==================== alu_result_buffer
Figure 1. Routing congestion map (alu_result_buffer).
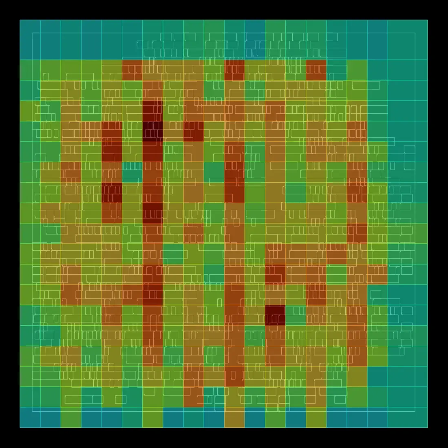

<file path="src/rtl/alu_result_buffer.sv">
// Captures ALU results a fixed two edges after issue into an accumulator and a
// 4-entry first-word-fall-through FIFO, with credit-based issue throttling.
module alu_result_buffer (
  input  logic        clk,
  input  logic        rst,
  input  logic        alu_enable,
  input  logic [3:0]  alu_control,
  input  logic [31:0] c_bus,
  output logic        issue_ready,
  output logic [31:0] ac,
  output logic        z_flag,
  output logic        out_valid,
  output logic [31:0] out_data,
  input  logic        out_ready,
  output logic [2:0]  count,
  output logic        overflow_err
);
  localparam int STAGES = 2;
  localparam int DEPTH  = 4;

  logic [STAGES:1]      r_vld_pipe;
  logic [STAGES:1][3:0] r_op_pipe;
  logic [DEPTH-1:0][31:0] r_mem;
  logic [1:0]  r_wr_ptr, r_rd_ptr;
  logic [2:0]  r_count;
  logic [31:0] r_ac;
  logic        r_z, r_ovf;

  logic        w_push, w_pop, w_accept;
  logic [3:0]  w_credit;
  logic        w_unused_op;

  assign w_pop    = out_valid & out_ready;
  assign w_push   = r_vld_pipe[STAGES];
  // Every in-flight issue already owns a FIFO slot, so a push can never hit a full FIFO.
  assign w_credit = {1'b0, r_count} + {3'b0, r_vld_pipe[1]} + {3'b0, r_vld_pipe[2]}
                  - {3'b0, w_pop};
  assign issue_ready = (w_credit < 4'd4);
  assign w_accept    = alu_enable & issue_ready;

  // Opcode travels with the result for observability only; capture ignores it.
  assign w_unused_op = ^r_op_pipe[STAGES];

  always_ff @(posedge clk or posedge rst) begin
    if (rst) begin
      r_vld_pipe <= '0;
      r_op_pipe  <= '0;
    end else begin
      r_vld_pipe <= {r_vld_pipe[STAGES-1:1], w_accept};
      r_op_pipe[2] <= r_op_pipe[1];
      if (w_accept) r_op_pipe[1] <= alu_control;
    end
  end

  always_ff @(posedge clk or posedge rst) begin
    if (rst) begin
      r_mem    <= '0;
      r_wr_ptr <= '0;
      r_rd_ptr <= '0;
      r_count  <= '0;
    end else begin
      if (w_push) begin
        r_mem[r_wr_ptr] <= c_bus;
        r_wr_ptr        <= r_wr_ptr + 2'd1;
      end
      if (w_pop) r_rd_ptr <= r_rd_ptr + 2'd1;
      case ({w_push, w_pop})
        2'b10:   r_count <= r_count + 3'd1;
        2'b01:   r_count <= r_count - 3'd1;
        default: r_count <= r_count;
      endcase
    end
  end

  always_ff @(posedge clk or posedge rst) begin
    if (rst) begin
      r_ac  <= '0;
      r_z   <= 1'b1;
      r_ovf <= 1'b0;
    end else begin
      if (w_push) begin
        r_ac <= c_bus;
        r_z  <= (c_bus == 32'd0);
      end
      if (alu_enable && !issue_ready) r_ovf <= 1'b1;
    end
  end

  assign count        = r_count;
  assign out_valid    = (r_count != 3'd0);
  assign out_data     = out_valid ? r_mem[r_rd_ptr] : 32'd0;
  assign ac           = r_ac;
  assign z_flag       = r_z;
  assign overflow_err = r_ovf;

endmodule

</file>
<file path="config.mk">
export PLATFORM = sky130hd
export DESIGN_NAME = alu_result_buffer
export DESIGN_NICKNAME = d
export VERILOG_FILES = /design/src/rtl/alu_result_buffer.sv
export SDC_FILE = /design/constraint.sdc
export NUM_CORES = 1
export LEC_CHECK = 0
export ABC_AREA = 1
export CAP_MARGIN = 20
export CORE_MARGIN = 4
export CORE_UTILIZATION = 45
export DETAILED_ROUTE_END_ITERATION = 8
export PLACE_DENSITY = 0.71
export SLEW_MARGIN = 20
export SYNTH_ARGS = -nofsm -noshare
export SYNTH_HDL_FRONTEND = slang
export SYNTH_SLANG_ARGS = --single-unit
</file>
<file path="constraint.sdc">
create_clock -name clk -period 6.9 [get_ports clk]
set_input_delay 2.07 -clock clk [delete_from_list [all_inputs] [get_ports clk]]
set_output_delay 2.07 -clock clk [all_outputs]
set_load 0.03 [all_outputs]
</file>
==================== nibble_add_seq_flat
### config.mk
export PLATFORM = sky130hd
export DESIGN_NAME = nibble_add_seq_flat
export DESIGN_NICKNAME = d
export VERILOG_FILES = /design/src/rtl/nibble_add_seq_if.sv /design/src/rtl/nibble_add_seq.sv /design/src/flat_wrapper.sv
export SDC_FILE = /design/constraint.sdc
export NUM_CORES = 1
export LEC_CHECK = 0
export ABC_AREA = 1
export CAP_MARGIN = 30
export CORE_MARGIN = 4
export CORE_UTILIZATION = 51
export DETAILED_ROUTE_END_ITERATION = 7
export GPL_ROUTABILITY_DRIVEN = 0
export GPL_TIMING_DRIVEN = 0
export PLACE_DENSITY = 0.84
export SYNTH_ARGS = -nofsm -noshare
export SYNTH_HDL_FRONTEND = slang
export SYNTH_SLANG_ARGS = --single-unit
### constraint.sdc
create_clock -name clk -period 1.9 [get_ports clk]
set_input_delay 0.38 -clock clk [delete_from_list [all_inputs] [get_ports clk]]
set_output_delay 0.38 -clock clk [all_outputs]
set_load 0.02 [all_outputs]
### src/rtl/nibble_add_seq_if.sv
// Request/response handshake bundle for the nibble-serial add/subtract sequencer.
// The master side issues operands and consumes results; the slave side is the sequencer.
interface nibble_add_seq_if #(
    parameter int NIBBLES = 4
);
    localparam int W = 4 * NIBBLES;

    logic         in_valid;
    logic         in_ready;
    logic [W-1:0] op_a;
    logic [W-1:0] op_b;
    logic         sub;
    logic         out_valid;
    logic         out_ready;
    logic [W-1:0] result;
    logic         carry_out;
    logic         overflow;

    modport master (
        output in_valid, op_a, op_b, sub, out_ready,
        input  in_ready, out_valid, result, carry_out, overflow
    );

    modport slave (
        input  in_valid, op_a, op_b, sub, out_ready,
        output in_ready, out_valid, result, carry_out, overflow
    );
endinterface

### src/rtl/nibble_add_seq.sv
// Wide add/subtract done one nibble per clock on an external 4-bit adder,
// least significant nibble first, with the carry chained through c_r.
module nibble_add_seq #(
    parameter int NIBBLES = 4
) (
    input  logic              clk,
    input  logic              rst,
    nibble_add_seq_if.slave   bus,
    output logic [3:0]        add_a,
    output logic [3:0]        add_b,
    output logic              add_cin,
    input  logic [3:0]        add_sum,
    input  logic              add_cout
);
    // state | meaning
    // IDLE  | waiting for a request, in_ready high
    // RUN   | one nibble per cycle through the external adder, idx selects it
    // DONE  | result held with out_valid high until out_ready

    localparam int IDX_W = (NIBBLES > 1) ? $clog2(NIBBLES) : 1;
    localparam logic [IDX_W-1:0] IDX_LAST = IDX_W'(NIBBLES - 1);

    typedef enum logic [1:0] {
        IDLE = 2'd0,
        RUN  = 2'd1,
        DONE = 2'd2
    } state_t;

    state_t state_q;
    state_t state_d;

    logic [NIBBLES-1:0][3:0] a_r;
    logic [NIBBLES-1:0][3:0] b_r;
    logic [NIBBLES-1:0][3:0] res_r;
    logic [IDX_W-1:0]        idx;
    logic                    c_r;
    logic                    carry_r;
    logic                    ovf_r;

    logic                    in_ready_c;
    logic                    out_valid_c;
    logic                    accept;
    logic                    last;

    always_ff @(posedge clk) begin
        if (rst) begin
            state_q <= IDLE;
        end else begin
            state_q <= state_d;
        end
    end

    always_comb begin
        state_d     = state_q;
        in_ready_c  = 1'b0;
        out_valid_c = 1'b0;
        accept      = 1'b0;
        last        = 1'b0;
        add_a       = 4'h0;
        add_b       = 4'h0;
        add_cin     = 1'b0;
        case (state_q)
            IDLE: begin
                // Held low during reset so a requester never sees a phantom accept.
                in_ready_c = ~rst;
                accept     = bus.in_valid & in_ready_c;
                if (accept) begin
                    state_d = RUN;
                end
            end
            RUN: begin
                add_a   = a_r[idx];
                add_b   = b_r[idx];
                add_cin = c_r;
                last    = (idx == IDX_LAST);
                if (last) begin
                    state_d = DONE;
                end
            end
            DONE: begin
                out_valid_c = 1'b1;
                if (bus.out_ready) begin
                    state_d = IDLE;
                end
            end
            default: begin
                state_d = IDLE;
            end
        endcase
    end

    always_ff @(posedge clk) begin
        if (rst) begin
            a_r     <= '0;
            b_r     <= '0;
            res_r   <= '0;
            idx     <= '0;
            c_r     <= 1'b0;
            carry_r <= 1'b0;
            ovf_r   <= 1'b0;
        end else begin
            case (state_q)
                IDLE: begin
                    if (accept) begin
                        a_r     <= bus.op_a;
                        // Subtract is A + ~B + 1: invert B here, seed the carry with 1.
                        b_r     <= bus.sub ? ~bus.op_b : bus.op_b;
                        c_r     <= bus.sub;
                        idx     <= '0;
                        res_r   <= '0;
                        carry_r <= 1'b0;
                        ovf_r   <= 1'b0;
                    end
                end
                RUN: begin
                    res_r[idx] <= add_sum;
                    c_r        <= add_cout;
                    if (last) begin
                        carry_r <= add_cout;
                        ovf_r   <= (a_r[NIBBLES-1][3] == b_r[NIBBLES-1][3]) &
                                   (add_sum[3] != a_r[NIBBLES-1][3]);
                    end else begin
                        idx <= idx + IDX_W'(1);
                    end
                end
                default: begin
                end
            endcase
        end
    end

    assign bus.in_ready  = in_ready_c;
    assign bus.out_valid = out_valid_c;
    assign bus.result    = res_r;
    assign bus.carry_out = carry_r;
    assign bus.overflow  = ovf_r;
endmodule

### src/flat_wrapper.sv
// flat-port wrapper written by rule: the top's interface ports become plain ports
module nibble_add_seq_flat 
#(
    parameter int NIBBLES = 4
)
  (clk, rst, add_a, add_b, add_cin, add_sum, add_cout, bus_in_valid, bus_op_a, bus_op_b, bus_sub, bus_out_ready, bus_in_ready, bus_out_valid, bus_result, bus_carry_out, bus_overflow);
  nibble_add_seq_if #(.NIBBLES(NIBBLES)) bus_i ();
  input  logic clk;
  input  logic rst;
  output logic [3:0] add_a;
  output logic [3:0] add_b;
  output logic add_cin;
  input  logic [3:0] add_sum;
  input  logic add_cout;
  input wire logic [$bits(bus_i.in_valid)-1:0] bus_in_valid;
  input wire logic [$bits(bus_i.op_a)-1:0] bus_op_a;
  input wire logic [$bits(bus_i.op_b)-1:0] bus_op_b;
  input wire logic [$bits(bus_i.sub)-1:0] bus_sub;
  input wire logic [$bits(bus_i.out_ready)-1:0] bus_out_ready;
  output wire logic [$bits(bus_i.in_ready)-1:0] bus_in_ready;
  output wire logic [$bits(bus_i.out_valid)-1:0] bus_out_valid;
  output wire logic [$bits(bus_i.result)-1:0] bus_result;
  output wire logic [$bits(bus_i.carry_out)-1:0] bus_carry_out;
  output wire logic [$bits(bus_i.overflow)-1:0] bus_overflow;
  assign bus_i.in_valid = bus_in_valid;
  assign bus_i.op_a = bus_op_a;
  assign bus_i.op_b = bus_op_b;
  assign bus_i.sub = bus_sub;
  assign bus_i.out_ready = bus_out_ready;
  assign bus_in_ready = bus_i.in_ready;
  assign bus_out_valid = bus_i.out_valid;
  assign bus_result = bus_i.result;
  assign bus_carry_out = bus_i.carry_out;
  assign bus_overflow = bus_i.overflow;
  nibble_add_seq #(.NIBBLES(NIBBLES)) u_core (.clk(clk), .rst(rst), .bus(bus_i), .add_a(add_a), .add_b(add_b), .add_cin(add_cin), .add_sum(add_sum), .add_cout(add_cout));
endmodule
==================== input_buffer
==> config.mk <==
export PLATFORM = sky130hd
export DESIGN_NAME = input_buffer
export DESIGN_NICKNAME = d
export VERILOG_FILES = /design/src/rtl/input_buffer_pkg.sv /design/src/rtl/input_buffer_bit.sv /design/src/rtl/input_buffer.sv
export SDC_FILE = /design/constraint.sdc
export NUM_CORES = 1
export LEC_CHECK = 0
export ABC_AREA = 1
export ABC_CLOCK_PERIOD_IN_PS = 800
export CORE_AREA = 2 2 39 41
export CTS_CLUSTER_DIAMETER = 30
export CTS_CLUSTER_SIZE = 16
export DETAILED_ROUTE_END_ITERATION = 6
export DIE_AREA = 0 0 41 43
export PLACE_DENSITY_LB_ADDON = 0.3
export SYNTH_ARGS = -nofsm -noshare
export SYNTH_HDL_FRONTEND = slang
export SYNTH_SLANG_ARGS = --single-unit
==> constraint.sdc <==
create_clock -name osc -period 0.8 [get_ports osc]
set_input_delay 0.12 -clock osc [delete_from_list [all_inputs] [get_ports osc]]
set_output_delay 0.12 -clock osc [all_outputs]
set_load 0.02 [all_outputs]
==> src/rtl/input_buffer_pkg.sv <==
// Shared defaults and helpers for the input_buffer pad conditioner.
package input_buffer_pkg;

    localparam int SYNC_STAGES_DEF = 2;
    localparam int FILTER_LEN_DEF  = 3;

    function automatic int cnt_width(input int filter_len);
        return $clog2(filter_len + 1);
    endfunction

endpackage

==> src/rtl/input_buffer_bit.sv <==
// One pad bit: synchronizer chain, optional debounce counter, edge pulses.
// Debounce counter is built only when INPUT_BUFFER_GLITCH_FILTER_EN is defined.
module input_buffer_bit
    import input_buffer_pkg::*;
#(
    parameter int SYNC_STAGES = SYNC_STAGES_DEF,
    parameter int FILTER_LEN  = FILTER_LEN_DEF
) (
    input  logic i_osc,
    input  logic i_rst,
    input  logic i_d,
    output logic o_sync,
    output logic o_filt,
    output logic o_rise,
    output logic o_fall
);

    if (SYNC_STAGES < 2 || SYNC_STAGES > 4 || FILTER_LEN < 1 || FILTER_LEN > 15) begin : g_bad_param
        $error("input_buffer_bit: SYNC_STAGES or FILTER_LEN out of range");
    end

    logic [SYNC_STAGES-1:0] r_sync;
    logic                   r_filt;
    logic                   r_rise;
    logic                   r_fall;
    logic                   w_sync;

    always_ff @(posedge i_osc or posedge i_rst) begin
        if (i_rst) begin
            r_sync <= '0;
        end else begin
            r_sync <= {r_sync[SYNC_STAGES-2:0], i_d};
        end
    end

    assign w_sync = r_sync[SYNC_STAGES-1];

`ifdef INPUT_BUFFER_GLITCH_FILTER_EN
    localparam int              CW       = cnt_width(FILTER_LEN);
    localparam logic [CW-1:0]   CNT_LAST = CW'(FILTER_LEN - 1);

    logic [CW-1:0] r_cnt;
    logic          w_differ;
    logic          w_take;

    // The level is accepted on the edge the count would reach FILTER_LEN,
    // so the counter itself never holds FILTER_LEN.
    assign w_differ = (w_sync != r_filt);
    assign w_take   = w_differ && (r_cnt == CNT_LAST);

    always_ff @(posedge i_osc or posedge i_rst) begin
        if (i_rst) begin
            r_cnt  <= '0;
            r_filt <= 1'b0;
            r_rise <= 1'b0;
            r_fall <= 1'b0;
        end else begin
            if (w_differ && !w_take) begin
                r_cnt <= r_cnt + 1'b1;
            end else begin
                r_cnt <= '0;
            end
            if (w_take) begin
                r_filt <= w_sync;
            end
            r_rise <= w_take & w_sync;
            r_fall <= w_take & ~w_sync;
        end
    end
`else
    always_ff @(posedge i_osc or posedge i_rst) begin
        if (i_rst) begin
            r_filt <= 1'b0;
            r_rise <= 1'b0;
            r_fall <= 1'b0;
        end else begin
            r_filt <= w_sync;
            r_rise <= w_sync & ~r_filt;
            r_fall <= ~w_sync & r_filt;
        end
    end
`endif

    assign o_sync = w_sync;
    assign o_filt = r_filt;
    assign o_rise = r_rise;
    assign o_fall = r_fall;

endmodule

==> src/rtl/input_buffer.sv <==
// Pad input buffer: WIDTH independent synchronize/debounce/edge-detect lanes.
// Debounce is enabled by defining INPUT_BUFFER_GLITCH_FILTER_EN.
module input_buffer
    import input_buffer_pkg::*;
#(
    parameter int WIDTH       = 1,
    parameter int SYNC_STAGES = SYNC_STAGES_DEF,
    parameter int FILTER_LEN  = FILTER_LEN_DEF
) (
    input  logic             osc,
    input  logic             rst,
    input  logic [WIDTH-1:0] I,
    output logic [WIDTH-1:0] O,
    output logic [WIDTH-1:0] O_sync,
    output logic [WIDTH-1:0] O_filt,
    output logic [WIDTH-1:0] rise,
    output logic [WIDTH-1:0] fall
);

    assign O = I;

    for (genvar g = 0; g < WIDTH; g++) begin : g_bit
        input_buffer_bit #(
            .SYNC_STAGES (SYNC_STAGES),
            .FILTER_LEN  (FILTER_LEN)
        ) u_bit (
            .i_osc  (osc),
            .i_rst  (rst),
            .i_d    (I[g]),
            .o_sync (O_sync[g]),
            .o_filt (O_filt[g]),
            .o_rise (rise[g]),
            .o_fall (fall[g])
        );
    end

endmodule

==================== audio_session_ctrl_flat
===== src/rtl/audio_session_ctrl_if.sv =====
// Command and status bundle between the button logic, the session sequencer
// and the record/playback datapath plus progress display.
interface audio_session_ctrl_if;
    logic       btn_rec;
    logic       btn_play;
    logic       btn_stop;
    logic [1:0] menu;
    logic [5:0] progress;
    logic [5:0] rec_len;
    logic       tick;
    logic       done;

    modport master (
        output btn_rec, btn_play, btn_stop,
        input  menu, progress, rec_len, tick, done
    );

    modport slave (
        input  btn_rec, btn_play, btn_stop,
        output menu, progress, rec_len, tick, done
    );
endinterface


===== src/rtl/audio_session_ctrl.sv =====
// Record/playback session sequencer: turns command pulses into the menu mode
// code, runs the 1 s timebase and tracks progress and the stored recording length.
module audio_session_ctrl #(
    parameter int TICK_DIV = 50000000,
    parameter int MAX_SEC  = 20
) (
    input  logic                 clk,
    input  logic                 rst,
    audio_session_ctrl_if.slave  bus
);
    localparam int              PW         = $clog2(TICK_DIV);
    localparam logic [PW-1:0]   PRESC_LAST = PW'(TICK_DIV - 1);
    localparam logic [5:0]      MAX_LEN    = 6'(MAX_SEC);

    // Encodings equal the menu codes so menu is the state register itself.
    typedef enum logic [1:0] {
        IDLE   = 2'b00,
        PLAY   = 2'b01,
        RECORD = 2'b10,
        PAUSE  = 2'b11
    } state_t;

    state_t          state_reg;
    logic [PW-1:0]   presc_reg;
    logic [5:0]      progress_reg;
    logic [5:0]      rec_len_reg;
    logic            done_reg;

    logic            running;
    logic            tick_now;
    logic [PW-1:0]   presc_next;
    logic [5:0]      progress_next;

    assign running       = (state_reg == RECORD) || (state_reg == PLAY);
    assign tick_now      = running && (presc_reg == PRESC_LAST);
    assign presc_next    = tick_now ? '0 : presc_reg + PW'(1);
    // Saturating increment; the session limits keep this from ever mattering.
    assign progress_next = (progress_reg == 6'd63) ? progress_reg : progress_reg + 6'd1;

    always_ff @(posedge clk) begin
        if (rst) begin
            state_reg    <= IDLE;
            presc_reg    <= '0;
            progress_reg <= '0;
            rec_len_reg  <= '0;
            done_reg     <= 1'b0;
        end else begin
            done_reg <= 1'b0;
            case (state_reg)
                IDLE: begin
                    presc_reg <= '0;
                    if (!bus.btn_stop) begin
                        if (bus.btn_rec) begin
                            state_reg    <= RECORD;
                            progress_reg <= '0;
                        end else if (bus.btn_play && (rec_len_reg != 6'd0)) begin
                            state_reg    <= PLAY;
                            progress_reg <= '0;
                        end
                    end
                end
                RECORD: begin
                    if (bus.btn_stop) begin
                        // Stop beats a coincident tick: only completed seconds are kept.
                        state_reg   <= IDLE;
                        presc_reg   <= '0;
                        rec_len_reg <= progress_reg;
                        done_reg    <= 1'b1;
                    end else begin
                        presc_reg <= presc_next;
                        if (tick_now) begin
                            progress_reg <= progress_next;
                            if (progress_next == MAX_LEN) begin
                                state_reg   <= IDLE;
                                presc_reg   <= '0;
                                rec_len_reg <= MAX_LEN;
                                done_reg    <= 1'b1;
                            end
                        end
                    end
                end
                PLAY: begin
                    if (bus.btn_stop) begin
                        state_reg <= IDLE;
                        presc_reg <= '0;
                        done_reg  <= 1'b1;
                    end else begin
                        presc_reg <= presc_next;
                        if (tick_now) begin
                            progress_reg <= progress_next;
                        end
                        if (tick_now && (progress_next >= rec_len_reg)) begin
                            state_reg <= IDLE;
                            presc_reg <= '0;
                            done_reg  <= 1'b1;
                        end else if (bus.btn_play) begin
                            state_reg <= PAUSE;
                        end
                    end
                end
                PAUSE: begin
                    // Prescaler and progress hold so resume continues mid-second.
                    if (bus.btn_stop) begin
                        state_reg <= IDLE;
                        presc_reg <= '0;
                        done_reg  <= 1'b1;
                    end else if (bus.btn_play) begin
                        state_reg <= PLAY;
                    end
                end
                default: state_reg <= IDLE;
            endcase
        end
    end

    assign bus.menu     = state_reg;
    assign bus.progress = progress_reg;
    assign bus.rec_len  = rec_len_reg;
    assign bus.tick     = tick_now;
    assign bus.done     = done_reg;
endmodule


===== src/flat_wrapper.sv =====
// flat-port wrapper written by rule: the top's interface ports become plain ports
module audio_session_ctrl_flat 
#(
    parameter int TICK_DIV = 50000000,
    parameter int MAX_SEC  = 20
)
  (clk, rst, bus_btn_rec, bus_btn_play, bus_btn_stop, bus_menu, bus_progress, bus_rec_len, bus_tick, bus_done);
  audio_session_ctrl_if bus_i ();
  input  logic clk;
  input  logic rst;
  input wire logic [$bits(bus_i.btn_rec)-1:0] bus_btn_rec;
  input wire logic [$bits(bus_i.btn_play)-1:0] bus_btn_play;
  input wire logic [$bits(bus_i.btn_stop)-1:0] bus_btn_stop;
  output wire logic [$bits(bus_i.menu)-1:0] bus_menu;
  output wire logic [$bits(bus_i.progress)-1:0] bus_progress;
  output wire logic [$bits(bus_i.rec_len)-1:0] bus_rec_len;
  output wire logic [$bits(bus_i.tick)-1:0] bus_tick;
  output wire logic [$bits(bus_i.done)-1:0] bus_done;
  assign bus_i.btn_rec = bus_btn_rec;
  assign bus_i.btn_play = bus_btn_play;
  assign bus_i.btn_stop = bus_btn_stop;
  assign bus_menu = bus_i.menu;
  assign bus_progress = bus_i.progress;
  assign bus_rec_len = bus_i.rec_len;
  assign bus_tick = bus_i.tick;
  assign bus_done = bus_i.done;
  audio_session_ctrl #(.TICK_DIV(TICK_DIV), .MAX_SEC(MAX_SEC)) u_core (.clk(clk), .rst(rst), .bus(bus_i));
endmodule

===== config.mk =====
export PLATFORM = sky130hd
export DESIGN_NAME = audio_session_ctrl_flat
export DESIGN_NICKNAME = d
export VERILOG_FILES = /design/src/rtl/audio_session_ctrl_if.sv /design/src/rtl/audio_session_ctrl.sv /design/src/flat_wrapper.sv
export SDC_FILE = /design/constraint.sdc
export NUM_CORES = 1
export LEC_CHECK = 0
export ABC_AREA = 1
export CAP_MARGIN = 10
export CORE_MARGIN = 2
export CORE_UTILIZATION = 29
export DETAILED_ROUTE_END_ITERATION = 16
export GPL_ROUTABILITY_DRIVEN = 0
export PLACE_DENSITY_LB_ADDON = 0.2
export RECOVER_POWER = 100
export SLEW_MARGIN = 20
export SYNTH_ARGS = -nofsm -noshare
export SYNTH_HDL_FRONTEND = slang
export SYNTH_SLANG_ARGS = --single-unit

===== constraint.sdc =====
create_clock -name clk -period 1.95 [get_ports clk]
set_input_delay 0.195 -clock clk [delete_from_list [all_inputs] [get_ports clk]]
set_output_delay 0.195 -clock clk [all_outputs]
set_load 0.005 [all_outputs]

==================== edf_seq_sched
### config.mk
export PLATFORM = sky130hd
export DESIGN_NAME = edf_seq_sched
export DESIGN_NICKNAME = d
export VERILOG_FILES = /design/src/rtl/edf_ic_pkg.sv /design/src/rtl/edf_slack_cmp.sv /design/src/rtl/edf_seq_sched.sv
export SDC_FILE = /design/constraint.sdc
export NUM_CORES = 1
export LEC_CHECK = 0
export ABC_AREA = 1
export CORE_MARGIN = 3
export CORE_UTILIZATION = 41
export CTS_CLUSTER_DIAMETER = 150
export DETAILED_ROUTE_END_ITERATION = 8
export PLACE_DENSITY = 0.86
export RECOVER_POWER = 100
export SYNTH_ARGS = -nofsm -noshare
export SYNTH_HDL_FRONTEND = slang
export SYNTH_SLANG_ARGS = --single-unit
### constraint.sdc
create_clock -name clk_i -period 4.1 [get_ports clk_i]
set_clock_uncertainty 0.05 [all_clocks]
set_input_delay 0.82 -clock clk_i [delete_from_list [all_inputs] [get_ports clk_i]]
set_output_delay 0.82 -clock clk_i [all_outputs]
set_load 0.005 [all_outputs]
### src/rtl/edf_ic_pkg.sv
// Shared types and helpers for the EDF interrupt controller.
package edf_ic_pkg;

  // Widest timestamp that slack() can handle; callers truncate to their own width.
  localparam int unsigned MaxTsWidth = 64;

  typedef enum logic [1:0] {
    IDLE    = 2'd0,
    SCAN    = 2'd1,
    PRESENT = 2'd2,
    CLEAR   = 2'd3
  } sched_state_e;

  // Slack of a deadline relative to a time snapshot. The difference is modular, so
  // truncating the result to N bits gives slack mod 2^N, which the caller reads as signed.
  function automatic logic signed [MaxTsWidth-1:0] slack(input logic [MaxTsWidth-1:0] dl,
                                                         input logic [MaxTsWidth-1:0] now);
    return $signed(dl - now);
  endfunction

  // Width of a line index: never narrower than one bit.
  function automatic int unsigned id_width(input int unsigned n);
    return (n > 1) ? $clog2(n) : 1;
  endfunction

endpackage

### src/rtl/edf_slack_cmp.sv
// Decides whether the line under scan replaces the current best candidate.
module edf_slack_cmp #(
  parameter int unsigned SlackWidth = 24
) (
  input  logic                  cand_valid_i,
  input  logic [SlackWidth-1:0] cand_slack_i,
  input  logic                  best_valid_i,
  input  logic [SlackWidth-1:0] best_slack_i,
  output logic                  take_o
);

  // Signed compare puts overdue lines first; strict < keeps the lower index on a tie.
  assign take_o = cand_valid_i &&
                  (!best_valid_i || ($signed(cand_slack_i) < $signed(best_slack_i)));

endmodule

### src/rtl/edf_seq_sched.sv
// Sequential earliest-deadline-first scheduler: scans one line per cycle, presents the
// least-slack enabled pending line over valid/ready, then pulses its pending-clear.
module edf_seq_sched
  import edf_ic_pkg::*;
#(
  parameter  int unsigned NrIrqs  = 4,
  parameter  int unsigned TsWidth = 24,
  localparam int unsigned IdWidth = id_width(NrIrqs)
) (
  input  logic                      clk_i,
  input  logic                      rst_i,
  input  logic [NrIrqs-1:0]         ip_i,
  input  logic [NrIrqs-1:0]         ie_i,
  input  logic [NrIrqs*TsWidth-1:0] dl_i,
  input  logic [63:0]               mtime_i,
  output logic [IdWidth-1:0]        irq_id_o,
  output logic                      irq_valid_o,
  input  logic                      irq_ready_i,
  output logic [NrIrqs-1:0]         clr_o,
  output logic                      busy_o
);

  sched_state_e       state_q, state_d;
  logic [IdWidth-1:0] idx_q, idx_d;
  logic [IdWidth-1:0] best_id_q, best_id_d;
  logic [IdWidth-1:0] id_q, id_d;
  logic               found_q, found_d;
  logic [TsWidth-1:0] best_slack_q, best_slack_d;
  logic [TsWidth-1:0] snap_q, snap_d;
  logic               valid_q, valid_d;
  logic               busy_q, busy_d;
  logic [NrIrqs-1:0]  clr_q, clr_d;

  logic [TsWidth-1:0] dl_arr [NrIrqs];
  logic               cand_valid_c;
  logic [TsWidth-1:0] cand_slack_c;
  logic               take_c;
  logic               last_c;

  // Unpack the flat deadline bus into per-line entries.
  for (genvar k = 0; k < NrIrqs; k++) begin : g_dl
    assign dl_arr[k] = dl_i[k*TsWidth +: TsWidth];
  end

  // Only the low TsWidth bits of the timer take part in slack arithmetic.
  if (TsWidth < 64) begin : g_mtime_hi
    logic unused_mtime_hi;
    assign unused_mtime_hi = ^mtime_i[63:TsWidth];
  end

  // Candidate under scan: live pending/enable, slack against the held time snapshot.
  assign cand_valid_c = ip_i[idx_q] & ie_i[idx_q];
  assign cand_slack_c = TsWidth'(slack(MaxTsWidth'(dl_arr[idx_q]), MaxTsWidth'(snap_q)));
  assign last_c       = (idx_q == IdWidth'(NrIrqs - 1));

  edf_slack_cmp #(
    .SlackWidth (TsWidth)
  ) u_cmp (
    .cand_valid_i (cand_valid_c),
    .cand_slack_i (cand_slack_c),
    .best_valid_i (found_q),
    .best_slack_i (best_slack_q),
    .take_o       (take_c)
  );

  // Next-state and registered-output decode.
  always_comb begin
    state_d      = state_q;
    idx_d        = idx_q;
    best_id_d    = best_id_q;
    id_d         = id_q;
    found_d      = found_q;
    best_slack_d = best_slack_q;
    snap_d       = snap_q;
    clr_d        = '0;

    case (state_q)
      IDLE: begin
        idx_d   = '0;
        found_d = 1'b0;
        snap_d  = mtime_i[TsWidth-1:0];
        if (|(ip_i & ie_i)) begin
          state_d = SCAN;
        end
      end
      SCAN: begin
        if (take_c) begin
          best_slack_d = cand_slack_c;
          best_id_d    = idx_q;
          found_d      = 1'b1;
        end
        if (last_c) begin
          state_d = (found_q || take_c) ? PRESENT : IDLE;
          id_d    = take_c ? idx_q : best_id_q;
        end else begin
          idx_d = idx_q + IdWidth'(1);
        end
      end
      PRESENT: begin
        if (irq_ready_i) begin
          state_d = CLEAR;
          clr_d   = NrIrqs'(1) << best_id_q;
        end else if (!(ip_i[best_id_q] & ie_i[best_id_q])) begin
          state_d = IDLE;
        end
      end
      CLEAR: begin
        state_d = IDLE;
      end
      default: begin
        state_d = IDLE;
      end
    endcase

    valid_d = (state_d == PRESENT);
    busy_d  = (state_d != IDLE);
  end

  // State and output registers with synchronous reset.
  always_ff @(posedge clk_i) begin
    if (rst_i) begin
      state_q      <= IDLE;
      idx_q        <= '0;
      best_id_q    <= '0;
      id_q         <= '0;
      found_q      <= 1'b0;
      best_slack_q <= '0;
      snap_q       <= '0;
      valid_q      <= 1'b0;
      busy_q       <= 1'b0;
      clr_q        <= '0;
    end else begin
      state_q      <= state_d;
      idx_q        <= idx_d;
      best_id_q    <= best_id_d;
      id_q         <= id_d;
      found_q      <= found_d;
      best_slack_q <= best_slack_d;
      snap_q       <= snap_d;
      valid_q      <= valid_d;
      busy_q       <= busy_d;
      clr_q        <= clr_d;
    end
  end

  assign irq_id_o    = id_q;
  assign irq_valid_o = valid_q;
  assign clr_o       = clr_q;
  assign busy_o      = busy_q;

endmodule


==> screenshots <==
M4 wires.
picture 1
(4 px per um) Supply wires on this layer in grey.
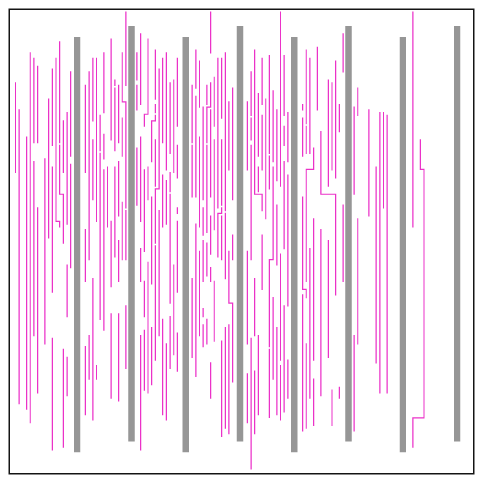
picture 2
(4 px per um) Supply wires on this layer in grey.
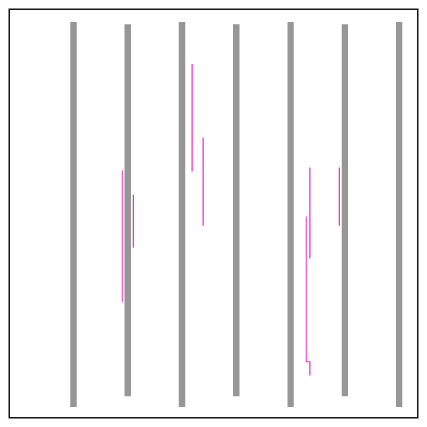
picture 3
(3 px per um) Supply wires on this layer in grey.
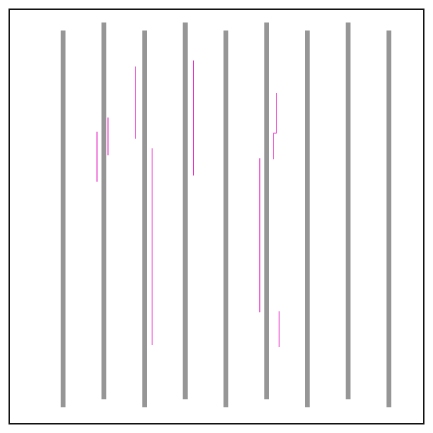
picture 4
(6 px per um) Supply wires on this layer in grey.
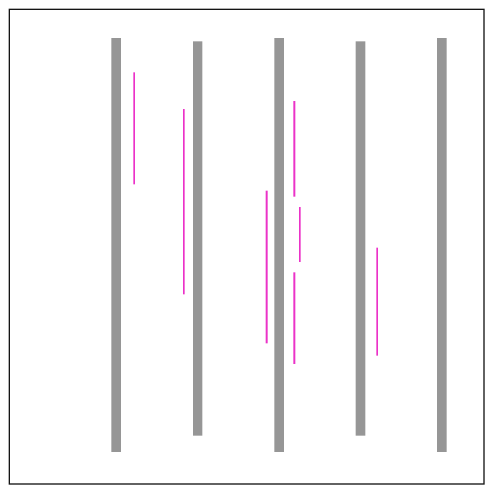
nibble_add_seq_flat: picture 4
edf_seq_sched: picture 1
audio_session_ctrl_flat: picture 2
alu_result_buffer: picture 3
The one with the largest die is picture 3.
The one with the smallest die is picture 4.

Figure 2. Sequential cells coloured by netlist name (edf_seq_sched).
(4 px per um) Other sequential cells in the stronger grey, the rest of the logic in the fainter grey.
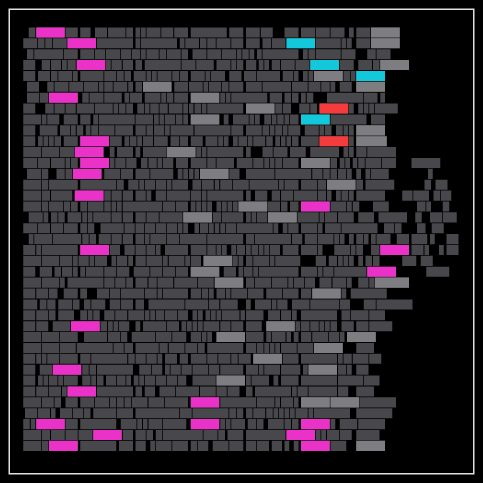
[snap_q] magenta | sequential cells: 24
[clr_o] cyan | sequential cells: 4
[best_id_q] red | sequential cells: 2

==> reports/results.ini, edf_seq_sched <==
[final_timing]
post-route-min-period_ps=5180
finalSetupViolCount=29
fin_ws_ps=-1080
slew_headroom_pct=11.0

[critical_path]
cp_common_cell=nand2_2
crit_end=best_slack_q[11]
crit_buf_inv=3
r2r_start=idx_q[0]

[outcome]
status=finished, violations left
violations=DRC, setup timing

[detailed_routing]
drt-met1-wl_um=10000
ant_nets=0
viasPerCell=6.77
drc=11

[power]
pwr-share-seq_pct=14.5
pwr-share-comb_pct=68.4

[final_layout]
n_fill_cell=487
largest_class=multi-input combinational cells
clk_share_pct=3.14

[clock_tree]
root_buffer=clkbuf_16
ctsResizeCount=240

[place]
gp_congestion=0.864
dp_slack_ps=-803

[global_route]
antenna_found_initial=2
track_usage_pct=30.8

[die]
die.size.y_um=116

[yosys]
yosysUniqueCellTypes=35
top_cells_by_count=nand2_1, inv_1, o21ai_0
top_cell=nand2_1

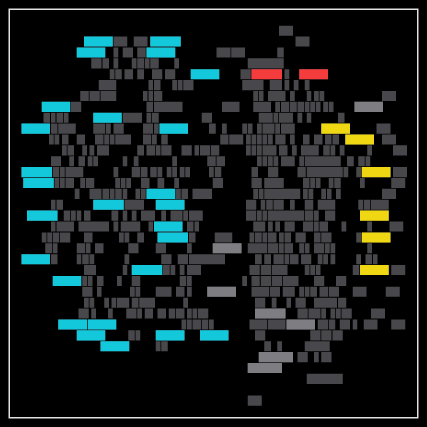
Figure 3: audio_session_ctrl_flat, sequential cells coloured by netlist name.
(4 px per um) Other sequential cells in the stronger grey, the rest of the logic in the fainter grey.
[u_core.presc_reg] cyan | sequential cells: 26
[u_core.bus.rec_len] yellow | sequential cells: 6 | where: east
[u_core.bus.menu] red | sequential cells: 2

==> reports/results.ini, audio_session_ctrl_flat <==
[final_layout]
nClkBuffers=7

[power]
pwr-share-seq_pct=28.8
internal_power_mw=2.14

[final_timing]
finalClockSkew_ps=3.42
fin_ws_ps=-228
finalSetupViolCount=3

[outcome]
status=finished, violations left
violations=setup timing

[detailed_routing]
vias=2795

[yosys]
yosysWarnings=0
synthTopLogicFamily=simple AND/OR/NAND/NOR gates

[flow_run]
max_cap_violations=0

[clock_tree]
clkTransAtPathRegs_ps=90

[global_route]
grtUsageMet3_pct=3.38

[critical_path]
cp_top_family=simple AND/OR/NAND/NOR gates

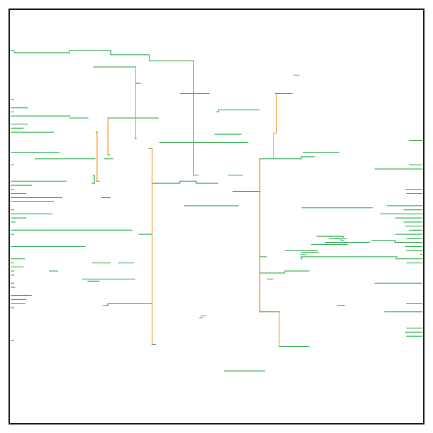
Figure 4: alu_result_buffer, signal wires by layer.
(3 px per um) Two of the layers only.
[met3] green | wire length: 958 um
[met4] orange | wire length: 241 um

Notes on Figure 1 above:
WL/cell: 15.1 um
M2 GR Usage: 31.8%
Total Routing Usage GR: 20.2%

==> reports/results.ini, alu_result_buffer <==
[critical_path]
crit_cells=13
r2r_start=r_vld_pipe[2]
cp-end-kind=primary output

[final_layout]
syn_to_final_growth_pct=22.9
antenna_cells=0
n_fill_cell=1532
finalCoreUtilization_pct=56.3

[final_timing]
fmax_ghz=0.157
hold_viol_final=0

[global_route]
grtUsageMet1_pct=28.2
grt_max_degree=72

[yosys]
synthAdderAreaFrac_pct=1.42
ys_cells=902

[die]
die_area_sq_um=18900

[hold_path]
min_from=r_vld_pipe[1]

[outcome]
status=completed

[power]
p_sw_mw=2.34

[place]
port_buffers=106

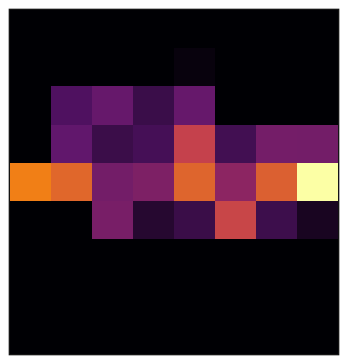
Figure 5: input_buffer, routed metal per tile.
(8 px per um) 8 x 9 tiles, from black (low) to pale yellow (high), scaled to the fullest tile. Values are wire area over tile area, all layers added.
tiles over half the peak: 9.7%
mean over tiles: 0.027
nearly empty tiles: 64%
densest ninth of the die: east
fullest tile: 0.22

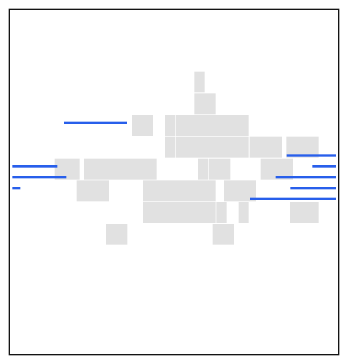
Figure 6: input_buffer, metal 3.
(8 px per um) Cells faint in the background.
longest straight run: 10.5 um
wire length on this layer: 51.7 um

==> reports/results.ini, input_buffer <==
[critical_path]
slowest_delay_ps=380
crit_buf_inv=1

[detailed_routing]
drc=0
vias=113
drt-met1-wl_um=104

[hold_path]
hold_path.class=in2async

[final_layout]
drive_gt1_share_pct=43.5
top_register=g_bit.u_bit.r_sync
nClkBuffers=4
sh_seq_area_pct=44.6

[global_route]
grtUsageMet3_pct=6.28

[clock_tree]
cts_hold_buf=0

[final_timing]
fin_ws_ps=-69.6
period_used_pct=109
finalSetupViolCount=4

[outcome]
violations=setup timing
status=finished, violations left

[place]
port_buffers=7

[yosys]
edf_count=0
top_cell=dfrtp_1
top_cells_by_count=dfrtp_1, inv_1, nor2_1

[power]
switching_share_pct=21.0
vdd_ir_drop_max_mv=0.461
internal_power_mw=0.494

[flow_run]
max_cap_violations=0

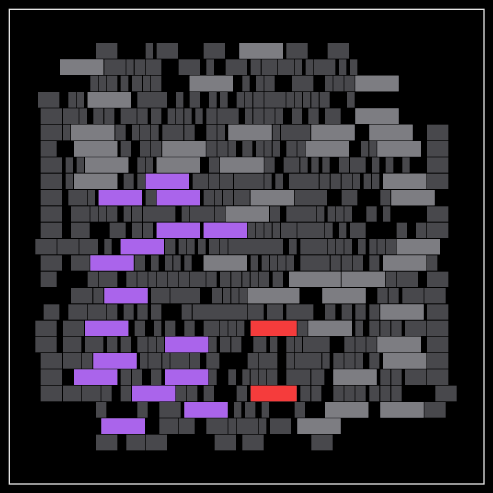
Figure 7: nibble_add_seq_flat, sequential cells coloured by netlist name.
(6 px per um) Other sequential cells in the stronger grey, the rest of the logic in the fainter grey.
[u_core.state_q] red | sequential cells: 2
[u_core.b_r] purple | sequential cells: 16
not coloured: 37

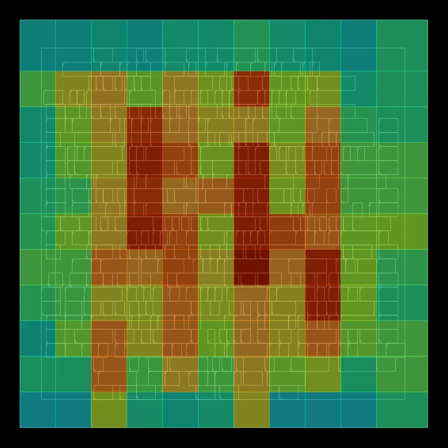
Figure 8: nibble_add_seq_flat, routing congestion map.
met1 usage: 26.0%
grt peak-use layer: met2
Total Routing Usage GR: 21.5%
WL/cell: 13.3 um

==> reports/results.ini, nibble_add_seq_flat <==
[yosys]
yosys.area_share.aoi_pct=12.7
yosysUniqueCellTypes=20
synthesis.nets=402
synthXorXnorAreaFrac_pct=5.47
largest_area_cell=dfxtp_1

[clock_tree]
post_cts.repair.setup_buffers=2
worstSkewPairLatency_ps=310
clkTransAtPathRegs_ps=90

[die]
die_area_sq_um=6220
fp_util_pct=53.5

[power]
internal_power_mw=1.84
powerDensity_nw_per_um2=741
p_sw_mw=0.793

[detailed_routing]
ant_nets=0
drt_iter0_markers=194

[outcome]
status=finished, violations left
violations=setup timing

[final_timing]
fmax_ghz=0.512
period_used_pct=103
finalSetupViolCount=2
post-route-min-period_ps=1950
fin_ws_ps=-52.5
hold_ws_ps=461

[final_layout]
final_cells=506
n_fill_cell=370
finalCoreUtilization_pct=74.1
bufAreaShareNonClock_pct=25.7
clk_share_pct=2.40

[critical_path]
slowest_stage=dfxtp_4

[hold_path]
hold_path.class=in2reg


==================== memory_unit
Figure 9. Sequential cells coloured by netlist name (memory_unit).
(1 px per um) Other sequential cells in the stronger grey, the rest of the logic in the fainter grey.
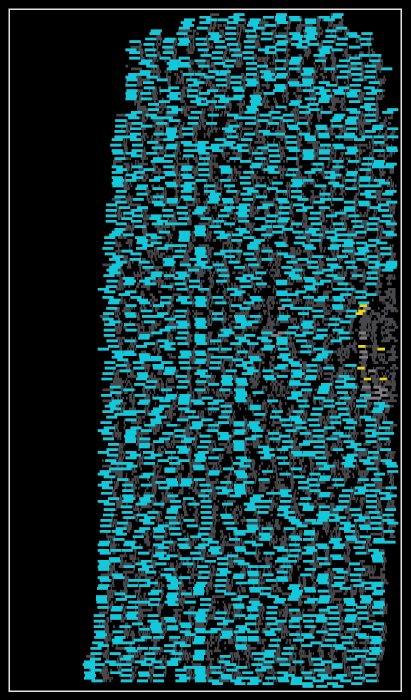

<file path="config.mk">
export PLATFORM = sky130hd
export DESIGN_NAME = memory_unit
export DESIGN_NICKNAME = d
export VERILOG_FILES = /design/src/rtl/memory_unit.sv
export SDC_FILE = /design/constraint.sdc
export NUM_CORES = 2
export LEC_CHECK = 0
export ABC_AREA = 1
export ABC_CLOCK_PERIOD_IN_PS = 16500
export CORE_ASPECT_RATIO = 1.75
export CORE_MARGIN = 2
export CORE_UTILIZATION = 40
export CTS_CLUSTER_DIAMETER = 120
export DETAILED_ROUTE_END_ITERATION = 6
export MAX_ROUTING_LAYER = met4
export SYNTH_ARGS = -nofsm -noshare
export SYNTH_HDL_FRONTEND = slang
export SYNTH_SLANG_ARGS = --single-unit
</file>
<file path="constraint.sdc">
create_clock -name clock -period 16.5 [get_ports clock]
set_input_delay 3.3 -clock clock [delete_from_list [all_inputs] [get_ports clock]]
set_output_delay 3.3 -clock clock [all_outputs]
set_load 0.05 [all_outputs]
</file>
<file path="src/rtl/memory_unit.sv">
// Memory unit of the 8-bit core: unified program/data RAM, PC and MAR.
// Reads are combinational; all state updates happen on posedge.
module memory_unit #(
   parameter int                    ADDR_WIDTH = 8,
   parameter logic [ADDR_WIDTH-1:0] RESET_PC   = '0
) (
   input  logic                  clock,
   input  logic                  reset,
   input  logic                  halt,
   input  logic [2:0]            memory_op,
   input  logic                  data_word_selector,
   input  logic                  bus_selector,
   input  logic [7:0]            bus_in,
   output logic [7:0]            bus_out,
   output logic                  bus_drive,
   input  logic                  prog_we,
   input  logic [ADDR_WIDTH-1:0] prog_addr,
   input  logic [7:0]            prog_data,
   output logic [ADDR_WIDTH-1:0] pc
);

   localparam int DEPTH = 1 << ADDR_WIDTH;

   typedef enum logic [2:0] {
      OP_NOP,
      OP_FETCH,
      OP_READ,
      OP_WRITE,
      OP_LD_MAR,
      OP_JUMP,
      OP_PC_OUT,
      OP_RSVD
   } memory_op_e;

   memory_op_e            op;
   logic [7:0]            mem [DEPTH];
   logic [ADDR_WIDTH-1:0] mar;
   logic [ADDR_WIDTH-1:0] addr;
   logic [ADDR_WIDTH-1:0] pc_inc;

   assign op     = memory_op_e'(memory_op);
   assign addr   = data_word_selector ? pc : mar;
   assign pc_inc = pc + ADDR_WIDTH'(1);

   always_comb begin
      bus_out   = 8'h00;
      bus_drive = 1'b0;
      if (bus_selector && !halt) begin
         unique case (op)
            OP_FETCH: begin
               bus_out   = mem[pc];
               bus_drive = 1'b1;
            end
            OP_READ: begin
               bus_out   = mem[addr];
               bus_drive = 1'b1;
            end
            OP_PC_OUT: begin
               bus_out   = 8'(pc);
               bus_drive = 1'b1;
            end
            default: ;
         endcase
      end
   end

   always_ff @(posedge clock) begin
      if (reset) begin
         pc  <= RESET_PC;
         mar <= '0;
      end else if (!halt) begin
         unique case (op)
            OP_FETCH:  pc  <= pc_inc;
            OP_READ,
            OP_WRITE:  if (data_word_selector) pc <= pc_inc;
            OP_LD_MAR: mar <= ADDR_WIDTH'(bus_in);
            OP_JUMP:   pc  <= ADDR_WIDTH'(bus_in);
            default: ;
         endcase
      end
   end

   // RAM is never cleared; reset only suppresses a write in its own cycle.
   always_ff @(posedge clock) begin
      if (!reset) begin
         if (halt) begin
            if (prog_we) mem[prog_addr] <= prog_data;
         end else if (op == OP_WRITE) begin
            mem[addr] <= bus_in;
         end
      end
   end

endmodule

</file>
==================== alu_arbiter
==> src/rtl/alu_arbiter.sv <==
// rtl/alu_arbiter.sv - two-requester round-robin arbiter sharing one multi-cycle ALU
module alu_arbiter #(
  parameter int unsigned ALU_LATENCY = 1
) (
  input  logic        clk,
  input  logic        rst_n,
  input  logic        req0_valid,
  output logic        req0_ready,
  input  logic [31:0] req0_a,
  input  logic [31:0] req0_b,
  input  logic        req0_a_or_l,
  input  logic        req0_s_or_u,
  input  logic [1:0]  req0_opcode,
  input  logic        req1_valid,
  output logic        req1_ready,
  input  logic [31:0] req1_a,
  input  logic [31:0] req1_b,
  input  logic        req1_a_or_l,
  input  logic        req1_s_or_u,
  input  logic [1:0]  req1_opcode,
  output logic        rsp0_valid,
  input  logic        rsp0_ready,
  output logic [31:0] rsp0_result,
  output logic        rsp1_valid,
  input  logic        rsp1_ready,
  output logic [31:0] rsp1_result,
  output logic [31:0] alu_a,
  output logic [31:0] alu_b,
  output logic        alu_a_or_l,
  output logic        alu_s_or_u,
  output logic [1:0]  alu_opcode,
  input  logic [31:0] alu_answer,
  output logic        busy
);

  typedef enum logic [1:0] {
    ST_IDLE = 2'd0,
    ST_EXEC = 2'd1,
    ST_RESP = 2'd2
  } state_t;

  localparam logic [3:0] LAT_CNT = 4'(ALU_LATENCY);

  state_t      r_state;
  state_t      w_next;
  logic [3:0]  r_cnt;
  logic        r_owner;
  logic        r_last;
  logic [31:0] r_alu_a;
  logic [31:0] r_alu_b;
  logic        r_alu_a_or_l;
  logic        r_alu_s_or_u;
  logic [1:0]  r_alu_opcode;
  logic [31:0] r_res0;
  logic [31:0] r_res1;

  logic w_idle;
  logic w_grant0;
  logic w_grant1;
  logic w_accept;
  logic w_sel;
  logic w_rsp_hs;
  logic w_cnt_done;

  // On a tie the requester that was not served last wins; r_last resets to 1 so req0 wins first.
  assign w_idle     = (r_state == ST_IDLE);
  assign w_grant0   = req0_valid & (~req1_valid | r_last);
  assign w_grant1   = req1_valid & (~req0_valid | ~r_last);
  assign req0_ready = rst_n & w_idle & w_grant0;
  assign req1_ready = rst_n & w_idle & w_grant1;

  assign w_accept   = (req0_valid & req0_ready) | (req1_valid & req1_ready);
  assign w_sel      = req1_valid & req1_ready;
  assign w_rsp_hs   = r_owner ? rsp1_ready : rsp0_ready;
  assign w_cnt_done = (r_cnt == 4'd1);

  always_comb begin
    w_next = r_state;
    case (r_state)
      ST_IDLE: if (w_accept)   w_next = ST_EXEC;
      ST_EXEC: if (w_cnt_done) w_next = ST_RESP;
      ST_RESP: if (w_rsp_hs)   w_next = ST_IDLE;
      default:                 w_next = ST_IDLE;
    endcase
  end

  always_ff @(posedge clk or negedge rst_n) begin
    if (!rst_n) begin
      r_state      <= ST_IDLE;
      r_cnt        <= 4'd0;
      r_owner      <= 1'b0;
      r_last       <= 1'b1;
      r_alu_a      <= 32'd0;
      r_alu_b      <= 32'd0;
      r_alu_a_or_l <= 1'b0;
      r_alu_s_or_u <= 1'b0;
      r_alu_opcode <= 2'd0;
      r_res0       <= 32'd0;
      r_res1       <= 32'd0;
    end else begin
      r_state <= w_next;
      if (w_accept) begin
        r_cnt        <= LAT_CNT;
        r_owner      <= w_sel;
        r_last       <= w_sel;
        r_alu_a      <= w_sel ? req1_a      : req0_a;
        r_alu_b      <= w_sel ? req1_b      : req0_b;
        r_alu_a_or_l <= w_sel ? req1_a_or_l : req0_a_or_l;
        r_alu_s_or_u <= w_sel ? req1_s_or_u : req0_s_or_u;
        r_alu_opcode <= w_sel ? req1_opcode : req0_opcode;
      end else if (r_state == ST_EXEC) begin
        r_cnt <= r_cnt - 4'd1;
        if (w_cnt_done) begin
          if (r_owner) r_res1 <= alu_answer;
          else         r_res0 <= alu_answer;
        end
      end
    end
  end

  assign alu_a       = r_alu_a;
  assign alu_b       = r_alu_b;
  assign alu_a_or_l  = r_alu_a_or_l;
  assign alu_s_or_u  = r_alu_s_or_u;
  assign alu_opcode  = r_alu_opcode;
  assign rsp0_valid  = (r_state == ST_RESP) & ~r_owner;
  assign rsp1_valid  = (r_state == ST_RESP) & r_owner;
  assign rsp0_result = r_res0;
  assign rsp1_result = r_res1;
  assign busy        = ~w_idle;

endmodule

==> config.mk <==
export PLATFORM = sky130hd
export DESIGN_NAME = alu_arbiter
export DESIGN_NICKNAME = d
export VERILOG_FILES = /design/src/rtl/alu_arbiter.sv
export SDC_FILE = /design/constraint.sdc
export NUM_CORES = 1
export LEC_CHECK = 0
export CORE_MARGIN = 5
export CORE_UTILIZATION = 38
export DETAILED_ROUTE_END_ITERATION = 8
export GPL_TIMING_DRIVEN = 0
export PLACE_DENSITY = 0.76
export SYNTH_ARGS = -nofsm -noshare
export SYNTH_HDL_FRONTEND = slang
export SYNTH_SLANG_ARGS = --single-unit
==> constraint.sdc <==
create_clock -name clk -period 3.2 [get_ports clk]
set_input_delay 0.48 -clock clk [delete_from_list [all_inputs] [get_ports clk]]
set_output_delay 0.48 -clock clk [all_outputs]
set_load 0.01 [all_outputs]

## Gallery

Routing congestion map.
Plate I
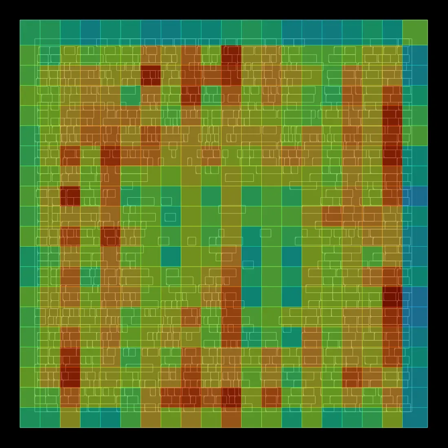
Plate II
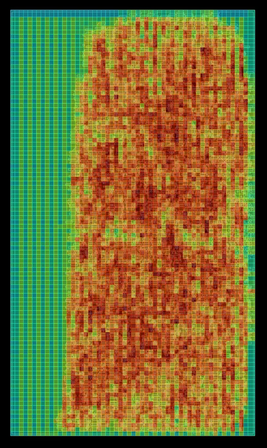
- memory_unit = Plate II
- alu_arbiter = Plate I

Figure 10. Signal wires by layer (memory_unit).
(1 px per um) Two of the layers only.
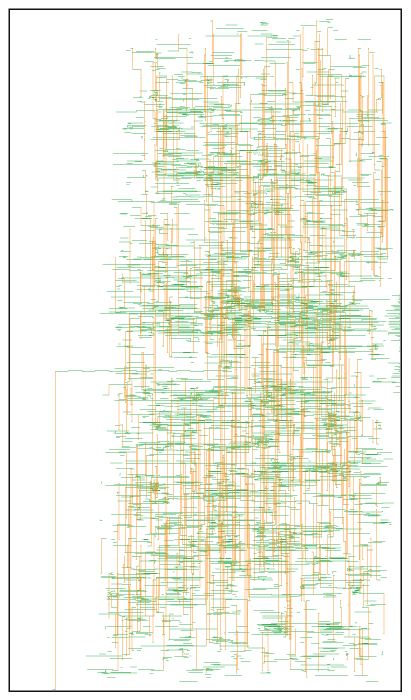
[met4] orange | wire length: 37.0 mm
[met3] green | wire length: 45.9 mm

About Figure 9:
[mem] cyan | sequential cells: 2048
[mar] yellow | sequential cells: 8 | where: east

==> reports/results.ini, memory_unit <==
[outcome]
status=finished, violations left
violations=DRC

[global_route]
grt_pass1_vias=88800

[final_layout]
drive_gt1_share_pct=4.19
logic_gates=8699
largestRegisters=mem (2048), mar (8), pc (8)
n_fill_cell=24200
antenna_cells=10

[yosys]
synth_top_area_share_pct=58.8
largest_area_cell=edfxtp_1
yosys_area_sq_um=105000
top_cell=nand2_1
simple_gate_area_share_pct=35.8
synth_flops=2072

[clock_tree]
cts_tree=yes
cts_made_buffers=190
htree_num_levels=4

[die]
tap_cells=3375

[final_timing]
fin_ws_ps=3730

[critical_path]
critPathLaunchType=input pin
crit_end=bus_out[3]
path_max_fanout=173

[detailed_routing]
drc=1
drt-pass1-iter-count=7

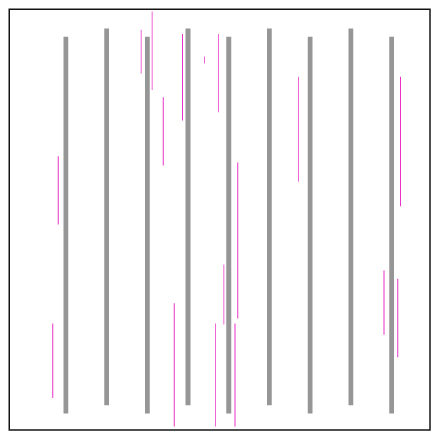
Figure 11: alu_arbiter, M4 wires.
(3 px per um) Supply wires on this layer in grey.
share of all routed wire: 2.1%
main direction: vertical
wire length on this layer: 471 um
longest straight run: 51.7 um
nets with wire on the layer: 14

==> reports/results.ini, alu_arbiter <==
[power]
p_clk_mw=1.95
clockPowerShare_pct=20.0
comb_power_mw=4.62
pwr-share-seq_pct=32.6

[final_layout]
clk_share_pct=5.63
design_area_sq_um=10500
nets=1087

[clock_tree]
cts_max_path_buffers=2

[detailed_routing]
wl_met2_um=10600
vias=5953
drt-pass1-iter-count=4
wirelength_um=22200

[place]
gp_congestion=0.829
port_buffers=310

[yosys]
edf_count=0
top_cells_by_count=dfrtp_1, a21oi_1, nand3b_1
async_flop_share_pct=100

[flow_run]
warnings=27

[final_timing]
hold_ws_ps=30.7

[die]
tap_cells=220
pin_count=311
die.size.y_um=140
num_rows=47

[outcome]
status=completed

[critical_path]
crit_type=in2out
rr_worst_depth=6


==================== sd_tagdemux
Figure 12. Routing congestion map (sd_tagdemux).
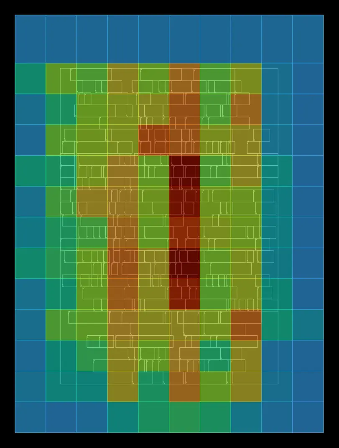

<file path="src/rtl/sd_tagdemux_pkg.sv">
// sd_tagdemux_pkg: shared types, tag extraction and p_data slicing for sd_tagdemux.
package sd_tagdemux_pkg;

    localparam int STAT_W = 16;

    typedef enum logic {
        SLOT_EMPTY,
        SLOT_FULL
    } slot_state_t;

    function automatic logic [31:0] tag_of(input logic [63:0] data, input int lsb, input int sz);
        return 32'((data >> lsb) & ((64'd1 << sz) - 64'd1));
    endfunction

endpackage

`define SD_TAGDEMUX_SLICE(i, w) (i)*(w) +: (w)

</file>
<file path="src/rtl/sd_tagdemux_slot.sv">
// sd_tagdemux_slot: one-entry output holding register with srdy/drdy handshake.
module sd_tagdemux_slot
    import sd_tagdemux_pkg::*;
#(
    parameter int width = 8
) (
    input  logic             clk,
    input  logic             reset,
    input  logic             load,
    input  logic [width-1:0] data,
    input  logic             drdy,
    output logic             srdy,
    output logic [width-1:0] q
);

    slot_state_t state, state_next;

    always_ff @(posedge clk or posedge reset) begin
        if (reset) begin
            state <= SLOT_EMPTY;
            q     <= '0;
        end else begin
            state <= state_next;
            if (load) q <= data;
        end
    end

    // A load wins over a drain, so a FULL slot stays FULL and streams one word per cycle.
    always_comb begin
        state_next = state;
        if (load)
            state_next = SLOT_FULL;
        else if (state == SLOT_FULL && drdy)
            state_next = SLOT_EMPTY;
    end

    assign srdy = (state == SLOT_FULL);

endmodule

</file>
<file path="src/rtl/sd_tagdemux.sv">
// sd_tagdemux: routes a merged srdy/drdy stream to per-tag one-entry output slots.
// Define SD_TAGDEMUX_STATS_EN to add per-output load counters and a drop counter.
module sd_tagdemux
    import sd_tagdemux_pkg::*;
#(
    parameter int width   = 8,
    parameter int outputs = 4,
    parameter int tag_sz  = 2,
    parameter int tag_lsb = 6
) (
    input  logic                      clk,
    input  logic                      reset,
    input  logic                      c_srdy,
    output logic                      c_drdy,
    input  logic [width-1:0]          c_data,
    output logic [outputs-1:0]        p_srdy,
    input  logic [outputs-1:0]        p_drdy,
    output logic [outputs*width-1:0]  p_data
`ifdef SD_TAGDEMUX_STATS_EN
    ,
    output logic [outputs*STAT_W-1:0] stat_cnt,
    output logic [STAT_W-1:0]         stat_drop
`endif
);

    localparam int slots = 2 ** tag_sz;

    logic [tag_sz-1:0]  tag;
    logic               in_range;
    logic               xfer;
    logic [slots-1:0]   full_pad;
    logic [slots-1:0]   drdy_pad;
    logic [outputs-1:0] load;

    assign tag      = tag_sz'(tag_of(64'(c_data), tag_lsb, tag_sz));
    assign in_range = int'(tag) < outputs;

    // Pad to the full tag space so out-of-range tags index safely.
    always_comb begin
        full_pad = '0;
        drdy_pad = '0;
        full_pad[outputs-1:0] = p_srdy;
        drdy_pad[outputs-1:0] = p_drdy;
    end

    assign c_drdy = ~in_range | ~full_pad[tag] | drdy_pad[tag];
    assign xfer   = c_srdy & c_drdy;

    for (genvar i = 0; i < outputs; i++) begin : g_slot
        assign load[i] = xfer & in_range & (int'(tag) == i);
        sd_tagdemux_slot #(.width(width)) u_slot (
            .clk   (clk),
            .reset (reset),
            .load  (load[i]),
            .data  (c_data),
            .drdy  (p_drdy[i]),
            .srdy  (p_srdy[i]),
            .q     (p_data[`SD_TAGDEMUX_SLICE(i, width)])
        );
    end

`ifdef SD_TAGDEMUX_STATS_EN
    always_ff @(posedge clk or posedge reset) begin
        if (reset) begin
            stat_cnt  <= '0;
            stat_drop <= '0;
        end else begin
            for (int i = 0; i < outputs; i++)
                if (load[i])
                    stat_cnt[i*STAT_W +: STAT_W] <= stat_cnt[i*STAT_W +: STAT_W] + STAT_W'(1);
            if (xfer & ~in_range)
                stat_drop <= stat_drop + STAT_W'(1);
        end
    end
`else
`endif

endmodule
</file>
<file path="config.mk">
export PLATFORM = sky130hd
export DESIGN_NAME = sd_tagdemux
export DESIGN_NICKNAME = d
export VERILOG_FILES = /design/src/rtl/sd_tagdemux_pkg.sv /design/src/rtl/sd_tagdemux_slot.sv /design/src/rtl/sd_tagdemux.sv
export SDC_FILE = /design/constraint.sdc
export NUM_CORES = 1
export LEC_CHECK = 0
export ABC_AREA = 1
export CORE_ASPECT_RATIO = 1.5
export CORE_MARGIN = 10
export CORE_UTILIZATION = 45
export CTS_BUF_LIST = sky130_fd_sc_hd__clkbuf_16
export CTS_CLUSTER_SIZE = 16
export DETAILED_ROUTE_END_ITERATION = 6
export GPL_TIMING_DRIVEN = 0
export PLACE_DENSITY = 0.78
export SYNTH_ARGS = -nofsm -noshare
export SYNTH_HDL_FRONTEND = slang
export SYNTH_SLANG_ARGS = --single-unit
</file>
<file path="constraint.sdc">
create_clock -name clk -period 1.8 [get_ports clk]
set_clock_uncertainty 0.2 [all_clocks]
set_input_delay 0.36 -clock clk [delete_from_list [all_inputs] [get_ports clk]]
set_output_delay 0.36 -clock clk [all_outputs]
set_load 0.02 [all_outputs]
</file>
==================== disp_iface
## config.mk

```make
export PLATFORM = sky130hd
export DESIGN_NAME = disp_iface
export DESIGN_NICKNAME = d
export VERILOG_FILES = /design/src/rtl/disp_pkg.sv /design/src/rtl/bin2bcd_seq.sv /design/src/rtl/disp_iface.sv
export SDC_FILE = /design/constraint.sdc
export NUM_CORES = 1
export LEC_CHECK = 0
export ABC_CLOCK_PERIOD_IN_PS = 4300
export CORE_MARGIN = 1.5
export CORE_UTILIZATION = 46
export CTS_BUF_LIST = sky130_fd_sc_hd__clkbuf_4 sky130_fd_sc_hd__clkbuf_8
export DETAILED_ROUTE_END_ITERATION = 10
export GPL_TIMING_DRIVEN = 0
export PLACE_DENSITY_LB_ADDON = 0.2
export SYNTH_ARGS = -nofsm -noshare
export SYNTH_HDL_FRONTEND = slang
export SYNTH_SLANG_ARGS = --single-unit
```

## constraint.sdc

```tcl
create_clock -name clk -period 4.3 [get_ports clk]
set_clock_uncertainty 0.15 [all_clocks]
set_input_delay 1.29 -clock clk [delete_from_list [all_inputs] [get_ports clk]]
set_output_delay 1.29 -clock clk [all_outputs]
set_load 0.1 [all_outputs]
```

## src/rtl/disp_pkg.sv

```systemverilog
// rtl/disp_pkg.sv - segment glyphs, conversion FSM state type and helpers for disp_iface
package disp_pkg;

  // Active-high {g,f,e,d,c,b,a}; entry n is the glyph for digit n
  localparam logic [9:0][6:0] SEG_DIG = {
    7'h6F, 7'h7F, 7'h07, 7'h7D, 7'h6D, 7'h66, 7'h4F, 7'h5B, 7'h06, 7'h3F
  };
  localparam logic [6:0] SEG_MINUS = 7'h40;
  localparam logic [6:0] SEG_E     = 7'h79;
  localparam logic [6:0] SEG_BLANK = 7'h00;

  typedef enum logic [1:0] {IDLE, CONV, COMMIT} disp_state_t;

  function automatic logic [31:0] pow10(input int n);
    logic [31:0] r;
    r = 32'd1;
    for (int i = 0; i < n; i++) r = r * 32'd10;
    return r;
  endfunction

  function automatic logic [6:0] digit_seg(input logic [3:0] d);
    return (d <= 4'd9) ? SEG_DIG[d] : SEG_BLANK;
  endfunction

endpackage

```

## src/rtl/bin2bcd_seq.sv

```systemverilog
// rtl/bin2bcd_seq.sv - sequential shift-add-3 binary to BCD converter, one input bit per cycle
module bin2bcd_seq #(
  parameter int VAL_W = 14,
  parameter int NDIG  = 4
) (
  input  logic                    clk,
  input  logic                    rst,
  input  logic                    start,
  input  logic [VAL_W-1:0]        mag,
  output logic                    done,
  output logic [4*(NDIG+1)-1:0]   bcd
);

  localparam int BCD_W = 4 * (NDIG + 1);
  localparam int CNT_W = $clog2(VAL_W + 1);

  logic [VAL_W-1:0] r_mag;
  logic [BCD_W-1:0] r_bcd;
  logic [CNT_W-1:0] r_cnt;
  logic             r_run;
  logic [BCD_W-1:0] w_adj;

  always_comb begin
    w_adj = r_bcd;
    for (int i = 0; i < NDIG + 1; i++) begin
      if (r_bcd[4*i +: 4] >= 4'd5) w_adj[4*i +: 4] = r_bcd[4*i +: 4] + 4'd3;
    end
  end

  always_ff @(posedge clk) begin
    if (rst) begin
      r_mag <= '0;
      r_bcd <= '0;
      r_cnt <= '0;
      r_run <= 1'b0;
    end else if (start) begin
      r_mag <= mag;
      r_bcd <= '0;
      r_cnt <= '0;
      r_run <= 1'b1;
    end else if (r_run) begin
      r_bcd <= {w_adj[BCD_W-2:0], r_mag[VAL_W-1]};
      r_mag <= {r_mag[VAL_W-2:0], 1'b0};
      r_cnt <= r_cnt + CNT_W'(1);
      if (r_cnt == CNT_W'(VAL_W - 1)) r_run <= 1'b0;
    end
  end

  // done marks the final shift cycle; bcd holds the result from the next cycle on
  assign done = r_run && (r_cnt == CNT_W'(VAL_W - 1));
  assign bcd  = r_bcd;

endmodule

```

## src/rtl/disp_iface.sv

```systemverilog
// rtl/disp_iface.sv - multiplexed NDIG-digit 7-segment driver for a signed binary result
// Optional LZ_BLANK_EN: blank leading zeros and place the minus sign beside the leading digit.
module disp_iface
  import disp_pkg::*;
#(
  parameter int NDIG        = 4,
  parameter int VAL_W       = 14,
  parameter int REFRESH_DIV = 50000,
  parameter int SEG_ACT_LOW = 1
) (
  input  logic             clk,
  input  logic             rst,
  input  logic [VAL_W-1:0] value,
  input  logic             load,
  output logic             busy,
  output logic [6:0]       seg,
  output logic [NDIG-1:0]  an
);

  localparam int BCD_W  = 4 * (NDIG + 1);
  localparam int REF_W  = $clog2(REFRESH_DIV);
  localparam int SCAN_W = (NDIG > 1) ? $clog2(NDIG) : 1;
  localparam logic [6:0]      SEG_OFF = (SEG_ACT_LOW != 0) ? 7'h7F : 7'h00;
  localparam logic [NDIG-1:0] AN_OFF  = (SEG_ACT_LOW != 0) ? '1 : '0;

  disp_state_t            r_state, w_state_nxt;
  logic                   r_sign, r_ovf;
  logic [NDIG-1:0][6:0]   r_disp, w_disp_fmt, w_disp_rst;
  logic                   w_start, w_done, w_ovf_in, w_ovf;
  logic [VAL_W-1:0]       w_mag;
  logic [BCD_W-1:0]       w_bcd;
  logic [REF_W-1:0]       r_refresh;
  logic [SCAN_W-1:0]      r_scan;
  logic [NDIG-1:0]        w_an_hot;
  logic [6:0]             r_seg;
  logic [NDIG-1:0]        r_an;

  assign w_mag    = value[VAL_W-1] ? -value : value;
  assign w_ovf_in = value[VAL_W-1] ? (32'(w_mag) >= pow10(NDIG - 1))
                                   : (32'(w_mag) >= pow10(NDIG));

  bin2bcd_seq #(.VAL_W(VAL_W), .NDIG(NDIG)) u_bcd (
    .clk   (clk),
    .rst   (rst),
    .start (w_start),
    .mag   (w_mag),
    .done  (w_done),
    .bcd   (w_bcd)
  );

  always_comb begin
    w_state_nxt = r_state;
    w_start     = 1'b0;
    case (r_state)
      IDLE:    if (load) begin
                 w_start     = 1'b1;
                 w_state_nxt = CONV;
               end
      CONV:    if (w_done) w_state_nxt = COMMIT;
      COMMIT:  w_state_nxt = IDLE;
      default: w_state_nxt = IDLE;
    endcase
  end

  assign busy = (r_state != IDLE);

  always_comb begin
    w_disp_rst = '0;
    for (int i = 0; i < NDIG; i++) begin
`ifdef LZ_BLANK_EN
      w_disp_rst[i] = (i == 0) ? SEG_DIG[0] : SEG_BLANK;
`else
      w_disp_rst[i] = SEG_DIG[0];
`endif
    end
  end

  // Any carry into the extra nibble is overflow whatever the threshold
  assign w_ovf = r_ovf || (w_bcd[BCD_W-1 -: 4] != 4'd0);

`ifdef LZ_BLANK_EN
  int w_msd;
`endif

  always_comb begin
    w_disp_fmt = '0;
`ifdef LZ_BLANK_EN
    w_msd = 0;
    for (int i = 0; i < NDIG; i++) begin
      if (w_bcd[4*i +: 4] != 4'd0) w_msd = i;
    end
`endif
    if (w_ovf) begin
      w_disp_fmt[0] = SEG_E;
    end else begin
      for (int i = 0; i < NDIG; i++) begin
`ifdef LZ_BLANK_EN
        if (i <= w_msd) w_disp_fmt[i] = digit_seg(w_bcd[4*i +: 4]);
        else if (r_sign && (i == w_msd + 1)) w_disp_fmt[i] = SEG_MINUS;
`else
        w_disp_fmt[i] = digit_seg(w_bcd[4*i +: 4]);
        if (r_sign && (i == NDIG - 1)) w_disp_fmt[i] = SEG_MINUS;
`endif
      end
    end
  end

  always_ff @(posedge clk) begin
    if (rst) begin
      r_state <= IDLE;
      r_sign  <= 1'b0;
      r_ovf   <= 1'b0;
      r_disp  <= w_disp_rst;
    end else begin
      r_state <= w_state_nxt;
      if (w_start) begin
        r_sign <= value[VAL_W-1];
        r_ovf  <= w_ovf_in;
      end
      if (r_state == COMMIT) r_disp <= w_disp_fmt;
    end
  end

  assign w_an_hot = NDIG'(1) << r_scan;

  always_ff @(posedge clk) begin
    if (rst) begin
      r_refresh <= '0;
      r_scan    <= '0;
      r_an      <= AN_OFF;
      r_seg     <= SEG_OFF;
    end else begin
      if (r_refresh == REF_W'(REFRESH_DIV - 1)) begin
        r_refresh <= '0;
        r_scan    <= (r_scan == SCAN_W'(NDIG - 1)) ? '0 : r_scan + SCAN_W'(1);
      end else begin
        r_refresh <= r_refresh + REF_W'(1);
      end
      r_an  <= (SEG_ACT_LOW != 0) ? ~w_an_hot : w_an_hot;
      r_seg <= (SEG_ACT_LOW != 0) ? ~r_disp[r_scan] : r_disp[r_scan];
    end
  end

  assign seg = r_seg;
  assign an  = r_an;

endmodule

```

==================== pcm_buf_reader_flat
$ cat config.mk
export PLATFORM = sky130hd
export DESIGN_NAME = pcm_buf_reader_flat
export DESIGN_NICKNAME = d
export VERILOG_FILES = /design/src/rtl/pcm_buf_reader_pkg.sv /design/src/rtl/pcm_buf_reader_if.sv /design/src/rtl/pcm_buf_reader_skid_fifo.sv /design/src/rtl/pcm_buf_reader.sv /design/src/flat_wrapper.sv
export SDC_FILE = /design/constraint.sdc
export NUM_CORES = 1
export LEC_CHECK = 0
export CORE_MARGIN = 5
export CORE_UTILIZATION = 49
export CTS_BUF_LIST = sky130_fd_sc_hd__clkbuf_4 sky130_fd_sc_hd__clkbuf_8
export CTS_CLUSTER_SIZE = 40
export DETAILED_ROUTE_END_ITERATION = 6
export PLACE_DENSITY = 0.9
export RECOVER_POWER = 50
export SETUP_SLACK_MARGIN = 0.02
export SLEW_MARGIN = 25
export SYNTH_ARGS = -nofsm -noshare
export SYNTH_HDL_FRONTEND = slang
export SYNTH_SLANG_ARGS = --single-unit
$ cat constraint.sdc
create_clock -name CLOCK_I -period 3.3 [get_ports CLOCK_I]
set_input_delay 0.33 -clock CLOCK_I [delete_from_list [all_inputs] [get_ports CLOCK_I]]
set_output_delay 0.33 -clock CLOCK_I [all_outputs]
set_load 0.02 [all_outputs]
$ cat src/rtl/pcm_buf_reader_pkg.sv
// Shared constants and FSM encoding for the PCM buffer reader slice.
package pcm_buf_reader_pkg;

    localparam int ADDRESS_WIDTH  = 9;
    localparam int DATA_WIDTH     = 32;
    localparam int NUM_SAMPLE_DEF = 512;
    localparam int CNT_W          = 10;

    typedef enum logic [1:0] {
        S_IDLE  = 2'd0,
        S_READ  = 2'd1,
        S_DRAIN = 2'd2
    } state_t;

endpackage

$ cat src/rtl/pcm_buf_reader_if.sv
// Buffer RAM read port plus the valid/ready sample stream of the PCM buffer reader.
interface pcm_buf_reader_if
    import pcm_buf_reader_pkg::*;
#(
    parameter int ADDR_W = ADDRESS_WIDTH,
    parameter int DATA_W = DATA_WIDTH
) ();

    logic [ADDR_W-1:0] MEM_ADDRESS_O;
    logic              MEM_EN_O;
    logic [DATA_W-1:0] MEM_DATA_I;
    logic [DATA_W-1:0] SAMPLE_O;
    logic              VALID_O;
    logic              READY_I;

    modport master (
        output MEM_ADDRESS_O, MEM_EN_O, SAMPLE_O, VALID_O,
        input  MEM_DATA_I, READY_I
    );

    modport slave (
        input  MEM_ADDRESS_O, MEM_EN_O, SAMPLE_O, VALID_O,
        output MEM_DATA_I, READY_I
    );

endinterface

$ cat src/rtl/pcm_buf_reader_skid_fifo.sv
// Two-entry skid FIFO between the buffer RAM read port and the sample stream.
module pcm_skid_fifo
#(
    parameter int DATA_W = 32
) (
    input  logic              CLOCK_I,
    input  logic              RESET_I,
    input  logic              push,
    input  logic [DATA_W-1:0] push_data,
    input  logic              pop,
    output logic [DATA_W-1:0] head,
    output logic [1:0]        count
);

    logic [DATA_W-1:0] mem [2];
    logic              wr_ptr;
    logic              rd_ptr;
    logic              do_push;
    logic              do_pop;

    // A full FIFO still accepts a push when the head leaves on the same edge.
    assign do_pop  = pop && (count != 2'd0);
    assign do_push = push && ((count != 2'd2) || do_pop);
    assign head    = mem[rd_ptr];

    always_ff @(posedge CLOCK_I) begin
        if (RESET_I) begin
            mem[0] <= '0;
            mem[1] <= '0;
            wr_ptr <= 1'b0;
            rd_ptr <= 1'b0;
            count  <= 2'd0;
        end else begin
            if (do_push) begin
                mem[wr_ptr] <= push_data;
                wr_ptr      <= ~wr_ptr;
            end
            if (do_pop) begin
                rd_ptr <= ~rd_ptr;
            end
            case ({do_push, do_pop})
                2'b10:   count <= count + 2'd1;
                2'b01:   count <= count - 2'd1;
                default: count <= count;
            endcase
        end
    end

endmodule

$ cat src/rtl/pcm_buf_reader.sv
// Drains one frame from the PCM buffer RAM into a valid/ready sample stream.
// Optional PCM_CHECKSUM_EN adds CHECKSUM_O, a running sum of the transferred samples.
module pcm_buf_reader
    import pcm_buf_reader_pkg::*;
#(
    parameter int NUM_SAMPLE = NUM_SAMPLE_DEF,
    parameter int ADDR_W     = ADDRESS_WIDTH,
    parameter int DATA_W     = DATA_WIDTH
) (
    input  logic              CLOCK_I,
    input  logic              RESET_I,
    input  logic              START_I,
    input  logic [ADDR_W-1:0] START_ADDR_I,
    pcm_buf_reader_if.master  bus,
    output logic              DONE_O
`ifdef PCM_CHECKSUM_EN
    ,
    output logic [DATA_W-1:0] CHECKSUM_O
`endif
);

    localparam logic [CNT_W-1:0] LAST_CNT = CNT_W'(NUM_SAMPLE - 1);

    state_t            state;
    state_t            state_nxt;
    logic [CNT_W-1:0]  issue_cnt;
    logic [CNT_W-1:0]  accept_cnt;
    logic [ADDR_W-1:0] rd_addr;
    logic [ADDR_W-1:0] mem_addr;
    logic              inflight;
    logic [1:0]        fifo_count;
    logic [DATA_W-1:0] fifo_head;
    logic              fifo_valid;
    logic              xfer;
    logic              start_acc;
    logic              issue;
    logic [2:0]        credit_used;

    assign fifo_valid        = (fifo_count != 2'd0);
    assign xfer              = fifo_valid && bus.READY_I;
    assign bus.MEM_EN_O      = inflight;
    assign bus.MEM_ADDRESS_O = mem_addr;
    assign bus.SAMPLE_O      = fifo_head;
    assign bus.VALID_O       = fifo_valid;
    assign DONE_O            = (state == S_IDLE);

    always_ff @(posedge CLOCK_I) begin
        if (RESET_I) begin
            state <= S_IDLE;
        end else begin
            state <= state_nxt;
        end
    end

    // The slot freed by a transfer on this edge counts as credit, so a held READY_I gives one sample per cycle.
    always_comb begin
        state_nxt   = state;
        start_acc   = 1'b0;
        issue       = 1'b0;
        credit_used = 3'(fifo_count) + 3'(inflight) - 3'(xfer);
        case (state)
            S_IDLE: begin
                if (START_I) begin
                    start_acc = 1'b1;
                    state_nxt = S_READ;
                end
            end
            S_READ: begin
                if (credit_used < 3'd2) begin
                    issue = 1'b1;
                    if (issue_cnt == LAST_CNT) begin
                        state_nxt = S_DRAIN;
                    end
                end
            end
            S_DRAIN: begin
                if (xfer && (accept_cnt == LAST_CNT)) begin
                    state_nxt = S_IDLE;
                end
            end
            default: state_nxt = S_IDLE;
        endcase
    end

    always_ff @(posedge CLOCK_I) begin
        if (RESET_I) begin
            issue_cnt  <= '0;
            accept_cnt <= '0;
            rd_addr    <= '0;
            mem_addr   <= '0;
            inflight   <= 1'b0;
        end else begin
            inflight <= issue;
            if (start_acc) begin
                rd_addr    <= START_ADDR_I;
                issue_cnt  <= '0;
                accept_cnt <= '0;
            end
            if (issue) begin
                mem_addr  <= rd_addr;
                rd_addr   <= rd_addr + 1'b1;
                issue_cnt <= issue_cnt + 1'b1;
            end
            if (xfer) begin
                accept_cnt <= accept_cnt + 1'b1;
            end
        end
    end

`ifdef PCM_CHECKSUM_EN
    always_ff @(posedge CLOCK_I) begin
        if (RESET_I) begin
            CHECKSUM_O <= '0;
        end else if (start_acc) begin
            CHECKSUM_O <= '0;
        end else if (xfer) begin
            CHECKSUM_O <= CHECKSUM_O + fifo_head;
        end
    end
`else
`endif

    pcm_skid_fifo #(
        .DATA_W (DATA_W)
    ) u_fifo (
        .CLOCK_I   (CLOCK_I),
        .RESET_I   (RESET_I),
        .push      (inflight),
        .push_data (bus.MEM_DATA_I),
        .pop       (xfer),
        .head      (fifo_head),
        .count     (fifo_count)
    );

endmodule

$ cat src/flat_wrapper.sv
// flat-port wrapper written by rule: the top's interface ports become plain ports
module pcm_buf_reader_flat import pcm_buf_reader_pkg::*;
#(
    parameter int NUM_SAMPLE = NUM_SAMPLE_DEF,
    parameter int ADDR_W     = ADDRESS_WIDTH,
    parameter int DATA_W     = DATA_WIDTH
)
  (CLOCK_I, RESET_I, START_I, START_ADDR_I, DONE_O, bus_MEM_ADDRESS_O, bus_MEM_EN_O, bus_SAMPLE_O, bus_VALID_O, bus_MEM_DATA_I, bus_READY_I);
  pcm_buf_reader_if #(.ADDR_W(ADDR_W), .DATA_W(DATA_W)) bus_i ();
  input  logic CLOCK_I;
  input  logic RESET_I;
  input  logic START_I;
  input  logic [ADDR_W-1:0] START_ADDR_I;
  output logic DONE_O;
  output wire logic [$bits(bus_i.MEM_ADDRESS_O)-1:0] bus_MEM_ADDRESS_O;
  output wire logic [$bits(bus_i.MEM_EN_O)-1:0] bus_MEM_EN_O;
  output wire logic [$bits(bus_i.SAMPLE_O)-1:0] bus_SAMPLE_O;
  output wire logic [$bits(bus_i.VALID_O)-1:0] bus_VALID_O;
  input wire logic [$bits(bus_i.MEM_DATA_I)-1:0] bus_MEM_DATA_I;
  input wire logic [$bits(bus_i.READY_I)-1:0] bus_READY_I;
  assign bus_MEM_ADDRESS_O = bus_i.MEM_ADDRESS_O;
  assign bus_MEM_EN_O = bus_i.MEM_EN_O;
  assign bus_SAMPLE_O = bus_i.SAMPLE_O;
  assign bus_VALID_O = bus_i.VALID_O;
  assign bus_i.MEM_DATA_I = bus_MEM_DATA_I;
  assign bus_i.READY_I = bus_READY_I;
  pcm_buf_reader #(.NUM_SAMPLE(NUM_SAMPLE), .ADDR_W(ADDR_W), .DATA_W(DATA_W)) u_core (.CLOCK_I(CLOCK_I), .RESET_I(RESET_I), .START_I(START_I), .START_ADDR_I(START_ADDR_I), .bus(bus_i), .DONE_O(DONE_O));
endmodule
Figure 13. Metal 3 (sd_tagdemux).
(4 px per um) Cells faint in the background.
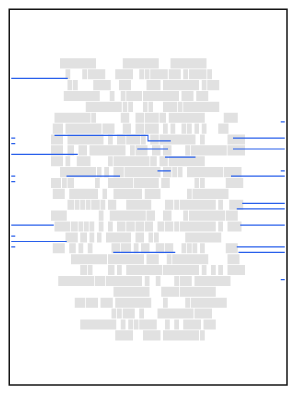
main direction: horizontal
longest straight run: 23.2 um
wire length on this layer: 231 um

About Figure 12:
Layout Utilization: 67.2%
WL/cell: 14.8 um
M2 GR Usage: 22.6%

==> reports/results.ini, sd_tagdemux <==
[die]
pin_count=52
die_area_sq_um=6460
tap_cells=42
num_rows=26

[clock_tree]
ctsResizeCount=29
cts_tree=yes
post_cts.repair.setup_buffers=1
cts_made_buffers=5
cts_hold_buf=0

[power]
top_power_group=sequential cells
vdd_ir_drop_max_mv=0.849
p_clk_mw=0.796

[final_timing]
fin_setup_tns_ps=0
fmax_ghz=0.564

[final_layout]
largest_reg_flops=32
buffers=60
largest_class=registers

[yosys]
top_cells_by_count=nand2_1, dfrtp_1, nand4_1
yosysUniqueCellTypes=16
synthAdderAreaFrac_pct=0
synthesis.nets=188

[critical_path]
crit_chain=clkdlybuf4s50_1
crit_buf_inv=1
crit_cells=1
rr_worst_depth=10

[place]
port_buffers=48
dp_cells=263

[outcome]
status=completed

[global_route]
grt-ovfl-total=0

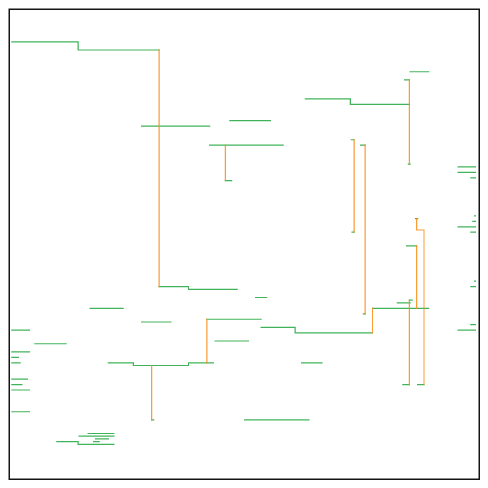
Figure 14: disp_iface, signal wires by layer.
(4 px per um) Two of the layers only.
[met3] green | wire length: 378 um
[met4] orange | wire length: 265 um

==> reports/results.ini, disp_iface <==
[final_layout]
clk_share_pct=6.22
final_cells=859
inverters_excl_clock=33
design_area_sq_um=6900

[yosys]
synthTopLogicFamily=simple AND/OR/NAND/NOR gates

[clock_tree]
worstSkewPairLatency_ps=440
clkTransAtPathRegs_ps=70
post_cts.repair.setup_buffers=0

[outcome]
status=completed

[global_route]
grtUsageMet1_pct=25.8

[place]
dp_slack_ps=4.50

[flow_run]
warnings=52

[power]
switching_share_pct=24.9
top_power_group=sequential cells
p_leak_nw=2.64

[critical_path]
arrival_ps=3950
path_max_fanout=10
crit_cells=7
cp_common_cell=clkbuf_1

[hold_path]
min_path_cells=1

[detailed_routing]
drc=0
vias=4580

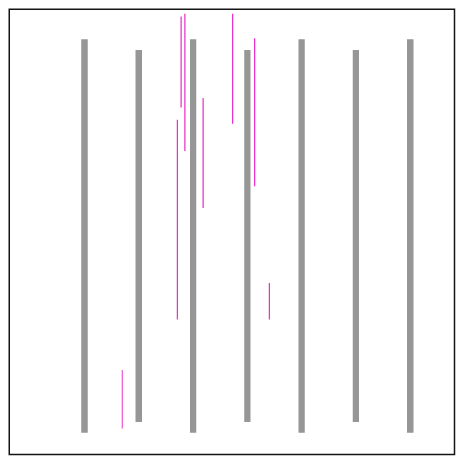
Figure 15: pcm_buf_reader_flat, M4 wires.
(4 px per um) Supply wires on this layer in grey.
nets with wire on the layer: 7
wire length on this layer: 220 um

==> reports/results.ini, pcm_buf_reader_flat <==
[outcome]
status=finished, violations left
violations=capacitance limit, slew limit

[detailed_routing]
drt-pass1-iter-count=5
drt_iter0_markers=201
viasPerCell=5.54
wl_met3_um=568

[final_layout]
antenna_cells=0
nets=583
nClkBuffers=9
top_register=u_core.u_fifo.mem
drive_gt1_share_pct=11.9
register_area_sq_um=2840

[final_timing]
fmax_ghz=0.366
drv_slew=40
post-route-min-period_ps=2740
fin_ws_ps=564

[power]
pwr-share-seq_pct=55.6
vdd_ir_drop_max_mv=0.216

[clock_tree]
htree_num_levels=3
cts_hold_buf=0
post_cts.repair.setup_buffers=0
root_buffer=clkbuf_8

[yosys]
yosysUniqueCellTypes=56
yosys.area_share.aoi_pct=9.83

[flow_run]
max_cap_violations=1

[global_route]
grt_max_degree=40
grt_busiest_layer=met2

[critical_path]
crit_type=reg2reg


## Gallery

Met1 routing.
shot_01.png
(4 px per um) Supply wires on this layer in grey. Cells faint in the background.
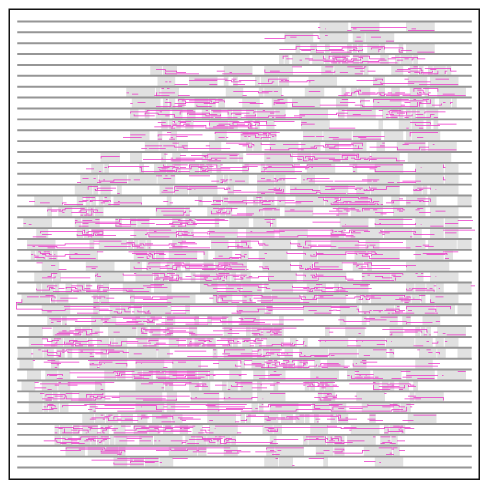
shot_02.png
(4 px per um) Supply wires on this layer in grey. Cells faint in the background.
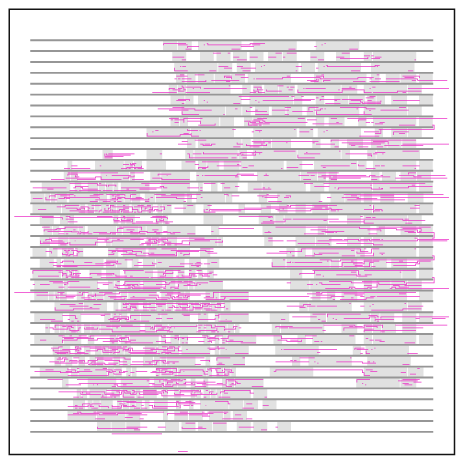
shot_03.png
(6 px per um) Supply wires on this layer in grey. Cells faint in the background.
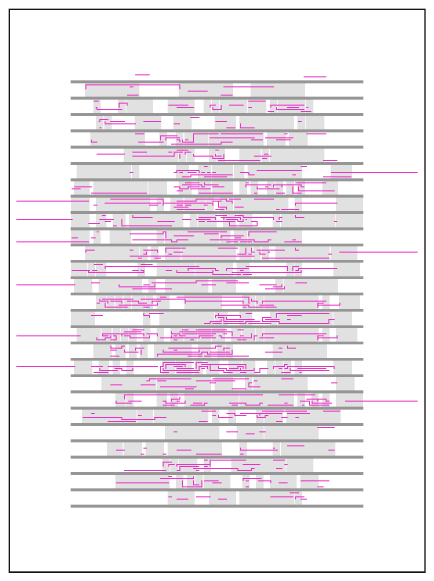
disp_iface: shot_01.png
sd_tagdemux: shot_03.png
pcm_buf_reader_flat: shot_02.png
Of these, smallest die: shot_03.png


==================== i2s_tx
Figure 16. Metal 3 (i2s_tx).
(4 px per um) Cells faint in the background.
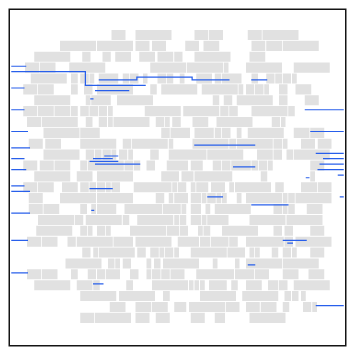

### src/rtl/audio_pkg.sv
// audio_pkg: shared sample widths and stereo frame types for the audio path
package audio_pkg;
  localparam int SAMPLE_W = 16;
  localparam int FRAME_SLOTS = 2 * SAMPLE_W;
  typedef logic [SAMPLE_W-1:0] sample_t;
  typedef struct packed {
    sample_t left;
    sample_t right;
  } stereo_t;
endpackage

### src/rtl/i2s_bclk_gen.sv
// i2s_bclk_gen: divides the system clock into bclk and flags the clock ending each high phase
module i2s_bclk_gen #(
  parameter int BCLK_DIV = 8
) (
  input  logic clock,
  input  logic reset_n,
  output logic bclk,
  output logic fall
);
  localparam int CW = (BCLK_DIV > 2) ? $clog2(BCLK_DIV) : 1;
  logic [CW-1:0] cnt;
  logic tc;
  assign tc = cnt == CW'(BCLK_DIV - 1);
  // fall is high in the cycle whose closing edge drives bclk low
  assign fall = tc && bclk;
  always_ff @(posedge clock or negedge reset_n) begin
    if (!reset_n) begin
      cnt  <= '0;
      bclk <= 1'b0;
    end else begin
      cnt  <= tc ? '0 : cnt + 1'b1;
      bclk <= bclk ^ tc;
    end
  end
endmodule

### src/rtl/i2s_tx.sv
// i2s_tx: Philips I2S master transmitter with a one-frame holding register.
// Define I2S_TX_HOLD_EN to repeat the last transmitted pair on underrun instead of zeros.
module i2s_tx
  import audio_pkg::*;
#(
  parameter int BCLK_DIV = 8
) (
  input  logic                clock,
  input  logic                reset_n,
  input  logic [SAMPLE_W-1:0] in_left,
  input  logic [SAMPLE_W-1:0] in_right,
  input  logic                in_valid,
  output logic                in_ready,
  output logic                bclk,
  output logic                lrclk,
  output logic                sdata,
  output logic                underrun
);
  localparam int SW = $clog2(FRAME_SLOTS);
  logic fall, load, accept, full, full_n;
  logic [SW-1:0] slot, slot_n;
  logic [FRAME_SLOTS-1:0] shift;
  stereo_t hold, src;
  i2s_bclk_gen #(.BCLK_DIV(BCLK_DIV)) u_bclk (
    .clock  (clock),
    .reset_n(reset_n),
    .bclk   (bclk),
    .fall   (fall)
  );
  assign load     = fall && slot == SW'(FRAME_SLOTS - 1);
  assign accept   = in_valid && in_ready;
  assign underrun = load && !full;
  assign slot_n   = slot + 1'b1;
  assign full_n   = accept ? 1'b1 : load ? 1'b0 : full;
`ifdef I2S_TX_HOLD_EN
  stereo_t last;
  always_ff @(posedge clock or negedge reset_n) begin
    if (!reset_n) last <= '0;
    else if (load && full) last <= hold;
  end
  assign src = full ? hold : last;
`else
  assign src = full ? hold : '0;
`endif
  // Serial outputs only move on the fall strobe so the DAC samples them on bclk rise
  always_ff @(posedge clock or negedge reset_n) begin
    if (!reset_n) begin
      slot     <= SW'(FRAME_SLOTS - 1);
      full     <= 1'b0;
      in_ready <= 1'b1;
      hold     <= '0;
      shift    <= '0;
      sdata    <= 1'b0;
      lrclk    <= 1'b0;
    end else begin
      full     <= full_n;
      in_ready <= !full_n;
      if (accept) hold <= {in_left, in_right};
      if (fall) begin
        slot  <= slot_n;
        lrclk <= slot_n >= SW'(SAMPLE_W - 1) && slot_n <= SW'(FRAME_SLOTS - 2);
        sdata <= load ? src[FRAME_SLOTS-1] : shift[FRAME_SLOTS-1];
        shift <= load ? {src[FRAME_SLOTS-2:0], 1'b0} : {shift[FRAME_SLOTS-2:0], 1'b0};
      end
    end
  end
endmodule

### config.mk
export PLATFORM = sky130hd
export DESIGN_NAME = i2s_tx
export DESIGN_NICKNAME = d
export VERILOG_FILES = /design/src/rtl/audio_pkg.sv /design/src/rtl/i2s_bclk_gen.sv /design/src/rtl/i2s_tx.sv
export SDC_FILE = /design/constraint.sdc
export NUM_CORES = 1
export LEC_CHECK = 0
export CORE_MARGIN = 3
export CORE_UTILIZATION = 55
export DETAILED_ROUTE_END_ITERATION = 10
export PLACE_DENSITY = 0.78
export RECOVER_POWER = 100
export SLEW_MARGIN = 20
export SYNTH_ARGS = -nofsm -noshare
export SYNTH_HDL_FRONTEND = slang
export SYNTH_SLANG_ARGS = --single-unit
export TNS_END_PERCENT = 100
### constraint.sdc
create_clock -name clock -period 2.9 [get_ports clock]
set_clock_uncertainty 0.15 [all_clocks]
set_input_delay 0.725 -clock clock [delete_from_list [all_inputs] [get_ports clock]]
set_output_delay 0.725 -clock clock [all_outputs]
set_load 0.01 [all_outputs]
==================== alu_wide_sequencer
===== src/rtl/alu_wide_sequencer.sv =====
// Two-pass 16-bit ADD/AND/OR sequencer driving an external 8-bit ALU.
// Chains the low-byte carry internally and assembles the 16-bit result with C/Z/N flags.
module alu_wide_sequencer (
    input  logic        clk,
    input  logic        rst,
    input  logic        start,
    input  logic [1:0]  op,
    input  logic [15:0] opA,
    input  logic [15:0] opB,
    output logic        busy,
    output logic        done,
    output logic [15:0] result,
    output logic        carry,
    output logic        zero,
    output logic        negative,
    output logic        err,
    output logic [7:0]  alu_a,
    output logic [7:0]  alu_b,
    output logic        alu_cin,
    output logic [2:0]  alu_func,
    input  logic [7:0]  alu_result,
    input  logic        alu_cout
);

    typedef enum logic [1:0] {IDLE, LO, HI, DONE} stateT;

    localparam logic [1:0] OP_ADD = 2'b00;
    localparam logic [1:0] OP_AND = 2'b01;
    localparam logic [1:0] OP_OR  = 2'b10;
    localparam logic [1:0] OP_RSV = 2'b11;

    stateT       state;
    logic [15:0] aReg;
    logic [15:0] bReg;
    logic [1:0]  opReg;
    logic [7:0]  loByte;
    logic        cLo;

    logic [7:0]  hiByte;
    logic        hiCarry;
    logic [15:0] fullResult;
    logic        isAdd;

    function automatic logic [2:0] funcFor(input logic [1:0] o);
        case (o)
            OP_AND:  return 3'b001;
            OP_OR:   return 3'b010;
            default: return 3'b000;
        endcase
    endfunction

    // cLo is only ever set for ADD, so adding it is harmless for AND/OR.
    always_comb begin
        isAdd      = (opReg == OP_ADD);
        hiByte     = alu_result + {7'b0, cLo};
        hiCarry    = isAdd & (alu_cout | ((alu_result == 8'hFF) & cLo));
        fullResult = {hiByte, loByte};
    end

    // NOTE: all state and outputs use <= so every register samples pre-edge values together.
    always_ff @(posedge clk) begin
        if (rst) begin
            state    <= IDLE;
            aReg     <= '0;
            bReg     <= '0;
            opReg    <= '0;
            loByte   <= '0;
            cLo      <= 1'b0;
            busy     <= 1'b0;
            done     <= 1'b0;
            result   <= '0;
            carry    <= 1'b0;
            zero     <= 1'b0;
            negative <= 1'b0;
            err      <= 1'b0;
            alu_a    <= '0;
            alu_b    <= '0;
            alu_cin  <= 1'b0;
            alu_func <= '0;
        end else begin
            case (state)
                IDLE: begin
                    done <= 1'b0;
                    if (start) begin
                        aReg  <= opA;
                        bReg  <= opB;
                        opReg <= op;
                        busy  <= 1'b1;
                        if (op == OP_RSV) begin
                            state    <= DONE;
                            done     <= 1'b1;
                            err      <= 1'b1;
                            result   <= '0;
                            carry    <= 1'b0;
                            zero     <= 1'b1;
                            negative <= 1'b0;
                        end else begin
                            // ALU inputs are registered, so the low pass is set up from the ports now.
                            state    <= LO;
                            err      <= 1'b0;
                            alu_a    <= opA[7:0];
                            alu_b    <= opB[7:0];
                            alu_cin  <= 1'b0;
                            alu_func <= funcFor(op);
                        end
                    end
                end
                LO: begin
                    loByte  <= alu_result;
                    cLo     <= alu_cout & isAdd;
                    alu_a   <= aReg[15:8];
                    alu_b   <= bReg[15:8];
                    alu_cin <= alu_cout & isAdd;
                    state   <= HI;
                end
                HI: begin
                    result   <= fullResult;
                    carry    <= hiCarry;
                    zero     <= (fullResult == 16'h0000);
                    negative <= fullResult[15];
                    done     <= 1'b1;
                    alu_a    <= '0;
                    alu_b    <= '0;
                    alu_cin  <= 1'b0;
                    alu_func <= '0;
                    state    <= DONE;
                end
                DONE: begin
                    done  <= 1'b0;
                    busy  <= 1'b0;
                    state <= IDLE;
                end
                default: state <= IDLE;
            endcase
        end
    end

endmodule


===== config.mk =====
export PLATFORM = sky130hd
export DESIGN_NAME = alu_wide_sequencer
export DESIGN_NICKNAME = d
export VERILOG_FILES = /design/src/rtl/alu_wide_sequencer.sv
export SDC_FILE = /design/constraint.sdc
export NUM_CORES = 1
export LEC_CHECK = 0
export CORE_MARGIN = 3
export CORE_UTILIZATION = 53
export CTS_BUF_LIST = sky130_fd_sc_hd__clkbuf_4 sky130_fd_sc_hd__clkbuf_8
export DETAILED_ROUTE_END_ITERATION = 12
export HOLD_SLACK_MARGIN = 0.1
export PLACE_DENSITY = 0.95
export SYNTH_ARGS = -nofsm -noshare
export SYNTH_HDL_FRONTEND = slang
export SYNTH_SLANG_ARGS = --single-unit

===== constraint.sdc =====
create_clock -name clk -period 3 [get_ports clk]
set_clock_uncertainty 0.15 [all_clocks]
set_input_delay 0.6 -clock clk [delete_from_list [all_inputs] [get_ports clk]]
set_output_delay 0.6 -clock clk [all_outputs]
set_load 0.01 [all_outputs]

==================== uart_tx
### src/rtl/uart_tx.sv
// UART serial transmitter: start bit, NB_DATA data bits LSB-first, SB_TICK-tick stop period.
// Timing comes from a 16x oversampling baud tick (i_s_tick); each bit lasts 16 ticks.
// Optional even-parity bit between data and stop when UART_TX_PARITY_EN is defined.
module uart_tx #(
    parameter int unsigned NB_DATA     = 8,
    parameter int unsigned SB_TICK     = 16,
    parameter int unsigned NB_TICK_CNT = 5
) (
    input  logic               clk,
    input  logic               i_rst,
    input  logic               i_s_tick,
    input  logic               i_tx_start,
    input  logic [NB_DATA-1:0] i_data,
    output logic               o_tx,
    output logic               o_tx_done_tick,
    output logic               o_busy
);

    localparam int unsigned NB_BIT = (NB_DATA > 1) ? $clog2(NB_DATA) : 1;

    localparam logic [NB_TICK_CNT-1:0] BIT_LAST  = NB_TICK_CNT'(15);
    localparam logic [NB_TICK_CNT-1:0] STOP_LAST = NB_TICK_CNT'(SB_TICK - 1);
    localparam logic [NB_BIT-1:0]      DATA_LAST = NB_BIT'(NB_DATA - 1);

`ifdef UART_TX_PARITY_EN
    typedef enum logic [2:0] {
        IDLE   = 3'd0,
        START  = 3'd1,
        DATA   = 3'd2,
        PARITY = 3'd3,
        STOP   = 3'd4
    } state_t;
`else
    typedef enum logic [1:0] {
        IDLE  = 2'd0,
        START = 2'd1,
        DATA  = 2'd2,
        STOP  = 2'd3
    } state_t;
`endif

    state_t                 state_q;
    logic [NB_TICK_CNT-1:0] tick_q;
    logic [NB_BIT-1:0]      bit_q;
    logic [NB_DATA-1:0]     sreg_q;
    logic                   tx_q;
    logic                   done_q;
`ifdef UART_TX_PARITY_EN
    logic                   par_q;
`endif

    logic [NB_DATA-1:0]     sreg_shift;

    // Shift register contents after dropping the bit just sent
    assign sreg_shift = sreg_q >> 1;

    // Frame sequencer; o_tx is loaded with the level of the state being entered
    always_ff @(posedge clk) begin
        done_q <= 1'b0;
        if (i_rst) begin
            state_q <= IDLE;
            tick_q  <= '0;
            bit_q   <= '0;
            sreg_q  <= '0;
            tx_q    <= 1'b1;
            done_q  <= 1'b0;
`ifdef UART_TX_PARITY_EN
            par_q   <= 1'b0;
`endif
        end else begin
            case (state_q)
                IDLE: begin
                    tx_q <= 1'b1;
                    if (i_tx_start) begin
                        sreg_q  <= i_data;
                        tick_q  <= '0;
                        tx_q    <= 1'b0;
                        state_q <= START;
`ifdef UART_TX_PARITY_EN
                        par_q   <= ^i_data;
`endif
                    end
                end
                START: begin
                    if (i_s_tick) begin
                        if (tick_q == BIT_LAST) begin
                            tick_q  <= '0;
                            bit_q   <= '0;
                            tx_q    <= sreg_q[0];
                            state_q <= DATA;
                        end else begin
                            tick_q <= tick_q + NB_TICK_CNT'(1);
                        end
                    end
                end
                DATA: begin
                    if (i_s_tick) begin
                        if (tick_q == BIT_LAST) begin
                            tick_q <= '0;
                            sreg_q <= sreg_shift;
                            if (bit_q == DATA_LAST) begin
`ifdef UART_TX_PARITY_EN
                                tx_q    <= par_q;
                                state_q <= PARITY;
`else
                                tx_q    <= 1'b1;
                                state_q <= STOP;
`endif
                            end else begin
                                bit_q <= bit_q + NB_BIT'(1);
                                tx_q  <= sreg_shift[0];
                            end
                        end else begin
                            tick_q <= tick_q + NB_TICK_CNT'(1);
                        end
                    end
                end
`ifdef UART_TX_PARITY_EN
                PARITY: begin
                    if (i_s_tick) begin
                        if (tick_q == BIT_LAST) begin
                            tick_q  <= '0;
                            tx_q    <= 1'b1;
                            state_q <= STOP;
                        end else begin
                            tick_q <= tick_q + NB_TICK_CNT'(1);
                        end
                    end
                end
`endif
                STOP: begin
                    tx_q <= 1'b1;
                    if (i_s_tick) begin
                        if (tick_q == STOP_LAST) begin
                            tick_q  <= '0;
                            done_q  <= 1'b1;
                            state_q <= IDLE;
                        end else begin
                            tick_q <= tick_q + NB_TICK_CNT'(1);
                        end
                    end
                end
                default: begin
                    tx_q    <= 1'b1;
                    tick_q  <= '0;
                    state_q <= IDLE;
                end
            endcase
        end
    end

    assign o_tx           = tx_q;
    assign o_tx_done_tick = done_q;
    assign o_busy         = (state_q != IDLE);

endmodule
### config.mk
export PLATFORM = sky130hd
export DESIGN_NAME = uart_tx
export DESIGN_NICKNAME = d
export VERILOG_FILES = /design/src/rtl/uart_tx.sv
export SDC_FILE = /design/constraint.sdc
export NUM_CORES = 1
export LEC_CHECK = 0
export CAP_MARGIN = 20
export CORE_ASPECT_RATIO = 0.6
export CORE_UTILIZATION = 30
export DETAILED_ROUTE_END_ITERATION = 8
export PLACE_DENSITY = 0.57
export SLEW_MARGIN = 20
export SYNTH_ARGS = -nofsm -noshare
export SYNTH_HDL_FRONTEND = slang
export SYNTH_SLANG_ARGS = --single-unit
export TNS_END_PERCENT = 50
### constraint.sdc
create_clock -name clk -period 1.9 [get_ports clk]
set_input_delay 0.475 -clock clk [delete_from_list [all_inputs] [get_ports clk]]
set_output_delay 0.475 -clock clk [all_outputs]
set_load 0.01 [all_outputs]
==================== sync_fifo_fwft
[config.mk]
export PLATFORM = sky130hd
export DESIGN_NAME = sync_fifo_fwft
export DESIGN_NICKNAME = d
export VERILOG_FILES = /design/src/rtl/sync_fifo_fwft_pkg.sv /design/src/rtl/sync_fifo_fwft_ram.sv /design/src/rtl/sync_fifo_fwft.sv
export SDC_FILE = /design/constraint.sdc
export NUM_CORES = 1
export LEC_CHECK = 0
export ABC_AREA = 1
export CAP_MARGIN = 15
export CORE_ASPECT_RATIO = 1.2
export CORE_MARGIN = 2
export CORE_UTILIZATION = 40
export DETAILED_ROUTE_END_ITERATION = 16
export SYNTH_ARGS = -nofsm -noshare
export SYNTH_HDL_FRONTEND = slang
export SYNTH_SLANG_ARGS = --single-unit
[constraint.sdc]
create_clock -name CLK -period 3.2 [get_ports CLK]
set_clock_uncertainty 0.05 [all_clocks]
set_input_delay 0.64 -clock CLK [delete_from_list [all_inputs] [get_ports CLK]]
set_output_delay 0.64 -clock CLK [all_outputs]
set_load 0.05 [all_outputs]
[src/rtl/sync_fifo_fwft_pkg.sv]
`default_nettype none
// ============================================================================
//  Module   : sync_fifo_fwft_pkg
//  Purpose  : Shared definitions for the first-word-fall-through FIFO:
//             address-width helper and the registered status flag bundle.
//  Revision : 1.0  initial release
// ============================================================================
package sync_fifo_fwft_pkg;

    // Ceiling log2, usable in constant expressions for address widths.
    function automatic int f_clog2(input int value);
        int r;
        r = 0;
        for (int i = 0; i < 31; i++) begin
            if ((1 << i) < value) begin
                r = i + 1;
            end
        end
        return r;
    endfunction

    // Registered status flags, all updated on the same clock edge.
    typedef struct packed {
        logic full;
        logic almost_full;
        logic empty;
        logic ovf;
        logic udf;
    } fifo_flags_t;

    // Bit positions of each flag inside the packed bundle.
    localparam int c_flag_udf         = 0;
    localparam int c_flag_ovf         = 1;
    localparam int c_flag_empty       = 2;
    localparam int c_flag_almost_full = 3;
    localparam int c_flag_full        = 4;

    localparam fifo_flags_t c_flags_reset = '{
        full:        1'b0,
        almost_full: 1'b0,
        empty:       1'b1,
        ovf:         1'b0,
        udf:         1'b0
    };

endpackage
`default_nettype wire

[src/rtl/sync_fifo_fwft_ram.sv]
`default_nettype none
// ============================================================================
//  Module   : fifo_ram_sdp
//  Purpose  : Simple dual-port storage for the FIFO. Synchronous write,
//             registered read (read-before-write on an address collision).
//             No reset: contents are only meaningful once written.
//  Ports    : i_clk      clock
//             i_wr_en    write strobe
//             i_wr_addr  write address
//             i_wr_data  write data
//             i_rd_addr  read address, sampled every cycle
//             o_rd_data  registered read data (old contents on collision)
//  Revision : 1.0  initial release
// ============================================================================
module fifo_ram_sdp
    import sync_fifo_fwft_pkg::*;
#(
    parameter int WIDTH = 8,
    parameter int DEPTH = 16,
    parameter int AW    = f_clog2(DEPTH)
) (
    input  logic             i_clk,
    input  logic             i_wr_en,
    input  logic [AW-1:0]    i_wr_addr,
    input  logic [WIDTH-1:0] i_wr_data,
    input  logic [AW-1:0]    i_rd_addr,
    output logic [WIDTH-1:0] o_rd_data
);

    logic [WIDTH-1:0] r_mem [DEPTH];

    always_ff @(posedge i_clk) begin
        if (i_wr_en) begin
            r_mem[i_wr_addr] <= i_wr_data;
        end
        o_rd_data <= r_mem[i_rd_addr];
    end

endmodule
`default_nettype wire

[src/rtl/sync_fifo_fwft.sv]
`default_nettype none
// ============================================================================
//  Module   : sync_fifo_fwft
//  Purpose  : Single-clock FIFO with first-word-fall-through output and a
//             valid/ready read side, occupancy count and sticky error flags.
//  Ports    : CLK          clock, rising edge
//             RST_N        asynchronous reset, active low
//             CLR          synchronous flush (also clears sticky flags)
//             DIN/DIN_DV   write data / write request (ignored when FULL)
//             FULL         no write accepted this cycle
//             ALMOST_FULL  COUNT >= AF_LEVEL
//             DOUT/DOUT_DV head word / head word valid (== !EMPTY)
//             DOUT_RDY     consumer pops head when DOUT_DV && DOUT_RDY
//             EMPTY        no words stored
//             COUNT        words stored, 0..DEPTH
//             OVF / UDF    sticky: write while full / ready while empty
//  Revision : 1.0  initial release
// ============================================================================
module sync_fifo_fwft
    import sync_fifo_fwft_pkg::*;
#(
    parameter int WIDTH    = 8,
    parameter int DEPTH    = 16,
    parameter int AF_LEVEL = 12
) (
    input  logic                        CLK,
    input  logic                        RST_N,
    input  logic                        CLR,
    input  logic [WIDTH-1:0]            DIN,
    input  logic                        DIN_DV,
    output logic                        FULL,
    output logic                        ALMOST_FULL,
    output logic [WIDTH-1:0]            DOUT,
    output logic                        DOUT_DV,
    input  logic                        DOUT_RDY,
    output logic                        EMPTY,
    output logic [f_clog2(DEPTH):0]     COUNT,
    output logic                        OVF,
    output logic                        UDF
);

    localparam int          AW           = f_clog2(DEPTH);
    localparam logic [AW:0] c_count_full = (AW+1)'(DEPTH);
    localparam logic [AW:0] c_count_af   = (AW+1)'(AF_LEVEL);

    logic [AW-1:0]    r_wr_ptr;
    logic [AW-1:0]    r_rd_ptr;
    logic [AW-1:0]    w_wr_ptr_nxt;
    logic [AW-1:0]    w_rd_ptr_nxt;
    logic [AW:0]      r_count;
    logic [AW:0]      w_count_nxt;
    fifo_flags_t      r_flags;
    fifo_flags_t      w_flags_nxt;
    logic             w_push;
    logic             w_pop;
    logic             w_byp_nxt;
    logic             r_byp;
    logic [WIDTH-1:0] r_byp_data;
    logic [WIDTH-1:0] w_ram_q;

    always_comb begin
        w_push       = DIN_DV && !r_flags.full;
        w_pop        = !r_flags.empty && DOUT_RDY;
        w_wr_ptr_nxt = w_push ? r_wr_ptr + AW'(1) : r_wr_ptr;
        w_rd_ptr_nxt = w_pop  ? r_rd_ptr + AW'(1) : r_rd_ptr;

        case ({w_push, w_pop})
            2'b10:   w_count_nxt = r_count + (AW+1)'(1);
            2'b01:   w_count_nxt = r_count - (AW+1)'(1);
            default: w_count_nxt = r_count;
        endcase

        w_flags_nxt.full        = (w_count_nxt == c_count_full);
        w_flags_nxt.almost_full = (w_count_nxt >= c_count_af);
        w_flags_nxt.empty       = (w_count_nxt == '0);
        w_flags_nxt.ovf         = r_flags.ovf | (DIN_DV && r_flags.full);
        w_flags_nxt.udf         = r_flags.udf | (DOUT_RDY && r_flags.empty);

        // The RAM is always reading the slot that will be the head after this
        // edge. If that same slot is being written now (push into an empty
        // FIFO, or push+pop with one word stored) the registered read returns
        // stale data, so the incoming word is captured and shown instead for
        // one cycle; by the following edge the RAM read has caught up.
        w_byp_nxt = w_push && (r_wr_ptr == w_rd_ptr_nxt);
    end

    always_ff @(posedge CLK or negedge RST_N) begin
        if (!RST_N) begin
            r_wr_ptr   <= '0;
            r_rd_ptr   <= '0;
            r_count    <= '0;
            r_flags    <= c_flags_reset;
            r_byp      <= 1'b0;
            r_byp_data <= '0;
        end else if (CLR) begin
            r_wr_ptr   <= '0;
            r_rd_ptr   <= '0;
            r_count    <= '0;
            r_flags    <= c_flags_reset;
            r_byp      <= 1'b0;
            r_byp_data <= '0;
        end else begin
            r_wr_ptr   <= w_wr_ptr_nxt;
            r_rd_ptr   <= w_rd_ptr_nxt;
            r_count    <= w_count_nxt;
            r_flags    <= w_flags_nxt;
            r_byp      <= w_byp_nxt;
            if (w_byp_nxt) begin
                r_byp_data <= DIN;
            end
        end
    end

    fifo_ram_sdp #(
        .WIDTH (WIDTH),
        .DEPTH (DEPTH),
        .AW    (AW)
    ) u_ram (
        .i_clk     (CLK),
        .i_wr_en   (w_push && !CLR),
        .i_wr_addr (r_wr_ptr),
        .i_wr_data (DIN),
        .i_rd_addr (w_rd_ptr_nxt),
        .o_rd_data (w_ram_q)
    );

    // Head word is forced to zero while nothing is stored so DOUT is never
    // driven from uninitialised RAM contents.
    assign DOUT        = r_flags.empty ? '0 : (r_byp ? r_byp_data : w_ram_q);
    assign DOUT_DV     = !r_flags.empty;
    assign EMPTY       = r_flags.empty;
    assign FULL        = r_flags.full;
    assign ALMOST_FULL = r_flags.almost_full;
    assign OVF         = r_flags.ovf;
    assign UDF         = r_flags.udf;
    assign COUNT       = r_count;

endmodule
`default_nettype wire

==================== pwl_lut_eval
--- config.mk ---
export PLATFORM = sky130hd
export DESIGN_NAME = pwl_lut_eval
export DESIGN_NICKNAME = d
export VERILOG_FILES = /design/src/rtl/pwl_lut_eval.sv
export SDC_FILE = /design/constraint.sdc
export NUM_CORES = 1
export LEC_CHECK = 0
export CORE_ASPECT_RATIO = 0.8
export CORE_MARGIN = 2
export CORE_UTILIZATION = 63
export CTS_CLUSTER_DIAMETER = 50
export DETAILED_ROUTE_END_ITERATION = 10
export GPL_TIMING_DRIVEN = 0
export PLACE_DENSITY_LB_ADDON = 0.1
export SLEW_MARGIN = 20
export SYNTH_ARGS = -nofsm -noshare
export SYNTH_HDL_FRONTEND = slang
export SYNTH_SLANG_ARGS = --single-unit
--- constraint.sdc ---
create_clock -name clk_i -period 17.5 [get_ports clk_i]
set_clock_uncertainty 0.05 [all_clocks]
set_input_delay 3.5 -clock clk_i [delete_from_list [all_inputs] [get_ports clk_i]]
set_output_delay 3.5 -clock clk_i [all_outputs]
set_load 0.03 [all_outputs]
--- src/rtl/pwl_lut_eval.sv ---
// pwl_lut_eval: piecewise-linear evaluator driving a coefficient BRAM (port A).
// Computes y = intercept + (slope * frac) >>> FRAC_W with signed saturation,
// one sample at a time: IDLE -> FETCH -> LATCH -> CALC -> HOLD.
// Ports:
//   clk_i, rst_i                 clock, synchronous active-high reset
//   in_valid_i/in_ready_o, x_i   input sample handshake (unsigned sample)
//   out_valid_o/out_ready_i      result handshake
//   y_o, sat_o                   signed result, saturation flag
//   bram_*_o, bram_dout_i        BRAM port-A controls and registered read data
module pwl_lut_eval #(
    parameter int unsigned DATA_W     = 16,
    parameter int unsigned ADDR_LINES = 4,
    localparam int unsigned RAM_WIDTH = 2 * DATA_W
) (
    input  logic                  clk_i,
    input  logic                  rst_i,
    input  logic                  in_valid_i,
    output logic                  in_ready_o,
    input  logic [DATA_W-1:0]     x_i,
    output logic                  out_valid_o,
    input  logic                  out_ready_i,
    output logic [DATA_W-1:0]     y_o,
    output logic                  sat_o,
    output logic [ADDR_LINES-1:0] bram_addr_o,
    output logic                  bram_en_o,
    output logic                  bram_we_o,
    output logic                  bram_regce_o,
    output logic                  bram_rstn_o,
    input  logic [RAM_WIDTH-1:0]  bram_dout_i
);

    localparam int unsigned FRAC_W = DATA_W - ADDR_LINES;
    localparam int unsigned PROD_W = DATA_W + FRAC_W + 1;
    localparam int unsigned SUM_W  = DATA_W + 1;

    typedef enum logic [2:0] {
        S_IDLE  = 3'd0,
        S_FETCH = 3'd1,
        S_LATCH = 3'd2,
        S_CALC  = 3'd3,
        S_HOLD  = 3'd4
    } state_e;

    state_e state_q, state_d;

    logic [ADDR_LINES-1:0] idx_q;
    logic [FRAC_W-1:0]     frac_q;
    logic [DATA_W-1:0]     y_q, y_d;
    logic                  sat_q, sat_d;
    logic                  accept;

    logic signed [DATA_W-1:0] slope, intercept;
    logic signed [PROD_W-1:0] slope_x, frac_x, prod, term_full;
    logic signed [SUM_W-1:0]  sum;

    // State register
    always_ff @(posedge clk_i) begin
        if (rst_i) begin
            state_q <= S_IDLE;
        end else begin
            state_q <= state_d;
        end
    end

    // Next-state logic
    always_comb begin
        state_d = state_q;
        unique case (state_q)
            S_IDLE:  if (in_valid_i) state_d = S_FETCH;
            S_FETCH: state_d = S_LATCH;
            S_LATCH: state_d = S_CALC;
            S_CALC:  state_d = S_HOLD;
            S_HOLD: begin
                if (out_ready_i) state_d = in_valid_i ? S_FETCH : S_IDLE;
            end
            default: state_d = S_IDLE;
        endcase
    end

    // Output decode; in_ready is held low during reset so nothing is accepted
    always_comb begin
        in_ready_o   = 1'b0;
        out_valid_o  = 1'b0;
        bram_en_o    = 1'b0;
        bram_regce_o = 1'b0;
        unique case (state_q)
            S_IDLE:  in_ready_o   = ~rst_i;
            S_FETCH: bram_en_o    = 1'b1;
            S_LATCH: bram_regce_o = 1'b1;
            S_HOLD: begin
                out_valid_o = 1'b1;
                in_ready_o  = out_ready_i & ~rst_i;
            end
            default: ;
        endcase
    end

    assign accept = in_valid_i & in_ready_o;

    // Sample capture and result registers
    always_ff @(posedge clk_i) begin
        if (rst_i) begin
            idx_q  <= '0;
            frac_q <= '0;
            y_q    <= '0;
            sat_q  <= 1'b0;
        end else begin
            if (accept) begin
                idx_q  <= x_i[DATA_W-1 -: ADDR_LINES];
                frac_q <= x_i[FRAC_W-1:0];
            end
            if (state_q == S_CALC) begin
                y_q   <= y_d;
                sat_q <= sat_d;
            end
        end
    end

    // Datapath: frac is zero-extended so the product sign follows slope only
    always_comb begin
        slope     = bram_dout_i[RAM_WIDTH-1:DATA_W];
        intercept = bram_dout_i[DATA_W-1:0];
        slope_x   = PROD_W'(slope);
        frac_x    = PROD_W'(frac_q);
        prod      = slope_x * frac_x;
        term_full = prod >>> FRAC_W;
        // |term| < 2^(DATA_W-1), so truncating to SUM_W keeps its value
        sum       = SUM_W'(intercept) + SUM_W'(term_full);
        sat_d     = 1'b0;
        y_d       = sum[DATA_W-1:0];
        // Overflow iff the two top bits of the widened sum disagree
        if (sum[SUM_W-1] != sum[SUM_W-2]) begin
            sat_d = 1'b1;
            y_d   = sum[SUM_W-1] ? {1'b1, {(DATA_W-1){1'b0}}}
                                 : {1'b0, {(DATA_W-1){1'b1}}};
        end
    end

    assign y_o         = y_q;
    assign sat_o       = sat_q;
    assign bram_addr_o = idx_q;
    assign bram_we_o   = 1'b0;
    assign bram_rstn_o = ~rst_i;

endmodule

Figure 17. Metal 3 (uart_tx).
(6 px per um) Cells faint in the background.
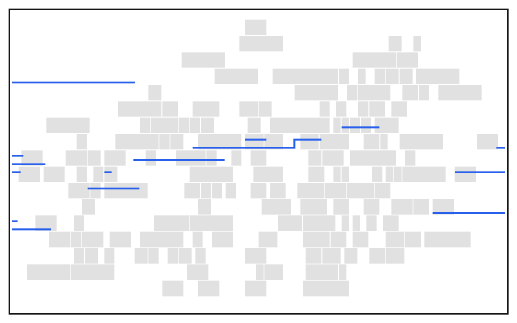
longest straight run: 20.2 um
nets with wire on the layer: 14

==> reports/results.ini, uart_tx <==
[clock_tree]
clkTransAtPathRegs_ps=80

[power]
pwr-share-comb_pct=43.5
comb_power_mw=0.780

[final_layout]
comb_share_pct=48.8
clk_share_pct=4.55

[final_timing]
rsz0062_at_grt=false
fmax_ghz=0.541
fin_ws_ps=52.7
hold_ws_ps=478

[die]
die.size.y_um=50.5

[critical_path]
slowest_stage=clkdlybuf4s50_1
rr_worst_depth=6
path_max_fanout=7
r2r_end=sreg_q[5]

[outcome]
status=completed

[yosys]
yosysWarnings=0

[detailed_routing]
drt_iter0_markers=43
viasPerCell=5.28

[global_route]
grt_pass1_vias=990

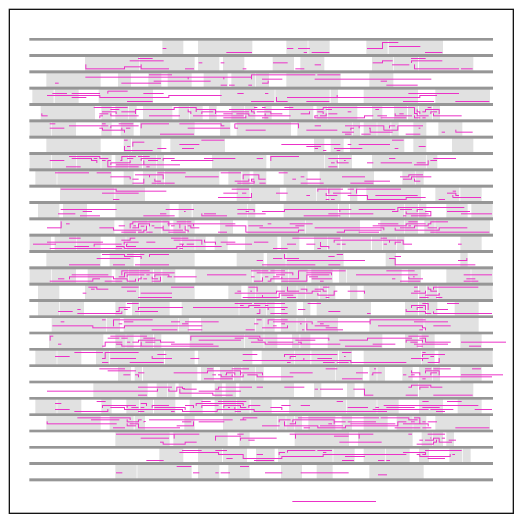
Figure 18: i2s_tx, met1 routing.
(6 px per um) Supply wires on this layer in grey. Cells faint in the background.
nets with wire on the layer: 332
share of all routed wire: 46%

## Picture notes: Figure 16
share of all routed wire: 4.3%
main direction: horizontal

==> reports/results.ini, i2s_tx <==
[outcome]
status=finished, violations left
violations=capacitance limit, slew limit

[critical_path]
crit_start=slot[0]
crit_type=reg2out
crit_end=underrun
crit_chain=ha_2 -> and3_2 -> ha_2 -> nand2_1 -> nor2_1 -> dlygate4sd2_1

[final_timing]
drv_slew=32
hold_ws_ps=304
tightest_slew_ps=1550

[flow_run]
max_cap_violations=1

[final_layout]
top_register=hold
largestRegisters=hold (32), shift (31), slot (5)
syn_to_final_growth_pct=17.5

[yosys]
simple_gate_area_share_pct=16.4
avgSynthCellArea_sq_um=11.2

[die]
die.size.y_um=83.8

[clock_tree]
root_buffer=clkbuf_8

[power]
pwr-share-seq_pct=58.6
p_leak_nw=1.80

[place]
gp_congestion=0.689

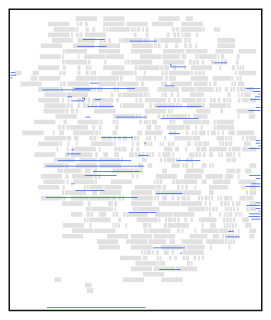
Figure 19: sync_fifo_fwft, metal 3.
(2 px per um) Cells faint in the background.
wire length on this layer: 630 um
nets with wire on the layer: 51
main direction: horizontal

==> reports/results.ini, sync_fifo_fwft <==
[outcome]
status=completed

[final_timing]
period_used_pct=87.9
slew_headroom_pct=46.4
rsz0062_at_grt=false
fin_ws_ps=387

[power]
top_power_group=sequential cells
p_sw_mw=1.89

[final_layout]
sh_seq_area_pct=56.7
inverters_excl_clock=96
syn_to_final_growth_pct=16.5
largest_class=registers

[critical_path]
cp.required_ps=2510
crit_buf_inv=2
path_max_fanout=9
crit_start=r_byp
slowest_stage=clkdlybuf4s50_1

[global_route]
use_met2_pct=30.3

[detailed_routing]
wl_per_cell_um=17.1

[die]
fp_util_pct=40.6
fp.dieW_um=126

[yosys]
synthXorXnorAreaFrac_pct=0.494
avgSynthCellArea_sq_um=10.9
edf_count=128
mux_share_pct=0.141

[clock_tree]
ctsResizeCount=0
cts_made_buffers=17

[place]
placed_cell_area_sq_um=7680
hpwlAfterDp_um=10500

[hold_path]
min_from=UDF

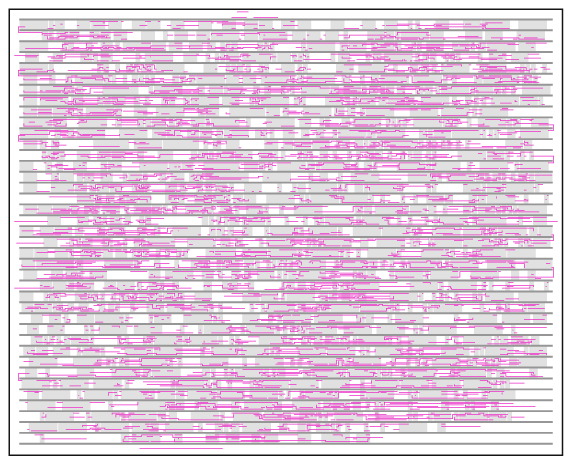
Figure 20: pwl_lut_eval, met1 routing.
(4 px per um) Supply wires on this layer in grey. Cells faint in the background.
share of all routed wire: 45%
main direction: horizontal
nets with wire on the layer: 1330
longest straight run: 37.3 um
wire length on this layer: 9900 um

==> reports/results.ini, pwl_lut_eval <==
[flow_run]
max_cap_violations=0

[final_layout]
logic_gates=730
logic_area_sq_um=7230
sh_seq_area_pct=7.07

[place]
port_buffers=76
placed_cell_area_sq_um=10000

[critical_path]
slowest_delay_ps=740

[yosys]
yosysSeqAreaShare_pct=7.97
async_flop_share_pct=0
netlist_area_sq_um=9040
top_cells_by_count=inv_1, fa_1, nand2_1
edf_count=0

[outcome]
status=completed

[clock_tree]
worstSkewPairLatency_ps=280

[final_timing]
finalSetupViolCount=0

[power]
pwr-share-seq_pct=6.2

[detailed_routing]
wl_per_cell_um=16.7

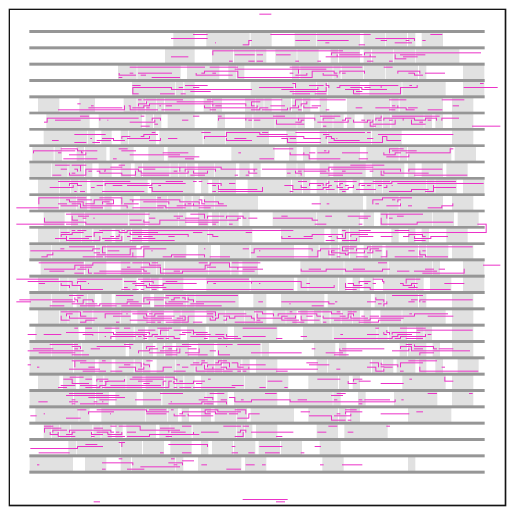
Figure 21: alu_wide_sequencer, met1 routing.
(6 px per um) Supply wires on this layer in grey. Cells faint in the background.
longest straight run: 27.6 um
main direction: horizontal
share of all routed wire: 42%
wire length on this layer: 3170 um

==> reports/results.ini, alu_wide_sequencer <==
[outcome]
status=completed

[yosys]
synthesis.nets=425
yosys_area_sq_um=3100
simple_gate_area_share_pct=23.7
yosys.area_share.aoi_pct=17.6
avgSynthCellArea_sq_um=8.31

[die]
fp.dieW_um=82.5

[final_timing]
hold_ws_ps=306
fmax_ghz=0.396

[power]
pwr-share-seq_pct=35.9

[final_layout]
logic_gates=263
flops=69
register_area_sq_um=1380

[clock_tree]
post_cts.repair.setup_buffers=0
ctsResizeCount=0

[place]
hpwlAfterDp_um=5340

[critical_path]
slowest_delay_ps=560
crit_cells=7

[global_route]
antenna_found_initial=0


## Gallery

Sequential cells coloured by netlist name.
image #1
(8 px per um) Other sequential cells in the stronger grey, the rest of the logic in the fainter grey.
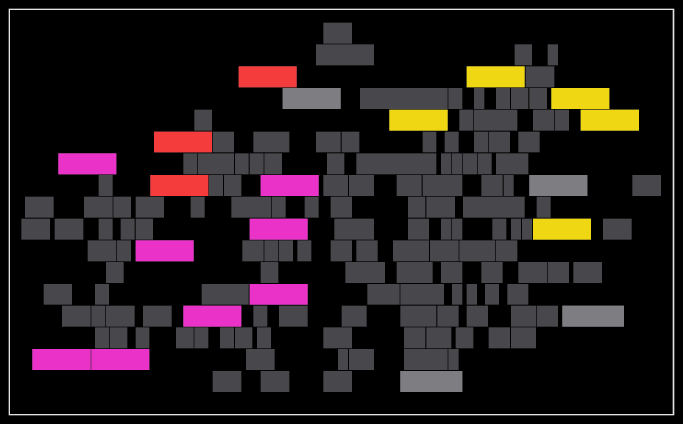
image #2
(6 px per um) Other sequential cells in the stronger grey, the rest of the logic in the fainter grey.
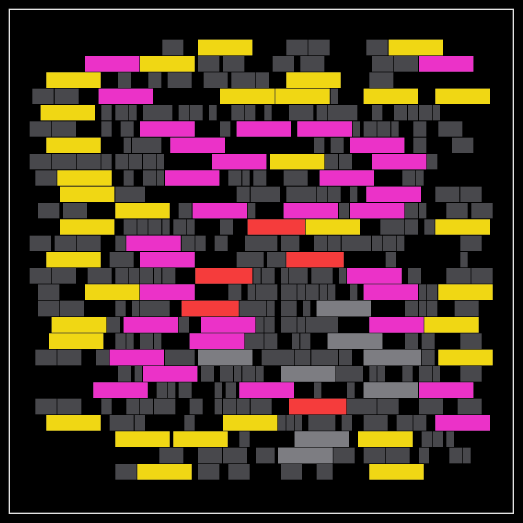
image #3
(3 px per um) Other sequential cells in the stronger grey, the rest of the logic in the fainter grey.
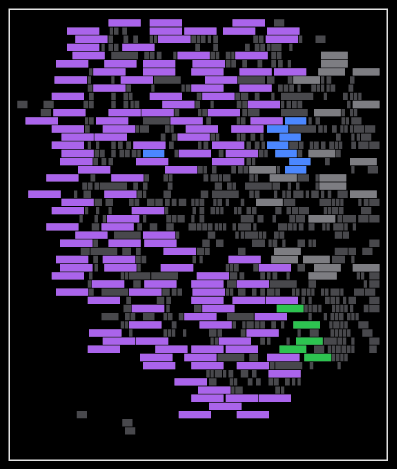
image #4
(3 px per um) Other sequential cells in the stronger grey, the rest of the logic in the fainter grey.
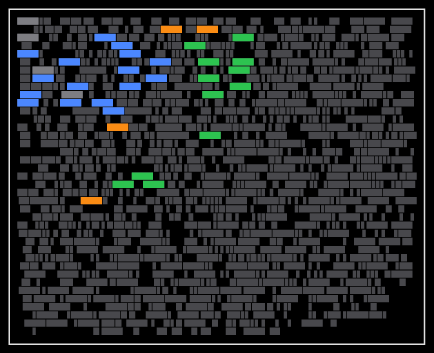
image #5
(6 px per um) Other sequential cells in the stronger grey, the rest of the logic in the fainter grey.
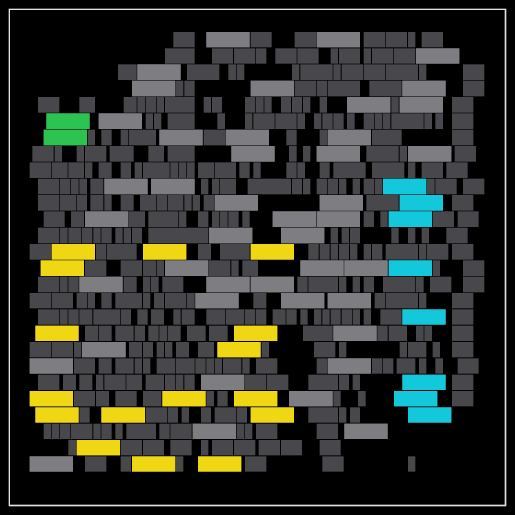
The one with the fewest cells is image #1.
The one with the largest die is image #3.
Image #4 comes from pwl_lut_eval.
Image #3 comes from sync_fifo_fwft.
Image #5 comes from alu_wide_sequencer.
Image #1 comes from uart_tx.
Image #2 comes from i2s_tx.

Key to image #3:
[u_ram.o_rd_data] blue | sequential cells: 8
[COUNT] green | sequential cells: 5 | where: south-east
[u_ram.r_mem] purple | sequential cells: 128


==================== trash_compactor_stream
Figure 22. Sequential cells coloured by netlist name (trash_compactor_stream).
(2 px per um) Other sequential cells in the stronger grey, the rest of the logic in the fainter grey.
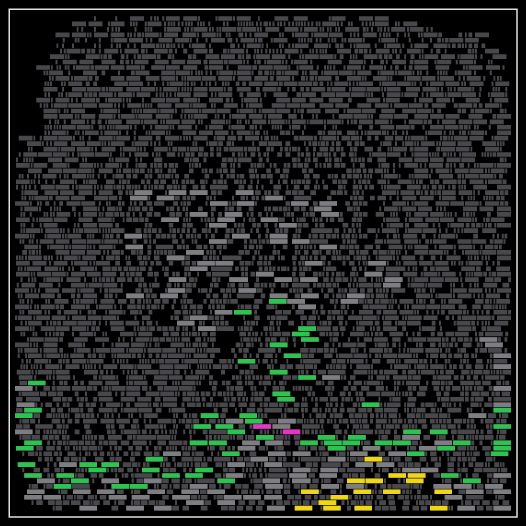

[src/rtl/trash_compactor_pkg.sv]
// trash_compactor_pkg: shared types and constants for the streaming worksheet evaluator.
package trash_compactor_pkg;

    typedef enum logic [1:0] {
        IDLE   = 2'd0,
        ACCEPT = 2'd1,
        DRAIN  = 2'd2,
        DONE   = 2'd3
    } state_e;

    localparam logic OP_MUL = 1'b0;
    localparam logic OP_ADD = 1'b1;

    // Row index width; a single-row column still needs one bit to hold index 0.
    function automatic int row_index_width(input int num_rows);
        return (num_rows > 1) ? $clog2(num_rows) : 1;
    endfunction

endpackage

[src/rtl/trash_compactor_stream_column_fold.sv]
// trash_compactor_stream_column_fold: folds one column of operands into a single
// value with the operator latched on row 0. The column result is held in the
// accumulator and flagged by a one-cycle done pulse after the column's last beat.
// Optional build macro: TRASH_COMPACTOR_OVF_DETECT_EN adds wide arithmetic that
// reports a per-beat overflow pulse; otherwise ovf_o is tied low.
module trash_compactor_stream_column_fold
    import trash_compactor_pkg::*;
#(
    parameter int DATA_WIDTH   = 16,
    parameter int RESULT_WIDTH = 64
) (
    input  logic                    clk,
    input  logic                    rst,
    input  logic                    valid_i,
    input  logic                    load_i,
    input  logic                    last_i,
    input  logic [DATA_WIDTH-1:0]   operand_i,
    input  logic                    op_i,
    output logic [RESULT_WIDTH-1:0] col_result_o,
    output logic                    col_done_o,
    output logic                    ovf_o
);

    logic [RESULT_WIDTH-1:0] acc_q, acc_d;
    logic [RESULT_WIDTH-1:0] operand_ext, sum, prod;
    logic                    op_q, op_d;
    logic                    done_q, done_d;
    logic                    ovf_q, ovf_d;
    logic                    sum_carry, prod_high;

    assign operand_ext = RESULT_WIDTH'(operand_i);

`ifdef TRASH_COMPACTOR_OVF_DETECT_EN
    logic [RESULT_WIDTH:0]            sum_w;
    logic [RESULT_WIDTH+DATA_WIDTH-1:0] prod_w;

    assign sum_w     = {1'b0, acc_q} + {1'b0, operand_ext};
    assign prod_w    = (RESULT_WIDTH+DATA_WIDTH)'(acc_q) * (RESULT_WIDTH+DATA_WIDTH)'(operand_i);
    assign sum       = sum_w[RESULT_WIDTH-1:0];
    assign sum_carry = sum_w[RESULT_WIDTH];
    assign prod      = prod_w[RESULT_WIDTH-1:0];
    assign prod_high = |prod_w[RESULT_WIDTH+DATA_WIDTH-1:RESULT_WIDTH];
`else
    assign sum       = acc_q + operand_ext;
    assign prod      = acc_q * operand_ext;
    assign sum_carry = 1'b0;
    assign prod_high = 1'b0;
`endif

    // Next accumulator: load on row 0, otherwise combine with the latched operator.
    always_comb begin
        acc_d  = acc_q;
        op_d   = op_q;
        done_d = 1'b0;
        ovf_d  = 1'b0;
        if (valid_i) begin
            if (load_i) begin
                acc_d = operand_ext;
                op_d  = op_i;
            end else if (op_q == OP_ADD) begin
                acc_d = sum;
                ovf_d = sum_carry;
            end else begin
                acc_d = prod;
                ovf_d = prod_high;
            end
            done_d = last_i;
        end
    end

    // Accumulator, operator and status pulses.
    always_ff @(posedge clk or posedge rst) begin
        if (rst) begin
            acc_q  <= '0;
            op_q   <= OP_MUL;
            done_q <= 1'b0;
            ovf_q  <= 1'b0;
        end else begin
            acc_q  <= acc_d;
            op_q   <= op_d;
            done_q <= done_d;
            ovf_q  <= ovf_d;
        end
    end

    assign col_result_o = acc_q;
    assign col_done_o   = done_q;
    assign ovf_o        = ovf_q;

endmodule

[src/rtl/trash_compactor_stream.sv]
// trash_compactor_stream: accepts worksheet columns over valid/ready, folds each
// column and accumulates the grand total and the number of completed columns.
// Optional build macro: TRASH_COMPACTOR_OVF_DETECT_EN enables the sticky overflow
// flag; without it overflow stays low and no wide adders are built.
//
// state  | meaning
// IDLE   | waiting for the first start after reset
// ACCEPT | in_ready high, consuming operand beats
// DRAIN  | last column result being added to the total
// DONE   | total published on result/finished, waiting for a new start
module trash_compactor_stream
    import trash_compactor_pkg::*;
#(
    parameter int DATA_WIDTH   = 16,
    parameter int NUM_ROWS     = 4,
    parameter int RESULT_WIDTH = 64,
    parameter int COUNT_WIDTH  = 16
) (
    input  logic                    clk,
    input  logic                    rst,
    input  logic                    start,
    input  logic                    in_valid,
    output logic                    in_ready,
    input  logic [DATA_WIDTH-1:0]   in_data,
    input  logic                    in_op,
    input  logic                    in_last,
    output logic                    busy,
    output logic                    finished,
    output logic [RESULT_WIDTH-1:0] result,
    output logic [COUNT_WIDTH-1:0]  col_count,
    output logic                    overflow
);

    localparam int               ROW_W    = row_index_width(NUM_ROWS);
    localparam logic [ROW_W-1:0] LAST_ROW = ROW_W'(NUM_ROWS - 1);

    state_e                  state_q, state_d;
    logic [ROW_W-1:0]        row_q, row_d;
    logic [RESULT_WIDTH-1:0] total_q, total_d, total_sum;
    logic [RESULT_WIDTH-1:0] result_q, result_d;
    logic [COUNT_WIDTH-1:0]  count_q, count_d;
    logic                    ready_q, ready_d;
    logic                    busy_q, busy_d;
    logic                    finished_q, finished_d;
    logic                    ovf_q, ovf_d;
    logic                    beat, last_row, begin_sheet, total_carry;
    logic [RESULT_WIDTH-1:0] col_result;
    logic                    col_done, fold_ovf;

    assign beat     = in_valid && ready_q;
    assign last_row = (row_q == LAST_ROW);

    trash_compactor_stream_column_fold #(
        .DATA_WIDTH   (DATA_WIDTH),
        .RESULT_WIDTH (RESULT_WIDTH)
    ) u_column_fold (
        .clk          (clk),
        .rst          (rst),
        .valid_i      (beat),
        .load_i       (row_q == '0),
        .last_i       (last_row),
        .operand_i    (in_data),
        .op_i         (in_op),
        .col_result_o (col_result),
        .col_done_o   (col_done),
        .ovf_o        (fold_ovf)
    );

`ifdef TRASH_COMPACTOR_OVF_DETECT_EN
    logic [RESULT_WIDTH:0] total_sum_w;

    assign total_sum_w = {1'b0, total_q} + {1'b0, col_result};
    assign total_sum   = total_sum_w[RESULT_WIDTH-1:0];
    assign total_carry = total_sum_w[RESULT_WIDTH];
`else
    assign total_sum   = total_q + col_result;
    assign total_carry = 1'b0;
`endif

    // Next-state logic; start is only honoured outside a running worksheet.
    always_comb begin
        state_d     = state_q;
        begin_sheet = 1'b0;
        case (state_q)
            IDLE: begin
                if (start) begin
                    state_d     = ACCEPT;
                    begin_sheet = 1'b1;
                end
            end
            ACCEPT: begin
                if (beat && last_row && in_last) begin
                    state_d = DRAIN;
                end
            end
            DRAIN: begin
                state_d = DONE;
            end
            DONE: begin
                if (start) begin
                    state_d     = ACCEPT;
                    begin_sheet = 1'b1;
                end
            end
            default: begin
                state_d = IDLE;
            end
        endcase
    end

    // Datapath next values: row index, total, column count and published outputs.
    always_comb begin
        row_d      = row_q;
        total_d    = total_q;
        count_d    = count_q;
        ovf_d      = ovf_q;
        finished_d = finished_q;
        result_d   = result_q;
        if (begin_sheet) begin
            row_d      = '0;
            total_d    = '0;
            count_d    = '0;
            ovf_d      = 1'b0;
            finished_d = 1'b0;
            result_d   = '0;
        end else begin
            if (beat) begin
                row_d = last_row ? '0 : row_q + 1'b1;
            end
            if (col_done) begin
                total_d = total_sum;
                count_d = count_q + 1'b1;
                ovf_d   = ovf_d | total_carry;
            end
            if (fold_ovf) begin
                ovf_d = 1'b1;
            end
            if (state_q == DONE) begin
                finished_d = 1'b1;
                result_d   = total_q;
            end
        end
        ready_d = (state_d == ACCEPT);
        busy_d  = (state_d == ACCEPT) || (state_d == DRAIN);
    end

    // State register.
    always_ff @(posedge clk or posedge rst) begin
        if (rst) begin
            state_q <= IDLE;
        end else begin
            state_q <= state_d;
        end
    end

    // Datapath and output registers.
    always_ff @(posedge clk or posedge rst) begin
        if (rst) begin
            row_q      <= '0;
            total_q    <= '0;
            count_q    <= '0;
            ovf_q      <= 1'b0;
            finished_q <= 1'b0;
            result_q   <= '0;
            ready_q    <= 1'b0;
            busy_q     <= 1'b0;
        end else begin
            row_q      <= row_d;
            total_q    <= total_d;
            count_q    <= count_d;
            ovf_q      <= ovf_d;
            finished_q <= finished_d;
            result_q   <= result_d;
            ready_q    <= ready_d;
            busy_q     <= busy_d;
        end
    end

    assign in_ready  = ready_q;
    assign busy      = busy_q;
    assign finished  = finished_q;
    assign result    = result_q;
    assign col_count = count_q;
    assign overflow  = ovf_q;

endmodule

[config.mk]
export PLATFORM = sky130hd
export DESIGN_NAME = trash_compactor_stream
export DESIGN_NICKNAME = d
export VERILOG_FILES = /design/src/rtl/trash_compactor_pkg.sv /design/src/rtl/trash_compactor_stream_column_fold.sv /design/src/rtl/trash_compactor_stream.sv
export SDC_FILE = /design/constraint.sdc
export NUM_CORES = 2
export LEC_CHECK = 0
export CAP_MARGIN = 40
export CORE_MARGIN = 2
export CORE_UTILIZATION = 66
export CTS_CLUSTER_DIAMETER = 50
export CTS_CLUSTER_SIZE = 12
export DETAILED_ROUTE_END_ITERATION = 8
export PLACE_DENSITY_LB_ADDON = 0.12
export SLEW_MARGIN = 15
export SYNTH_ARGS = -nofsm -noshare
export SYNTH_HDL_FRONTEND = slang
export SYNTH_SLANG_ARGS = --single-unit
[constraint.sdc]
create_clock -name clk -period 7.9 [get_ports clk]
set_input_delay 1.185 -clock clk [delete_from_list [all_inputs] [get_ports clk]]
set_output_delay 1.185 -clock clk [all_outputs]
set_load 0.01 [all_outputs]
==================== id_decode_pipe
**src/rtl/id_pkg.sv**
```systemverilog
// Shared definitions for the ID stage: opcode encoding, instruction field
// positions, execute-command encodings and the decoded control bundle.
// The operand fields of the bundle (val1/val2/st_val/dest) are sized by the
// top-level parameters, so they sit next to id_ctrl_t in id_decode_pipe.
package id_pkg;

   typedef enum logic [3:0] {
      OP_NOP   = 4'h0,
      OP_ADD   = 4'h1,
      OP_SUB   = 4'h2,
      OP_AND   = 4'h3,
      OP_OR    = 4'h4,
      OP_MOVR  = 4'h5,
      OP_ADDI  = 4'h6,
      OP_MOVI  = 4'h7,
      OP_CMP   = 4'h8,
      OP_LDR   = 4'h9,
      OP_STR   = 4'hA,
      OP_B     = 4'hB,
      OP_BEQ   = 4'hC,
      OP_BNE   = 4'hD,
      OP_ILL_E = 4'hE,
      OP_ILL_F = 4'hF
   } op_e;

   localparam int OP_W    = 4;
   localparam int FIELD_W = 4;
   localparam int RD_LSB  = 8;
   localparam int RS1_LSB = 4;
   localparam int RS2_LSB = 0;
   localparam int IMM8_W  = 8;
   localparam int OFF12_W = 12;

   localparam logic [3:0] EXE_NOP = 4'd0;
   localparam logic [3:0] EXE_ADD = 4'd1;
   localparam logic [3:0] EXE_SUB = 4'd2;
   localparam logic [3:0] EXE_AND = 4'd3;
   localparam logic [3:0] EXE_OR  = 4'd4;

   typedef struct packed {
      logic [3:0] exe_cmd;
      logic       wb_en;
      logic       mem_r_en;
      logic       mem_w_en;
      logic       set_flags;
   } id_ctrl_t;

endpackage

```
**src/rtl/id_scoreboard.sv**
```systemverilog
// In-flight writer tracking for the ID stage.
// One pending bit per register plus one flag-pending bit. A set and a clear
// of the same register in one cycle leaves it pending (set wins).
// Optional feature macro: ID_FWD_EN -- a write-back landing on a pending
// source this cycle is reported as forwardable and no longer stalls.
// Ports:
//   set_en/set_idx     mark a register pending (accepted WB_EN instruction)
//   clr_en/clr_idx     write-back retires a register
//   flag_set/flag_clr  flag writer accepted / flags retired
//   src_a*/src_b*      source registers used by the decoding instruction
//   need_flag          decoding instruction reads the zero flag
//   fwd_a/fwd_b        source served from the write-back bus this cycle
//   hazard             decoding instruction must stall
module id_scoreboard
   import id_pkg::*;
#(
   parameter int REG_ADDR_W = 4
) (
   input  logic                  clk,
   input  logic                  rst,
   input  logic                  set_en,
   input  logic [REG_ADDR_W-1:0] set_idx,
   input  logic                  clr_en,
   input  logic [REG_ADDR_W-1:0] clr_idx,
   input  logic                  flag_set,
   input  logic                  flag_clr,
   input  logic                  src_a_en,
   input  logic [REG_ADDR_W-1:0] src_a,
   input  logic                  src_b_en,
   input  logic [REG_ADDR_W-1:0] src_b,
   input  logic                  need_flag,
   output logic                  fwd_a,
   output logic                  fwd_b,
   output logic                  hazard
);

   localparam int DEPTH = 2**REG_ADDR_W;

   logic [DEPTH-1:0] pending_q, pending_d;
   logic             flag_pend_q, flag_pend_d;
   logic             pend_a, pend_b;

   always_comb begin
      pending_d = pending_q;
      if (clr_en) pending_d[clr_idx] = 1'b0;
      if (set_en) pending_d[set_idx] = 1'b1;
      flag_pend_d = flag_pend_q;
      if (flag_clr) flag_pend_d = 1'b0;
      if (flag_set) flag_pend_d = 1'b1;
   end

   always_ff @(posedge clk) begin
      if (rst) begin
         pending_q   <= '0;
         flag_pend_q <= 1'b0;
      end else begin
         pending_q   <= pending_d;
         flag_pend_q <= flag_pend_d;
      end
   end

   always_comb begin
      pend_a = src_a_en && pending_q[src_a];
      pend_b = src_b_en && pending_q[src_b];
`ifdef ID_FWD_EN
      fwd_a = pend_a && clr_en && (clr_idx == src_a);
      fwd_b = pend_b && clr_en && (clr_idx == src_b);
`else
      fwd_a = 1'b0;
      fwd_b = 1'b0;
`endif
      hazard = (pend_a && !fwd_a) || (pend_b && !fwd_b) || (need_flag && flag_pend_q);
   end

endmodule

```
**src/rtl/id_decode_pipe.sv**
```systemverilog
// Pipelined instruction decode stage with hazard scoreboard and ID/EX register.
// Optional feature macro: ID_FWD_EN (write-back bypass into operands).
// Ports:
//   clk, rst                 clock, synchronous active-high reset
//   in_valid/in_ready/in_instr   IF/ID handshake and instruction
//   rf_rs1/rf_rs2, rf_rd1/rf_rd2 register file read (address combinational)
//   flag_z/flag_valid        zero flag and flag retirement from EX
//   wb_valid/wb_dest/wb_data write-back bus
//   br_taken/br_offset       taken-branch redirect to fetch
//   out_*                    ID/EX bundle with valid/ready handshake
//   stall_cnt                saturating count of hazard-stall cycles
// Read-port usage: port 1 carries rs1 (rd for ADDI/CMP), port 2 carries rs2
// (rs1 for CMP, rd for STR store data).
module id_decode_pipe
   import id_pkg::*;
#(
   parameter int INSTR_W     = 16,
   parameter int DATA_W      = 24,
   parameter int REG_ADDR_W  = 4,
   parameter int EXE_CMD_W   = 4,
   parameter int STALL_CNT_W = 16
) (
   input  logic                   clk,
   input  logic                   rst,
   input  logic                   in_valid,
   output logic                   in_ready,
   input  logic [INSTR_W-1:0]     in_instr,
   output logic [REG_ADDR_W-1:0]  rf_rs1,
   output logic [REG_ADDR_W-1:0]  rf_rs2,
   input  logic [DATA_W-1:0]      rf_rd1,
   input  logic [DATA_W-1:0]      rf_rd2,
   input  logic                   flag_z,
   input  logic                   flag_valid,
   input  logic                   wb_valid,
   input  logic [REG_ADDR_W-1:0]  wb_dest,
   input  logic [DATA_W-1:0]      wb_data,
   output logic                   br_taken,
   output logic [DATA_W-1:0]      br_offset,
   output logic                   out_valid,
   input  logic                   out_ready,
   output logic [EXE_CMD_W-1:0]   out_exe_cmd,
   output logic [DATA_W-1:0]      out_val1,
   output logic [DATA_W-1:0]      out_val2,
   output logic [DATA_W-1:0]      out_st_val,
   output logic [REG_ADDR_W-1:0]  out_dest,
   output logic                   out_wb_en,
   output logic                   out_mem_r_en,
   output logic                   out_mem_w_en,
   output logic                   out_set_flags,
   output logic [STALL_CNT_W-1:0] stall_cnt
);

   op_e                   op;
   logic [REG_ADDR_W-1:0] f_rd, f_rs1, f_rs2, addr_a, addr_b;
   logic [DATA_W-1:0]     imm_sext, off_sext, opnd_a, opnd_b;
   logic                  use_a, use_b, need_flag, is_taken;
   logic                  v1_from_a, v2_from_b, v2_from_imm, st_from_b;
   id_ctrl_t              ctrl;
   logic                  fwd_a, fwd_b, hazard, accept, issue;

   logic                   out_valid_q, out_valid_d, squash_q, squash_d;
   id_ctrl_t               ctrl_q, ctrl_d;
   logic [DATA_W-1:0]      val1_q, val1_d, val2_q, val2_d, st_q, st_d;
   logic [REG_ADDR_W-1:0]  dest_q, dest_d;
   logic [STALL_CNT_W-1:0] stall_q, stall_d;

   // Branch opcodes leave ctrl and all operand selects at zero, so every
   // branch (taken or not) leaves as a NOP bundle.
   always_comb begin
      op       = op_e'(in_instr[INSTR_W-1 -: OP_W]);
      f_rd     = REG_ADDR_W'(in_instr[RD_LSB  +: FIELD_W]);
      f_rs1    = REG_ADDR_W'(in_instr[RS1_LSB +: FIELD_W]);
      f_rs2    = REG_ADDR_W'(in_instr[RS2_LSB +: FIELD_W]);
      imm_sext = {{(DATA_W-IMM8_W){in_instr[IMM8_W-1]}}, in_instr[IMM8_W-1:0]};
      off_sext = {{(DATA_W-OFF12_W){in_instr[OFF12_W-1]}}, in_instr[OFF12_W-1:0]};
      addr_a      = f_rs1;
      addr_b      = f_rs2;
      use_a       = 1'b0;
      use_b       = 1'b0;
      need_flag   = 1'b0;
      is_taken    = 1'b0;
      v1_from_a   = 1'b0;
      v2_from_b   = 1'b0;
      v2_from_imm = 1'b0;
      st_from_b   = 1'b0;
      ctrl        = '0;
      case (op)
         OP_ADD, OP_SUB, OP_AND, OP_OR: begin
            use_a = 1'b1; use_b = 1'b1; v1_from_a = 1'b1; v2_from_b = 1'b1;
            ctrl.wb_en     = 1'b1;
            ctrl.set_flags = (op == OP_SUB);
            ctrl.exe_cmd   = (op == OP_ADD) ? EXE_ADD :
                             (op == OP_SUB) ? EXE_SUB :
                             (op == OP_AND) ? EXE_AND : EXE_OR;
         end
         OP_MOVR: begin
            use_a = 1'b1; v1_from_a = 1'b1;
            ctrl.wb_en = 1'b1; ctrl.exe_cmd = EXE_ADD;
         end
         OP_ADDI: begin
            addr_a = f_rd; use_a = 1'b1; v1_from_a = 1'b1; v2_from_imm = 1'b1;
            ctrl.wb_en = 1'b1; ctrl.exe_cmd = EXE_ADD;
         end
         OP_MOVI: begin
            v2_from_imm = 1'b1;
            ctrl.wb_en = 1'b1; ctrl.exe_cmd = EXE_ADD;
         end
         OP_CMP: begin
            addr_a = f_rd; addr_b = f_rs1;
            use_a = 1'b1; use_b = 1'b1; v1_from_a = 1'b1; v2_from_b = 1'b1;
            ctrl.set_flags = 1'b1; ctrl.exe_cmd = EXE_SUB;
         end
         OP_LDR: begin
            use_a = 1'b1; v1_from_a = 1'b1;
            ctrl.wb_en = 1'b1; ctrl.mem_r_en = 1'b1; ctrl.exe_cmd = EXE_ADD;
         end
         OP_STR: begin
            addr_b = f_rd; use_a = 1'b1; use_b = 1'b1; v1_from_a = 1'b1; st_from_b = 1'b1;
            ctrl.mem_w_en = 1'b1; ctrl.exe_cmd = EXE_ADD;
         end
         OP_B:    is_taken = 1'b1;
         OP_BEQ:  begin need_flag = 1'b1; is_taken = flag_z;  end
         OP_BNE:  begin need_flag = 1'b1; is_taken = !flag_z; end
         default: ;
      endcase
   end

   id_scoreboard #(.REG_ADDR_W(REG_ADDR_W)) u_scoreboard (
      .clk       (clk),
      .rst       (rst),
      .set_en    (issue && ctrl.wb_en),
      .set_idx   (f_rd),
      .clr_en    (wb_valid),
      .clr_idx   (wb_dest),
      .flag_set  (issue && ctrl.set_flags),
      .flag_clr  (flag_valid),
      .src_a_en  (use_a),
      .src_a     (addr_a),
      .src_b_en  (use_b),
      .src_b     (addr_b),
      .need_flag (need_flag),
      .fwd_a     (fwd_a),
      .fwd_b     (fwd_b),
      .hazard    (hazard)
   );

   always_comb begin
      opnd_a   = fwd_a ? wb_data : rf_rd1;
      opnd_b   = fwd_b ? wb_data : rf_rd2;
      in_ready = !rst && !hazard && (!out_valid_q || out_ready);
      accept   = in_valid && in_ready;
      // The instruction following a taken branch is consumed but never issued.
      issue    = accept && !squash_q;
      br_taken = issue && is_taken;
      br_offset = br_taken ? off_sext : '0;

      out_valid_d = out_valid_q;
      ctrl_d      = ctrl_q;
      val1_d      = val1_q;
      val2_d      = val2_q;
      st_d        = st_q;
      dest_d      = dest_q;
      if (issue) begin
         out_valid_d = 1'b1;
         ctrl_d      = ctrl;
         val1_d      = v1_from_a ? opnd_a : '0;
         val2_d      = v2_from_b ? opnd_b : (v2_from_imm ? imm_sext : '0);
         st_d        = st_from_b ? opnd_b : '0;
         dest_d      = ctrl.wb_en ? f_rd : '0;
      end else if (out_ready) begin
         out_valid_d = 1'b0;
      end

      squash_d = accept ? (!squash_q && is_taken) : squash_q;
      stall_d  = (in_valid && hazard && (stall_q != '1)) ? stall_q + STALL_CNT_W'(1) : stall_q;
   end

   always_ff @(posedge clk) begin
      if (rst) begin
         out_valid_q <= 1'b0;
         ctrl_q      <= '0;
         val1_q      <= '0;
         val2_q      <= '0;
         st_q        <= '0;
         dest_q      <= '0;
         squash_q    <= 1'b0;
         stall_q     <= '0;
      end else begin
         out_valid_q <= out_valid_d;
         ctrl_q      <= ctrl_d;
         val1_q      <= val1_d;
         val2_q      <= val2_d;
         st_q        <= st_d;
         dest_q      <= dest_d;
         squash_q    <= squash_d;
         stall_q     <= stall_d;
      end
   end

   assign rf_rs1        = rst ? '0 : addr_a;
   assign rf_rs2        = rst ? '0 : addr_b;
   assign out_valid     = out_valid_q;
   assign out_exe_cmd   = EXE_CMD_W'(ctrl_q.exe_cmd);
   assign out_val1      = val1_q;
   assign out_val2      = val2_q;
   assign out_st_val    = st_q;
   assign out_dest      = dest_q;
   assign out_wb_en     = ctrl_q.wb_en;
   assign out_mem_r_en  = ctrl_q.mem_r_en;
   assign out_mem_w_en  = ctrl_q.mem_w_en;
   assign out_set_flags = ctrl_q.set_flags;
   assign stall_cnt     = stall_q;

endmodule

```
**config.mk**
```make
export PLATFORM = sky130hd
export DESIGN_NAME = id_decode_pipe
export DESIGN_NICKNAME = d
export VERILOG_FILES = /design/src/rtl/id_pkg.sv /design/src/rtl/id_scoreboard.sv /design/src/rtl/id_decode_pipe.sv
export SDC_FILE = /design/constraint.sdc
export NUM_CORES = 1
export LEC_CHECK = 0
export CAP_MARGIN = 20
export CORE_MARGIN = 2
export CORE_UTILIZATION = 55
export CTS_CLUSTER_SIZE = 30
export DETAILED_ROUTE_END_ITERATION = 12
export DONT_BUFFER_PORTS = 1
export PLACE_DENSITY = 0.73
export SYNTH_ARGS = -nofsm -noshare
export SYNTH_HDL_FRONTEND = slang
export SYNTH_HIERARCHICAL = 1
export SYNTH_SLANG_ARGS = --single-unit
```
**constraint.sdc**
```tcl
create_clock -name clk -period 5.9 [get_ports clk]
set_clock_uncertainty 0.15 [all_clocks]
set_input_delay 1.18 -clock clk [delete_from_list [all_inputs] [get_ports clk]]
set_output_delay 1.18 -clock clk [all_outputs]
set_load 0.01 [all_outputs]
```
==================== light_display
--- src/rtl/light_display.sv ---
// Light-level display: converts an 8-bit reading to BCD by shift-add-3 and
// multiplexes it onto a four-digit active-low seven-segment display.
module light_display #(
   parameter int REFRESH_COUNT = 10_000
) (
   input  logic       clk_10Mhz,
   input  logic       reset_n,
   input  logic [7:0] sample_in,
   input  logic       hex_mode,
   output logic [3:0] an,
   output logic [6:0] seg,
   output logic       dp,
   output logic       busy
);

   localparam int CW = (REFRESH_COUNT > 1) ? $clog2(REFRESH_COUNT) : 1;
   localparam logic [6:0] BLANK   = 7'b1111111;
   localparam logic [6:0] GLYPH_L = 7'b1000111;
   localparam logic [6:0] GLYPH_H = 7'b0001001;

   typedef enum logic [1:0] {S_IDLE, S_CONV, S_DONE} state_t;

   state_t      state, state_next;
   logic [7:0]  captured, captured_next;
   logic [7:0]  work, work_next;
   logic [11:0] bcd, bcd_next, bcd_adj;
   logic [2:0]  iter, iter_next;
   logic [7:0]  last_value;
   logic [3:0]  hundreds, tens, units;
   logic [CW-1:0] refresh_cnt;
   logic [1:0]  digit_idx, digit_next;
   logic [6:0]  seg_next;
   logic        terminal;

   function automatic logic [3:0] add3(input logic [3:0] n);
      return (n >= 4'd5) ? n + 4'd3 : n;
   endfunction

   function automatic logic [6:0] glyph(input logic [3:0] d);
      case (d)
         4'h0: return 7'b1000000;
         4'h1: return 7'b1111001;
         4'h2: return 7'b0100100;
         4'h3: return 7'b0110000;
         4'h4: return 7'b0011001;
         4'h5: return 7'b0010010;
         4'h6: return 7'b0000010;
         4'h7: return 7'b1111000;
         4'h8: return 7'b0000000;
         4'h9: return 7'b0010000;
         4'hA: return 7'b0001000;
         4'hB: return 7'b0000011;
         4'hC: return 7'b1000110;
         4'hD: return 7'b0100001;
         4'hE: return 7'b0000110;
         default: return 7'b0001110;
      endcase
   endfunction

   always_comb begin
      state_next    = state;
      captured_next = captured;
      work_next     = work;
      bcd_next      = bcd;
      iter_next     = iter;
      bcd_adj       = {add3(bcd[11:8]), add3(bcd[7:4]), add3(bcd[3:0])};
      case (state)
         S_IDLE: begin
            if (sample_in != last_value) begin
               captured_next = sample_in;
               work_next     = sample_in;
               bcd_next      = '0;
               iter_next     = '0;
               state_next    = S_CONV;
            end
         end
         S_CONV: begin
            {bcd_next, work_next} = {bcd_adj, work} << 1;
            iter_next = iter + 3'd1;
            if (iter == 3'd7) state_next = S_DONE;
         end
         default: state_next = S_IDLE;
      endcase
   end

   always_ff @(posedge clk_10Mhz or negedge reset_n) begin
      if (!reset_n) begin
         state      <= S_IDLE;
         captured   <= '0;
         work       <= '0;
         bcd        <= '0;
         iter       <= '0;
         last_value <= '0;
         hundreds   <= '0;
         tens       <= '0;
         units      <= '0;
      end else begin
         state    <= state_next;
         captured <= captured_next;
         work     <= work_next;
         bcd      <= bcd_next;
         iter     <= iter_next;
         if (state == S_DONE) begin
            last_value <= captured;
            hundreds   <= bcd[11:8];
            tens       <= bcd[7:4];
            units      <= bcd[3:0];
         end
      end
   end

   // Digit content for the digit about to be lit; leading zeros blank in decimal.
   assign terminal   = (refresh_cnt == CW'(REFRESH_COUNT - 1));
   assign digit_next = digit_idx + 2'd1;

   always_comb begin
      seg_next = BLANK;
      if (hex_mode) begin
         case (digit_next)
            2'd3:    seg_next = GLYPH_H;
            2'd2:    seg_next = BLANK;
            2'd1:    seg_next = glyph(last_value[7:4]);
            default: seg_next = glyph(last_value[3:0]);
         endcase
      end else begin
         case (digit_next)
            2'd3:    seg_next = GLYPH_L;
            2'd2:    seg_next = (hundreds == 4'd0) ? BLANK : glyph(hundreds);
            2'd1:    seg_next = (hundreds == 4'd0 && tens == 4'd0) ? BLANK : glyph(tens);
            default: seg_next = glyph(units);
         endcase
      end
   end

   always_ff @(posedge clk_10Mhz or negedge reset_n) begin
      if (!reset_n) begin
         refresh_cnt <= '0;
         digit_idx   <= 2'd3;
         an          <= 4'b1111;
         seg         <= BLANK;
      end else if (terminal) begin
         refresh_cnt <= '0;
         digit_idx   <= digit_next;
         an          <= ~(4'b0001 << digit_next);
         seg         <= seg_next;
      end else begin
         refresh_cnt <= refresh_cnt + CW'(1);
      end
   end

   assign busy = (state != S_IDLE);
   assign dp   = 1'b1;

endmodule
--- config.mk ---
export PLATFORM = sky130hd
export DESIGN_NAME = light_display
export DESIGN_NICKNAME = d
export VERILOG_FILES = /design/src/rtl/light_display.sv
export SDC_FILE = /design/constraint.sdc
export NUM_CORES = 1
export LEC_CHECK = 0
export ABC_AREA = 1
export CAP_MARGIN = 20
export CORE_MARGIN = 5
export CORE_UTILIZATION = 45
export DETAILED_ROUTE_END_ITERATION = 10
export PLACE_DENSITY = 0.68
export RECOVER_POWER = 25
export SYNTH_ARGS = -nofsm -noshare
export SYNTH_HDL_FRONTEND = slang
export SYNTH_SLANG_ARGS = --single-unit
--- constraint.sdc ---
create_clock -name clk_10Mhz -period 1.54 [get_ports clk_10Mhz]
set_input_delay 0.308 -clock clk_10Mhz [delete_from_list [all_inputs] [get_ports clk_10Mhz]]
set_output_delay 0.308 -clock clk_10Mhz [all_outputs]
set_load 0.03 [all_outputs]
Figure 23. M4 wires (id_decode_pipe).
(4 px per um) Supply wires on this layer in grey.
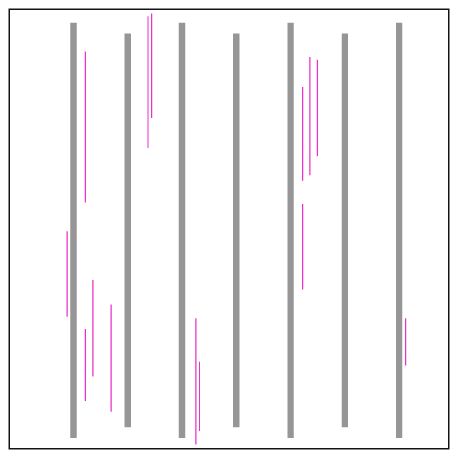
longest straight run: 37.4 um
wire length on this layer: 342 um
main direction: vertical

==> reports/results.ini, id_decode_pipe <==
[outcome]
status=completed

[critical_path]
critPathLaunchType=input pin
arrival_ps=4040
r2r_end=out_val2[10]
cp_top_family=simple AND/OR/NAND/NOR gates
reg2reg_slack_ps=2550

[final_layout]
clk_share_pct=9.61
design_area_sq_um=6640
logic_gates=513
largest_class=multi-input combinational cells

[yosys]
ff_type=dfxtp_1
avgSynthCellArea_sq_um=8.69
synthXorXnorAreaFrac_pct=0.572

[clock_tree]
post_cts.repair.setup_buffers=0
worstSkewPairLatency_ps=510
htree_num_levels=4
cts_max_path_buffers=2

[detailed_routing]
wl_met3_um=1700

[hold_path]
min_path_cells=2
hold_end=out_val1[2]

[global_route]
grtUsageMet1_pct=33.7
grt_busiest_layer=met2

[final_timing]
post-route-min-period_ps=5370

[die]
fp_util_pct=56.5

[place]
gp_congestion=0.890

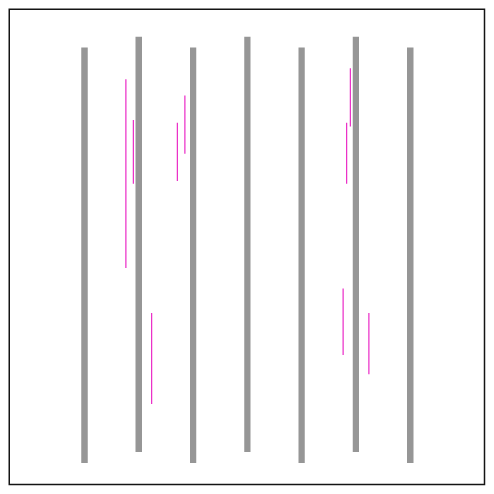
Figure 24: light_display, M4 wires.
(4 px per um) Supply wires on this layer in grey.
main direction: vertical
nets with wire on the layer: 8
share of all routed wire: 1.3%
longest straight run: 46.9 um
wire length on this layer: 174 um

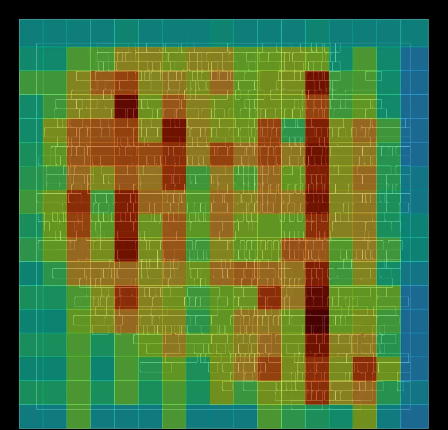
Figure 25: light_display, routing congestion map.
grt peak-use layer: met2
Total Routing Usage GR: 17.9%

==> reports/results.ini, light_display <==
[outcome]
status=finished, violations left
violations=setup timing

[clock_tree]
cts_max_path_buffers=2

[yosys]
top_cell=nand2_1
topCellsByArea=dfrtp_1, nand2_1, ha_1
edf_count=0
top_cells_by_count=nand2_1, inv_1, dfrtp_1

[critical_path]
r2r_end=work[1]
reg2reg_slack_ps=-60
crit_start=last_value[0]
slowest_stage=dfrtp_1

[detailed_routing]
highest_layer=met4

[final_layout]
logic_area_sq_um=3330
final_cells=915

[global_route]
grt-ovfl-total=0

[final_timing]
finalSetupViolCount=24
fin_ws_ps=-64.5
hold_ws_ps=467

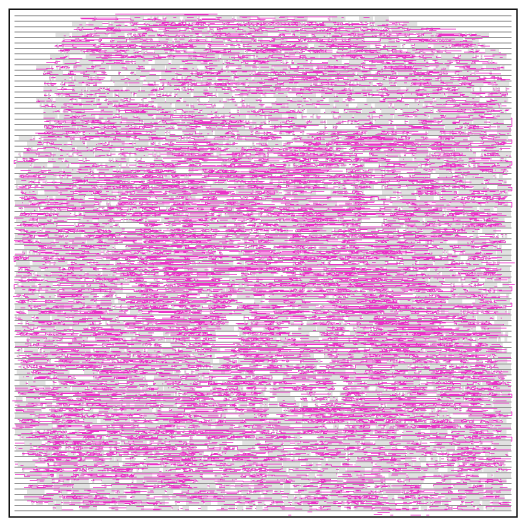
Figure 26: trash_compactor_stream, met1 routing.
(2 px per um) Supply wires on this layer in grey. Cells faint in the background.
nets with wire on the layer: 5273
longest straight run: 64.4 um
wire length on this layer: 45.6 mm
main direction: horizontal
share of all routed wire: 40%

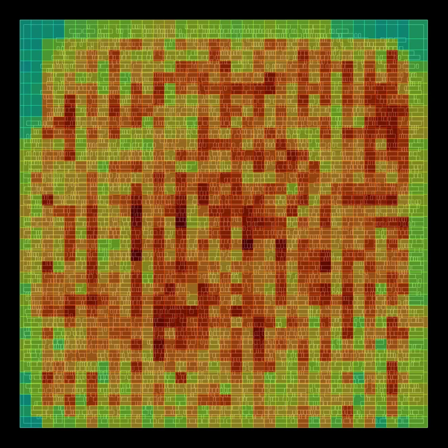
Figure 27: trash_compactor_stream, routing congestion map.
Total Routing Usage GR: 36.9%
global routing usage on met3: 4.86%
grt peak-use layer: met2

## Picture notes: Figure 22
[row_q] magenta | sequential cells: 2
[total_q] green | sequential cells: 64 | where: a horizontal strip, bottom
[col_count] yellow | sequential cells: 16
not coloured: 135

==> reports/results.ini, trash_compactor_stream <==
[outcome]
status=completed

[final_layout]
final_cells=5627
finalCoreUtilization_pct=72.4
antenna_cells=0
layout_top_cell=inv_1

[yosys]
synthAdderAreaFrac_pct=42.4
yosysUniqueCellTypes=88

[critical_path]
crit_chain=clkdlybuf4s50_1 -> buf_12 -> buf_4 -> and2_1 -> fa_1 -> fa_1 -> fa_1 -> fa_1 -> fa_1 -> inv_1 -> fa_1 -> inv_1 -> ha_1 -> nand2_1 -> or4_1 -> nor3_1 -> a221oi_1 -> o211ai_1 -> a41o_1 -> a41oi_1 -> o21ai_0 -> nand2_1 -> a311o_1
cp-end-kind=flip-flop
crit_end=u_column_fold.col_result_o[63]

[die]
tap_cells=790

[detailed_routing]
drt-met1-wl_um=45600
drt-pass1-iter-count=5

[final_timing]
finalSetupViolCount=0
hold_viol_final=0

[clock_tree]
root_buffer=clkbuf_16
cts_tree=yes

[global_route]
grtUsageMet1_pct=50.4


==> screenshots <==
Signal wires by layer.
(a)
(4 px per um) Two of the layers only.
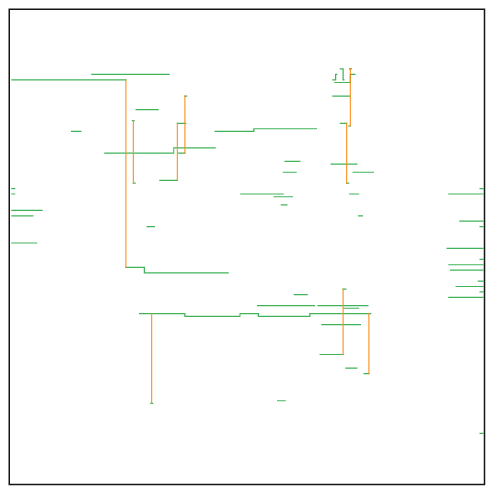
(b)
(4 px per um) Two of the layers only.
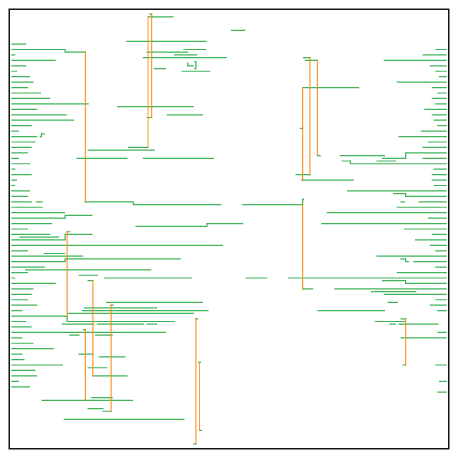
(c)
(2 px per um) Two of the layers only.
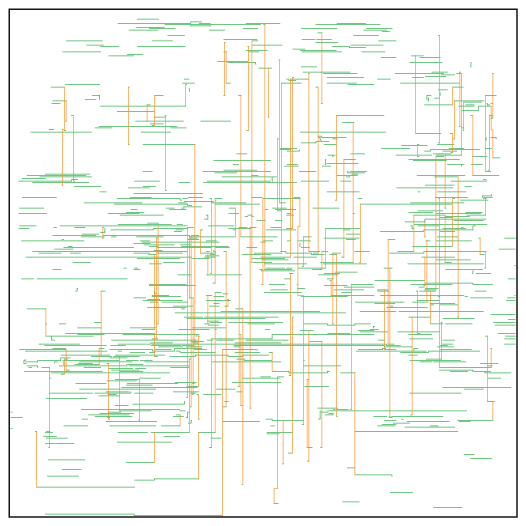
- id_decode_pipe = (b)
- trash_compactor_stream = (c)
- light_display = (a)
Of these, least wire: (a)
Of these, most wire: (c)

Key to (a):
[met3] green | wire length: 402 um
[met4] orange | wire length: 174 um



## Gallery

Met1 routing.
panel A
(4 px per um) Supply wires on this layer in grey. Cells faint in the background.
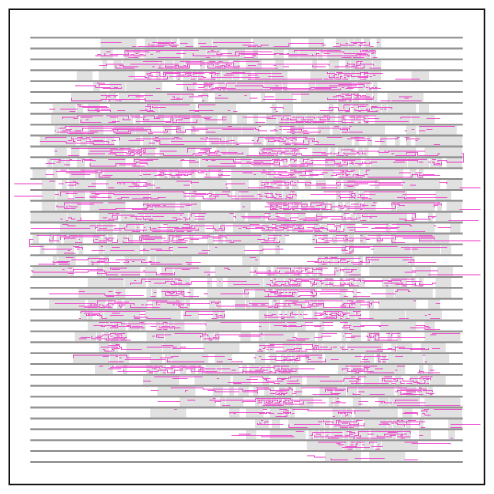
panel B
(8 px per um) Supply wires on this layer in grey. Cells faint in the background.
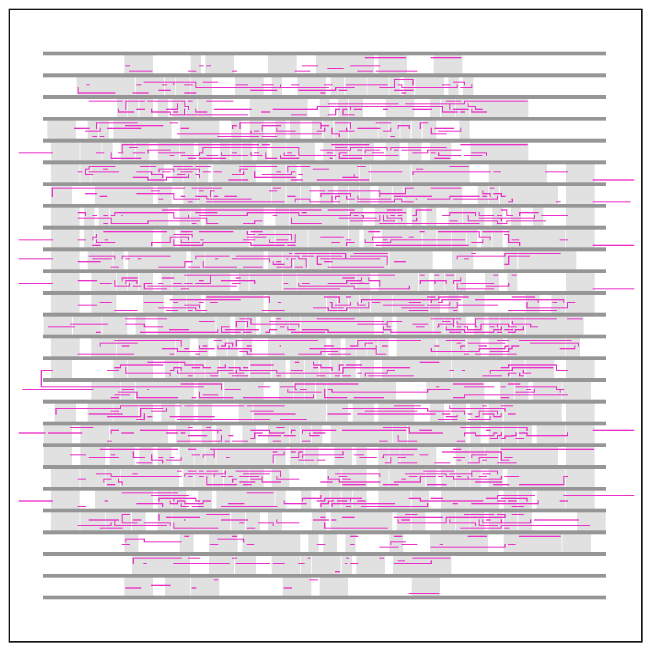
panel C
(4 px per um) Supply wires on this layer in grey. Cells faint in the background.
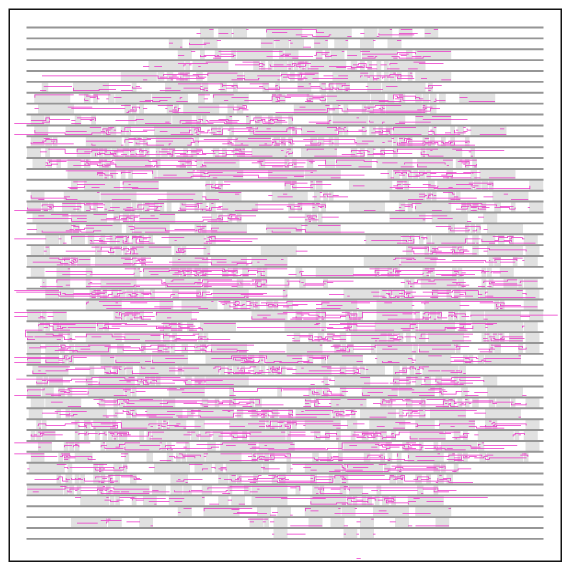
panel D
(4 px per um) Supply wires on this layer in grey. Cells faint in the background.
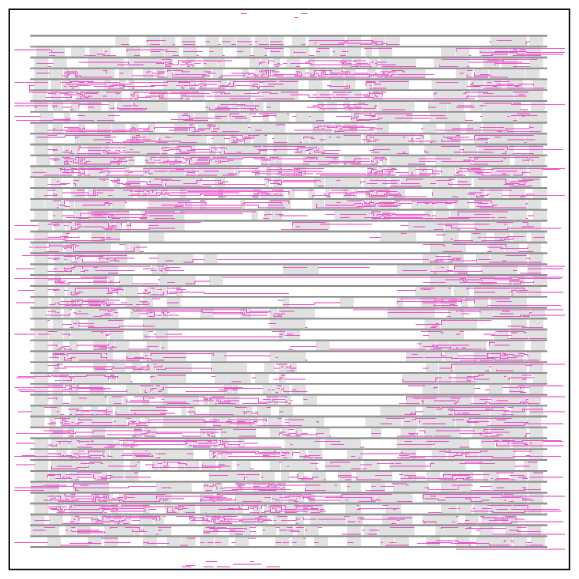
panel E
(6 px per um) Supply wires on this layer in grey. Cells faint in the background.
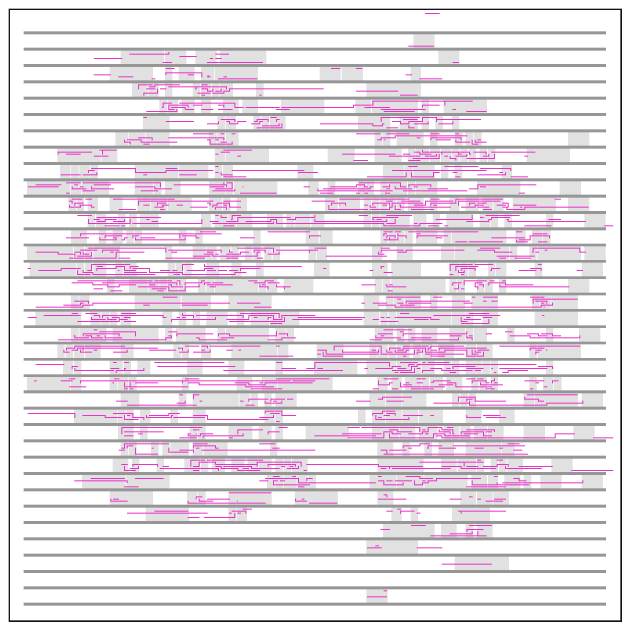
panel F
(4 px per um) Supply wires on this layer in grey. Cells faint in the background.
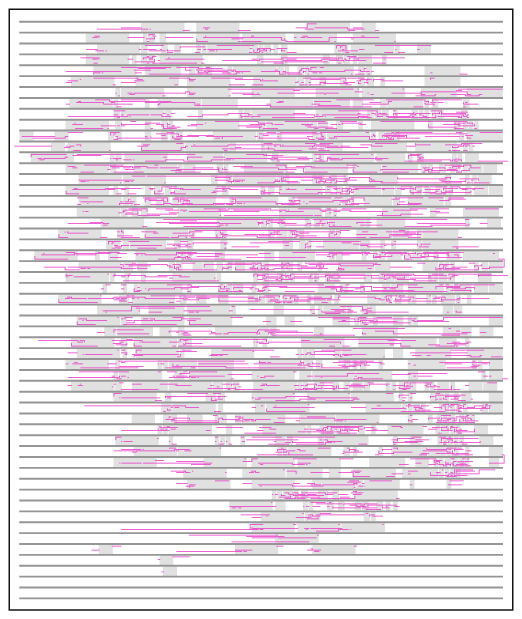
Of these, smallest die: panel B
For alu_arbiter, see panel D.
For light_display, see panel A.
For audio_session_ctrl_flat, see panel E.
For sync_fifo_fwft, see panel F.
For alu_result_buffer, see panel C.
For nibble_add_seq_flat, see panel B.


==> notes/layouts.md <==
Pictures saved along the way, in no particular order.

Sequential cells coloured by netlist name.
image #1
(4 px per um) Other sequential cells in the stronger grey, the rest of the logic in the fainter grey.
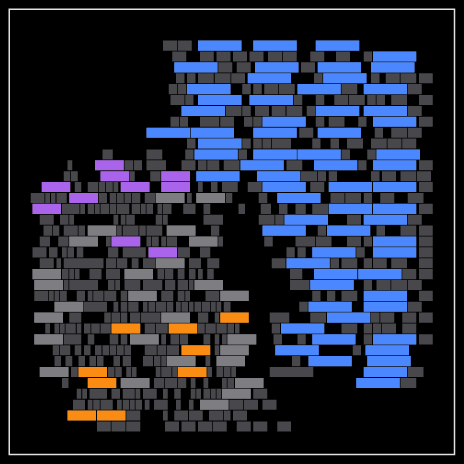
image #2
(4 px per um) Other cells in grey.
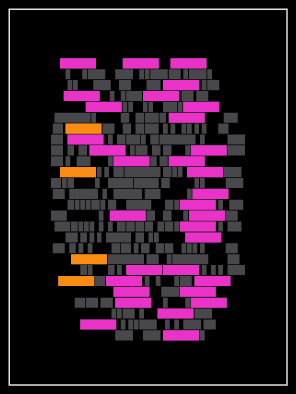
image #3
(3 px per um) Other sequential cells in the stronger grey, the rest of the logic in the fainter grey.
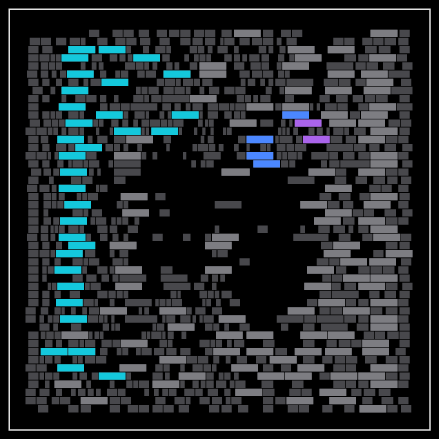
image #4
(4 px per um) Other sequential cells in the stronger grey, the rest of the logic in the fainter grey.
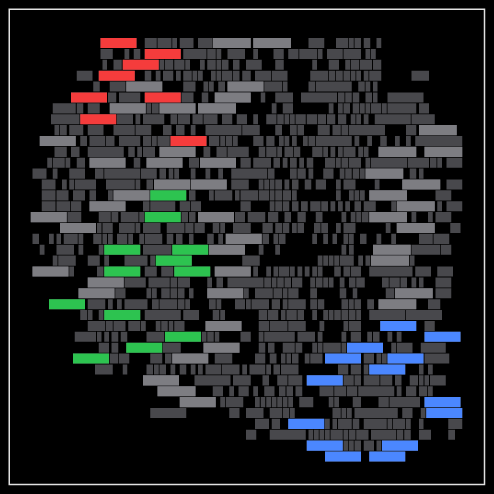
image #5
(4 px per um) Other sequential cells in the stronger grey, the rest of the logic in the fainter grey.
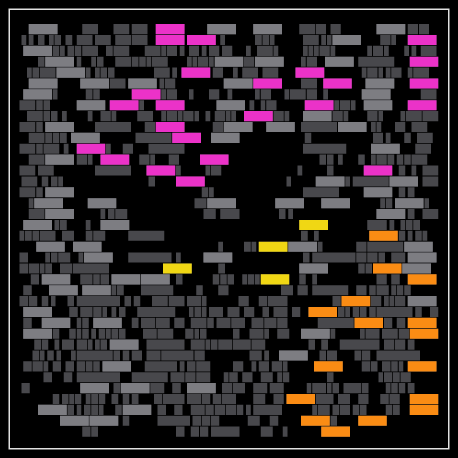
image #6
(3 px per um) Other sequential cells in the stronger grey, the rest of the logic in the fainter grey.
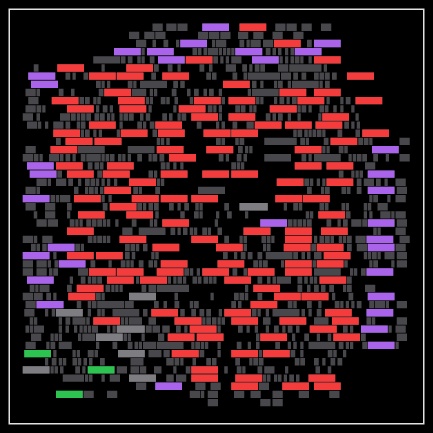
id_decode_pipe: image #5
pcm_buf_reader_flat: image #1
alu_result_buffer: image #6
alu_arbiter: image #3
sd_tagdemux: image #2
light_display: image #4
Of these, fewest cells: image #2
Of these, smallest die: image #2

Power is estimated from default activity; no workload was simulated.
